==================== hu_audiodec_dma_sched
## src/rtl/hu_audiodec_dma_sched.sv

```systemverilog
// hu_audiodec_dma_sched
//
// Chunked load/compute/store scheduler for the audio decoder accelerator.
// For each chunk it issues a DMA read request, gates read beats into the load
// buffer, starts the kernel, issues a DMA write request, then drains store beats.
// After the last chunk it pulses acc_done.
//
// Ports
//   clk, rst                       clock, synchronous active-high reset
//   acc_start, cfg_*               start pulse and run configuration
//   dma_read_ctrl_*                read request {size, length, index}
//   dma_read_chnl_*, ld_buf_rdy    read data channel gating, ld_wr beat strobe
//   dma_write_ctrl_*               write request {size, length, index}
//   dma_write_chnl_*, st_buf_val   write data channel gating, st_rd beat strobe
//   kern_start, kern_done          per-chunk kernel handshake
//   acc_done                       one-cycle completion pulse
//   debug                          {state, err, 12'b0, chunk_idx[15:0]}
//
// Optional feature: define HU_AUDIODEC_SCHED_WDOG_EN to enable a progress
// watchdog that aborts a stuck run after WDOG_CYCLES idle cycles and sets err.

module hu_audiodec_dma_sched #(
  parameter logic [2:0]  SIZE_CODE   = 3'b011,
  parameter int unsigned CNT_W       = 16,
  parameter int unsigned WDOG_CYCLES = 65535
) (
  input  logic             clk,
  input  logic             rst,
  input  logic             acc_start,
  input  logic [31:0]      cfg_in_base,
  input  logic [31:0]      cfg_out_base,
  input  logic [CNT_W-1:0] cfg_num_chunks,
  input  logic [CNT_W-1:0] cfg_chunk_len,
  output logic             dma_read_ctrl_val,
  input  logic             dma_read_ctrl_rdy,
  output logic [66:0]      dma_read_ctrl_msg,
  input  logic             dma_read_chnl_val,
  output logic             dma_read_chnl_rdy,
  input  logic             ld_buf_rdy,
  output logic             ld_wr,
  output logic             dma_write_ctrl_val,
  input  logic             dma_write_ctrl_rdy,
  output logic [66:0]      dma_write_ctrl_msg,
  output logic             dma_write_chnl_val,
  input  logic             dma_write_chnl_rdy,
  input  logic             st_buf_val,
  output logic             st_rd,
  output logic             kern_start,
  input  logic             kern_done,
  output logic             acc_done,
  output logic [31:0]      debug
);

  typedef enum logic [2:0] {
    StIdle    = 3'd0,
    StRdReq   = 3'd1,
    StLoad    = 3'd2,
    StCompute = 3'd3,
    StWrReq   = 3'd4,
    StStore   = 3'd5,
    StDone    = 3'd6
  } state_e;

  localparam logic [CNT_W-1:0] One = CNT_W'(1);

  state_e           state_q;
  logic [CNT_W-1:0] num_q, len_q, chunk_q, beat_q;
  logic [31:0]      rd_idx_q, wr_idx_q;
  logic             kern_start_q;

  logic             wdog_fire;
  logic             err;
  logic             rd_req, wr_req, rd_hs, wr_hs;
  logic             last_beat, kern_accept;
  logic [31:0]      len32;
  logic [15:0]      chunk16;

  assign len32   = 32'(len_q);
  assign chunk16 = 16'(chunk_q);

  // Request and channel outputs; all of them drop in a watchdog abort cycle.
  assign rd_req = (state_q == StRdReq) & ~wdog_fire;
  assign wr_req = (state_q == StWrReq) & ~wdog_fire;
  assign rd_hs  = rd_req & dma_read_ctrl_rdy;
  assign wr_hs  = wr_req & dma_write_ctrl_rdy;

  assign dma_read_ctrl_val  = rd_req;
  assign dma_read_ctrl_msg  = rd_req ? {SIZE_CODE, len32, rd_idx_q} : '0;
  assign dma_write_ctrl_val = wr_req;
  assign dma_write_ctrl_msg = wr_req ? {SIZE_CODE, len32, wr_idx_q} : '0;

  assign dma_read_chnl_rdy  = (state_q == StLoad) & ld_buf_rdy & ~wdog_fire;
  assign ld_wr              = dma_read_chnl_val & dma_read_chnl_rdy;
  assign dma_write_chnl_val = (state_q == StStore) & st_buf_val & ~wdog_fire;
  assign st_rd              = dma_write_chnl_val & dma_write_chnl_rdy;

  assign last_beat   = (beat_q == len_q - One);
  // kern_done in the kern_start cycle belongs to no chunk of ours
  assign kern_accept = (state_q == StCompute) & ~kern_start_q & kern_done;

  assign kern_start = kern_start_q;
  assign acc_done   = (state_q == StDone);
  assign debug      = {state_q, err, 12'b0, chunk16};

  always_ff @(posedge clk) begin
    if (rst) begin
      state_q      <= StIdle;
      num_q        <= '0;
      len_q        <= '0;
      chunk_q      <= '0;
      beat_q       <= '0;
      rd_idx_q     <= '0;
      wr_idx_q     <= '0;
      kern_start_q <= 1'b0;
    end else begin
      kern_start_q <= 1'b0;
      if (wdog_fire) begin
        state_q <= StDone;
      end else begin
        case (state_q)
          StIdle: begin
            if (acc_start) begin
              num_q    <= cfg_num_chunks;
              len_q    <= cfg_chunk_len;
              chunk_q  <= '0;
              beat_q   <= '0;
              rd_idx_q <= cfg_in_base;
              wr_idx_q <= cfg_out_base;
              if (cfg_num_chunks == '0 || cfg_chunk_len == '0) begin
                state_q <= StDone;
              end else begin
                state_q <= StRdReq;
              end
            end
          end
          StRdReq: begin
            if (rd_hs) state_q <= StLoad;
          end
          StLoad: begin
            if (ld_wr) begin
              if (last_beat) begin
                beat_q       <= '0;
                kern_start_q <= 1'b1;
                state_q      <= StCompute;
              end else begin
                beat_q <= beat_q + One;
              end
            end
          end
          StCompute: begin
            if (kern_accept) state_q <= StWrReq;
          end
          StWrReq: begin
            if (wr_hs) state_q <= StStore;
          end
          StStore: begin
            if (st_rd) begin
              if (last_beat) begin
                beat_q   <= '0;
                rd_idx_q <= rd_idx_q + len32;
                wr_idx_q <= wr_idx_q + len32;
                chunk_q  <= chunk_q + One;
                state_q  <= (chunk_q == num_q - One) ? StDone : StRdReq;
              end else begin
                beat_q <= beat_q + One;
              end
            end
          end
          StDone: begin
            state_q <= StIdle;
          end
          default: begin
            state_q <= StIdle;
          end
        endcase
      end
    end
  end

`ifdef HU_AUDIODEC_SCHED_WDOG_EN
  logic [31:0] wdog_q;
  logic        err_q;
  logic        progress;

  // Leaving IDLE/DONE needs no handshake; every other transition coincides
  // with one of the handshake strobes or kern_done, so this covers state changes.
  assign progress = rd_hs | wr_hs | ld_wr | st_rd | kern_done |
                    (state_q == StIdle) | (state_q == StDone);

  assign wdog_fire = (state_q != StIdle) && (state_q != StDone) &&
                     (wdog_q >= 32'(WDOG_CYCLES) - 32'd1);
  assign err       = err_q;

  always_ff @(posedge clk) begin
    if (rst) begin
      wdog_q <= '0;
      err_q  <= 1'b0;
    end else begin
      if (progress || wdog_fire) begin
        wdog_q <= '0;
      end else begin
        wdog_q <= wdog_q + 32'd1;
      end
      if (wdog_fire) begin
        err_q <= 1'b1;
      end else if (state_q == StIdle && acc_start) begin
        err_q <= 1'b0;
      end
    end
  end
`else
  assign wdog_fire = 1'b0;
  assign err       = 1'b0;
`endif

endmodule

```

## config.mk

```make
export PLATFORM = sky130hd
export DESIGN_NAME = hu_audiodec_dma_sched
export DESIGN_NICKNAME = d
export VERILOG_FILES = /design/src/rtl/hu_audiodec_dma_sched.sv
export SDC_FILE = /design/constraint.sdc
export NUM_CORES = 1
export LEC_CHECK = 0
export CAP_MARGIN = 30
export CORE_AREA = 4 4 135 163
export CTS_BUF_LIST = sky130_fd_sc_hd__clkbuf_2 sky130_fd_sc_hd__clkbuf_4 sky130_fd_sc_hd__clkbuf_8
export CTS_CLUSTER_DIAMETER = 50
export CTS_CLUSTER_SIZE = 12
export DETAILED_ROUTE_END_ITERATION = 12
export DIE_AREA = 0 0 139 167
export GPL_ROUTABILITY_DRIVEN = 0
export HOLD_SLACK_MARGIN = 0.06
export PLACE_DENSITY = 0.83
export SLEW_MARGIN = 15
export SYNTH_ARGS = -nofsm -noshare
export SYNTH_HDL_FRONTEND = slang
export SYNTH_SLANG_ARGS = --single-unit
export TNS_END_PERCENT = 30
```

## constraint.sdc

```tcl
create_clock -name clk -period 3.59 [get_ports clk]
set_clock_uncertainty 0.15 [all_clocks]
set_input_delay 0.5385 -clock clk [delete_from_list [all_inputs] [get_ports clk]]
set_output_delay 0.5385 -clock clk [all_outputs]
set_load 0.05 [all_outputs]
```

Fig. 1: hu_audiodec_dma_sched, PDN straps and rails
Pins as bars on the die edge.
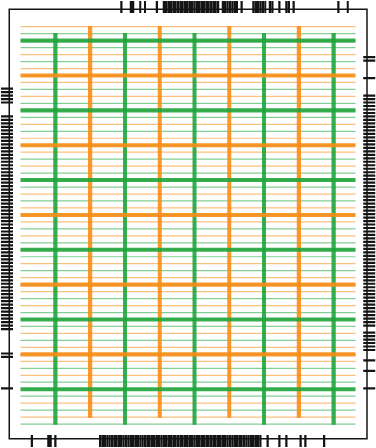
Key: VSS = green; VDD = orange
58 met1 rails follow the rows. 280 signal pins sit on the boundary. 11 straps on met5. The core has 57 rows.

Fig. 2: hu_audiodec_dma_sched, the clock network
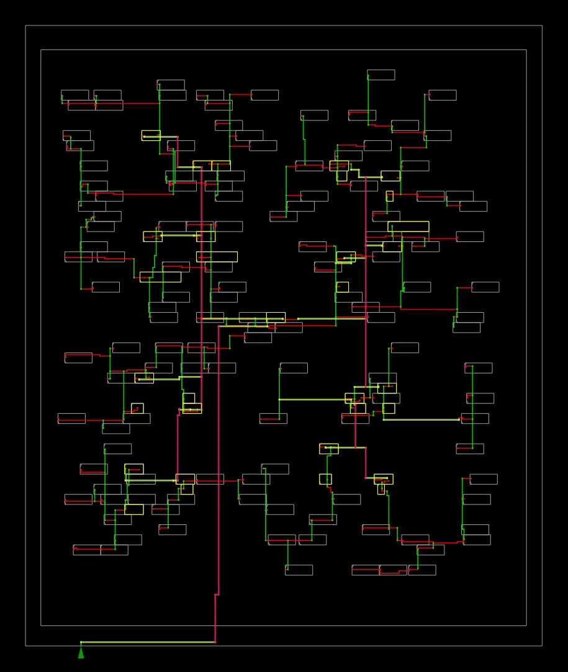
clk_buf instances: 19
number of clock sinks: 132

==> report_power, final <==
part	switching [uW]	total, uW	internal, uW
sequential	403	2170	1760
clock	663	1400	737
combinational	2580	4260	1680
==> per-stage QoR <==
step                      hold WS, ns  power (uW)
after global placement          0.319        6210
after CTS                       0.314        7750
after detailed placement        0.321        6350
final                           0.334        7830
after global routing            0.343        8260
after floorplan                 0.298        5070
==> sequential cells by signal, summed over array words and instances, names as in the netlist <==
signal / flops
rd_idx_q: 32
wr_idx_q: 32
beat_q: 16
chunk16: 16
len_q: 16
num_q: 16
state_q: 3
kern_start: 1
==> flow_summary.yaml <==
# flow metrics
global_route:
  use_met1: 0.327
outcome:
  status: "complete, no violations"
synthesis:
  ys_sh_adder: 0.0479
  synth_top_flop_cell: "dfxtp_1"
  async_flop_share: 0
final_layout:
  nNetsFinal: 1707
  inverters: 31
  clkCellAreaFrac: 0.0311
  seq_area_frac: 0.190
  postLayoutCellArea_sq_um: 13900
  final_common_cell: "nand2_1"
drt:
  ant_nets: 0
  wire_per_inst_microns: 18.2
  drtPass1Iterations: 6
  drc_errors: 0
  drtIter0Drc: 1139
  vias: 11046
  wirelength_microns: 33600
sta:
  fin_crit_sh: 0.951
  fin_crit_ns: 3.41
  clock.fmax_ghz: 0.293
  slew_violations: 0
placed_design:
  placed_area_sq_um: 13400
critical_path:
  crit_buf_inv: 2
  worstPathArrival_ns: 3.63
  crit_type: "flip-flop to flip-flop"
  critPathMaxFanout: 29
  crit_family: "simple AND/OR/NAND/NOR gates"
  max_stage_delay_ns: 0.44
  path_depth: 11
clock_network:
  holdBufCountCts: 0
  cts_setup_buffers: 0
  cts-root-to-sink-buffers: 2
  clkTransAtPathRegs_ns: 0.08
  htreeDepth: 4
  cts_resized: 0
worst_hold_path:
  worstHoldPathType: "flip-flop to flip-flop"

==================== mem_port_arbiter_flat
Fig. 3: mem_port_arbiter_flat, PDN straps and rails
Pins as bars on the die edge.
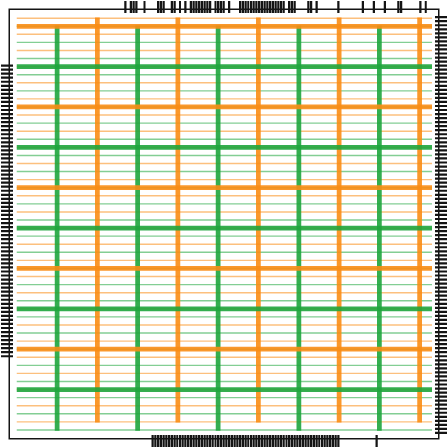
Fig. 4: mem_port_arbiter_flat, the clock network
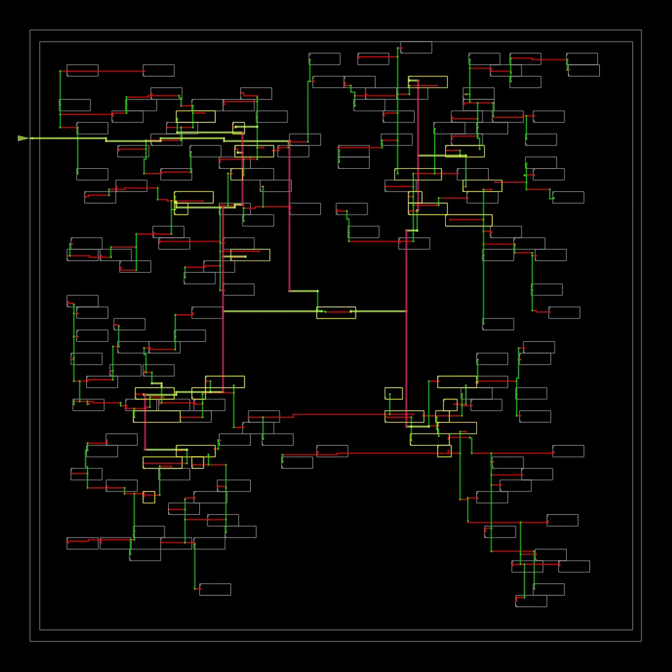
<file path="src/rtl/mem_port_arbiter_if.sv">
// Bundle of requester (P, D) and memory-side signals for mem_port_arbiter.
// slave = arbiter side, master = the environment driving requests and memory data.
interface mem_port_arbiter_if #(
  parameter int ADDR_W = 32,
  parameter int DATA_W = 32
);
  // Handshake: a requester raises req with its fields and keeps them steady until its
  // one-cycle ack; err/rdata are valid with ack and stay held until that port's next ack.
  logic              i_p_req;
  logic              i_p_we;
  logic [ADDR_W-1:0] i_p_addr;
  logic [DATA_W-1:0] i_p_wdata;
  logic              o_p_ack;
  logic              o_p_err;
  logic [DATA_W-1:0] o_p_rdata;

  logic              i_d_req;
  logic              i_d_we;
  logic [ADDR_W-1:0] i_d_addr;
  logic [DATA_W-1:0] i_d_wdata;
  logic              o_d_ack;
  logic              o_d_err;
  logic [DATA_W-1:0] o_d_rdata;

  logic [ADDR_W-1:0] o_mem_address;
  logic [DATA_W-1:0] o_mem_data;
  logic              o_mem_enable_read;
  logic              o_mem_enable_write;
  logic [DATA_W-1:0] i_mem_data;
  logic              o_busy;

  modport slave (
    input  i_p_req, i_p_we, i_p_addr, i_p_wdata,
    output o_p_ack, o_p_err, o_p_rdata,
    input  i_d_req, i_d_we, i_d_addr, i_d_wdata,
    output o_d_ack, o_d_err, o_d_rdata,
    output o_mem_address, o_mem_data, o_mem_enable_read, o_mem_enable_write,
    input  i_mem_data,
    output o_busy
  );

  modport master (
    output i_p_req, i_p_we, i_p_addr, i_p_wdata,
    input  o_p_ack, o_p_err, o_p_rdata,
    output i_d_req, i_d_we, i_d_addr, i_d_wdata,
    input  o_d_ack, o_d_err, o_d_rdata,
    input  o_mem_address, o_mem_data, o_mem_enable_read, o_mem_enable_write,
    output i_mem_data,
    input  o_busy
  );
endinterface

</file>
<file path="src/rtl/mem_port_arbiter.sv">
// Two-requester (P over D) arbiter for a single-ported memory stage: IDLE -> ISSUE -> RESP.
// Optional D anti-starvation guard enabled by defining ARB_STARVE_GUARD_EN.
module mem_port_arbiter #(
  parameter int ADDR_W    = 32,
  parameter int DATA_W    = 32,
  parameter int MEM_DEPTH = 128
`ifdef ARB_STARVE_GUARD_EN
  ,
  parameter int MAX_WAIT  = 4
`endif
) (
  input  logic                clk,
  input  logic                rst,
  mem_port_arbiter_if.slave   bus,
  output logic [1:0]          state_dbg
);

  typedef enum logic [1:0] {
    IDLE  = 2'd0,
    ISSUE = 2'd1,
    RESP  = 2'd2
  } state_t;

  state_t            state;
  logic              owner_d;
  logic              we_q;
  logic              oor_q;
  logic              p_ack_q, p_err_q, d_ack_q, d_err_q;
  logic [DATA_W-1:0] p_rdata_q, d_rdata_q;
  logic [ADDR_W-1:0] mem_addr_q;
  logic [DATA_W-1:0] mem_data_q;
  logic              rd_q, wr_q, busy_q;

  logic              any_req;
  logic              starve;
  logic              grant_d;
  logic              sel_we;
  logic [ADDR_W-1:0] sel_addr;
  logic [DATA_W-1:0] sel_wdata;
  logic              sel_in_range;
  logic              rd_pass;

`ifdef ARB_STARVE_GUARD_EN
  localparam int CNT_W = $clog2(MAX_WAIT + 1);
  logic [CNT_W-1:0] wait_cnt;
  assign starve = (wait_cnt == CNT_W'(MAX_WAIT));
`else
  assign starve = 1'b0;
`endif

  always_comb begin
    any_req      = bus.i_p_req | bus.i_d_req;
    grant_d      = bus.i_d_req & (~bus.i_p_req | starve);
    sel_we       = grant_d ? bus.i_d_we    : bus.i_p_we;
    sel_addr     = grant_d ? bus.i_d_addr  : bus.i_p_addr;
    sel_wdata    = grant_d ? bus.i_d_wdata : bus.i_p_wdata;
    sel_in_range = (sel_addr < ADDR_W'(MEM_DEPTH));
  end

  // Memory read data arrives during RESP, so in-range reads bypass it straight to the owner.
  assign rd_pass = (state == RESP) & ~we_q & ~oor_q;

  always_ff @(posedge clk) begin
    if (rst) begin
      state      <= IDLE;
      owner_d    <= 1'b0;
      we_q       <= 1'b0;
      oor_q      <= 1'b0;
      p_ack_q    <= 1'b0;
      p_err_q    <= 1'b0;
      d_ack_q    <= 1'b0;
      d_err_q    <= 1'b0;
      p_rdata_q  <= '0;
      d_rdata_q  <= '0;
      mem_addr_q <= '0;
      mem_data_q <= '0;
      rd_q       <= 1'b0;
      wr_q       <= 1'b0;
      busy_q     <= 1'b0;
`ifdef ARB_STARVE_GUARD_EN
      wait_cnt   <= '0;
`endif
    end else begin
      case (state)
        IDLE: begin
          if (any_req) begin
            state   <= ISSUE;
            busy_q  <= 1'b1;
            owner_d <= grant_d;
            we_q    <= sel_we;
            oor_q   <= ~sel_in_range;
            if (sel_in_range) begin
              mem_addr_q <= sel_addr;
              mem_data_q <= sel_wdata;
              rd_q       <= ~sel_we;
              wr_q       <= sel_we;
            end
`ifdef ARB_STARVE_GUARD_EN
            // D losing to P can only happen below MAX_WAIT, so the count saturates there.
            if (grant_d)
              wait_cnt <= '0;
            else if (bus.i_d_req)
              wait_cnt <= wait_cnt + 1'b1;
`endif
          end
        end
        ISSUE: begin
          state <= RESP;
          rd_q  <= 1'b0;
          wr_q  <= 1'b0;
          if (owner_d) begin
            d_ack_q   <= 1'b1;
            d_err_q   <= oor_q;
            d_rdata_q <= '0;
          end else begin
            p_ack_q   <= 1'b1;
            p_err_q   <= oor_q;
            p_rdata_q <= '0;
          end
        end
        RESP: begin
          state   <= IDLE;
          busy_q  <= 1'b0;
          p_ack_q <= 1'b0;
          d_ack_q <= 1'b0;
          if (rd_pass) begin
            if (owner_d) d_rdata_q <= bus.i_mem_data;
            else         p_rdata_q <= bus.i_mem_data;
          end
        end
        default: state <= IDLE;
      endcase
    end
  end

  assign bus.o_p_ack            = p_ack_q;
  assign bus.o_p_err            = p_err_q;
  assign bus.o_p_rdata          = (rd_pass & ~owner_d) ? bus.i_mem_data : p_rdata_q;
  assign bus.o_d_ack            = d_ack_q;
  assign bus.o_d_err            = d_err_q;
  assign bus.o_d_rdata          = (rd_pass & owner_d) ? bus.i_mem_data : d_rdata_q;
  assign bus.o_mem_address      = mem_addr_q;
  assign bus.o_mem_data         = mem_data_q;
  assign bus.o_mem_enable_read  = rd_q;
  assign bus.o_mem_enable_write = wr_q;
  assign bus.o_busy             = busy_q;
  assign state_dbg              = state;

endmodule
</file>
<file path="src/flat_wrapper.sv">
// flat-port wrapper written by rule: the top's interface ports become plain ports
module mem_port_arbiter_flat 
#(
  parameter int ADDR_W    = 32,
  parameter int DATA_W    = 32,
  parameter int MEM_DEPTH = 128

)
  (clk, rst, state_dbg, bus_i_p_req, bus_i_p_we, bus_i_p_addr, bus_i_p_wdata, bus_o_p_ack, bus_o_p_err, bus_o_p_rdata, bus_i_d_req, bus_i_d_we, bus_i_d_addr, bus_i_d_wdata, bus_o_d_ack, bus_o_d_err, bus_o_d_rdata, bus_o_mem_address, bus_o_mem_data, bus_o_mem_enable_read, bus_o_mem_enable_write, bus_i_mem_data, bus_o_busy);
  mem_port_arbiter_if #(.ADDR_W(ADDR_W), .DATA_W(DATA_W)) bus_i ();
  input  logic clk;
  input  logic rst;
  output logic [1:0] state_dbg;
  input wire logic [$bits(bus_i.i_p_req)-1:0] bus_i_p_req;
  input wire logic [$bits(bus_i.i_p_we)-1:0] bus_i_p_we;
  input wire logic [$bits(bus_i.i_p_addr)-1:0] bus_i_p_addr;
  input wire logic [$bits(bus_i.i_p_wdata)-1:0] bus_i_p_wdata;
  output wire logic [$bits(bus_i.o_p_ack)-1:0] bus_o_p_ack;
  output wire logic [$bits(bus_i.o_p_err)-1:0] bus_o_p_err;
  output wire logic [$bits(bus_i.o_p_rdata)-1:0] bus_o_p_rdata;
  input wire logic [$bits(bus_i.i_d_req)-1:0] bus_i_d_req;
  input wire logic [$bits(bus_i.i_d_we)-1:0] bus_i_d_we;
  input wire logic [$bits(bus_i.i_d_addr)-1:0] bus_i_d_addr;
  input wire logic [$bits(bus_i.i_d_wdata)-1:0] bus_i_d_wdata;
  output wire logic [$bits(bus_i.o_d_ack)-1:0] bus_o_d_ack;
  output wire logic [$bits(bus_i.o_d_err)-1:0] bus_o_d_err;
  output wire logic [$bits(bus_i.o_d_rdata)-1:0] bus_o_d_rdata;
  output wire logic [$bits(bus_i.o_mem_address)-1:0] bus_o_mem_address;
  output wire logic [$bits(bus_i.o_mem_data)-1:0] bus_o_mem_data;
  output wire logic [$bits(bus_i.o_mem_enable_read)-1:0] bus_o_mem_enable_read;
  output wire logic [$bits(bus_i.o_mem_enable_write)-1:0] bus_o_mem_enable_write;
  input wire logic [$bits(bus_i.i_mem_data)-1:0] bus_i_mem_data;
  output wire logic [$bits(bus_i.o_busy)-1:0] bus_o_busy;
  assign bus_i.i_p_req = bus_i_p_req;
  assign bus_i.i_p_we = bus_i_p_we;
  assign bus_i.i_p_addr = bus_i_p_addr;
  assign bus_i.i_p_wdata = bus_i_p_wdata;
  assign bus_o_p_ack = bus_i.o_p_ack;
  assign bus_o_p_err = bus_i.o_p_err;
  assign bus_o_p_rdata = bus_i.o_p_rdata;
  assign bus_i.i_d_req = bus_i_d_req;
  assign bus_i.i_d_we = bus_i_d_we;
  assign bus_i.i_d_addr = bus_i_d_addr;
  assign bus_i.i_d_wdata = bus_i_d_wdata;
  assign bus_o_d_ack = bus_i.o_d_ack;
  assign bus_o_d_err = bus_i.o_d_err;
  assign bus_o_d_rdata = bus_i.o_d_rdata;
  assign bus_o_mem_address = bus_i.o_mem_address;
  assign bus_o_mem_data = bus_i.o_mem_data;
  assign bus_o_mem_enable_read = bus_i.o_mem_enable_read;
  assign bus_o_mem_enable_write = bus_i.o_mem_enable_write;
  assign bus_i.i_mem_data = bus_i_mem_data;
  assign bus_o_busy = bus_i.o_busy;
  mem_port_arbiter #(.ADDR_W(ADDR_W), .DATA_W(DATA_W), .MEM_DEPTH(MEM_DEPTH)) u_core (.clk(clk), .rst(rst), .bus(bus_i), .state_dbg(state_dbg));
endmodule
</file>
<file path="config.mk">
export PLATFORM = sky130hd
export DESIGN_NAME = mem_port_arbiter_flat
export DESIGN_NICKNAME = d
export VERILOG_FILES = /design/src/rtl/mem_port_arbiter_if.sv /design/src/rtl/mem_port_arbiter.sv /design/src/flat_wrapper.sv
export SDC_FILE = /design/constraint.sdc
export NUM_CORES = 1
export LEC_CHECK = 0
export ABC_AREA = 1
export CAP_MARGIN = 25
export CORE_MARGIN = 2
export CORE_UTILIZATION = 35
export DETAILED_ROUTE_END_ITERATION = 10
export GPL_TIMING_DRIVEN = 0
export MAX_ROUTING_LAYER = met4
export PLACE_DENSITY = 0.75
export SLEW_MARGIN = 20
export SYNTH_ARGS = -nofsm -noshare
export SYNTH_HDL_FRONTEND = slang
export SYNTH_SLANG_ARGS = --single-unit
</file>
<file path="constraint.sdc">
create_clock -name clk -period 3.1 [get_ports clk]
set_input_delay 0.62 -clock clk [delete_from_list [all_inputs] [get_ports clk]]
set_output_delay 0.62 -clock clk [all_outputs]
set_load 0.01 [all_outputs]
</file>
==> flow_summary.yaml <==
# flow metrics
synthesis:
  logic_family: "simple AND/OR/NAND/NOR gates"
  synth_warnings: 0
critical_path:
  worstPathRequired_ns: 2.48
  crit_type: "flip-flop to primary output"
global_route:
  antenna_found_initial: 0
  grt_max_degree: 17
  met2_usage: 0.414
sta:
  fin_crit_ns: 2.99
  slew_violations: 0
  slew_headroom: 0.570
die:
  fp-utilization: 0.355
drt:
  ant_nets: 0
  vias: 8079
outcome:
  status: "complete, no violations"
clock_network:
  cts_setup_buffers: 2
placed_design:
  gp_congestion: 0.870
About Fig. 3:
Key: VSS = green; VDD = orange
The core has 51 rows. 52 met1 rails follow the rows. 303 signal pins sit on the boundary.
die width: 144 microns
Die H: 144 microns

About Fig. 4:
Clock Skew: 0.0120 ns
clk_buf instances: 17
Clk. pwr: 2130 uW
cts bufs inserted: 17

## area by class of cell
type,count,share of cell area
clock buffer,17,0.0388
sequential,140,0.256
buffer,70,0.0347
timing repair buffer,303,0.279
inverter,108,0.0370
tap,265,0.0302
multi-input combinational,797,0.307
clock inverter,14,0.0168
## layer usage
metal / vias up / wire length, microns
li1: 4089 / -
met1: 3620 / 10600
met2: 326 / 12100
met3: 44 / 2090
met4: 0 / 550
met5: - / 0

==================== div_seq
Fig. 5: div_seq, gate-type map
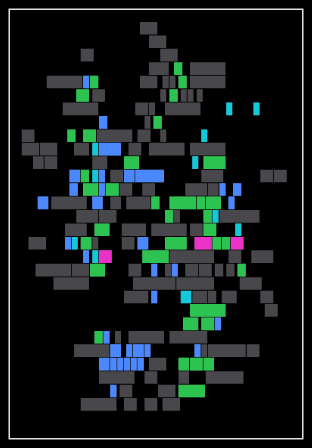
Fig. 6: div_seq, the clock network
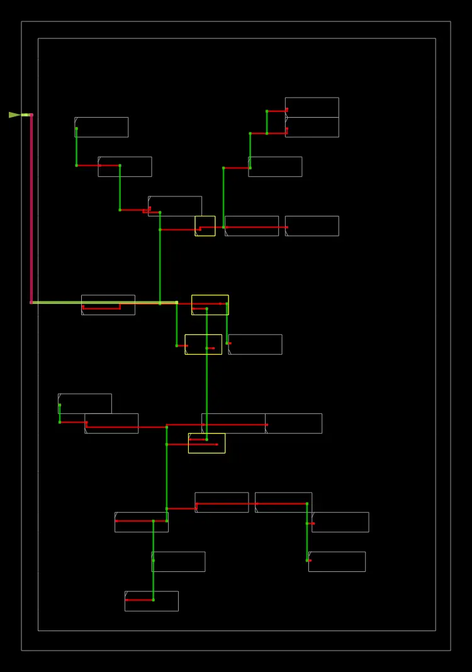
--- src/rtl/div_seq.sv ---
// div_seq: sequential unsigned restoring divider.
// One shift-subtract iteration per clock through a single WIDTH+2 bit
// subtractor, with a start/done handshake and a divide-by-zero fast path.
module div_seq #(
  parameter int WIDTH = 5
) (
  input  logic             clk,
  input  logic             rst,
  input  logic             start,
  input  logic [WIDTH-1:0] dividend,
  input  logic [WIDTH-1:0] divisor,
  output logic             busy,
  output logic             done,
  output logic [WIDTH-1:0] quotient,
  output logic [WIDTH-1:0] remainder,
  output logic             div_by_zero
);

  // Counter must be able to hold the value WIDTH itself.
  localparam int CW = $clog2(WIDTH + 1);

  typedef enum logic [1:0] {
    IDLE = 2'd0,
    RUN  = 2'd1,
    DONE = 2'd2
  } state_t;

  typedef struct packed {
    logic [WIDTH-1:0] q;
    logic [WIDTH-1:0] r;
  } step_t;

  // One restoring iteration: shift the next dividend bit into the partial
  // remainder and subtract the divisor. The top bit of the WIDTH+2 bit
  // difference is the borrow; on borrow the shifted remainder is kept.
  function automatic step_t div_step(
    input logic [WIDTH-1:0] q,
    input logic [WIDTH-1:0] r,
    input logic [WIDTH-1:0] d
  );
    logic [WIDTH:0]   t;
    logic [WIDTH+1:0] diff;
    step_t            res;
    t    = {r, q[WIDTH-1]};
    diff = {1'b0, t} - {2'b00, d};
    if (diff[WIDTH+1]) begin
      res.r = t[WIDTH-1:0];
      res.q = {q[WIDTH-2:0], 1'b0};
    end else begin
      res.r = diff[WIDTH-1:0];
      res.q = {q[WIDTH-2:0], 1'b1};
    end
    return res;
  endfunction

  state_t           state_r, state_n;
  logic [WIDTH-1:0] q_r, q_n;
  logic [WIDTH-1:0] r_r, r_n;
  logic [WIDTH-1:0] d_r, d_n;
  logic [CW-1:0]    cnt_r, cnt_n;
  logic             dbz_r, dbz_n;
  step_t            step_s;

  // Next-state and datapath decode; every register holds unless its state says otherwise.
  always_comb begin
    state_n = state_r;
    q_n     = q_r;
    r_n     = r_r;
    d_n     = d_r;
    cnt_n   = cnt_r;
    dbz_n   = dbz_r;
    step_s  = div_step(q_r, r_r, d_r);

    case (state_r)
      IDLE: begin
        if (start) begin
          if (divisor != {WIDTH{1'b0}}) begin
            q_n     = dividend;
            r_n     = {WIDTH{1'b0}};
            d_n     = divisor;
            cnt_n   = CW'(WIDTH);
            dbz_n   = 1'b0;
            state_n = RUN;
          end else begin
            // Fast path: no iterations, results are fixed by convention.
            q_n     = {WIDTH{1'b1}};
            r_n     = dividend;
            d_n     = divisor;
            cnt_n   = {CW{1'b0}};
            dbz_n   = 1'b1;
            state_n = DONE;
          end
        end else begin
          state_n = IDLE;
        end
      end

      RUN: begin
        q_n   = step_s.q;
        r_n   = step_s.r;
        cnt_n = cnt_r - CW'(1);
        // cnt reaching zero on this edge means WIDTH iterations are complete.
        if (cnt_r == CW'(1)) begin
          state_n = DONE;
        end else begin
          state_n = RUN;
        end
      end

      DONE: begin
        state_n = IDLE;
      end

      default: begin
        state_n = IDLE;
      end
    endcase
  end

  // State and datapath registers; reset wins over any start on the same edge.
  always_ff @(posedge clk) begin
    if (rst) begin
      state_r <= IDLE;
      q_r     <= {WIDTH{1'b0}};
      r_r     <= {WIDTH{1'b0}};
      d_r     <= {WIDTH{1'b0}};
      cnt_r   <= {CW{1'b0}};
      dbz_r   <= 1'b0;
    end else begin
      state_r <= state_n;
      q_r     <= q_n;
      r_r     <= r_n;
      d_r     <= d_n;
      cnt_r   <= cnt_n;
      dbz_r   <= dbz_n;
    end
  end

  // Outputs come straight from registers or a decode of the state register.
  assign busy        = (state_r != IDLE);
  assign done        = (state_r == DONE);
  assign quotient    = q_r;
  assign remainder   = r_r;
  assign div_by_zero = dbz_r;

endmodule

--- config.mk ---
export PLATFORM = sky130hd
export DESIGN_NAME = div_seq
export DESIGN_NICKNAME = d
export VERILOG_FILES = /design/src/rtl/div_seq.sv
export SDC_FILE = /design/constraint.sdc
export NUM_CORES = 1
export LEC_CHECK = 0
export CAP_MARGIN = 15
export CORE_ASPECT_RATIO = 1.5
export CORE_MARGIN = 2
export CORE_UTILIZATION = 27
export CTS_BUF_LIST = sky130_fd_sc_hd__clkbuf_4 sky130_fd_sc_hd__clkbuf_8 sky130_fd_sc_hd__clkbuf_16
export DETAILED_ROUTE_END_ITERATION = 8
export PLACE_DENSITY = 0.52
export SETUP_SLACK_MARGIN = 0.05
export SLEW_MARGIN = 25
export SYNTH_ARGS = -nofsm -noshare
export SYNTH_HDL_FRONTEND = slang
export SYNTH_SLANG_ARGS = --single-unit
--- constraint.sdc ---
create_clock -name clk -period 2.1 [get_ports clk]
set_input_delay 0.21 -clock clk [delete_from_list [all_inputs] [get_ports clk]]
set_output_delay 0.21 -clock clk [all_outputs]
set_load 0.1 [all_outputs]
==> flow_summary.yaml <==
# flow metrics
final_layout:
  fillCellCount: 461
  postLayoutCellArea_sq_um: 1620
  lay_top_cells: "buf_4, nor2_1, dfxtp_1"
placed_design:
  place_inst: 221
  gp_congestion: 0.858
sta:
  slew_headroom: 0.714
synthesis:
  area_leaders: "dfxtp_1, ha_1, nor2_1"
  edf_count: 0
  ys_seq_share: 0.342
  synth.avg_cell_area_sq_um: 8.37
  synth_warnings: 0
clock_network:
  htreeDepth: 1
outcome:
  status: "complete, no violations"
critical_path:
  worstReg2RegStart: "quotient[4]"
  crit_chain: "inv_4 -> ha_4 -> inv_1 -> fa_2 -> a211oi_4 -> o211a_1 -> a221oi_2 -> a211oi_1"
drt:
  vias: 1201
  ant_nets: 0
die:
  die_area_sq_um: 5120
global_route:
  grt_pass1_vias: 1168
  grt_busiest_layer: "met2"
pwr:
  comb_power_uw: 553
## Picture notes: Fig. 5
Key: non-inverting ao/oa cells = magenta [cells 3]; inv cells = cyan [cells 11, most used inv_1]; aoi and oai cells = green [cells 36, most used a21oi_1]; nor cells = blue [cells 34, most used nor2_1]
non-filler cells in the finished layout: 227
logic share of the area: 0.461
Top cell excl fill/tap: buf_4

## Picture notes: Fig. 6
Clk. pwr: 278 uW
clk_buf instances: 4
cts bufs inserted: 3
clk ins delay skew pair: 0.26 ns
Clock Skew: 0.00332 ns

-- kinds of logic after synthesis --
kind of cell    Yosys count  share of synthesized area
xor+xnor                  2                     0.0142
simple gates             59                      0.245
compound gates           39                      0.225
buf+inv                  18                     0.0865
flops                    21                      0.342
fa+ha+maj                 8                     0.0875
-- timing repair --
action / 4_1_cts / 5_1_grt
gates cloned: 0 / 0
resized: 1 / 7
buffers inserted: 0 / 2
pin swaps: 1 / 5
endpoints found under the setup margin: 3 / 6
-- sequential cells by signal, summed over array words and instances (netlist names) --
signal       cells
d_r              5
remainder        5
cnt_r            3
quotient         5
div_by_zero      1
state_r          2

==================== store_pkt_hdr
Fig. 7: store_pkt_hdr, the clock network
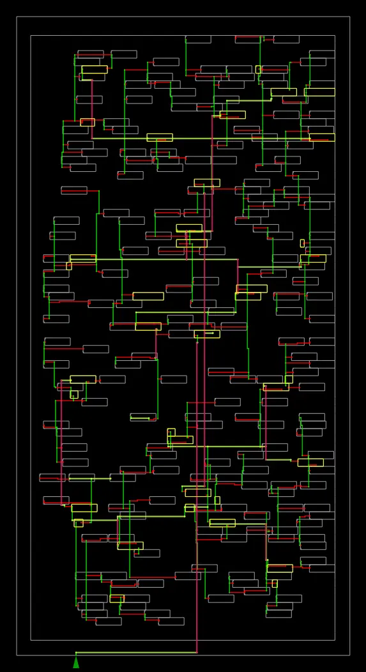
$ cat src/rtl/store_pkt_hdr.sv
// Output-queue packet store: moves each admitted packet from the input FIFO into its queue's
// circular SRAM region. Define STORE_PKT_HDR_WORD_EN to prepend a length header word.
module store_pkt_hdr #(
    parameter int unsigned DATA_WIDTH        = 64,
    parameter int unsigned CTRL_WIDTH        = DATA_WIDTH / 8,
    parameter int unsigned NUM_OUTPUT_QUEUES = 8,
    parameter int unsigned NUM_OQ_WIDTH      = $clog2(NUM_OUTPUT_QUEUES),
    parameter int unsigned SRAM_ADDR_WIDTH   = 19,
    parameter int unsigned PKT_LEN_WIDTH     = 11,
    parameter int unsigned PKT_WORDS_WIDTH   = PKT_LEN_WIDTH - $clog2(CTRL_WIDTH)
) (
    input  logic                             clk,
    input  logic                             reset,
    input  logic                             dst_oq_avail,
    input  logic [NUM_OQ_WIDTH-1:0]          parsed_dst_oq,
    input  logic [PKT_LEN_WIDTH-1:0]         parsed_pkt_byte_len,
    input  logic [PKT_WORDS_WIDTH-1:0]       parsed_pkt_word_len,
    output logic                             rd_dst_oq,
    output logic [NUM_OQ_WIDTH-1:0]          dst_oq,
    output logic                             rd_dst_addr,
    input  logic [SRAM_ADDR_WIDTH-1:0]       dst_oq_wr_addr,
    input  logic [SRAM_ADDR_WIDTH-1:0]       dst_oq_low_addr,
    input  logic [SRAM_ADDR_WIDTH-1:0]       dst_oq_high_addr,
    input  logic [SRAM_ADDR_WIDTH:0]         dst_oq_words_free,
    output logic [SRAM_ADDR_WIDTH-1:0]       dst_oq_wr_addr_new,
    output logic                             pkt_stored,
    output logic                             pkt_dropped,
    output logic                             pkt_len_err,
    output logic [PKT_WORDS_WIDTH:0]         stored_pkt_word_length,
    output logic [SRAM_ADDR_WIDTH-1:0]       wr_0_addr,
    output logic [DATA_WIDTH+CTRL_WIDTH-1:0] wr_0_data,
    output logic                             wr_0_req,
    input  logic                             wr_0_ack,
    output logic                             input_fifo_rd_en,
    input  logic                             input_fifo_empty,
    input  logic [DATA_WIDTH-1:0]            input_fifo_data_out,
    input  logic [CTRL_WIDTH-1:0]            input_fifo_ctrl_out
);

    localparam int unsigned AW = SRAM_ADDR_WIDTH;
    localparam int unsigned WW = PKT_WORDS_WIDTH + 1;
`ifdef STORE_PKT_HDR_WORD_EN
    localparam int unsigned HDR_WORDS = 1;
`else
    localparam int unsigned HDR_WORDS = 0;
`endif

    typedef enum logic [2:0] {
        StIdle, StReadAddr, StLatch, StMove, StWaitData, StTail,
`ifdef STORE_PKT_HDR_WORD_EN
        StHdr,
`endif
        StDrop
    } state_e;

    state_e                     state_q;
    logic [PKT_WORDS_WIDTH-1:0] word_len_q;
    logic [AW-1:0]              lo_q, hi_q, next_addr_q;
    logic [WW-1:0]              word_cnt_q;
    logic                       prev_ctrl_zero_q;

    function automatic logic [AW-1:0] wrap(input logic [AW-1:0] a, input logic [AW-1:0] lo,
                                           input logic [AW-1:0] hi);
        return (a >= hi) ? lo : a + AW'(1);
    endfunction

    logic          pop, eop, acked, admit;
    logic [AW:0]   need;
    logic [AW-1:0] first_addr;

`ifdef STORE_PKT_HDR_WORD_EN
    logic [PKT_LEN_WIDTH-1:0] byte_len_q;
    logic [AW-1:0]            hdr_addr_q;
    logic [DATA_WIDTH-1:0]    hdr_data;

    always_comb begin
        hdr_data        = '0;
        hdr_data[15:0]  = 16'(byte_len_q);
        hdr_data[31:16] = 16'(word_cnt_q);
    end
    assign first_addr = wrap(dst_oq_wr_addr, dst_oq_low_addr, dst_oq_high_addr);
`else
    logic unused_byte_len;
    assign unused_byte_len = ^parsed_pkt_byte_len;
    assign first_addr      = dst_oq_wr_addr;
`endif

    assign acked       = wr_0_req & wr_0_ack;
    assign eop         = prev_ctrl_zero_q & (input_fifo_ctrl_out != '0);
    assign rd_dst_oq   = (state_q == StIdle) & dst_oq_avail;
    assign rd_dst_addr = (state_q == StReadAddr);
    assign need        = (AW + 1)'(word_len_q) + (AW + 1)'(HDR_WORDS);
    assign admit       = (32'(dst_oq) < NUM_OUTPUT_QUEUES) && (dst_oq_words_free >= need);
    assign input_fifo_rd_en = pop;

    always_comb begin
        pop = 1'b0;
        case (state_q)
            StLatch:            pop = admit & ~input_fifo_empty;
            StMove:             pop = acked & ~input_fifo_empty;
            StWaitData, StDrop: pop = ~input_fifo_empty;
            default:            pop = 1'b0;
        endcase
    end

    always_ff @(posedge clk or negedge reset) begin
        if (!reset) begin
            state_q                <= StIdle;
            dst_oq                 <= '0;
            word_len_q             <= '0;
            lo_q                   <= '0;
            hi_q                   <= '0;
            next_addr_q            <= '0;
            word_cnt_q             <= '0;
            prev_ctrl_zero_q       <= 1'b0;
            dst_oq_wr_addr_new     <= '0;
            pkt_stored             <= 1'b0;
            pkt_dropped            <= 1'b0;
            pkt_len_err            <= 1'b0;
            stored_pkt_word_length <= '0;
            wr_0_addr              <= '0;
            wr_0_data              <= '0;
            wr_0_req               <= 1'b0;
`ifdef STORE_PKT_HDR_WORD_EN
            byte_len_q             <= '0;
            hdr_addr_q             <= '0;
`endif
        end else begin
            pkt_stored  <= 1'b0;
            pkt_dropped <= 1'b0;
            pkt_len_err <= 1'b0;
            if (pop) prev_ctrl_zero_q <= (input_fifo_ctrl_out == '0);
            case (state_q)
                StIdle: if (dst_oq_avail) begin
                    dst_oq     <= parsed_dst_oq;
                    word_len_q <= parsed_pkt_word_len;
`ifdef STORE_PKT_HDR_WORD_EN
                    byte_len_q <= parsed_pkt_byte_len;
`endif
                    state_q    <= StReadAddr;
                end
                StReadAddr: state_q <= StLatch;
                StLatch: begin
                    lo_q       <= dst_oq_low_addr;
                    hi_q       <= dst_oq_high_addr;
                    word_cnt_q <= '0;
                    if (!admit) begin
                        state_q <= StDrop;
                    end else begin
`ifdef STORE_PKT_HDR_WORD_EN
                        hdr_addr_q <= dst_oq_wr_addr;
`endif
                        if (pop) begin
                            wr_0_addr   <= first_addr;
                            wr_0_data   <= {input_fifo_ctrl_out, input_fifo_data_out};
                            wr_0_req    <= 1'b1;
                            next_addr_q <= wrap(first_addr, dst_oq_low_addr, dst_oq_high_addr);
                            word_cnt_q  <= WW'(1);
                            state_q     <= eop ? StTail : StMove;
                        end else begin
                            next_addr_q <= first_addr;
                            state_q     <= StWaitData;
                        end
                    end
                end
                StMove, StWaitData: begin
                    if (pop) begin
                        wr_0_addr   <= next_addr_q;
                        wr_0_data   <= {input_fifo_ctrl_out, input_fifo_data_out};
                        wr_0_req    <= 1'b1;
                        next_addr_q <= wrap(next_addr_q, lo_q, hi_q);
                        word_cnt_q  <= word_cnt_q + WW'(1);
                        state_q     <= eop ? StTail : StMove;
                    end else if (state_q == StMove && acked) begin
                        wr_0_req <= 1'b0;
                        state_q  <= StWaitData;
                    end
                end
`ifdef STORE_PKT_HDR_WORD_EN
                StTail: if (acked) begin
                    wr_0_addr <= hdr_addr_q;
                    wr_0_data <= {{CTRL_WIDTH{1'b1}}, hdr_data};
                    state_q   <= StHdr;
                end
                StHdr: if (acked) begin
`else
                StTail: if (acked) begin
`endif
                    // next_addr_q already holds wrap(last data address)
                    wr_0_req               <= 1'b0;
                    pkt_stored             <= 1'b1;
                    dst_oq_wr_addr_new     <= next_addr_q;
                    stored_pkt_word_length <= word_cnt_q + WW'(HDR_WORDS);
                    pkt_len_err            <= (word_cnt_q != {1'b0, word_len_q});
                    state_q                <= StIdle;
                end
                StDrop: if (pop && eop) begin
                    pkt_dropped <= 1'b1;
                    state_q     <= StIdle;
                end
                default: state_q <= StIdle;
            endcase
        end
    end

endmodule

$ cat config.mk
export PLATFORM = sky130hd
export DESIGN_NAME = store_pkt_hdr
export DESIGN_NICKNAME = d
export VERILOG_FILES = /design/src/rtl/store_pkt_hdr.sv
export SDC_FILE = /design/constraint.sdc
export NUM_CORES = 1
export LEC_CHECK = 0
export CORE_ASPECT_RATIO = 2
export CORE_MARGIN = 5
export CORE_UTILIZATION = 45
export CTS_CLUSTER_SIZE = 20
export DETAILED_ROUTE_END_ITERATION = 12
export PLACE_DENSITY = 0.8
export SYNTH_ARGS = -nofsm -noshare
export SYNTH_HDL_FRONTEND = slang
export SYNTH_SLANG_ARGS = --single-unit
$ cat constraint.sdc
create_clock -name clk -period 3 [get_ports clk]
set_input_delay 0.3 -clock clk [delete_from_list [all_inputs] [get_ports clk]]
set_output_delay 0.3 -clock clk [all_outputs]
set_load 0.02 [all_outputs]
==> flow_summary.yaml <==
# flow metrics
placed_design:
  dp_hpwl_microns: 28400
  placed_area_sq_um: 15000
  numPortBuffers: 293
final_layout:
  top_register: "wr_0_data"
  seq_area_sq_um: 5100
  fillCellCount: 1819
  largest_reg_flops: 72
  layout.nonclk_buf_frac: 0.256
  buffers_excl_clock: 421
synthesis:
  logic_family: "multiplexers"
  async_flop_share: 1.00
  ys_cells: 1021
  syn-instance-count: 1021
sta:
  worstMarginPinSlew_ns: 0.668
  setup_tns_ns: 0
outcome:
  status: "complete, no violations"
drt:
  met3_length_microns: 2080
  vias: 9698
clock_network:
  cts-root-buf: "clkbuf_16"
critical_path:
  crit_type: "flip-flop to flip-flop"
  worstPathRequired_ns: 3.44
  worst_setup_path_end_kind: "flip-flop"
  crit_path_start_kind: "flip-flop"
pwr:
  sw_frac_of_total: 0.390
  comb_power_share: 0.564
global_route:
  track_usage: 0.258
  use_met1: 0.252
## Picture notes: Fig. 7
clk ins delay skew pair: 0.53 ns
cts bufs inserted: 21
Clock Skew: 0.0274 ns
number of clock sinks: 204

power groups by stage:
stage / Sequential (uW) / Combinational (uW) / Clock [uW]
floorplan: 5630 / 4370 / 0
global placement: 4720 / 9350 / 0
detailed placement: 4780 / 9590 / 0
CTS: 4750 / 9670 / 2900
global route: 4880 / 10500 / 3030
finish: 4740 / 9850 / 2870
worst max-delay path, cell delays in order, from the launching register on:
cell and delay, ns:
dfrtp_1 0.42, ha_1 0.30, nand2b_1 0.18, a2111oi_4 0.38
buf_4 0.17, nor3_2 0.05, or2_2 0.33, a211oi_4 0.37
buf_2 0.30, nand2_1 0.07, o21ai_0 0.09, a221o_1 0.19

==================== serial_adder
--- src/rtl/serial_adder_pkg.sv ---
// Shared types and helpers for the serial_adder block.
// Holds the FSM state encoding and the width helpers used to size the
// digit counter.
package serial_adder_pkg;

   typedef enum logic [1:0] {
      IDLE = 2'd0,
      RUN  = 2'd1,
      DONE = 2'd2
   } state_t;

   // Ceiling log2 of n; 0 for n <= 1.
   function automatic int clog2(input int n);
      int r;
      r = 0;
      while ((1 << r) < n) r++;
      return r;
   endfunction

   // Counter width for n states, never narrower than one bit.
   function automatic int cnt_width(input int n);
      return (n > 1) ? clog2(n) : 1;
   endfunction

endpackage

--- src/rtl/serial_adder_fa_digit.sv ---
// fa_digit: combinational DIGIT-bit ripple of full adders.
// One digit of the serial datapath; the carry register lives in the parent.
module fa_digit
   import serial_adder_pkg::*;
#(
   parameter int DIGIT = 1
) (
   input  logic [DIGIT-1:0] x,
   input  logic [DIGIT-1:0] y,
   input  logic             ci,
   output logic [DIGIT-1:0] sum,
   output logic             co
);

   // Ripple the carry through the digit, LSB first.
   always_comb begin
      logic c;
      // NOTE: every variable gets a value before any branch or loop so no latch is inferred.
      c   = ci;
      sum = '0;
      for (int i = 0; i < DIGIT; i++) begin
         sum[i] = x[i] ^ y[i] ^ c;
         c      = (x[i] & y[i]) | (c & (x[i] ^ y[i]));
      end
      co = c;
   end

endmodule

--- src/rtl/serial_adder.sv ---
// serial_adder: WIDTH-bit adder processing DIGIT bits per clock with a
// start/busy/done handshake; one result every N+1 cycles, N = WIDTH/DIGIT.
// Optional subtract mode: define SERIAL_ADDER_SUB_EN to add the sub port,
// which computes a + ~b + 1 (cin ignored) when sampled high with start.
module serial_adder
   import serial_adder_pkg::*;
#(
   parameter int WIDTH = 8,
   parameter int DIGIT = 1
) (
   input  logic             clk,
   input  logic             rst_n,
   input  logic             start,
   input  logic [WIDTH-1:0] a,
   input  logic [WIDTH-1:0] b,
   input  logic             cin,
`ifdef SERIAL_ADDER_SUB_EN
   input  logic             sub,
`endif
   output logic             busy,
   output logic             done,
   output logic [WIDTH-1:0] s,
   output logic             cout
);

   localparam int N     = WIDTH / DIGIT;
   localparam int CNT_W = cnt_width(N);
   localparam logic [CNT_W-1:0] LAST = CNT_W'(N - 1);

   // Reject configurations the datapath cannot represent.
   if (WIDTH < 2) begin : g_bad_width
      $error("serial_adder: WIDTH must be at least 2");
   end
   if (DIGIT < 1 || (WIDTH % DIGIT) != 0) begin : g_bad_digit
      $error("serial_adder: DIGIT must divide WIDTH");
   end

   state_t           state;
   logic [CNT_W-1:0] cnt;
   logic [WIDTH-1:0] op_a;
   logic [WIDTH-1:0] op_b;
   logic [WIDTH-1:0] acc;
   logic             carry;

   logic [DIGIT-1:0] dsum;
   logic             dco;
   logic [WIDTH-1:0] acc_next;
   logic [WIDTH-1:0] b_load;
   logic             c_load;

   // Operand B and carry-in as captured on an accepted start.
`ifdef SERIAL_ADDER_SUB_EN
   assign b_load = sub ? ~b : b;
   assign c_load = sub ? 1'b1 : cin;
`else
   assign b_load = b;
   assign c_load = cin;
`endif

   fa_digit #(
      .DIGIT (DIGIT)
   ) u_fa (
      .x   (op_a[DIGIT-1:0]),
      .y   (op_b[DIGIT-1:0]),
      .ci  (carry),
      .sum (dsum),
      .co  (dco)
   );

   // Sum digits enter from the MSB side so after N steps the LSB digit
   // has travelled down to bit 0.
   assign acc_next = (acc >> DIGIT) | (WIDTH'(dsum) << (WIDTH - DIGIT));

   // Control FSM and datapath registers; outputs are registered here too.
   always_ff @(posedge clk or negedge rst_n) begin
      if (!rst_n) begin
         state <= IDLE;
         cnt   <= '0;
         op_a  <= '0;
         op_b  <= '0;
         acc   <= '0;
         carry <= 1'b0;
         busy  <= 1'b0;
         done  <= 1'b0;
         s     <= '0;
         cout  <= 1'b0;
      end else begin
         // NOTE: state registers use non-blocking assignments so every flop samples pre-edge values.
         case (state)
            IDLE, DONE: begin
               done <= 1'b0;
               if (start) begin
                  op_a  <= a;
                  op_b  <= b_load;
                  carry <= c_load;
                  acc   <= '0;
                  cnt   <= '0;
                  busy  <= 1'b1;
                  state <= RUN;
               end else begin
                  state <= IDLE;
               end
            end
            RUN: begin
               op_a  <= op_a >> DIGIT;
               op_b  <= op_b >> DIGIT;
               carry <= dco;
               acc   <= acc_next;
               cnt   <= cnt + 1'b1;
               if (cnt == LAST) begin
                  s     <= acc_next;
                  cout  <= dco;
                  busy  <= 1'b0;
                  done  <= 1'b1;
                  state <= DONE;
               end
            end
            default: begin
               busy  <= 1'b0;
               done  <= 1'b0;
               state <= IDLE;
            end
         endcase
      end
   end

endmodule

--- config.mk ---
export PLATFORM = sky130hd
export DESIGN_NAME = serial_adder
export DESIGN_NICKNAME = d
export VERILOG_FILES = /design/src/rtl/serial_adder_pkg.sv /design/src/rtl/serial_adder_fa_digit.sv /design/src/rtl/serial_adder.sv
export SDC_FILE = /design/constraint.sdc
export NUM_CORES = 1
export LEC_CHECK = 0
export CORE_MARGIN = 8
export CORE_UTILIZATION = 55
export CTS_BUF_LIST = sky130_fd_sc_hd__clkbuf_4
export CTS_CLUSTER_SIZE = 24
export DETAILED_ROUTE_END_ITERATION = 10
export HOLD_SLACK_MARGIN = 0.08
export MAX_ROUTING_LAYER = met4
export PLACE_DENSITY = 0.79
export SLEW_MARGIN = 20
export SYNTH_ARGS = -nofsm -noshare
export SYNTH_HDL_FRONTEND = slang
export SYNTH_SLANG_ARGS = --single-unit
--- constraint.sdc ---
create_clock -name clk -period 2 [get_ports clk]
set_input_delay 0.4 -clock clk [delete_from_list [all_inputs] [get_ports clk]]
set_output_delay 0.4 -clock clk [all_outputs]
set_load 0.1 [all_outputs]
Fig. 8: serial_adder, the clock network
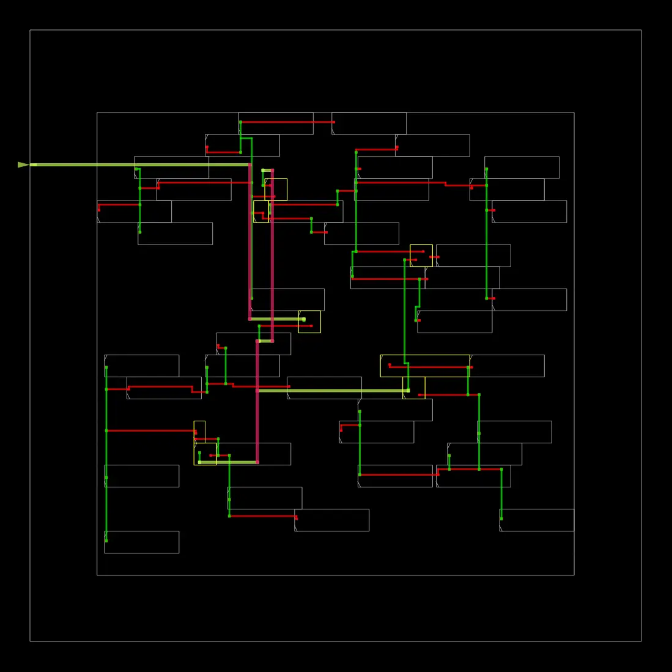
Clk. pwr: 519 uW
number of clock sinks: 39
cts bufs inserted: 5

==> flow_summary.yaml <==
# flow metrics
outcome:
  status: "complete, no violations"
global_route:
  track_usage: 0.155
  met3_usage: 0.0382
  grt.overflow.total: 0
synthesis:
  yosys_area_sq_um: 1940
  simple_gate_share: 0.0772
  synth.avg_cell_area_sq_um: 12.5
  async_flop_share: 1.00
  synth_top_flop_cell: "dfrtp_1"
  synth_warnings: 0
sta:
  fin_crit_sh: 0.891
  hold_violations: 0
placed_design:
  numPortBuffers: 30
  place_ws_ns: 0.281
  dp_hpwl_microns: 2780
die:
  chipWidth_microns: 75.5
  io_pins: 31
  die_area_sq_um: 5690
  fp-utilization: 0.578
final_layout:
  fillCellCount: 258
  lay_top_cells: "dfrtp_1, clkdlybuf4s50_1, buf_4"
pwr:
  powerSeq_uw: 1400
  powerDensity_nw_per_um2: 1630
  clkPwrFrac: 0.136
  power_switching_uw: 1660
drt:
  vias_per_cell: 5.68
  met1_length_microns: 1770
  vias: 1346
  ant_nets: 0
job:
  warning_count: 26
clock_network:
  htreeDepth: 2
critical_path:
  r2r_cells: 4
  crit_start: "state[1]"
  rrSetupSlack_ns: 0.44
Fig. 9: serial_adder, gate-type map
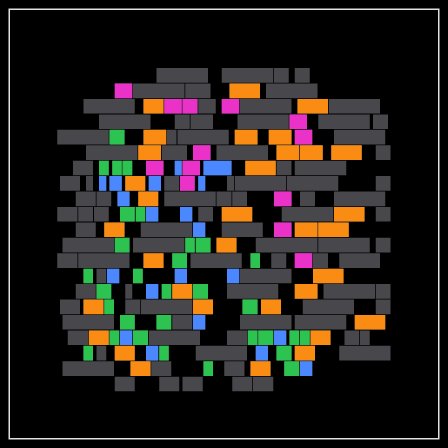
Key: non-inverting ao/oa cells = magenta [cells 13, most used a22o_1]; nor cells = blue [cells 20, most used nor2b_1]; aoi and oai cells = green [cells 31]; mux cells = orange [cells 33, most used mux2i_1]

-- final cells by class --
cell class,instances,area [sq um],share of cell area
clock inverters,3,38.8,0.0165
well taps,46,57.6,0.0245
flip-flops and latches,39,976,0.416
inverters,1,3.75,0.00160
repair buffers,38,340,0.145
multi-input cells,105,891,0.380
clock buffers,5,37.5,0.0160
-- sequential cells by signal, summed over array words and instances (netlist names) --
register  cells
op_a          8
op_b          8
s             8
acc           7
cnt           3
state         2
busy          1
carry         1
cout          1

==================== mips_cpu_bus_sequencer
Fig. 10: mips_cpu_bus_sequencer, PDN straps and rails
Pins as bars on the die edge.
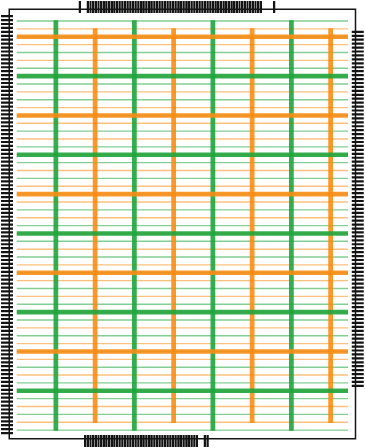
--- config.mk ---
export PLATFORM = sky130hd
export DESIGN_NAME = mips_cpu_bus_sequencer
export DESIGN_NICKNAME = d
export VERILOG_FILES = /design/src/rtl/mips_cpu_pkg.sv /design/src/rtl/mips_cpu_bus_timeout.sv /design/src/rtl/mips_cpu_bus_sequencer.sv
export SDC_FILE = /design/constraint.sdc
export NUM_CORES = 1
export LEC_CHECK = 0
export CORE_ASPECT_RATIO = 1.25
export CORE_MARGIN = 2
export CORE_UTILIZATION = 43
export DETAILED_ROUTE_END_ITERATION = 12
export PLACE_DENSITY = 0.92
export SLEW_MARGIN = 15
export SYNTH_ARGS = -nofsm -noshare
export SYNTH_HDL_FRONTEND = slang
export SYNTH_HIERARCHICAL = 1
export SYNTH_SLANG_ARGS = --single-unit
--- constraint.sdc ---
create_clock -name clk -period 2 [get_ports clk]
set_input_delay 0.3 -clock clk [delete_from_list [all_inputs] [get_ports clk]]
set_output_delay 0.3 -clock clk [all_outputs]
set_load 0.005 [all_outputs]
--- src/rtl/mips_cpu_pkg.sv ---
// Shared CPU definitions: sequencer state encoding, byte-lane constants and the
// load/store opcode table used by the decoder that produces is_load/is_store.
package mips_cpu_pkg;

  typedef enum logic [1:0] {
    FETCH  = 2'd0,
    EXEC   = 2'd1,
    HALTED = 2'd2
  } seq_state_t;

  localparam logic [3:0] BE_WORD = 4'b1111;

  localparam logic [5:0] OP_LB  = 6'h20;
  localparam logic [5:0] OP_LH  = 6'h21;
  localparam logic [5:0] OP_LWL = 6'h22;
  localparam logic [5:0] OP_LW  = 6'h23;
  localparam logic [5:0] OP_LBU = 6'h24;
  localparam logic [5:0] OP_LHU = 6'h25;
  localparam logic [5:0] OP_LWR = 6'h26;
  localparam logic [5:0] OP_SB  = 6'h28;
  localparam logic [5:0] OP_SH  = 6'h29;
  localparam logic [5:0] OP_SW  = 6'h2B;

  function automatic logic op_is_load(input logic [5:0] op);
    return (op == OP_LB) || (op == OP_LH) || (op == OP_LWL) || (op == OP_LW) ||
           (op == OP_LBU) || (op == OP_LHU) || (op == OP_LWR);
  endfunction

  function automatic logic op_is_store(input logic [5:0] op);
    return (op == OP_SB) || (op == OP_SH) || (op == OP_SW);
  endfunction

endpackage

--- src/rtl/mips_cpu_bus_timeout.sv ---
// Saturating count of consecutive stalled bus cycles for the access in flight.
module mips_cpu_bus_timeout #(
  parameter int LIMIT = 1024,
  parameter int CNT_W = 11
) (
  input  logic clk,
  input  logic reset,
  input  logic clear,
  input  logic incr,
  output logic limit_reached
);

  localparam logic [CNT_W-1:0] LIMIT_V = CNT_W'(LIMIT);

  logic [CNT_W-1:0] count;

  // Fires on the increment that brings the count to LIMIT so the owner can react on that edge.
  assign limit_reached = incr && (count >= (LIMIT_V - CNT_W'(1)));

  always_ff @(posedge clk or negedge reset) begin
    if (!reset) begin
      count <= '0;
    end else if (clear) begin
      count <= '0;
    end else if (incr && (count != LIMIT_V)) begin
      count <= count + CNT_W'(1);
    end
  end

endmodule

--- src/rtl/mips_cpu_bus_sequencer.sv ---
// FETCH/EXEC sequencer owning the CPU's single memory port; buffers load data so the
// datapath writes it back during the first cycle of the following FETCH.
module mips_cpu_bus_sequencer
  import mips_cpu_pkg::*;
#(
  parameter logic [31:0] HALT_ADDR  = 32'h0000_0000,
  parameter int          WAIT_LIMIT = 1024,
  parameter int          CNT_W      = 11
) (
  input  logic        clk,
  input  logic        reset,
  input  logic [31:0] instr_address,
  input  logic        is_load,
  input  logic        is_store,
  input  logic        alu_busy,
  input  logic [31:0] dp_readaddr,
  input  logic [31:0] dp_writeaddr,
  input  logic [31:0] dp_writedata,
  input  logic [3:0]  dp_byteenable,
  input  logic        waitrequest,
  input  logic [31:0] readdata,
  output logic [31:0] address,
  output logic        read,
  output logic        write,
  output logic [31:0] writedata,
  output logic [3:0]  byteenable,
  output logic        state,
  output logic        valid_data,
  output logic [31:0] dp_readdata,
  output logic [31:0] instr_word,
  output logic        pc_en,
  output logic        active,
  output logic        bus_error,
  output seq_state_t  seq_state
);

  seq_state_t  state_q, state_d;
  logic        read_q, read_d, write_q, write_d;
  logic [31:0] address_q, address_d, writedata_q, writedata_d;
  logic [3:0]  byteenable_q, byteenable_d;
  logic [31:0] instr_word_q, instr_word_d, load_buf_q, load_buf_d;
  logic        load_pend_q, load_pend_d;
  logic        acc_done_q, acc_done_d;
  logic        bus_error_q, bus_error_d;
  logic        advance;
  logic        strobe, accepted, stalled, timeout;

  // Handshake: an access is accepted on a rising edge where read or write is high and
  // waitrequest is low; address, byteenable and writedata are held unchanged until then.
  assign strobe   = read_q | write_q;
  assign accepted = strobe & ~waitrequest;
  assign stalled  = strobe & waitrequest;

  mips_cpu_bus_timeout #(
    .LIMIT (WAIT_LIMIT),
    .CNT_W (CNT_W)
  ) u_timeout (
    .clk           (clk),
    .reset         (reset),
    .clear         (accepted),
    .incr          (stalled),
    .limit_reached (timeout)
  );

  always_comb begin
    state_d      = state_q;
    read_d       = read_q;
    write_d      = write_q;
    address_d    = address_q;
    writedata_d  = writedata_q;
    byteenable_d = byteenable_q;
    instr_word_d = instr_word_q;
    load_buf_d   = load_buf_q;
    load_pend_d  = load_pend_q;
    acc_done_d   = acc_done_q;
    bus_error_d  = bus_error_q;
    advance      = 1'b0;

    unique case (state_q)
      FETCH: begin
        // The pending load is handed over in the first FETCH cycle only.
        load_pend_d = 1'b0;
        if (!strobe) begin
          if (instr_address == HALT_ADDR) begin
            state_d = HALTED;
          end else begin
            read_d       = 1'b1;
            address_d    = instr_address;
            byteenable_d = BE_WORD;
          end
        end else if (!waitrequest) begin
          read_d       = 1'b0;
          instr_word_d = readdata;
          state_d      = EXEC;
        end
      end

      EXEC: begin
        if (strobe) begin
          if (!waitrequest) begin
            read_d     = 1'b0;
            write_d    = 1'b0;
            acc_done_d = 1'b1;
            if (read_q) begin
              load_buf_d  = readdata;
              load_pend_d = 1'b1;
            end
            advance = !alu_busy;
          end
        end else if (acc_done_q) begin
          advance = !alu_busy;
        end else if (is_load) begin
          read_d       = 1'b1;
          address_d    = dp_readaddr;
          byteenable_d = dp_byteenable;
        end else if (is_store) begin
          write_d      = 1'b1;
          address_d    = dp_writeaddr;
          writedata_d  = dp_writedata;
          byteenable_d = dp_byteenable;
        end else begin
          acc_done_d = 1'b1;
          advance    = !alu_busy;
        end
        if (advance) begin
          state_d    = FETCH;
          acc_done_d = 1'b0;
        end
      end

      HALTED: begin
        read_d  = 1'b0;
        write_d = 1'b0;
      end

      default: begin
        state_d = HALTED;
        read_d  = 1'b0;
        write_d = 1'b0;
      end
    endcase

    if (timeout) begin
      read_d      = 1'b0;
      write_d     = 1'b0;
      bus_error_d = 1'b1;
      acc_done_d  = 1'b0;
      advance     = 1'b0;
      state_d     = HALTED;
    end
  end

  always_ff @(posedge clk or negedge reset) begin
    if (!reset) begin
      state_q      <= FETCH;
      read_q       <= 1'b0;
      write_q      <= 1'b0;
      address_q    <= '0;
      writedata_q  <= '0;
      byteenable_q <= '0;
      instr_word_q <= '0;
      load_buf_q   <= '0;
      load_pend_q  <= 1'b0;
      acc_done_q   <= 1'b0;
      bus_error_q  <= 1'b0;
    end else begin
      state_q      <= state_d;
      read_q       <= read_d;
      write_q      <= write_d;
      address_q    <= address_d;
      writedata_q  <= writedata_d;
      byteenable_q <= byteenable_d;
      instr_word_q <= instr_word_d;
      load_buf_q   <= load_buf_d;
      load_pend_q  <= load_pend_d;
      acc_done_q   <= acc_done_d;
      bus_error_q  <= bus_error_d;
    end
  end

  assign address     = address_q;
  assign read        = read_q;
  assign write       = write_q;
  assign writedata   = writedata_q;
  assign byteenable  = byteenable_q;
  assign state       = (state_q == EXEC);
  assign valid_data  = (state_q == FETCH) && load_pend_q;
  assign dp_readdata = valid_data ? load_buf_q : readdata;
  assign instr_word  = instr_word_q;
  assign pc_en       = advance;
  assign active      = (state_q != HALTED);
  assign bus_error   = bus_error_q;
  assign seq_state   = state_q;

endmodule

==> flow_summary.yaml <==
# flow metrics
outcome:
  status: "finished with violations"
  violations: "negative setup slack"
synthesis:
  ys_seq_share: 0.526
  synth_warnings: 6
  yosys.area.top_type_share: 0.526
  synth.avg_cell_area_sq_um: 12.6
critical_path:
  crit_type: "flip-flop to primary output"
  worstPathRequired_ns: 1.70
  crit_buf_inv: 4
  crit_start: "seq_state[1]"
  crit_family: "buffers and inverters"
sta:
  setup_tns_ns: -4.95
  setup_viol: 33
  worst_slack_ns: -0.225
  fin_crit_sh: 1.11
die:
  fp-utilization: 0.440
  die_h_microns: 148
  io_pins: 311
global_route:
  grt_max_degree: 52
  met2_usage: 0.498
  grt.overflow.total: 0
  track_usage: 0.274
  grt_busiest_layer: "met2"
  met3_usage: 0.0829
job:
  drv_cap: 0
clock_network:
  clkLatencyLatePin_ns: 0.42
  cts.sinks: 150
placed_design:
  dp_hpwl_microns: 16300
drt:
  drc_errors: 0
  ant_nets: 0
  vias: 6177
  vias_per_cell: 5.32
  highest_layer: "met5"
pwr:
  peakVddDrop_uv: 799
  sw_frac_of_total: 0.316
worst_hold_path:
  worstHoldPathType: "input port to asynchronous set/reset pin"
final_layout:
  layout.cells.non_filler: 1162
  fillCellCount: 1023
About Fig. 10:
Key: VSS = green; VDD = orange
10 straps on met5. 8 straps on met4. The core has 52 rows. 53 met1 rails follow the rows.

-- cell type report --
| type | count | share of cell area |
|---|---|---|
| Timing Repair Buffer | 384 | 0.331 |
| Sequential cell | 150 | 0.317 |
| Multi-Input combinational cell | 368 | 0.277 |
| Clock buffer | 20 | 0.0385 |
| Tap cell | 216 | 0.0228 |
| Clock inverter | 12 | 0.0101 |
| Inverter | 11 | 0.00349 |
| Antenna cell | 1 | 0.000211 |
-- worst register-to-register path, delay by kind of cell (launching register included) --
family	cells	cell delay (ns)
AND/OR/NAND/NOR	2	0.40
multiplexers	1	0.35
buffers and inverters	6	0.69
flip-flops	1	0.39

==================== fc1_dense2_argmax
## config.mk

```make
export PLATFORM = sky130hd
export DESIGN_NAME = fc1_dense2_argmax
export DESIGN_NICKNAME = d
export VERILOG_FILES = /design/src/rtl/fc1_dense2_argmax_pkg.sv /design/src/rtl/fc1_dense2_argmax_fp32_greater.sv /design/src/rtl/fc1_dense2_argmax.sv
export SDC_FILE = /design/constraint.sdc
export NUM_CORES = 1
export LEC_CHECK = 0
export CORE_MARGIN = 2
export CORE_UTILIZATION = 45
export DETAILED_ROUTE_END_ITERATION = 7
export PLACE_DENSITY_LB_ADDON = 0.3
export SKIP_CTS_REPAIR_TIMING = 1
export SYNTH_ARGS = -nofsm -noshare
export SYNTH_HDL_FRONTEND = slang
export SYNTH_SLANG_ARGS = --single-unit
```

## constraint.sdc

```tcl
create_clock -name clk -period 11.2 [get_ports clk]
set_input_delay 2.24 -clock clk [delete_from_list [all_inputs] [get_ports clk]]
set_output_delay 2.24 -clock clk [all_outputs]
set_load 0.02 [all_outputs]
```

## src/rtl/fc1_dense2_argmax_pkg.sv

```systemverilog
// Shared definitions for the fc1 dense2 argmax stage: default sizing and FSM states.
package fc1_dense2_argmax_pkg;

    localparam int DEFAULT_DATA_WIDTH  = 32;
    localparam int DEFAULT_NUM_CLASSES = 8;
    localparam int DEFAULT_IDX_WIDTH   = 3;

    typedef enum logic [1:0] {
        IDLE    = 2'd0,
        COMPARE = 2'd1,
        DONE    = 2'd2
    } argmax_state_t;

endpackage

```

## src/rtl/fc1_dense2_argmax_fp32_greater.sv

```systemverilog
// Combinational fp32 "a strictly greater than b" using sign/magnitude ordering.
// Both zeros compare equal regardless of sign; NaNs fall out of the bit-pattern order.
module fp32_greater
    import fc1_dense2_argmax_pkg::*;
#(
    parameter int DATA_WIDTH = DEFAULT_DATA_WIDTH
) (
    input  logic [DATA_WIDTH-1:0] a,
    input  logic [DATA_WIDTH-1:0] b,
    output logic                  gt
);

    logic                  sign_a;
    logic                  sign_b;
    logic [DATA_WIDTH-2:0] mag_a;
    logic [DATA_WIDTH-2:0] mag_b;
    logic                  both_zero;

    assign sign_a    = a[DATA_WIDTH-1];
    assign sign_b    = b[DATA_WIDTH-1];
    assign mag_a     = a[DATA_WIDTH-2:0];
    assign mag_b     = b[DATA_WIDTH-2:0];
    assign both_zero = (mag_a == '0) && (mag_b == '0);

    // Positive beats negative; among negatives the smaller magnitude is larger.
    always_comb begin
        gt = 1'b0;
        if (both_zero) begin
            gt = 1'b0;
        end else if (sign_a != sign_b) begin
            gt = ~sign_a;
        end else if (!sign_a) begin
            gt = (mag_a > mag_b);
        end else begin
            gt = (mag_a < mag_b);
        end
    end

endmodule

```

## src/rtl/fc1_dense2_argmax.sv

```systemverilog
// Sequential argmax over the dense2 logit vector: one class compared per cycle,
// lowest index wins ties, result presented with a single-cycle valid pulse.
module fc1_dense2_argmax
    import fc1_dense2_argmax_pkg::*;
#(
    parameter int DATA_WIDTH  = DEFAULT_DATA_WIDTH,
    parameter int NUM_CLASSES = DEFAULT_NUM_CLASSES,
    parameter int IDX_WIDTH   = DEFAULT_IDX_WIDTH
) (
    input  logic                              clk,
    input  logic                              rst,
    input  logic                              valid_in,
    input  logic [NUM_CLASSES*DATA_WIDTH-1:0] data_in,
    output logic                              ready_out,
    output logic                              valid_out,
    output logic [IDX_WIDTH-1:0]              class_out,
    output logic [DATA_WIDTH-1:0]             max_out
);

    localparam logic [IDX_WIDTH-1:0] LAST_IDX = IDX_WIDTH'(NUM_CLASSES - 1);

    argmax_state_t                      state;
    logic [NUM_CLASSES*DATA_WIDTH-1:0]  data_reg;
    logic [DATA_WIDTH-1:0]              best_val;
    logic [IDX_WIDTH-1:0]               best_idx;
    logic [IDX_WIDTH-1:0]               idx;
    logic [DATA_WIDTH-1:0]              logits [NUM_CLASSES];
    logic [DATA_WIDTH-1:0]              cand;
    logic                               cand_gt;

    // Split the latched vector into per-class words for indexed selection.
    for (genvar k = 0; k < NUM_CLASSES; k++) begin : g_split
        assign logits[k] = data_reg[k*DATA_WIDTH +: DATA_WIDTH];
    end

    assign cand = logits[idx];

    fp32_greater #(
        .DATA_WIDTH(DATA_WIDTH)
    ) u_greater (
        .a (cand),
        .b (best_val),
        .gt(cand_gt)
    );

    // Control FSM with registered handshake and result outputs.
    always_ff @(posedge clk or posedge rst) begin
        if (rst) begin
            state     <= IDLE;
            ready_out <= 1'b1;
            valid_out <= 1'b0;
            class_out <= '0;
            max_out   <= '0;
            data_reg  <= '0;
            best_val  <= '0;
            best_idx  <= '0;
            idx       <= '0;
        end else begin
            valid_out <= 1'b0;
            case (state)
                IDLE: begin
                    if (valid_in) begin
                        data_reg  <= data_in;
                        best_val  <= data_in[DATA_WIDTH-1:0];
                        best_idx  <= '0;
                        idx       <= IDX_WIDTH'(1);
                        ready_out <= 1'b0;
                        state     <= COMPARE;
                    end
                end
                COMPARE: begin
                    if (cand_gt) begin
                        best_val <= cand;
                        best_idx <= idx;
                    end
                    idx <= idx + IDX_WIDTH'(1);
                    if (idx == LAST_IDX) begin
                        state <= DONE;
                    end
                end
                DONE: begin
                    valid_out <= 1'b1;
                    class_out <= best_idx;
                    max_out   <= best_val;
                    ready_out <= 1'b1;
                    state     <= IDLE;
                end
                default: begin
                    ready_out <= 1'b1;
                    state     <= IDLE;
                end
            endcase
        end
    end

endmodule
```

Fig. 11: fc1_dense2_argmax, the clock network
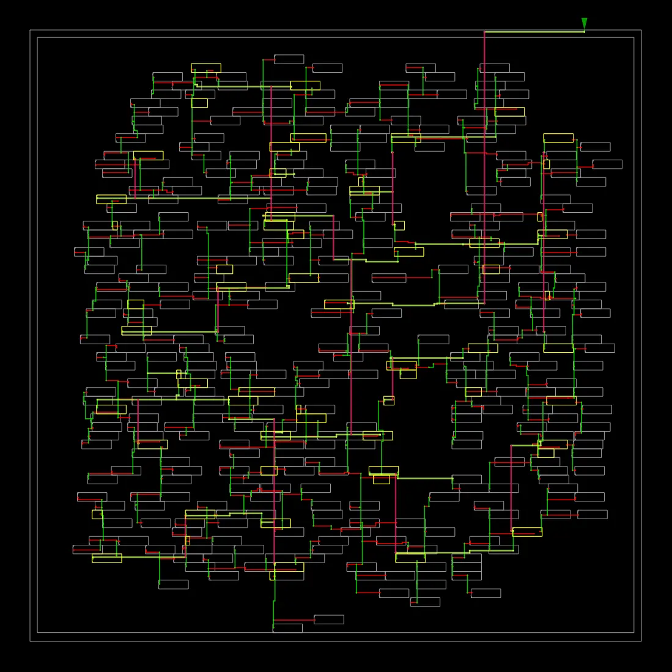
Clk. pwr: 1200 uW
clk_buf instances: 56

==> flow_summary.yaml <==
# flow metrics
outcome:
  status: "complete, no violations"
final_layout:
  largest_reg_flops: 256
  final_layout_size_suffix_gt1_frac: 0.0867
  diodes: 0
  fillCellCount: 2931
  seq_area_frac: 0.417
  logic_gates: 1135
pwr:
  peakVddDrop_uv: 249
  powerDensity_nw_per_um2: 309
synthesis:
  synth-xor-area-share: 0
  async_flop_share: 1.00
clock_network:
  cts-root-to-sink-buffers: 3
critical_path:
  worstPathRequired_ns: 11.59
  slowest_stage: "dfrtp_4"
  worstPathArrival_ns: 5.71
sta:
  rsz0062_at_grt: "false"
placed_design:
  place_inst: 2272
global_route:
  grt_pass1_vias: 12432
Fig. 12: fc1_dense2_argmax, zoomed window
Window x 22 to 72, y 117 to 167 microns. Cells in grey, sequential cells in the stronger grey; small squares are vias.
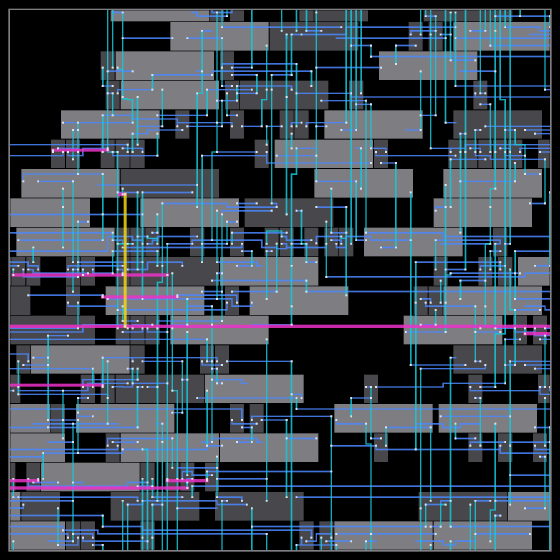
Key: metal 4 = yellow; metal 2 = cyan; metal 3 = magenta; metal 1 = blue
128 logic cells have their middle in the window. Sequential cells in the window: 34. Netlist names of flops here include data_reg (34). Most frequent: nand2_1 (79), dfrtp_1 (34), mux4_2 (10).

through the flow:
stage | power, uW | worst slack, ns | instance area, sq um | hold WS [ns]
floorplan | 4070 | 4.51 | 15600 | 0.440
detailed placement | 4970 | 5.91 | 18800 | 0.459
CTS | 6180 | 5.90 | 20000 | 0.474
global route | 6600 | 5.59 | 20000 | 0.492
finish | 6190 | 5.88 | 20000 | 0.472
global placement | 4850 | 6.13 | 18800 | 0.451
per-layer routing:
metal  track usage  wire (microns)  vias to the layer above
met5             0               0                        -
met4        0.0787            1380                        0
met3        0.0362            3340                       82
met2         0.371           19800                      524
met1         0.388           20600                     6073
li1              -               -                     5764

==================== fsm_2
Fig. 13: fsm_2, gate-type map
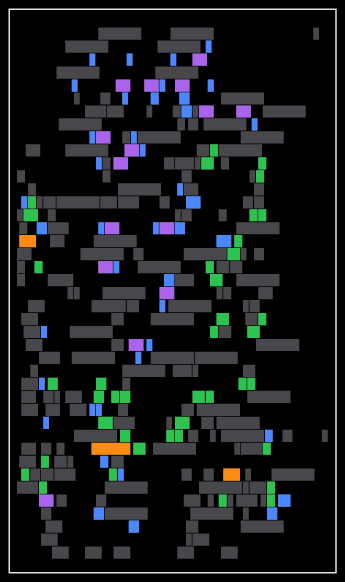
Fig. 14: fsm_2, the clock network
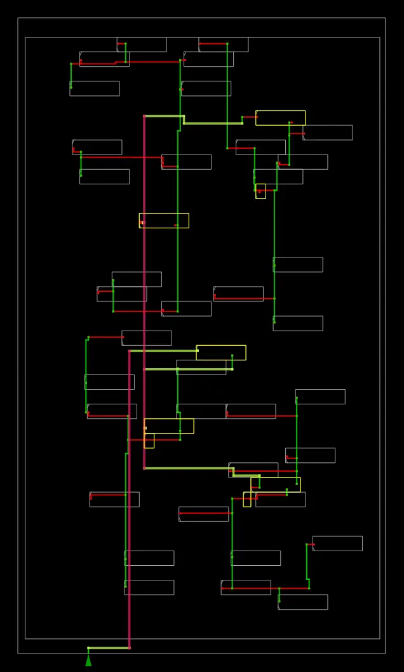
Fig. 15: fsm_2, placement by cell class
Bar = 20 microns. Fill, decap, tap and diode cells in grey.
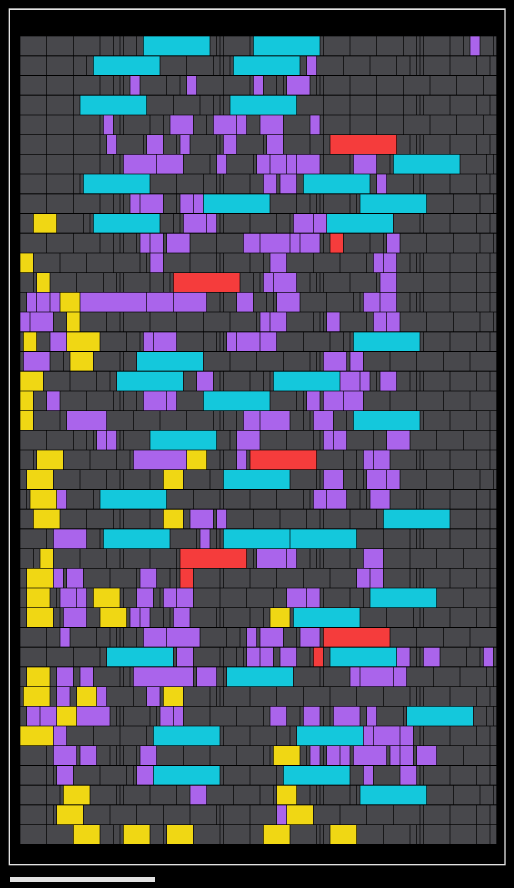
===== src/rtl/fsm_2.sv =====
// Four-space parking-lot controller: occupancy map, gate pulse, full blink, 7-seg/BCD status.
// Latency: occupancy and doorOpen update on the request edge; display outputs are combinational from state.
// Backpressure: none; requests are edge-triggered, and an entry into a full lot is dropped.
`timescale 1ns/1ps
module fsm_2 #(
  parameter int DOOR_CYCLES = 10,
  parameter int BLINK_DIV   = 25_000_000
) (
  input  logic       clk,
  input  logic       reset,
  input  logic       enter,
  input  logic       exit,
  input  logic [1:0] exitLocation,
  output logic       doorOpen,
  output logic       isFull,
  output logic [6:0] Capacity,
  output logic [6:0] nextParking,
  output logic [3:0] state,
  output logic [3:0] CapacityBCD,
  output logic [3:0] nextParkingBCD,
  output logic       blinkLED
);

  localparam int DW = $clog2(DOOR_CYCLES + 1);
  localparam int BW = $clog2(BLINK_DIV + 1);

  // CLOSED encodes as zero, so every register powers up in its reset value
  // on flows that zero-initialise flops.
  typedef enum logic {CLOSED = 1'b0, OPEN = 1'b1} doorState_t;

  doorState_t    doorState, doorNext;
  logic [DW-1:0] doorCnt, doorCntNext;
  logic [3:0]    occ, occNext;
  logic          enterQ, exitQ;
  logic [BW-1:0] blinkCnt;
  logic          blinkQ;

  logic [3:0]    freeMask, lowFree, exitMask;
  logic          entryOk, exitOk, accepted;

  function automatic logic [6:0] sevenSeg(input logic [3:0] v);
    case (v)
      4'd0:    sevenSeg = 7'h3F;
      4'd1:    sevenSeg = 7'h06;
      4'd2:    sevenSeg = 7'h5B;
      4'd3:    sevenSeg = 7'h4F;
      4'd4:    sevenSeg = 7'h66;
      default: sevenSeg = 7'h00;
    endcase
  endfunction

  // Entry and exit both look at the pre-edge map, so a simultaneous pair
  // never targets the same bit: entry takes a free one, exit clears a used one.
  always_comb begin
    freeMask = ~occ;
    lowFree  = freeMask & (~freeMask + 4'd1);
    exitMask = 4'b0001 << exitLocation;
    entryOk  = enter & ~enterQ & ~isFull;
    exitOk   = exit & ~exitQ & occ[exitLocation];
    accepted = entryOk | exitOk;
    occNext  = occ;
    if (entryOk) occNext = occNext | lowFree;
    if (exitOk)  occNext = occNext & ~exitMask;
  end

  always_comb begin
    doorNext    = doorState;
    doorCntNext = doorCnt;
    case (doorState)
      CLOSED: begin
        if (accepted) begin
          doorNext    = OPEN;
          doorCntNext = DW'(DOOR_CYCLES);
        end
      end
      OPEN: begin
        if (accepted) begin
          doorCntNext = DW'(DOOR_CYCLES);
        end else if (doorCnt == DW'(1)) begin
          doorNext    = CLOSED;
          doorCntNext = '0;
        end else begin
          doorCntNext = doorCnt - DW'(1);
        end
      end
      default: begin
        doorNext    = CLOSED;
        doorCntNext = '0;
      end
    endcase
  end

  always_ff @(posedge clk or posedge reset) begin
    if (reset) begin
      doorState <= CLOSED;
      doorCnt   <= '0;
      occ       <= '0;
      enterQ    <= 1'b0;
      exitQ     <= 1'b0;
    end else begin
      doorState <= doorNext;
      doorCnt   <= doorCntNext;
      occ       <= occNext;
      enterQ    <= enter;
      exitQ     <= exit;
    end
  end

  always_ff @(posedge clk or posedge reset) begin
    if (reset) begin
      blinkCnt <= '0;
      blinkQ   <= 1'b0;
    end else if (!isFull) begin
      blinkCnt <= '0;
      blinkQ   <= 1'b0;
    end else if (blinkCnt == BW'(BLINK_DIV - 1)) begin
      blinkCnt <= '0;
      blinkQ   <= ~blinkQ;
    end else begin
      blinkCnt <= blinkCnt + BW'(1);
    end
  end

  always_comb begin
    nextParkingBCD = 4'd0;
    if      (!occ[0]) nextParkingBCD = 4'd1;
    else if (!occ[1]) nextParkingBCD = 4'd2;
    else if (!occ[2]) nextParkingBCD = 4'd3;
    else if (!occ[3]) nextParkingBCD = 4'd4;
  end

  assign state       = occ;
  assign isFull      = &occ;
  assign CapacityBCD = 4'd4 - ({3'b0, occ[0]} + {3'b0, occ[1]} + {3'b0, occ[2]} + {3'b0, occ[3]});
  assign Capacity    = sevenSeg(CapacityBCD);
  assign nextParking = sevenSeg(nextParkingBCD);
  assign doorOpen    = (doorState == OPEN);
  // Gated so the LED drops on the same edge the lot stops being full.
  assign blinkLED    = blinkQ & isFull;

endmodule


===== config.mk =====
export PLATFORM = sky130hd
export DESIGN_NAME = fsm_2
export DESIGN_NICKNAME = d
export VERILOG_FILES = /design/src/rtl/fsm_2.sv
export SDC_FILE = /design/constraint.sdc
export NUM_CORES = 1
export LEC_CHECK = 0
export CAP_MARGIN = 20
export CORE_ASPECT_RATIO = 1.75
export CORE_UTILIZATION = 28
export CTS_CLUSTER_SIZE = 16
export DETAILED_ROUTE_END_ITERATION = 10
export GPL_ROUTABILITY_DRIVEN = 1
export PLACE_DENSITY = 0.43
export SLEW_MARGIN = 20
export SYNTH_ARGS = -nofsm -noshare
export SYNTH_HDL_FRONTEND = slang
export SYNTH_SLANG_ARGS = --single-unit

===== constraint.sdc =====
create_clock -name clk -period 2.82 [get_ports clk]
set_input_delay 0.564 -clock clk [delete_from_list [all_inputs] [get_ports clk]]
set_output_delay 0.564 -clock clk [all_outputs]
set_load 0.02 [all_outputs]

==> flow_summary.yaml <==
# flow metrics
critical_path:
  worstPathRequired_ns: 2.26
  crit_path_start_kind: "flip-flop"
  worst_setup_path_end_kind: "primary output"
  crit_start: "state[1]"
synthesis:
  synth.distinct_cells: 43
  mux_share: 0.0198
  synth_warnings: 0
  top_cells_by_count: "dfrtp_1, nor2_1, a21oi_1"
  ys_cells: 230
  edf_count: 0
placed_design:
  gp_congestion: 0.735
  place_ws_ns: -0.0931
  placed_area_sq_um: 2580
clock_network:
  cts_tree: "yes"
  clkLatencyLatePin_ns: 0.29
  cts-root-buf: "clkbuf_16"
final_layout:
  seq_area_sq_um: 926
  inverters: 13
  utilization: 0.368
  dominant_cells: "logic gates"
  fillCellCount: 780
drt:
  met3_length_microns: 180
  wire_per_inst_microns: 14.7
worst_hold_path:
  hold_start: "blinkCnt[0]"
  worstHoldPathType: "flip-flop to flip-flop"
sta:
  hold_ws_ns: 0.503
  setup_viol: 0
  setup_tns_ns: 0
pwr:
  peakVddDrop_uv: 447
outcome:
  status: "complete, no violations"
global_route:
  grt_max_degree: 38
die:
  fp-utilization: 0.293
About Fig. 13:
Key: aoi and oai cells = green [cells 40, most used a21oi_1]; mux cells = orange [cells 3, most used mux2i_1]; nor cells = blue [cells 41, most used nor2_1]; xor and xnor cells = purple [cells 15, most used xnor2_1]
Top cell excl fill/tap: dfrtp_1
non-filler cells in the finished layout: 355
logic share of the area: 0.418

About Fig. 14:
Clk. pwr: 545 uW
Clock Skew: 0.00441 ns
cts bufs inserted: 5

About Fig. 15:
Key: sequential cells = cyan [cells 37]; clock drivers and dummy loads = red [cells 8]; remaining buffers and delay cells = yellow [cells 41]; combinational and other logic = purple [cells 183]

[timing repair]
| item | in CTS | in global routing |
|---|---|---|
| pin swaps | 0 | 0 |
| gates resized | 22 | 13 |
| setup endpoints to repair | 13 | 10 |
[worst max-delay path, cell delays in order, from the launching register on]
cell and delay, ns:
dfrtp_1 0.40, buf_4 0.19, ha_1 0.27, xnor2_1 0.14
o21ai_0 0.21, clkdlybuf4s50_1 0.65
[report_power, final]
group	internal [uW]	leakage, uW	switching, uW
Clock	325	0.0000706	221
Sequential	588	0.000482	48.9
Combinational	440	0.000558	628

==================== pulse_stretcher_flat
===== src/rtl/pulse_stretcher_if.sv =====
// pulse_stretcher_if: event strobe toward the stretcher, conditioned line and queue status back.
interface pulse_stretcher_if #(parameter int MAX_PENDING = 7);
    logic trigger, out, busy, overflow;
    logic [$clog2(MAX_PENDING+1)-1:0] pending;
    modport master(output trigger, input out, busy, pending, overflow);
    modport slave(input trigger, output out, busy, pending, overflow);
endinterface


===== src/rtl/pulse_stretcher.sv =====
// pulse_stretcher: turns single-cycle strobes into fixed-width pulses with a minimum low gap, queueing bursts.
module pulse_stretcher #(
    parameter int ON_CYCLES = 512,
    parameter int OFF_CYCLES = 512,
    parameter int MAX_PENDING = 7
) (
    input logic clk,
    input logic reset,
    pulse_stretcher_if.slave io
);
    localparam int CMAX = ON_CYCLES > OFF_CYCLES ? ON_CYCLES : OFF_CYCLES;
    localparam int CW = $clog2(CMAX + 1);
    localparam int PW = $clog2(MAX_PENDING + 1);
    localparam logic [CW-1:0] ON_LAST = CW'(ON_CYCLES - 1);
    localparam logic [CW-1:0] OFF_LAST = CW'(OFF_CYCLES - 1);
    localparam logic [PW-1:0] PMAX = PW'(MAX_PENDING);
    typedef enum logic [1:0] {IDLE, HIGH, GAP} state_t;
    state_t state, state_d;
    logic [CW-1:0] cnt, cnt_d;
    logic [PW-1:0] pend, pend_d;
    logic ovf, ovf_d, out_q, enq, deq;
    always_ff @(posedge clk) begin
        if (reset) begin
            state <= IDLE;
            cnt <= '0;
            pend <= '0;
            ovf <= 1'b0;
            out_q <= 1'b0;
        end else begin
            state <= state_d;
            cnt <= cnt_d;
            pend <= pend_d;
            ovf <= ovf_d;
            out_q <= state_d == HIGH;
        end
    end
    always_comb begin
        state_d = state;
        cnt_d = '0;
        deq = 1'b0;
        // an idle trigger with nothing queued starts the pulse directly instead of queueing
        enq = io.trigger && !(state == IDLE && pend == '0);
        if (state == IDLE) begin
            deq = pend != '0;
            state_d = (deq || io.trigger) ? HIGH : IDLE;
        end else if (state == HIGH) begin
            state_d = cnt == ON_LAST ? GAP : HIGH;
            cnt_d = cnt == ON_LAST ? '0 : cnt + 1'b1;
        end else begin
            deq = cnt == OFF_LAST && pend != '0;
            state_d = cnt != OFF_LAST ? GAP : deq ? HIGH : IDLE;
            cnt_d = cnt == OFF_LAST ? '0 : cnt + 1'b1;
        end
        pend_d = pend;
        ovf_d = ovf;
        if (enq && !deq) begin
            if (pend == PMAX) ovf_d = 1'b1;
            else pend_d = pend + 1'b1;
        end else if (deq && !enq) begin
            pend_d = pend - 1'b1;
        end
    end
    assign io.out = out_q;
    assign io.busy = state != IDLE;
    assign io.pending = pend;
    assign io.overflow = ovf;
endmodule


===== src/flat_wrapper.sv =====
// flat-port wrapper written by rule: the top's interface ports become plain ports
module pulse_stretcher_flat 
#(
    parameter int ON_CYCLES = 512,
    parameter int OFF_CYCLES = 512,
    parameter int MAX_PENDING = 7
)
  (clk, reset, io_trigger, io_out, io_busy, io_pending, io_overflow);
  pulse_stretcher_if #(.MAX_PENDING(MAX_PENDING)) io_i ();
  input logic clk;
  input logic reset;
  input wire logic [$bits(io_i.trigger)-1:0] io_trigger;
  output wire logic [$bits(io_i.out)-1:0] io_out;
  output wire logic [$bits(io_i.busy)-1:0] io_busy;
  output wire logic [$bits(io_i.pending)-1:0] io_pending;
  output wire logic [$bits(io_i.overflow)-1:0] io_overflow;
  assign io_i.trigger = io_trigger;
  assign io_out = io_i.out;
  assign io_busy = io_i.busy;
  assign io_pending = io_i.pending;
  assign io_overflow = io_i.overflow;
  pulse_stretcher #(.ON_CYCLES(ON_CYCLES), .OFF_CYCLES(OFF_CYCLES), .MAX_PENDING(MAX_PENDING)) u_core (.clk(clk), .reset(reset), .io(io_i));
endmodule

===== config.mk =====
export PLATFORM = sky130hd
export DESIGN_NAME = pulse_stretcher_flat
export DESIGN_NICKNAME = d
export VERILOG_FILES = /design/src/rtl/pulse_stretcher_if.sv /design/src/rtl/pulse_stretcher.sv /design/src/flat_wrapper.sv
export SDC_FILE = /design/constraint.sdc
export NUM_CORES = 1
export LEC_CHECK = 0
export CAP_MARGIN = 20
export CORE_MARGIN = 2
export CORE_UTILIZATION = 57
export DETAILED_ROUTE_END_ITERATION = 6
export GPL_ROUTABILITY_DRIVEN = 0
export PLACE_DENSITY = 0.8
export SETUP_SLACK_MARGIN = 0.05
export SYNTH_ARGS = -nofsm -noshare
export SYNTH_HDL_FRONTEND = slang
export SYNTH_SLANG_ARGS = --single-unit

===== constraint.sdc =====
create_clock -name clk -period 3.2 [get_ports clk]
set_input_delay 0.64 -clock clk [delete_from_list [all_inputs] [get_ports clk]]
set_output_delay 0.64 -clock clk [all_outputs]
set_load 0.005 [all_outputs]

Fig. 16: pulse_stretcher_flat, placement by cell class
Bar = 10 microns. Fill, decap, tap and diode cells in grey.
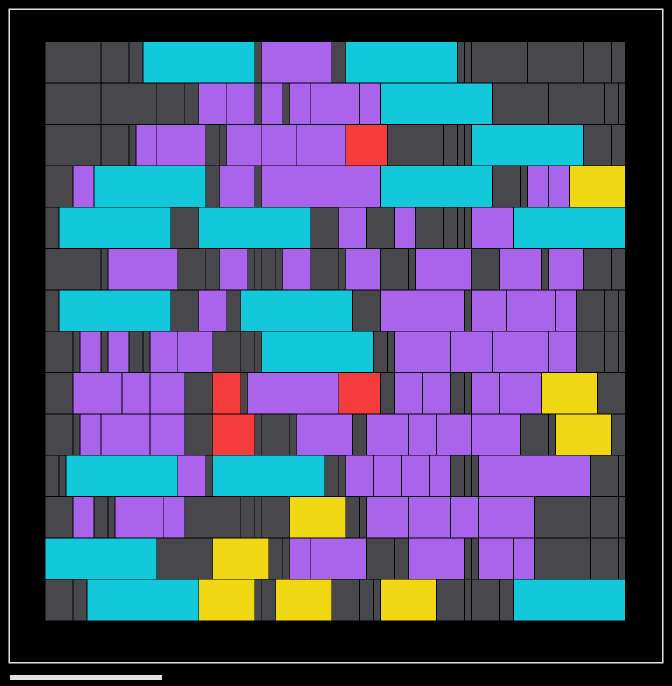
Key: clock drivers and dummy loads = red [cells 4]; combinational and other logic = purple [cells 74]; sequential cells = cyan [cells 17]; remaining buffers and delay cells = yellow [cells 8]

Fig. 17: pulse_stretcher_flat, sequential cells coloured by netlist name
Other sequential cells in the stronger grey, the rest of the logic in the fainter grey.
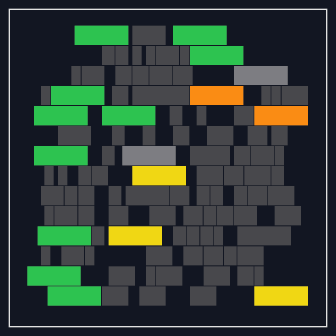
Key: u_core.cnt = green [sequential cells 10]; u_core.io.pending = yellow [sequential cells 3]; u_core.state = orange [sequential cells 2]
Another 2 sequential cells are not coloured.
utilization after layout: 0.675
Seq/total area: 0.347
seq pwr: 267 uW

Fig. 18: pulse_stretcher_flat, the clock network
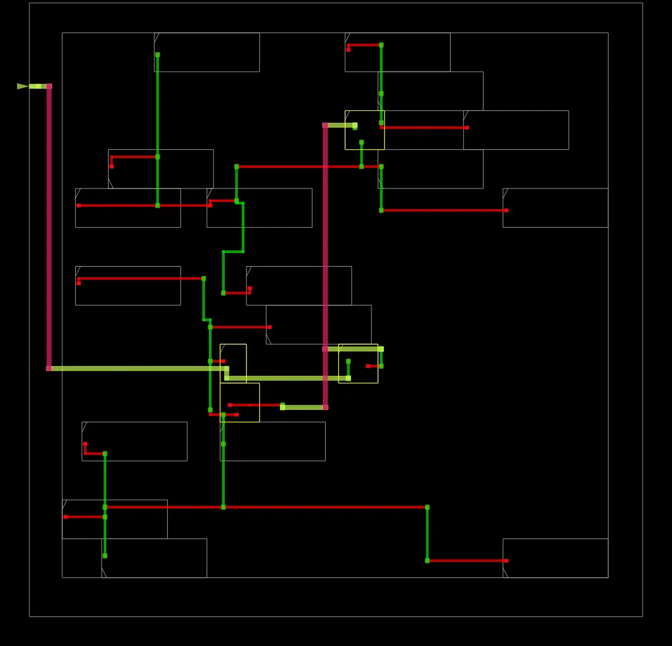
Clk. pwr: 118 uW
clk ins delay skew pair: 0.30 ns
cts bufs inserted: 3
number of clock sinks: 17
Clock Skew: 0.00428 ns

kinds of logic (layout without fill, tap and decap cells):
logic type / Yosys count / count (layout) / synth area share
AOI/OAI and AO/OA: 16 / 16 / 0.126
xor gates and xnor gates: 6 / 6 / 0.0610
adders and majority gates: 2 / 2 / 0.0377
buffers and inverters: 4 / 14 / 0.0189
DFF: 17 / 17 / 0.395
muxes: 4 / 4 / 0.0522
and+or+nand+nor: 44 / 44 / 0.309
power breakdown:
| part | switching, uW | internal [uW] |
|---|---|---|
| Combinational | 66.5 | 76.6 |
| Sequential | 35.8 | 231 |
| Clock | 71.2 | 46.6 |
| Total | 173 | 354 |
==> flow_summary.yaml <==
# flow metrics
final_layout:
  diodes: 0
  top_register: "u_core.cnt"
  layout.cells.non_filler: 119
  final_layout_size_suffix_gt1_frac: 0.107
  fillCellCount: 126
critical_path:
  worstPathArrival_ns: 2.60
  path_depth: 7
  slowest_stage: "or4b_1"
sta:
  worst_slack_ns: 0.844
  setup_tns_ns: 0
global_route:
  use_met1: 0.238
  antenna_found_initial: 0
  grt_pass1_wl_microns: 2590
placed_design:
  place_inst: 115
  dp_hpwl_microns: 1160
drt:
  ant_nets: 0
worst_hold_path:
  min_to: "u_core.cnt[0]"
  min_path_cells: 1
synthesis:
  ys_cells: 93
  synth.distinct_cells: 37
outcome:
  status: "complete, no violations"

==================== fp_sgnj_arbiter
Fig. 19: fp_sgnj_arbiter, sequential cells coloured by netlist name
Other sequential cells in the stronger grey, the rest of the logic in the fainter grey.
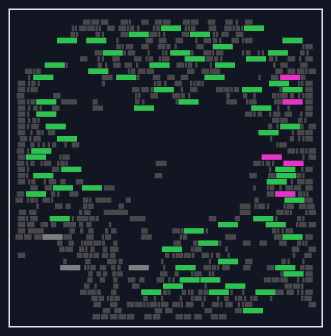
[config.mk]
export PLATFORM = sky130hd
export DESIGN_NAME = fp_sgnj_arbiter
export DESIGN_NICKNAME = d
export VERILOG_FILES = /design/src/rtl/fp_pkg.sv /design/src/rtl/fp_sgnj_kernel.sv /design/src/rtl/fp_sgnj_arbiter.sv
export SDC_FILE = /design/constraint.sdc
export NUM_CORES = 1
export LEC_CHECK = 0
export ABC_AREA = 0
export CORE_AREA = 2 2 136 138
export CTS_BUF_LIST = sky130_fd_sc_hd__clkbuf_8
export DETAILED_ROUTE_END_ITERATION = 10
export DIE_AREA = 0 0 138 140
export MAX_ROUTING_LAYER = met4
export SLEW_MARGIN = 20
export SYNTH_ARGS = -nofsm -noshare
export SYNTH_HDL_FRONTEND = slang
export SYNTH_SLANG_ARGS = --single-unit
[constraint.sdc]
create_clock -name in_clk -period 2.75 [get_ports in_clk]
set_clock_uncertainty 0.05 [all_clocks]
set_input_delay 0.55 -clock in_clk [delete_from_list [all_inputs] [get_ports in_clk]]
set_output_delay 0.55 -clock in_clk [all_outputs]
set_load 0.05 [all_outputs]
[src/rtl/fp_pkg.sv]
// rtl/fp_pkg.sv - shared FP sign-injection op/format constants, request type and sign helper
package fp_pkg;

    localparam logic [1:0]  SGNJ_OP_INJ  = 2'b00;
    localparam logic [1:0]  SGNJ_OP_NEG  = 2'b01;
    localparam logic [1:0]  SGNJ_OP_XOR  = 2'b10;
    localparam logic [1:0]  SGNJ_OP_PASS = 2'b11;

    localparam logic        FMT_SP = 1'b0;
    localparam logic        FMT_DP = 1'b1;

    localparam logic [31:0] SP_CANON_NAN = 32'h7FC00000;
    localparam logic [31:0] NANBOX_ONES  = 32'hFFFFFFFF;

    typedef struct packed {
        logic [63:0] num_a;
        logic [63:0] num_b;
        logic [1:0]  ctrl;
        logic        fmt;
    } sgnj_req_t;

    // Result sign for the three injecting ops; PASS never consults it.
    function automatic logic sgnj_sign(input logic [1:0] ctrl, input logic sa, input logic sb);
        case (ctrl)
            SGNJ_OP_INJ: sgnj_sign = sb;
            SGNJ_OP_NEG: sgnj_sign = ~sb;
            SGNJ_OP_XOR: sgnj_sign = sa ^ sb;
            default:     sgnj_sign = sa;
        endcase
    endfunction

endpackage

[src/rtl/fp_sgnj_kernel.sv]
// rtl/fp_sgnj_kernel.sv - combinational FSGNJ/FSGNJN/FSGNJX evaluation (optional FP_SGNJ_NANBOX_CHK_EN)
module fp_sgnj_kernel
    import fp_pkg::*;
(
    input  sgnj_req_t   req,
    output logic [63:0] result
);

    logic [63:0] a_chk;
    logic [63:0] b_chk;
    logic        sa;
    logic        sb;
    logic        rs;
    logic        unused_bits;

    // Improperly boxed single operands are replaced by the canonical NaN when checking is enabled.
    always_comb begin
`ifdef FP_SGNJ_NANBOX_CHK_EN
        a_chk = (req.fmt == FMT_SP && req.num_a[63:32] != NANBOX_ONES)
              ? {NANBOX_ONES, SP_CANON_NAN} : req.num_a;
        b_chk = (req.fmt == FMT_SP && req.num_b[63:32] != NANBOX_ONES)
              ? {NANBOX_ONES, SP_CANON_NAN} : req.num_b;
`else
        a_chk = req.num_a;
        b_chk = req.num_b;
`endif
    end

    // Sign selection and result assembly; PASS forwards the raw A operand untouched.
    always_comb begin
        sa = (req.fmt == FMT_DP) ? a_chk[63] : a_chk[31];
        sb = (req.fmt == FMT_DP) ? b_chk[63] : b_chk[31];
        rs = sgnj_sign(req.ctrl, sa, sb);
        if (req.ctrl == SGNJ_OP_PASS) begin
            result = req.num_a;
        end else if (req.fmt == FMT_DP) begin
            result = {rs, a_chk[62:0]};
        end else begin
            result = {NANBOX_ONES, rs, a_chk[30:0]};
        end
    end

    assign unused_bits = ^b_chk;

endmodule

[src/rtl/fp_sgnj_arbiter.sv]
// rtl/fp_sgnj_arbiter.sv - two-port round-robin front end with one registered result slot (optional FP_SGNJ_NANBOX_CHK_EN)
module fp_sgnj_arbiter
    import fp_pkg::*;
#(
    parameter int TAG_W   = 5,
    parameter int RR_INIT = 0
) (
    input  logic             in_clk,
    input  logic             in_rst_n,
    input  logic             in_flush,
    input  logic             in_req0_valid,
    output logic             out_req0_ready,
    input  logic [63:0]      in_req0_numA,
    input  logic [63:0]      in_req0_numB,
    input  logic [1:0]       in_req0_ctrl,
    input  logic             in_req0_fmt,
    input  logic [TAG_W-1:0] in_req0_tag,
    input  logic             in_req1_valid,
    output logic             out_req1_ready,
    input  logic [63:0]      in_req1_numA,
    input  logic [63:0]      in_req1_numB,
    input  logic [1:0]       in_req1_ctrl,
    input  logic             in_req1_fmt,
    input  logic [TAG_W-1:0] in_req1_tag,
    output logic             out_valid,
    input  logic             in_out_ready,
    output logic [63:0]      out_data,
    output logic [TAG_W-1:0] out_tag,
    output logic             out_src
);

    localparam logic PTR_INIT = (RR_INIT != 0);

    logic             ptr;
    logic             slot_free;
    logic             grant_any;
    logic             winner;
    sgnj_req_t        sel_req;
    logic [TAG_W-1:0] sel_tag;
    logic [63:0]      kernel_result;

    // Grant: the slot must be free, no flush, and reset released; ties go to the pointer.
    always_comb begin
        slot_free = !out_valid || in_out_ready;
        grant_any = 1'b0;
        winner    = ptr;
        if (in_rst_n && slot_free && !in_flush) begin
            if (in_req0_valid && in_req1_valid) begin
                grant_any = 1'b1;
                winner    = ptr;
            end else if (in_req0_valid) begin
                grant_any = 1'b1;
                winner    = 1'b0;
            end else if (in_req1_valid) begin
                grant_any = 1'b1;
                winner    = 1'b1;
            end
        end
        out_req0_ready = grant_any && (winner == 1'b0);
        out_req1_ready = grant_any && (winner == 1'b1);
    end

    // Steer the winning port's operands into the shared kernel.
    always_comb begin
        if (winner) begin
            sel_req = '{num_a: in_req1_numA, num_b: in_req1_numB, ctrl: in_req1_ctrl, fmt: in_req1_fmt};
            sel_tag = in_req1_tag;
        end else begin
            sel_req = '{num_a: in_req0_numA, num_b: in_req0_numB, ctrl: in_req0_ctrl, fmt: in_req0_fmt};
            sel_tag = in_req0_tag;
        end
    end

    fp_sgnj_kernel u_kernel (
        .req    (sel_req),
        .result (kernel_result)
    );

    // Output slot and priority pointer; flush wins over both consume and new grant.
    always_ff @(posedge in_clk or negedge in_rst_n) begin
        if (!in_rst_n) begin
            out_valid <= 1'b0;
            out_data  <= '0;
            out_tag   <= '0;
            out_src   <= 1'b0;
            ptr       <= PTR_INIT;
        end else if (in_flush) begin
            out_valid <= 1'b0;
        end else if (grant_any) begin
            out_valid <= 1'b1;
            out_data  <= kernel_result;
            out_tag   <= sel_tag;
            out_src   <= winner;
            ptr       <= ~winner;
        end else if (in_out_ready) begin
            out_valid <= 1'b0;
        end
    end

endmodule

==> flow_summary.yaml <==
# flow metrics
sta:
  hold_violations: 0
  fin_crit_sh: 0.970
  setup_viol: 0
final_layout:
  utilization: 0.362
  nNetsFinal: 945
  fillCellCount: 1872
  seq_area_sq_um: 1800
  buffers_excl_clock: 257
  comb_share: 0.248
  diodes: 0
worst_hold_path:
  worstHoldPathType: "input port to asynchronous set/reset pin"
placed_design:
  dp_hpwl_microns: 9970
  gp_congestion: 0.843
clock_network:
  holdBufCountCts: 1
  cts.sinks: 72
global_route:
  grt_busiest_layer: "met2"
  met3_usage: 0.0414
  antenna_found_initial: 0
  use_met1: 0.187
pwr:
  peakVddDrop_uv: 459
  power_leader: "combinational cells"
  powerDensity_nw_per_um2: 890
job:
  warning_count: 152
  drv_cap: 0
synthesis:
  synth-xor-area-share: 0.00466
  synth_warnings: 0
  simple_gate_share: 0.266
  synth_top_cell_by_area: "dfrtp_1"
  area_leaders: "dfrtp_1, nand2_1, a31oi_1"
die:
  die_h_microns: 140
  taps: 229
drt:
  met2WireLength_microns: 6160
  ant_nets: 0
  highest_layer: "met4"
  drtPass1Iterations: 4
critical_path:
  slowest_stage: "clkdlybuf4s50_1"
  worstReg2RegStart: "ptr"
outcome:
  status: "complete, no violations"
About Fig. 19:
Key: out_data = green [sequential cells 64, where widely spread]; out_tag = magenta [sequential cells 5, where east]
Another 3 sequential cells are not coloured.

==> worst register-to-register path, stage by stage, from the launching register on <==
cell	delay [ns]
dfrtp_1	0.44
and3b_1	0.20
a2111o_1	0.40
or3_1	0.44
mux2i_1	0.16
mux2i_1	0.26
xnor2_2	0.17
o221ai_2	0.12
==> kinds of logic (layout without fill, tap and decap cells) <==
family	Yosys count	in the layout
flops	72	72
mux	6	6
xor+xnor	1	1
compound gates	86	86
buf+inv	31	274
simple gates	233	233
==> registers in the layout (all words and copies together) (netlist names) <==
name and flops:
out_tag 5, out_data 64, out_src 1, ptr 1, out_valid 1

==================== pwm_capture
Fig. 20: pwm_capture, sequential cells coloured by netlist name
Other sequential cells in the stronger grey, the rest of the logic in the fainter grey.
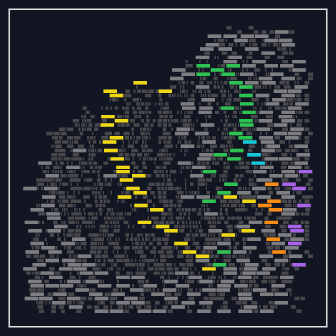
Fig. 21: pwm_capture, zoomed window
Window x 26 to 76, y 127 to 177 microns. Cells in grey, sequential cells in the stronger grey; small squares are vias.
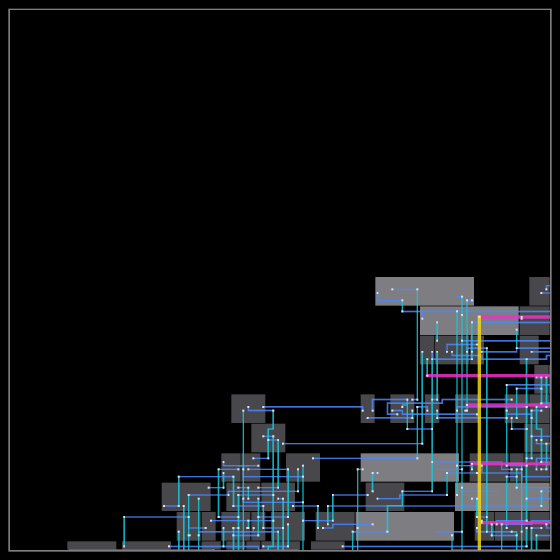
Fig. 22: pwm_capture, PDN straps and rails
Pins as bars on the die edge.
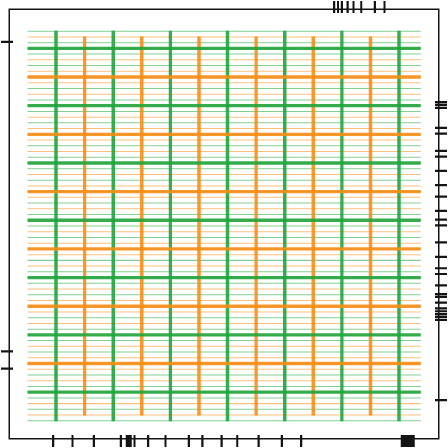
==> src/rtl/pwm_capture.sv <==
// pwm_capture: measures period, high time and duty (percent) of an asynchronous PWM input.
// A two-flop synchroniser feeds an edge-driven measurement FSM and a serial restoring divider.
module pwm_capture #(
    parameter int CW      = 24,
    parameter int TIMEOUT = 5_000_000
) (
    input  logic          CLK,
    input  logic          Rstn,
    input  logic          PWM_In,
    output logic [CW-1:0] Count_P,
    output logic [CW-1:0] Count_D,
    output logic [7:0]    Duty,
    output logic          Valid,
    output logic          Timeout,
    output logic          Overrun
);
    localparam int NW = CW + 7;
    localparam logic [CW-1:0] TMO = CW'(TIMEOUT);

    typedef enum logic {S_WAIT, S_MEAS} state_t;
    typedef enum logic {D_IDLE, D_RUN} dstate_t;

    logic          s1_q, s2_q, s3_q;
    state_t        st_q;
    logic [CW-1:0] cnt_p_q, cnt_h_q;
    dstate_t       ds_q;
    logic [NW-1:0] rem_q, dsr_q;
    logic [7:0]    quo_q;
    logic [2:0]    it_q;
    logic [CW-1:0] op_p_q, op_h_q, fin_p_q, fin_h_q;
    logic [7:0]    fin_d_q;
    logic          done_q;
    logic [CW-1:0] cp_q, cd_q;
    logic [7:0]    duty_q;
    logic          valid_q, tmo_q, ovr_q;
    logic          rise, snap, tmo, last, ge, load;

    assign rise = s2_q & ~s3_q;
    assign snap = (st_q == S_MEAS) && rise;
    assign tmo  = (st_q == S_MEAS) && !rise && (cnt_p_q == TMO);
    assign last = (ds_q == D_RUN) && (it_q == 3'd7);
    assign ge   = rem_q >= dsr_q;
    // The divider accepts a new snapshot in its final iteration cycle, since the result is parked in fin_*.
    assign load = snap && (ds_q == D_IDLE || last);

    always_ff @(posedge CLK or negedge Rstn) begin
        if (!Rstn) begin
            s1_q    <= 1'b0;
            s2_q    <= 1'b0;
            s3_q    <= 1'b0;
            st_q    <= S_WAIT;
            cnt_p_q <= '0;
            cnt_h_q <= '0;
        end else begin
            s1_q <= PWM_In;
            s2_q <= s1_q;
            s3_q <= s2_q;
            if (rise) begin
                st_q    <= S_MEAS;
                cnt_p_q <= CW'(1);
                cnt_h_q <= CW'(1);
            end else if (st_q == S_WAIT || tmo) begin
                st_q    <= S_WAIT;
                cnt_p_q <= '0;
                cnt_h_q <= '0;
            end else begin
                cnt_p_q <= cnt_p_q + CW'(1);
                cnt_h_q <= cnt_h_q + CW'(s2_q);
            end
        end
    end

    always_ff @(posedge CLK or negedge Rstn) begin
        if (!Rstn) begin
            ds_q    <= D_IDLE;
            rem_q   <= '0;
            dsr_q   <= '0;
            quo_q   <= '0;
            it_q    <= '0;
            op_p_q  <= '0;
            op_h_q  <= '0;
            fin_p_q <= '0;
            fin_h_q <= '0;
            fin_d_q <= '0;
            done_q  <= 1'b0;
        end else begin
            done_q <= last;
            if (last) begin
                fin_p_q <= op_p_q;
                fin_h_q <= op_h_q;
                fin_d_q <= {quo_q[6:0], ge};
            end
            if (load) begin
                ds_q   <= D_RUN;
                it_q   <= '0;
                rem_q  <= NW'(cnt_h_q) * NW'(100);
                dsr_q  <= {cnt_p_q, 7'd0};
                quo_q  <= '0;
                op_p_q <= cnt_p_q;
                op_h_q <= cnt_h_q;
            end else if (ds_q == D_RUN) begin
                rem_q <= ge ? rem_q - dsr_q : rem_q;
                dsr_q <= dsr_q >> 1;
                quo_q <= {quo_q[6:0], ge};
                it_q  <= it_q + 3'd1;
                if (last)
                    ds_q <= D_IDLE;
            end
        end
    end

    always_ff @(posedge CLK or negedge Rstn) begin
        if (!Rstn) begin
            cp_q    <= '0;
            cd_q    <= '0;
            duty_q  <= '0;
            valid_q <= 1'b0;
            tmo_q   <= 1'b0;
            ovr_q   <= 1'b0;
        end else begin
            valid_q <= tmo | done_q;
            ovr_q   <= snap & ~load;
            if (tmo) begin
                cp_q   <= '0;
                cd_q   <= '0;
                duty_q <= s2_q ? 8'd100 : 8'd0;
            end else if (done_q) begin
                cp_q   <= fin_p_q;
                cd_q   <= fin_h_q;
                duty_q <= fin_d_q;
            end
            if (rise)
                tmo_q <= 1'b0;
            else if (tmo)
                tmo_q <= 1'b1;
        end
    end

    assign Count_P = cp_q;
    assign Count_D = cd_q;
    assign Duty    = duty_q;
    assign Valid   = valid_q;
    assign Timeout = tmo_q;
    assign Overrun = ovr_q;
endmodule

==> config.mk <==
export PLATFORM = sky130hd
export DESIGN_NAME = pwm_capture
export DESIGN_NICKNAME = d
export VERILOG_FILES = /design/src/rtl/pwm_capture.sv
export SDC_FILE = /design/constraint.sdc
export NUM_CORES = 1
export LEC_CHECK = 0
export CORE_MARGIN = 8
export CORE_UTILIZATION = 45
export CTS_BUF_LIST = sky130_fd_sc_hd__clkbuf_2 sky130_fd_sc_hd__clkbuf_4 sky130_fd_sc_hd__clkbuf_8
export DETAILED_ROUTE_END_ITERATION = 8
export GPL_ROUTABILITY_DRIVEN = 0
export PLACE_DENSITY = 0.64
export RECOVER_POWER = 25
export SETUP_SLACK_MARGIN = 0.4
export SLEW_MARGIN = 40
export SYNTH_ARGS = -nofsm -noshare
export SYNTH_HDL_FRONTEND = slang
export SYNTH_SLANG_ARGS = --single-unit
==> constraint.sdc <==
create_clock -name CLK -period 9.31 [get_ports CLK]
set_input_delay 2.793 -clock CLK [delete_from_list [all_inputs] [get_ports CLK]]
set_output_delay 2.793 -clock CLK [all_outputs]
set_load 0.01 [all_outputs]
==> flow_summary.yaml <==
# flow metrics
placed_design:
  numPortBuffers: 61
  dp_hpwl_microns: 23900
synthesis:
  synth_dominant_cell_count: "dfrtp_1"
  ys_seq_share: 0.459
  area_leaders: "dfrtp_1, ha_1, nand2_1"
  ys_ff: 289
  syn_nets: 1708
  logic_family: "simple AND/OR/NAND/NOR gates"
  synth-xor-area-share: 0.0489
critical_path:
  slowest_stage: "clkbuf_1"
  crit_type: "flip-flop to flip-flop"
  crit_buf_inv: 1
  crit_family: "buffers and inverters"
  critPathMaxFanout: 72
  r2r_end: "rem_q[26]"
  critPathMostFrequentCell: "ha_1"
  crit_chain: "ha_1 -> ha_1 -> nand2b_1 -> nand3_1 -> clkbuf_1 -> nand2_4 -> o221ai_1"
drt:
  drtPass1Iterations: 6
  drtIter0Drc: 579
final_layout:
  lay_top_cells: "dfrtp_1, nand2_1, nor2_1"
  layout.cells.non_filler: 2127
  nNetsFinal: 1773
global_route:
  antenna_found_initial: 0
  met3_usage: 0.0322
  met2_usage: 0.265
  grt_max_degree: 97
outcome:
  status: "finished with violations"
  violations: "max-capacitance violations, max-slew violations"
sta:
  worst_slack_ns: 4.55
  setup_viol: 0
  slew_headroom: -1.19
  fin_crit_ns: 4.76
  hold_violations: 0
  slew_violations: 189
worst_hold_path:
  min_to: "s2_q"
  min_path_cells: 0
die:
  row_count: 68
  die_h_microns: 203
  core_region_area_sq_um: 34500
  die_area_sq_um: 41300
pwr:
  power_leader: "combinational cells"
  leakage_uw: 0.00893
  power_frac_seq: 0.349
job:
  drv_cap: 3
Notes on Fig. 20 above:
Key: quo_q = orange [sequential cells 7]; cnt_p_q = green [sequential cells 24]; Duty = purple [sequential cells 8]; rem_q = yellow [sequential cells 31]; it_q = cyan [sequential cells 3]
Seq/total area: 0.403
seq pwr: 1640 uW
FF+latch area: 7240 sq um

Notes on Fig. 21 above:
Key: metal 2 = cyan; metal 4 = yellow; metal 1 = blue; metal 3 = magenta
Netlist names of flops here include rem_q (5). Sequential cells in the window: 5. 41 logic cells have their middle in the window. Most frequent: nand2_1 (6), dfrtp_1 (5), xor2_1 (4).

Notes on Fig. 22 above:
Key: VSS = green; VDD = orange
69 met1 rails follow the rows. The core has 68 rows.

worst register-to-register path, delay by kind of cell, from the launching register on:
| family | cells | cell delay (ns) |
|---|---|---|
| simple gates | 3 | 1.16 |
| compound gates | 1 | 0.36 |
| flops | 1 | 0.38 |
| buf+inv | 1 | 2.37 |
| fa+ha+maj | 2 | 0.40 |
final cells by class:
cell class | count | area, sq um
fill | 3137 | 16600
multi-input combinational | 1082 | 7760
sequential | 289 | 7240
clock buffer | 75 | 926
timing repair buffer | 74 | 796
tap | 455 | 569
inverter | 141 | 529
clock inverter | 11 | 118

==================== axi_burst_beat_gen
Fig. 23: axi_burst_beat_gen, PDN straps and rails
Pins as bars on the die edge.
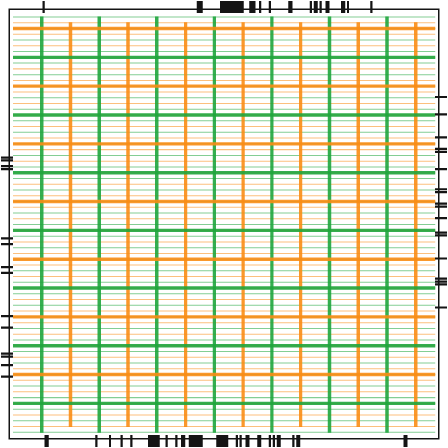
## src/rtl/axi_burst_beat_gen.sv

```systemverilog
// Expands one AXI4 AR/AW request into a stream of per-beat address, lane-mask,
// index, last and error information for the data-channel logic.
module axi_burst_beat_gen #(
    parameter int ADDR_WIDTH = 32,
    parameter int DATA_WIDTH = 64,
    parameter int ID_WIDTH   = 4,
    parameter int LEN_WIDTH  = 8
) (
    input  logic                    clk_i,
    input  logic                    rst_i,
    input  logic                    ax_valid_i,
    output logic                    ax_ready_o,
    input  logic [ADDR_WIDTH-1:0]   ax_addr_i,
    input  logic [LEN_WIDTH-1:0]    ax_len_i,
    input  logic [2:0]              ax_size_i,
    input  logic [1:0]              ax_burst_i,
    input  logic [ID_WIDTH-1:0]     ax_id_i,
    output logic                    beat_valid_o,
    input  logic                    beat_ready_i,
    output logic [ADDR_WIDTH-1:0]   beat_addr_o,
    output logic [DATA_WIDTH/8-1:0] beat_strb_o,
    output logic [LEN_WIDTH-1:0]    beat_idx_o,
    output logic                    beat_last_o,
    output logic [ID_WIDTH-1:0]     beat_id_o,
    output logic                    beat_err_o
);

    localparam int DB     = DATA_WIDTH / 8;
    localparam int LOG_DB = $clog2(DB);
    localparam int AW1    = ADDR_WIDTH + 1;
    localparam logic [ADDR_WIDTH-1:0] DB_MASK = ADDR_WIDTH'(DB - 1);

    localparam logic [1:0] B_FIXED = 2'b00;
    localparam logic [1:0] B_INCR  = 2'b01;
    localparam logic [1:0] B_WRAP  = 2'b10;
    localparam logic [1:0] B_RSVD  = 2'b11;

    typedef enum logic {S_IDLE, S_BURST} state_t;

    state_t                  r_state;
    logic                    r_beat_valid;
    logic [ADDR_WIDTH-1:0]   r_addr;
    logic [DB-1:0]           r_strb;
    logic [LEN_WIDTH-1:0]    r_idx;
    logic                    r_last;
    logic [ID_WIDTH-1:0]     r_id;
    logic                    r_err;
    logic [LEN_WIDTH-1:0]    r_len;
    logic [2:0]              r_size;
    logic [1:0]              r_burst;
    logic [ADDR_WIDTH-1:0]   r_wbase;
    logic [AW1-1:0]          r_wend;

    // Lanes from the byte address up to the top of the N-aligned container.
    function automatic logic [DB-1:0] f_strb(input logic [ADDR_WIDTH-1:0] a,
                                              input logic [2:0] sz);
        logic [DB-1:0] s;
        int n;
        int lo;
        int hi;
        n  = 1 << sz;
        lo = int'(a & DB_MASK);
        hi = int'((a & ~ADDR_WIDTH'(n - 1)) & DB_MASK) + n - 1;
        s  = '0;
        for (int i = 0; i < DB; i++) begin
            s[i] = (i >= lo) && (i <= hi);
        end
        return s;
    endfunction

    logic [AW1-1:0]  w_a0_x;
    logic [AW1-1:0]  w_n_in;
    logic [AW1-1:0]  w_t_in;
    logic [AW1-1:0]  w_base_in;
    logic [AW1-1:0]  w_wend_in;
    logic [11:0]     w_aal_lo;
    logic [31:0]     w_4k_sum;
    logic            w_wrap_len_ok;
    logic            w_err_in;

    assign w_a0_x    = {1'b0, ax_addr_i};
    assign w_n_in    = AW1'(1) << ax_size_i;
    assign w_t_in    = (AW1'(ax_len_i) + AW1'(1)) << ax_size_i;
    assign w_base_in = w_a0_x & ~(w_t_in - AW1'(1));
    assign w_wend_in = w_base_in + w_t_in;
    assign w_aal_lo  = ax_addr_i[11:0] & ~((12'd1 << ax_size_i) - 12'd1);
    assign w_4k_sum  = 32'(w_aal_lo) + ((32'(ax_len_i) + 32'd1) << ax_size_i);

    assign w_wrap_len_ok = (ax_len_i == LEN_WIDTH'(1)) || (ax_len_i == LEN_WIDTH'(3)) ||
                           (ax_len_i == LEN_WIDTH'(7)) || (ax_len_i == LEN_WIDTH'(15));

    assign w_err_in = (int'(ax_size_i) > LOG_DB)
                   || (ax_burst_i == B_RSVD)
                   || ((ax_burst_i == B_WRAP) && !w_wrap_len_ok)
                   || ((ax_burst_i == B_WRAP) && ((w_a0_x & (w_n_in - AW1'(1))) != '0))
                   || ((ax_burst_i == B_FIXED) && (ax_len_i > LEN_WIDTH'(15)))
                   || ((ax_burst_i == B_INCR) && (w_4k_sum > 32'd4096));

    logic [AW1-1:0]        w_n_cur;
    logic [AW1-1:0]        w_cur_al;
    logic [AW1-1:0]        w_wrap_sum;
    logic [ADDR_WIDTH-1:0] w_next_addr;
    logic [LEN_WIDTH-1:0]  w_idx_nxt;

    assign w_n_cur    = AW1'(1) << r_size;
    assign w_cur_al   = {1'b0, r_addr} & ~(w_n_cur - AW1'(1));
    assign w_wrap_sum = {1'b0, r_addr} + w_n_cur;
    assign w_idx_nxt  = r_idx + LEN_WIDTH'(1);

    always_comb begin
        w_next_addr = ADDR_WIDTH'(w_cur_al + w_n_cur);
        case (r_burst)
            B_FIXED: w_next_addr = r_addr;
            B_WRAP:  w_next_addr = (w_wrap_sum == r_wend) ? r_wbase : ADDR_WIDTH'(w_wrap_sum);
            default: w_next_addr = ADDR_WIDTH'(w_cur_al + w_n_cur);
        endcase
    end

    always_ff @(posedge clk_i or posedge rst_i) begin
        if (rst_i) begin
            r_state      <= S_IDLE;
            r_beat_valid <= 1'b0;
            r_addr       <= '0;
            r_strb       <= '0;
            r_idx        <= '0;
            r_last       <= 1'b0;
            r_id         <= '0;
            r_err        <= 1'b0;
            r_len        <= '0;
            r_size       <= '0;
            r_burst      <= '0;
            r_wbase      <= '0;
            r_wend       <= '0;
        end else begin
            case (r_state)
                S_IDLE: begin
                    if (ax_valid_i) begin
                        r_state      <= S_BURST;
                        r_beat_valid <= 1'b1;
                        r_addr       <= ax_addr_i;
                        r_strb       <= f_strb(ax_addr_i, ax_size_i);
                        r_idx        <= '0;
                        r_last       <= (ax_len_i == '0);
                        r_id         <= ax_id_i;
                        r_err        <= w_err_in;
                        r_len        <= ax_len_i;
                        r_size       <= ax_size_i;
                        r_burst      <= ax_burst_i;
                        r_wbase      <= ADDR_WIDTH'(w_base_in);
                        r_wend       <= w_wend_in;
                    end
                end
                S_BURST: begin
                    if (beat_ready_i) begin
                        if (r_last) begin
                            r_state      <= S_IDLE;
                            r_beat_valid <= 1'b0;
                            r_last       <= 1'b0;
                        end else begin
                            r_addr <= w_next_addr;
                            r_strb <= f_strb(w_next_addr, r_size);
                            r_idx  <= w_idx_nxt;
                            r_last <= (w_idx_nxt == r_len);
                        end
                    end
                end
                default: r_state <= S_IDLE;
            endcase
        end
    end

    assign ax_ready_o   = (r_state == S_IDLE) && !rst_i;
    assign beat_valid_o = r_beat_valid;
    assign beat_addr_o  = r_addr;
    assign beat_strb_o  = r_strb;
    assign beat_idx_o   = r_idx;
    assign beat_last_o  = r_last;
    assign beat_id_o    = r_id;
    assign beat_err_o   = r_err;

endmodule

```

## config.mk

```make
export PLATFORM = sky130hd
export DESIGN_NAME = axi_burst_beat_gen
export DESIGN_NICKNAME = d
export VERILOG_FILES = /design/src/rtl/axi_burst_beat_gen.sv
export SDC_FILE = /design/constraint.sdc
export NUM_CORES = 1
export LEC_CHECK = 0
export CAP_MARGIN = 5
export CORE_UTILIZATION = 35
export CTS_CLUSTER_SIZE = 8
export DETAILED_ROUTE_END_ITERATION = 8
export SLEW_MARGIN = 20
export SYNTH_ARGS = -nofsm -noshare
export SYNTH_HDL_FRONTEND = slang
export SYNTH_SLANG_ARGS = --single-unit
```

## constraint.sdc

```tcl
create_clock -name clk_i -period 9.8 [get_ports clk_i]
set_input_delay 1.96 -clock clk_i [delete_from_list [all_inputs] [get_ports clk_i]]
set_output_delay 1.96 -clock clk_i [all_outputs]
set_load 0.01 [all_outputs]
```

==> flow_summary.yaml <==
# flow metrics
synthesis:
  synth_dominant_cell_count: "nand2_1"
  yosys_area_sq_um: 14000
  async_flop_share: 1.00
  synth.distinct_cells: 97
final_layout:
  final_layout_size_suffix_gt1_frac: 0.0599
  layout.cells.non_filler: 2404
  top_register: "r_wend"
  utilization: 0.408
  syn_to_final_growth_pct: 13.9
  largest_reg_flops: 33
placed_design:
  place_inst: 2372
clock_network:
  cts.sinks: 134
  cts_tree: "yes"
sta:
  slew_headroom: 0.322
  clock.fmax_ghz: 0.113
  worst_slack_ns: 0.915
  fin_crit_ns: 8.89
pwr:
  leakage_uw: 0.00655
  power_uw: 4460
drt:
  drtPass1Iterations: 7
  met1_length_microns: 25200
  drtIter0Drc: 1434
  ant_nets: 0
  drc_errors: 0
global_route:
  met2_usage: 0.386
  grt.overflow.total: 0
  track_usage: 0.258
die:
  io_pins: 109
  row_count: 72
  core_region_area_sq_um: 39000
outcome:
  status: "complete, no violations"
critical_path:
  worstPathArrival_ns: 9.19
  r2r_end: "beat_strb_o[6]"
About Fig. 23:
Key: VSS = green; VDD = orange
14 straps on met5. The core has 72 rows. 73 met1 rails follow the rows. 109 signal pins sit on the boundary. 14 straps on met4.
die width: 202 microns
Die H: 202 microns

-- final cells by class --
class	count	area, sq um
Clock buffer	19	433
Timing Repair Buffer	124	1200
Multi-Input combinational cell	1513	9880
Clock inverter	13	98.8
Tap cell	518	648
Sequential cell	134	3350
Fill cell	4040	23100
Inverter	83	317
-- where the power goes --
group / internal (uW) / switching, uW
Combinational: 1120 / 1510
Sequential: 796 / 425
Clock: 326 / 279
Total: 2240 / 2220

==================== seven_seg_scanner
Fig. 24: seven_seg_scanner, PDN straps and rails
Pins as bars on the die edge.
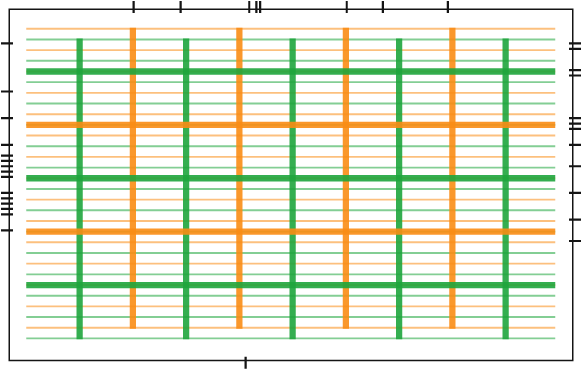
Fig. 25: seven_seg_scanner, zoomed window
Window x 11 to 61, y 39 to 89 microns. Cells in grey, sequential cells in the stronger grey; small squares are vias.
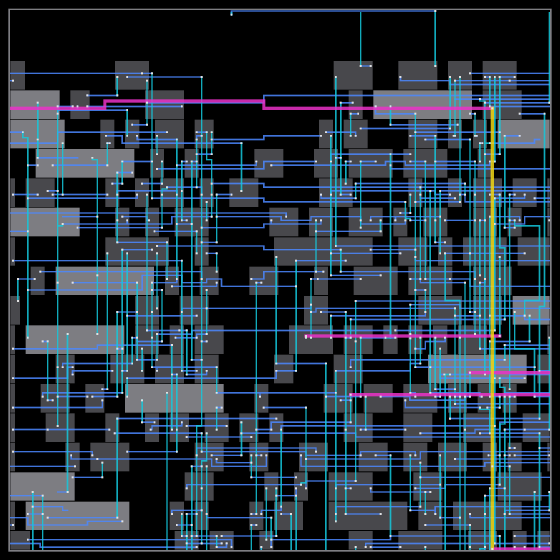
[src/rtl/seven_seg_scanner.sv]
// Time-multiplexed common-anode 7-segment scanner with per-frame digit snapshot and blanking guard.
// Optional leading-zero blanking is enabled by defining SEVENSEG_LZB_EN.
module seven_seg_scanner #(
    parameter int NUM_DIGITS   = 4,
    parameter int REFRESH_DIV  = 100000,
    parameter int BLANK_CYCLES = 1000
) (
    input  logic                    clk,
    input  logic                    rst,
    input  logic                    enable,
    input  logic [4*NUM_DIGITS-1:0] digits_in,
    input  logic [NUM_DIGITS-1:0]   dp_in,
    output logic [NUM_DIGITS-1:0]   an_n,
    output logic [6:0]              seg_n,
    output logic                    dp_n,
    output logic                    frame_tick
);

    // state   | meaning
    // S_IDLE  | display dark, waiting for enable
    // S_BLANK | anodes off, cathodes already driving the current digit
    // S_SHOW  | anode of the current digit on
    typedef enum logic [1:0] {S_IDLE, S_BLANK, S_SHOW} state_t;

    localparam int CNT_W = (REFRESH_DIV > 1) ? $clog2(REFRESH_DIV) : 1;
    localparam int IDX_W = (NUM_DIGITS > 1) ? $clog2(NUM_DIGITS) : 1;
    localparam logic [CNT_W-1:0] CNT_LAST   = CNT_W'(REFRESH_DIV - 1);
    localparam logic [CNT_W-1:0] BLANK_LAST = CNT_W'(BLANK_CYCLES - 1);
    localparam logic [IDX_W-1:0] IDX_LAST   = IDX_W'(NUM_DIGITS - 1);

    state_t                  state_q, state_d;
    logic [IDX_W-1:0]        idx_q, idx_d;
    logic [CNT_W-1:0]        cnt_q, cnt_d;
    logic [4*NUM_DIGITS-1:0] sh_dig_q, sh_dig_d;
    logic [NUM_DIGITS-1:0]   sh_dp_q, sh_dp_d;
    logic [NUM_DIGITS-1:0]   an_q, an_d;
    logic [6:0]              seg_q, seg_d;
    logic                    dp_q, dp_d;
    logic                    tick_q, tick_d;
    logic [3:0]              digit_d;
    logic                    higher_nz;

    function automatic logic [6:0] hex_to_seg(input logic [3:0] v);
        case (v)
            4'h0: hex_to_seg = 7'b1000000;
            4'h1: hex_to_seg = 7'b1111001;
            4'h2: hex_to_seg = 7'b0100100;
            4'h3: hex_to_seg = 7'b0110000;
            4'h4: hex_to_seg = 7'b0011001;
            4'h5: hex_to_seg = 7'b0010010;
            4'h6: hex_to_seg = 7'b0000010;
            4'h7: hex_to_seg = 7'b1111000;
            4'h8: hex_to_seg = 7'b0000000;
            4'h9: hex_to_seg = 7'b0010000;
            4'hA: hex_to_seg = 7'b0001000;
            4'hB: hex_to_seg = 7'b0000011;
            4'hC: hex_to_seg = 7'b1000110;
            4'hD: hex_to_seg = 7'b0100001;
            4'hE: hex_to_seg = 7'b0000110;
            default: hex_to_seg = 7'b0001110;
        endcase
    endfunction

    always_comb begin
        state_d  = state_q;
        idx_d    = idx_q;
        cnt_d    = cnt_q;
        sh_dig_d = sh_dig_q;
        sh_dp_d  = sh_dp_q;
        if (!enable) begin
            state_d = S_IDLE;
            idx_d   = '0;
            cnt_d   = '0;
        end else begin
            case (state_q)
                S_IDLE: begin
                    state_d  = S_BLANK;
                    idx_d    = '0;
                    cnt_d    = '0;
                    sh_dig_d = digits_in;
                    sh_dp_d  = dp_in;
                end
                S_BLANK: begin
                    cnt_d = cnt_q + 1'b1;
                    if (cnt_q == BLANK_LAST) state_d = S_SHOW;
                end
                S_SHOW: begin
                    if (cnt_q == CNT_LAST) begin
                        state_d = S_BLANK;
                        cnt_d   = '0;
                        if (idx_q == IDX_LAST) begin
                            idx_d    = '0;
                            sh_dig_d = digits_in;
                            sh_dp_d  = dp_in;
                        end else begin
                            idx_d = idx_q + 1'b1;
                        end
                    end else begin
                        cnt_d = cnt_q + 1'b1;
                    end
                end
                default: state_d = S_IDLE;
            endcase
        end
    end

    // Outputs are registered from the next-state values so the pins follow the FSM edge-for-edge.
    always_comb begin
        an_d      = '1;
        seg_d     = 7'h7F;
        dp_d      = 1'b1;
        digit_d   = sh_dig_d[{idx_d, 2'b00} +: 4];
        higher_nz = 1'b0;
        tick_d    = (state_d == S_SHOW) && (idx_d == IDX_LAST) && (cnt_d == CNT_LAST);
        if (state_d == S_SHOW) an_d[idx_d] = 1'b0;
        if (state_d != S_IDLE) begin
            seg_d = hex_to_seg(digit_d);
            dp_d  = ~sh_dp_d[idx_d];
`ifdef SEVENSEG_LZB_EN
            for (int k = 0; k < NUM_DIGITS; k++) begin
                if (k >= int'(idx_d) && sh_dig_d[4*k +: 4] != 4'd0) higher_nz = 1'b1;
            end
            if (idx_d != '0 && !higher_nz) seg_d = 7'h7F;
`else
            higher_nz = 1'b1;
`endif
        end
    end

    always_ff @(posedge clk or posedge rst) begin
        if (rst) begin
            state_q  <= S_IDLE;
            idx_q    <= '0;
            cnt_q    <= '0;
            sh_dig_q <= '0;
            sh_dp_q  <= '0;
            an_q     <= '1;
            seg_q    <= 7'h7F;
            dp_q     <= 1'b1;
            tick_q   <= 1'b0;
        end else begin
            state_q  <= state_d;
            idx_q    <= idx_d;
            cnt_q    <= cnt_d;
            sh_dig_q <= sh_dig_d;
            sh_dp_q  <= sh_dp_d;
            an_q     <= an_d;
            seg_q    <= seg_d;
            dp_q     <= dp_d;
            tick_q   <= tick_d;
        end
    end

    assign an_n       = an_q;
    assign seg_n      = seg_q;
    assign dp_n       = dp_q;
    assign frame_tick = tick_q;

endmodule
[config.mk]
export PLATFORM = sky130hd
export DESIGN_NAME = seven_seg_scanner
export DESIGN_NICKNAME = d
export VERILOG_FILES = /design/src/rtl/seven_seg_scanner.sv
export SDC_FILE = /design/constraint.sdc
export NUM_CORES = 1
export LEC_CHECK = 0
export ABC_AREA = 1
export CAP_MARGIN = 10
export CELL_PAD_IN_SITES_DETAIL_PLACEMENT = 1
export CELL_PAD_IN_SITES_GLOBAL_PLACEMENT = 2
export CORE_ASPECT_RATIO = 0.6
export CORE_MARGIN = 4
export CORE_UTILIZATION = 29
export CTS_BUF_LIST = sky130_fd_sc_hd__clkbuf_4 sky130_fd_sc_hd__clkbuf_8 sky130_fd_sc_hd__clkbuf_16
export CTS_CLUSTER_DIAMETER = 60
export DETAILED_ROUTE_END_ITERATION = 8
export MAX_ROUTING_LAYER = met4
export PLACE_DENSITY_LB_ADDON = 0.1
export SLEW_MARGIN = 10
export SYNTH_ARGS = -nofsm -noshare
export SYNTH_HDL_FRONTEND = slang
export SYNTH_SLANG_ARGS = --single-unit
[constraint.sdc]
create_clock -name clk -period 2.4 [get_ports clk]
set_input_delay 0.24 -clock clk [delete_from_list [all_inputs] [get_ports clk]]
set_output_delay 0.24 -clock clk [all_outputs]
set_load 0.005 [all_outputs]
==> flow_summary.yaml <==
# flow metrics
final_layout:
  buffers_excl_clock: 127
  largest_reg_flops: 17
  lay_top_cells: "nand2_1, buf_4, inv_1"
  seq_area_frac: 0.278
critical_path:
  worstReg2RegStart: "cnt_q[1]"
  crit_start: "cnt_q[1]"
  crit_family: "simple AND/OR/NAND/NOR gates"
  path_depth: 21
  r2r_cells: 21
  crit_buf_inv: 5
clock_network:
  cts-root-buf: "clkbuf_16"
  clkLatencyLatePin_ns: 0.30
  htreeDepth: 2
global_route:
  track_usage: 0.197
  use_met1: 0.322
  antenna_found_initial: 0
pwr:
  comb_power_uw: 514
  leakage_uw: 0.00240
sta:
  finClkSkew_ns: 0.00688
  fin_crit_ns: 2.47
  clock.fmax_ghz: 0.405
  worst_slack_ns: -0.0674
  setup_viol: 7
die:
  die_h_microns: 89.1
synthesis:
  edf_count: 0
  simple_gate_share: 0.353
  synth_warnings: 0
  synth.avg_cell_area_sq_um: 7.46
job:
  warning_count: 33
drt:
  highest_layer: "met4"
placed_design:
  gp_congestion: 0.836
  dp_hpwl_microns: 8840
outcome:
  status: "finished with violations"
  violations: "negative setup slack"
worst_hold_path:
  worstHoldPathType: "input port to asynchronous set/reset pin"
## Picture notes: Fig. 24
Key: VDD = orange; VSS = green
36 signal pins sit on the boundary. 9 straps on met4. 30 met1 rails follow the rows. The core has 29 rows. 5 straps on met5.

## Picture notes: Fig. 25
Key: metal 3 = magenta; metal 1 = blue; metal 2 = cyan; metal 4 = yellow
Netlist names of flops here include sh_dig_q (7), an_n (2), sh_dp_q (2). Sequential cells in the window: 12. Most frequent: buf_4 (29), nand2_1 (19), inv_1 (14). 144 logic cells have their middle in the window.

[Yosys cell counts (5+ instances only)]
master    instances  share of area
nand3_1          27          0.043
nor2_1           54          0.064
nand2_1         116           0.14
inv_2            14          0.017
nor2_2            5         0.0098
nand3b_1          6          0.014
dfrtp_1          42           0.33
nand4_1           8          0.016
nand2_2          10          0.020
xor2_1            9          0.025
dfstp_2          12          0.099
ha_1              8          0.031
inv_1            52          0.061
a21oi_1           6         0.0094
nor3_1            7          0.011
o21ai_0          14          0.022

==================== match_scan_controller
Fig. 26: match_scan_controller, PDN straps and rails
Pins as bars on the die edge.
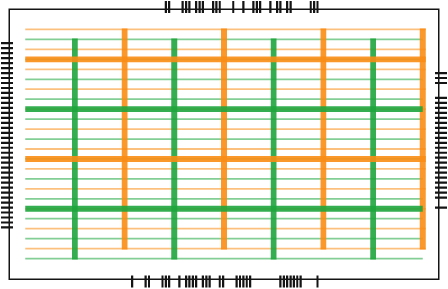
Fig. 27: match_scan_controller, placement by cell class
Bar = 20 microns. Fill, decap, tap and diode cells in grey.
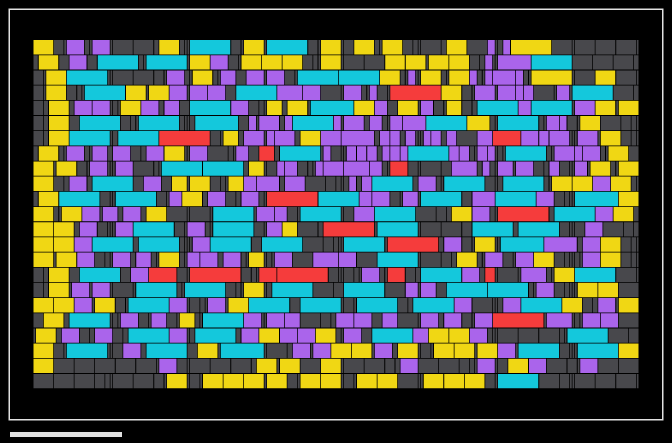
Fig. 28: match_scan_controller, sequential cells coloured by netlist name
Other sequential cells in the stronger grey, the rest of the logic in the fainter grey.
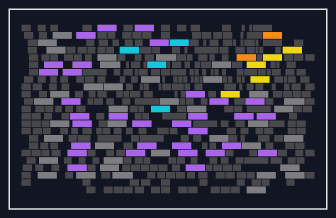
**config.mk**
```make
export PLATFORM = sky130hd
export DESIGN_NAME = match_scan_controller
export DESIGN_NICKNAME = d
export VERILOG_FILES = /design/src/rtl/match_pkg.sv /design/src/rtl/match_compare.sv /design/src/rtl/match_scan_controller.sv
export SDC_FILE = /design/constraint.sdc
export NUM_CORES = 1
export LEC_CHECK = 0
export CORE_ASPECT_RATIO = 0.6
export CORE_MARGIN = 4
export CORE_UTILIZATION = 44
export CTS_CLUSTER_SIZE = 30
export DETAILED_ROUTE_END_ITERATION = 16
export PLACE_DENSITY = 0.8
export SLEW_MARGIN = 20
export SYNTH_ARGS = -nofsm -noshare
export SYNTH_HDL_FRONTEND = slang
export SYNTH_SLANG_ARGS = --single-unit
```
**constraint.sdc**
```tcl
create_clock -name Clock -period 2.2 [get_ports Clock]
set_input_delay 0.22 -clock Clock [delete_from_list [all_inputs] [get_ports Clock]]
set_output_delay 0.22 -clock Clock [all_outputs]
set_load 0.02 [all_outputs]
```
**src/rtl/match_pkg.sv**
```systemverilog
// match_pkg: shared widths and FSM state encoding for the match scan block.
package match_pkg;
  localparam int MATCH_ADDR_WIDTH = 4;
  localparam int MATCH_DATA_WIDTH = 32;
  localparam int MATCH_DEPTH      = 16;
  typedef enum logic [1:0] {
    IDLE = 2'd0,
    SCAN = 2'd1,
    DONE = 2'd2
  } state_e;
endpackage

```
**src/rtl/match_compare.sv**
```systemverilog
// match_compare: masked equality of a memory word against a key.
module match_compare
  import match_pkg::*;
#(
  parameter int W = MATCH_DATA_WIDTH
) (
  input  logic [W-1:0] key_i,
  input  logic [W-1:0] mask_i,
  input  logic [W-1:0] word_i,
  output logic         hit_o
);
  assign hit_o = ((word_i ^ key_i) & mask_i) == '0;
endmodule

```
**src/rtl/match_scan_controller.sv**
```systemverilog
// match_scan_controller: walks every SRAM address once, counting masked key
// matches and recording the lowest matching address.
module match_scan_controller
  import match_pkg::*;
#(
  parameter int ADDR_WIDTH = MATCH_ADDR_WIDTH,
  parameter int DATA_WIDTH = MATCH_DATA_WIDTH
) (
  input  logic                  Clock,
  input  logic                  Reset,
  input  logic                  Start,
  input  logic [DATA_WIDTH-1:0] SearchKey,
  input  logic [DATA_WIDTH-1:0] SearchMask,
  input  logic                  StopOnFirst,
  output logic [ADDR_WIDTH-1:0] Address,
  input  logic [DATA_WIDTH-1:0] MemData,
  output logic                  Busy,
  output logic                  Done,
  output logic                  Found,
  output logic [ADDR_WIDTH-1:0] MatchAddress,
  output logic [ADDR_WIDTH:0]   MatchCount
);
  state_e                state_q, state_d;
  logic [ADDR_WIDTH-1:0] addr_q, addr_d, maddr_q, maddr_d;
  logic [DATA_WIDTH-1:0] key_q, key_d, mask_q, mask_d;
  logic [ADDR_WIDTH:0]   cnt_q, cnt_d;
  logic                  sof_q, sof_d, found_q, found_d, hit;
  match_compare #(.W(DATA_WIDTH)) u_cmp (
    .key_i (key_q),
    .mask_i(mask_q),
    .word_i(MemData),
    .hit_o (hit)
  );
  always_comb begin
    state_d = state_q;
    addr_d  = addr_q;
    maddr_d = maddr_q;
    key_d   = key_q;
    mask_d  = mask_q;
    cnt_d   = cnt_q;
    sof_d   = sof_q;
    found_d = found_q;
    if (state_q == IDLE && Start) begin
      state_d = SCAN;
      key_d   = SearchKey;
      mask_d  = SearchMask;
      sof_d   = StopOnFirst;
      addr_d  = '0;
      maddr_d = '0;
      cnt_d   = '0;
      found_d = 1'b0;
    end else if (state_q == SCAN) begin
      if (hit) begin
        cnt_d   = cnt_q + 1'b1;
        found_d = 1'b1;
        maddr_d = found_q ? maddr_q : addr_q;
      end
      // Last address always terminates; the counter never wraps inside a scan.
      if (&addr_q || (hit && sof_q)) state_d = DONE;
      else addr_d = addr_q + 1'b1;
    end else if (state_q == DONE) begin
      state_d = IDLE;
    end
  end
  always_ff @(posedge Clock) begin
    if (Reset) begin
      state_q <= IDLE;
      addr_q  <= '0;
      maddr_q <= '0;
      key_q   <= '0;
      mask_q  <= '0;
      cnt_q   <= '0;
      sof_q   <= 1'b0;
      found_q <= 1'b0;
    end else begin
      state_q <= state_d;
      addr_q  <= addr_d;
      maddr_q <= maddr_d;
      key_q   <= key_d;
      mask_q  <= mask_d;
      cnt_q   <= cnt_d;
      sof_q   <= sof_d;
      found_q <= found_d;
    end
  end
  assign Address      = (state_q == SCAN) ? addr_q : '0;
  assign Busy         = state_q != IDLE;
  assign Done         = state_q == DONE;
  assign Found        = found_q;
  assign MatchAddress = maddr_q;
  assign MatchCount   = cnt_q;
endmodule

```
==> flow_summary.yaml <==
# flow metrics
synthesis:
  synth_dominant_cell_count: "dfxtp_1"
  syn_nets: 393
  area_leaders: "dfxtp_1, a22o_1, xor2_1"
  synth.avg_cell_area_sq_um: 10.7
  edf_count: 0
die:
  io_pins: 116
  die_area_sq_um: 8570
  fp-utilization: 0.461
placed_design:
  placed_area_sq_um: 4430
  numPortBuffers: 115
  gp_congestion: 0.805
final_layout:
  flops: 81
  diodes: 0
  clkCellAreaFrac: 0.0605
  nNetsFinal: 514
  logic_gates: 188
  final_layout_size_suffix_gt1_frac: 0.113
global_route:
  grt_busiest_layer: "met2"
  track_usage: 0.208
  grt_max_degree: 81
  met3_usage: 0.0691
clock_network:
  cts-root-to-sink-buffers: 2
  cts-root-buf: "clkbuf_16"
  clkTransAtPathRegs_ns: 0.06
sta:
  hold_violations: 0
  fin_crit_sh: 1.01
  worst_slack_ns: -0.0231
  clock.fmax_ghz: 0.450
  rsz0062_at_grt: "true"
  setup_viol: 2
critical_path:
  crit_buf_inv: 1
  endpoint: "MatchCount[0]"
  worstPathArrival_ns: 2.48
  r2r_cells: 7
  crit_chain: "xor2_1 -> a22oi_1 -> nand4_1 -> or4_4 -> buf_6 -> or3_4 -> a21oi_2"
  max_stage_delay_ns: 0.61
  crit_type: "flip-flop to flip-flop"
worst_hold_path:
  min_path_cells: 2
job:
  warning_count: 27
pwr:
  power_frac_seq: 0.449
  p_clk_uw: 1410
drt:
  highest_layer: "met4"
  ant_nets: 0
outcome:
  violations: "negative setup slack"
  status: "finished with violations"
## Picture notes: Fig. 26
Key: VDD = orange; VSS = green
8 straps on met4. The core has 23 rows. 116 signal pins sit on the boundary. 4 straps on met5. 24 met1 rails follow the rows.
Max rail drop VDD: 408 uV
core area: 6790 sq um
die width: 117 microns
Die H: 73.3 microns

## Picture notes: Fig. 27
Key: sequential cells = cyan [cells 81]; combinational and other logic = purple [cells 193]; remaining buffers and delay cells = yellow [cells 127]; clock drivers and dummy loads = red [cells 16]
Seq/total area: 0.338
cell area after layout: 4820 sq um
utilization after layout: 0.710
# rows: 23

## Picture notes: Fig. 28
Key: MatchCount = yellow [sequential cells 5, where north-east]; state_q = orange [sequential cells 2]; MatchAddress = cyan [sequential cells 4, where north]; mask_q = purple [sequential cells 32]
Another 38 sequential cells are not coloured.
FF+latch area: 1630 sq um
seq pwr: 1620 uW

cell usage in the layout, fill, tap and decap left out, types with 5 or more instances in the layout:
cell type	synthesis	layout
dfxtp_1	81	76
nand2b_1	6	6
mux2i_1	10	10
clkbuf_16	0	9
buf_4	0	9
a22oi_1	16	12
nand3_1	6	6
xor2_1	32	30
nand2_1	15	15
inv_1	5	5
a21oi_1	8	6
dfxtp_2	0	5
clkdlybuf4s50_1	0	115
a22o_1	64	64
repair_timing:
item / 4_1_cts / 5_1_grt
endpoints found under the setup margin: 10 / 8
hold buffers: 0 / 0
resized: 6 / 12
pin swaps: 6 / 6
setup buffers: 1 / 3

==================== y_ram_writer_flat
Fig. 29: y_ram_writer_flat, the clock network
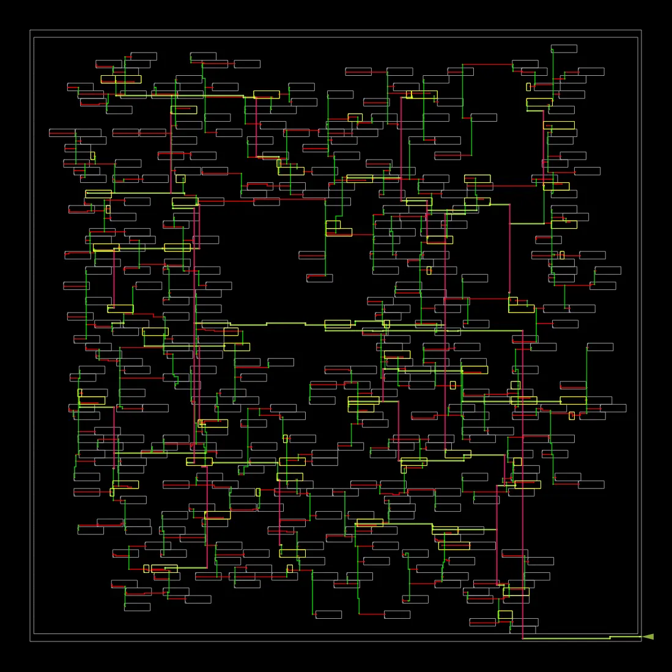
Fig. 30: y_ram_writer_flat, gate-type map
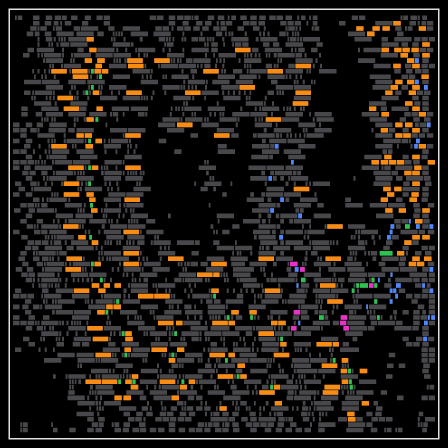
File: config.mk
export PLATFORM = sky130hd
export DESIGN_NAME = y_ram_writer_flat
export DESIGN_NICKNAME = d
export VERILOG_FILES = /design/src/rtl/y_ram_writer_pkg.sv /design/src/rtl/y_ram_writer_if.sv /design/src/rtl/y_ram_writer.sv /design/src/flat_wrapper.sv
export SDC_FILE = /design/constraint.sdc
export NUM_CORES = 1
export LEC_CHECK = 0
export CORE_UTILIZATION = 36
export DETAILED_ROUTE_END_ITERATION = 7
export GPL_TIMING_DRIVEN = 0
export SYNTH_ARGS = -nofsm -noshare
export SYNTH_HDL_FRONTEND = slang
export SYNTH_SLANG_ARGS = --single-unit
File: constraint.sdc
create_clock -name CLK -period 9.3 [get_ports CLK]
set_clock_uncertainty 0.2 [all_clocks]
set_input_delay 0.93 -clock CLK [delete_from_list [all_inputs] [get_ports CLK]]
set_output_delay 0.93 -clock CLK [all_outputs]
set_load 0.02 [all_outputs]
File: src/rtl/y_ram_writer_pkg.sv
`default_nettype none
//------------------------------------------------------------------------------
// Module  : y_ram_writer_pkg
// Brief   : Shared sizes, types and helpers for the activation-store writer.
// Revision: 1.0 - initial release
//------------------------------------------------------------------------------
package y_ram_writer_pkg;

  localparam int MAX_NEURONS = 8;
  localparam int MAX_DEPTH   = 4;

  typedef logic [31:0] word_t;

  typedef enum logic [1:0] {
    ST_IDLE  = 2'd0,
    ST_WRITE = 2'd1,
    ST_DONE  = 2'd2
  } state_t;

  function automatic word_t clamp_count(input word_t count, input word_t limit);
    return (count > limit) ? limit : count;
  endfunction

endpackage
`default_nettype wire

File: src/rtl/y_ram_writer_if.sv
`default_nettype none
//------------------------------------------------------------------------------
// Module  : y_ram_writer_if
// Brief   : Result handshake, read request and store-side bus of the writer.
// Revision: 1.0 - initial release
//------------------------------------------------------------------------------
interface y_ram_writer_if
  import y_ram_writer_pkg::*;
#(
  parameter int N_NEURONS = MAX_NEURONS
);
  logic                       res_valid;
  logic                       res_ready;
  word_t                      res_layer;
  word_t                      res_count;
  logic [N_NEURONS-1:0][31:0] res_vec;
  logic                       rd_req;
  word_t                      rd_layer;
  logic                       rd_grant;
  logic                       rw;
  word_t                      layer_index;
  word_t                      neuron_index;
  word_t                      y_in;
  logic                       busy;
  logic                       done;
  logic                       err;

  // master: compute engine / read requester side; slave: the writer itself
  modport master (
    output res_valid, res_layer, res_count, res_vec, rd_req, rd_layer,
    input  res_ready, rd_grant, rw, layer_index, neuron_index, y_in, busy, done, err
  );

  modport slave (
    input  res_valid, res_layer, res_count, res_vec, rd_req, rd_layer,
    output res_ready, rd_grant, rw, layer_index, neuron_index, y_in, busy, done, err
  );
endinterface
`default_nettype wire

File: src/rtl/y_ram_writer.sv
`default_nettype none
//------------------------------------------------------------------------------
// Module  : y_ram_writer
// Brief   : Serialises one captured layer result into per-neuron store writes.
// Revision: 1.0 - initial release
//------------------------------------------------------------------------------
module y_ram_writer
  import y_ram_writer_pkg::*;
#(
  parameter int N_NEURONS = MAX_NEURONS,
  parameter int DEPTH     = MAX_DEPTH
) (
  input  wire logic      CLK,
  input  wire logic      RST_N,
  y_ram_writer_if.slave  bus
);

  localparam int    c_KW    = (N_NEURONS > 2) ? $clog2(N_NEURONS) : 1;
  localparam word_t c_LAST  = word_t'(N_NEURONS - 1);
  localparam word_t c_DEPTH = word_t'(DEPTH);

  state_t                     r_state;
  logic [N_NEURONS-1:0][31:0] r_vec;
  word_t                      r_cnt;
  logic [c_KW-1:0]            r_k;
  logic                       r_res_ready;
  logic                       r_rd_grant;
  logic                       r_rw;
  word_t                      r_layer_index;
  word_t                      r_neuron_index;
  word_t                      r_y_in;
  logic                       r_busy;
  logic                       r_done;
  logic                       r_err;

  logic  w_hs;
  logic  w_bad_layer;
  word_t w_cnt;

  // r_res_ready is only ever set while IDLE, so it alone qualifies the handshake
  assign w_hs        = bus.res_valid && r_res_ready;
  assign w_bad_layer = (bus.res_layer == '0) || (bus.res_layer >= c_DEPTH);
  assign w_cnt       = clamp_count(bus.res_count, c_LAST);

  always_ff @(posedge CLK or negedge RST_N) begin
    if (!RST_N) begin
      r_state        <= ST_IDLE;
      r_vec          <= '0;
      r_cnt          <= '0;
      r_k            <= '0;
      r_res_ready    <= 1'b0;
      r_rd_grant     <= 1'b0;
      r_rw           <= 1'b0;
      r_layer_index  <= '0;
      r_neuron_index <= '0;
      r_y_in         <= '0;
      r_busy         <= 1'b0;
      r_done         <= 1'b0;
      r_err          <= 1'b0;
    end else begin
      r_done     <= 1'b0;
      r_err      <= 1'b0;
      r_rd_grant <= 1'b0;
      case (r_state)
        ST_IDLE: begin
          r_res_ready <= 1'b1;
          r_rw        <= 1'b0;
          r_busy      <= 1'b0;
          if (w_hs) begin
            if (w_bad_layer) begin
              r_err <= 1'b1;
            end else begin
              r_vec       <= bus.res_vec;
              r_cnt       <= w_cnt;
              r_res_ready <= 1'b0;
              if (w_cnt == '0) begin
                r_state <= ST_DONE;
                r_done  <= 1'b1;
              end else begin
                // first write issued straight from the input so it lands on the next cycle
                r_state        <= ST_WRITE;
                r_busy         <= 1'b1;
                r_rw           <= 1'b1;
                r_layer_index  <= bus.res_layer;
                r_neuron_index <= '0;
                r_y_in         <= bus.res_vec[0];
                r_k            <= c_KW'(1);
              end
            end
          end else if (bus.rd_req) begin
            r_layer_index <= bus.rd_layer;
            r_rd_grant    <= 1'b1;
          end
        end
        ST_WRITE: begin
          if (word_t'(r_k) >= r_cnt) begin
            r_state <= ST_DONE;
            r_rw    <= 1'b0;
            r_busy  <= 1'b0;
            r_done  <= 1'b1;
          end else begin
            r_neuron_index <= word_t'(r_k);
            r_y_in         <= r_vec[r_k];
            r_k            <= r_k + 1'b1;
          end
        end
        ST_DONE: begin
          r_state     <= ST_IDLE;
          r_res_ready <= 1'b1;
        end
        default: begin
          r_state <= ST_IDLE;
        end
      endcase
    end
  end

  assign bus.res_ready    = r_res_ready;
  assign bus.rd_grant     = r_rd_grant;
  assign bus.rw           = r_rw;
  assign bus.layer_index  = r_layer_index;
  assign bus.neuron_index = r_neuron_index;
  assign bus.y_in         = r_y_in;
  assign bus.busy         = r_busy;
  assign bus.done         = r_done;
  assign bus.err          = r_err;

endmodule
`default_nettype wire

File: src/flat_wrapper.sv
// flat-port wrapper written by rule: the top's interface ports become plain ports
module y_ram_writer_flat import y_ram_writer_pkg::*;
#(
  parameter int N_NEURONS = MAX_NEURONS,
  parameter int DEPTH     = MAX_DEPTH
)
  (CLK, RST_N, bus_res_valid, bus_res_layer, bus_res_count, bus_res_vec, bus_rd_req, bus_rd_layer, bus_res_ready, bus_rd_grant, bus_rw, bus_layer_index, bus_neuron_index, bus_y_in, bus_busy, bus_done, bus_err);
  y_ram_writer_if #(.N_NEURONS(N_NEURONS)) bus_i ();
  input  wire logic CLK;
  input  wire logic RST_N;
  input wire logic [$bits(bus_i.res_valid)-1:0] bus_res_valid;
  input wire logic [$bits(bus_i.res_layer)-1:0] bus_res_layer;
  input wire logic [$bits(bus_i.res_count)-1:0] bus_res_count;
  input wire logic [$bits(bus_i.res_vec)-1:0] bus_res_vec;
  input wire logic [$bits(bus_i.rd_req)-1:0] bus_rd_req;
  input wire logic [$bits(bus_i.rd_layer)-1:0] bus_rd_layer;
  output wire logic [$bits(bus_i.res_ready)-1:0] bus_res_ready;
  output wire logic [$bits(bus_i.rd_grant)-1:0] bus_rd_grant;
  output wire logic [$bits(bus_i.rw)-1:0] bus_rw;
  output wire logic [$bits(bus_i.layer_index)-1:0] bus_layer_index;
  output wire logic [$bits(bus_i.neuron_index)-1:0] bus_neuron_index;
  output wire logic [$bits(bus_i.y_in)-1:0] bus_y_in;
  output wire logic [$bits(bus_i.busy)-1:0] bus_busy;
  output wire logic [$bits(bus_i.done)-1:0] bus_done;
  output wire logic [$bits(bus_i.err)-1:0] bus_err;
  assign bus_i.res_valid = bus_res_valid;
  assign bus_i.res_layer = bus_res_layer;
  assign bus_i.res_count = bus_res_count;
  assign bus_i.res_vec = bus_res_vec;
  assign bus_i.rd_req = bus_rd_req;
  assign bus_i.rd_layer = bus_rd_layer;
  assign bus_res_ready = bus_i.res_ready;
  assign bus_rd_grant = bus_i.rd_grant;
  assign bus_rw = bus_i.rw;
  assign bus_layer_index = bus_i.layer_index;
  assign bus_neuron_index = bus_i.neuron_index;
  assign bus_y_in = bus_i.y_in;
  assign bus_busy = bus_i.busy;
  assign bus_done = bus_i.done;
  assign bus_err = bus_i.err;
  y_ram_writer #(.N_NEURONS(N_NEURONS), .DEPTH(DEPTH)) u_core (.CLK(CLK), .RST_N(RST_N), .bus(bus_i));
endmodule
==> flow_summary.yaml <==
# flow metrics
sta:
  setup_viol: 0
  worstMarginPinSlew_ns: 1.09
  hold_ws_ns: 0.269
  worst_slack_ns: 5.24
global_route:
  grt_pass1_wl_microns: 87800
  grt_max_degree: 114
drt:
  drtPass1Iterations: 5
  vias: 13410
  wirelength_microns: 58900
synthesis:
  ys_ff: 365
  synth.avg_cell_area_sq_um: 10.2
  synth_warnings: 0
  yosys.area.top_type_share: 0.546
job:
  drv_cap: 0
  warning_count: 32
die:
  io_pins: 458
  die_area_sq_um: 47300
final_layout:
  postLayoutCellArea_sq_um: 23300
  nNetsFinal: 2495
pwr:
  leakage_uw: 0.0114
  peakVddDrop_uv: 118
outcome:
  status: "complete, no violations"
clock_network:
  cts_setup_buffers: 0
About Fig. 29:
number of clock sinks: 365
flop count: 365
Clk. pwr: 1640 uW
clk_buf instances: 59

About Fig. 30:
Key: mux cells = orange [cells 192, most used mux4_2, where widely spread]; nor cells = blue [cells 37, most used nor4_1]; aoi and oai cells = green [cells 43, most used o21ai_0, where widely spread]; non-inverting ao/oa cells = magenta [cells 8, most used a32o_1]
Top cell excl fill/tap: nand2_1
non-filler cells in the finished layout: 2,769
logic share of the area: 0.294

## worst max-delay path: cells and delay by family
family | cells | cell delay (ns)
buffers and inverters | 4 | 2.21
AND/OR/NAND/NOR | 5 | 1.18
## power breakdown
part | internal [uW] | switching [uW]
registers | 1610 | 12.6
clock network | 972 | 666
logic | 213 | 148
## cells by family (layout without fill, tap and decap cells)
group	count (synthesis)	count (layout)	share of synthesized area
AND-OR/OR-AND	51	51	0.0190
adder cells (fa/ha/maj)	4	4	0.00299
other	1	34	0.000224
buffers and inverters	133	637	0.0505
multiplexers	192	192	0.170
flip-flops	365	365	0.546
AND/OR/NAND/NOR	886	886	0.211


==> notes/layouts.md <==
Pictures saved along the way, in no particular order.

PDN straps and rails.
Pins as bars on the die edge.
picture 1
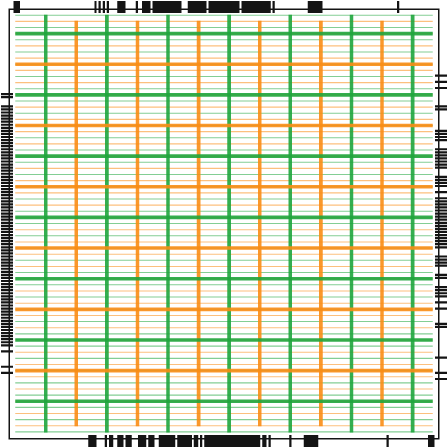
picture 2
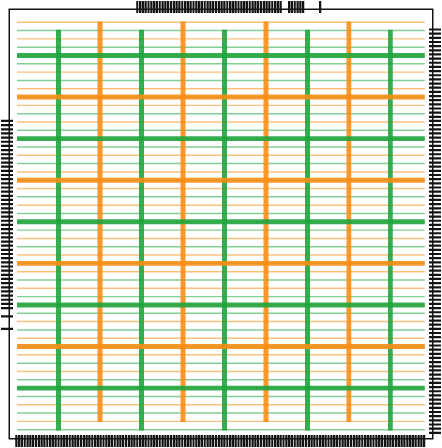
picture 3
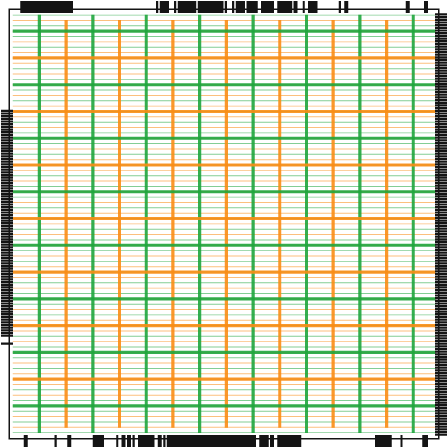
picture 4
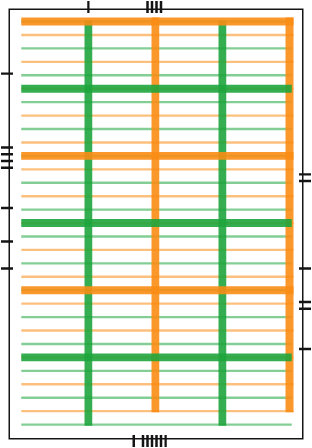
picture 5
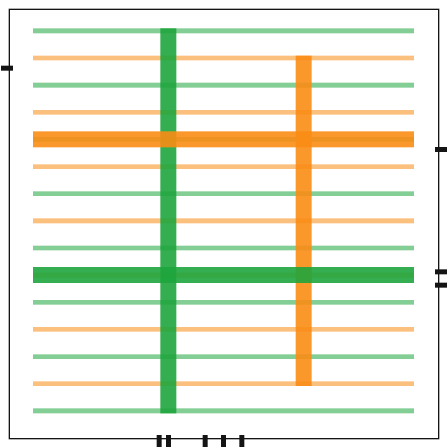
picture 6
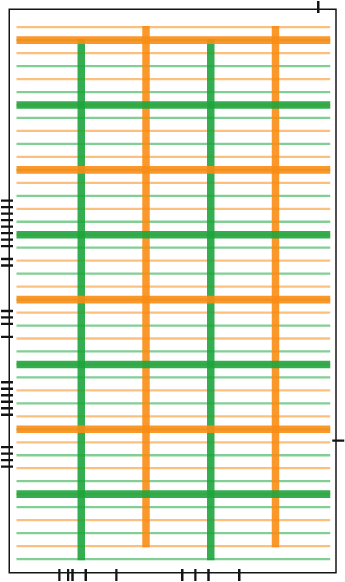
For fc1_dense2_argmax, see picture 1.
For fp_sgnj_arbiter, see picture 2.
For y_ram_writer_flat, see picture 3.
For fsm_2, see picture 6.
For pulse_stretcher_flat, see picture 5.
For div_seq, see picture 4.
- smallest die: picture 5


## Gallery

Gate-type map.
Plate I
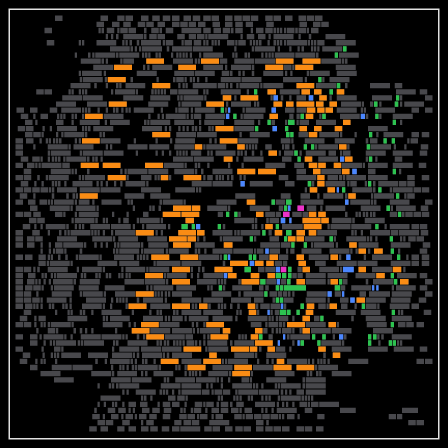
Plate II
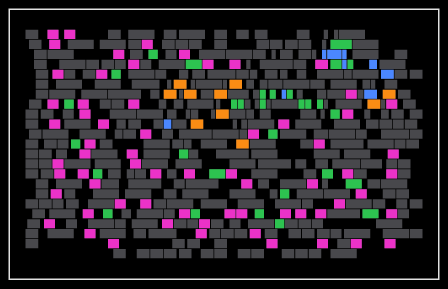
Plate III
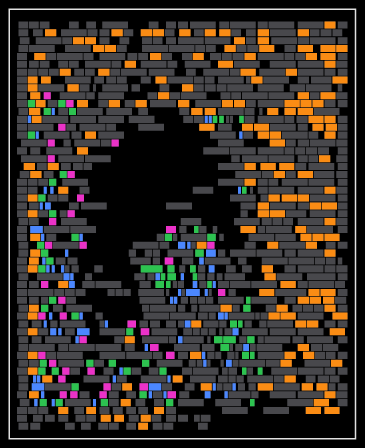
Plate IV
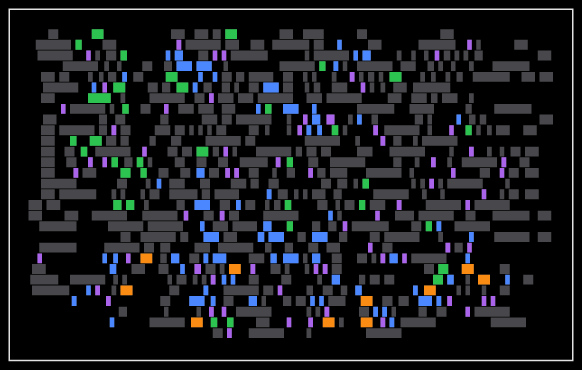
Plate V
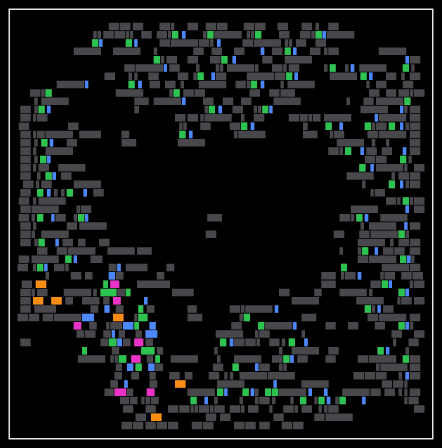
Plate VI
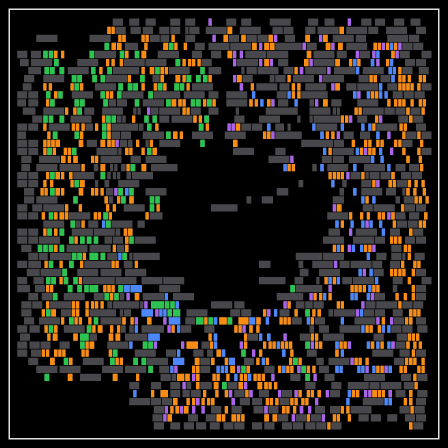
| picture | from |
|---|---|
| Plate V | fp_sgnj_arbiter |
| Plate II | match_scan_controller |
| Plate III | mips_cpu_bus_sequencer |
| Plate I | fc1_dense2_argmax |
| Plate VI | mem_port_arbiter_flat |
| Plate IV | seven_seg_scanner |

Key to Plate VI:
Key: inv cells = purple [cells 108, most used inv_1]; aoi and oai cells = green [cells 145, most used a21oi_1]; nand cells = orange [cells 533, most used nand2_1, where widely spread]; nor cells = blue [cells 117, most used nor2_1]

Power and IR drop assume default switching activity.
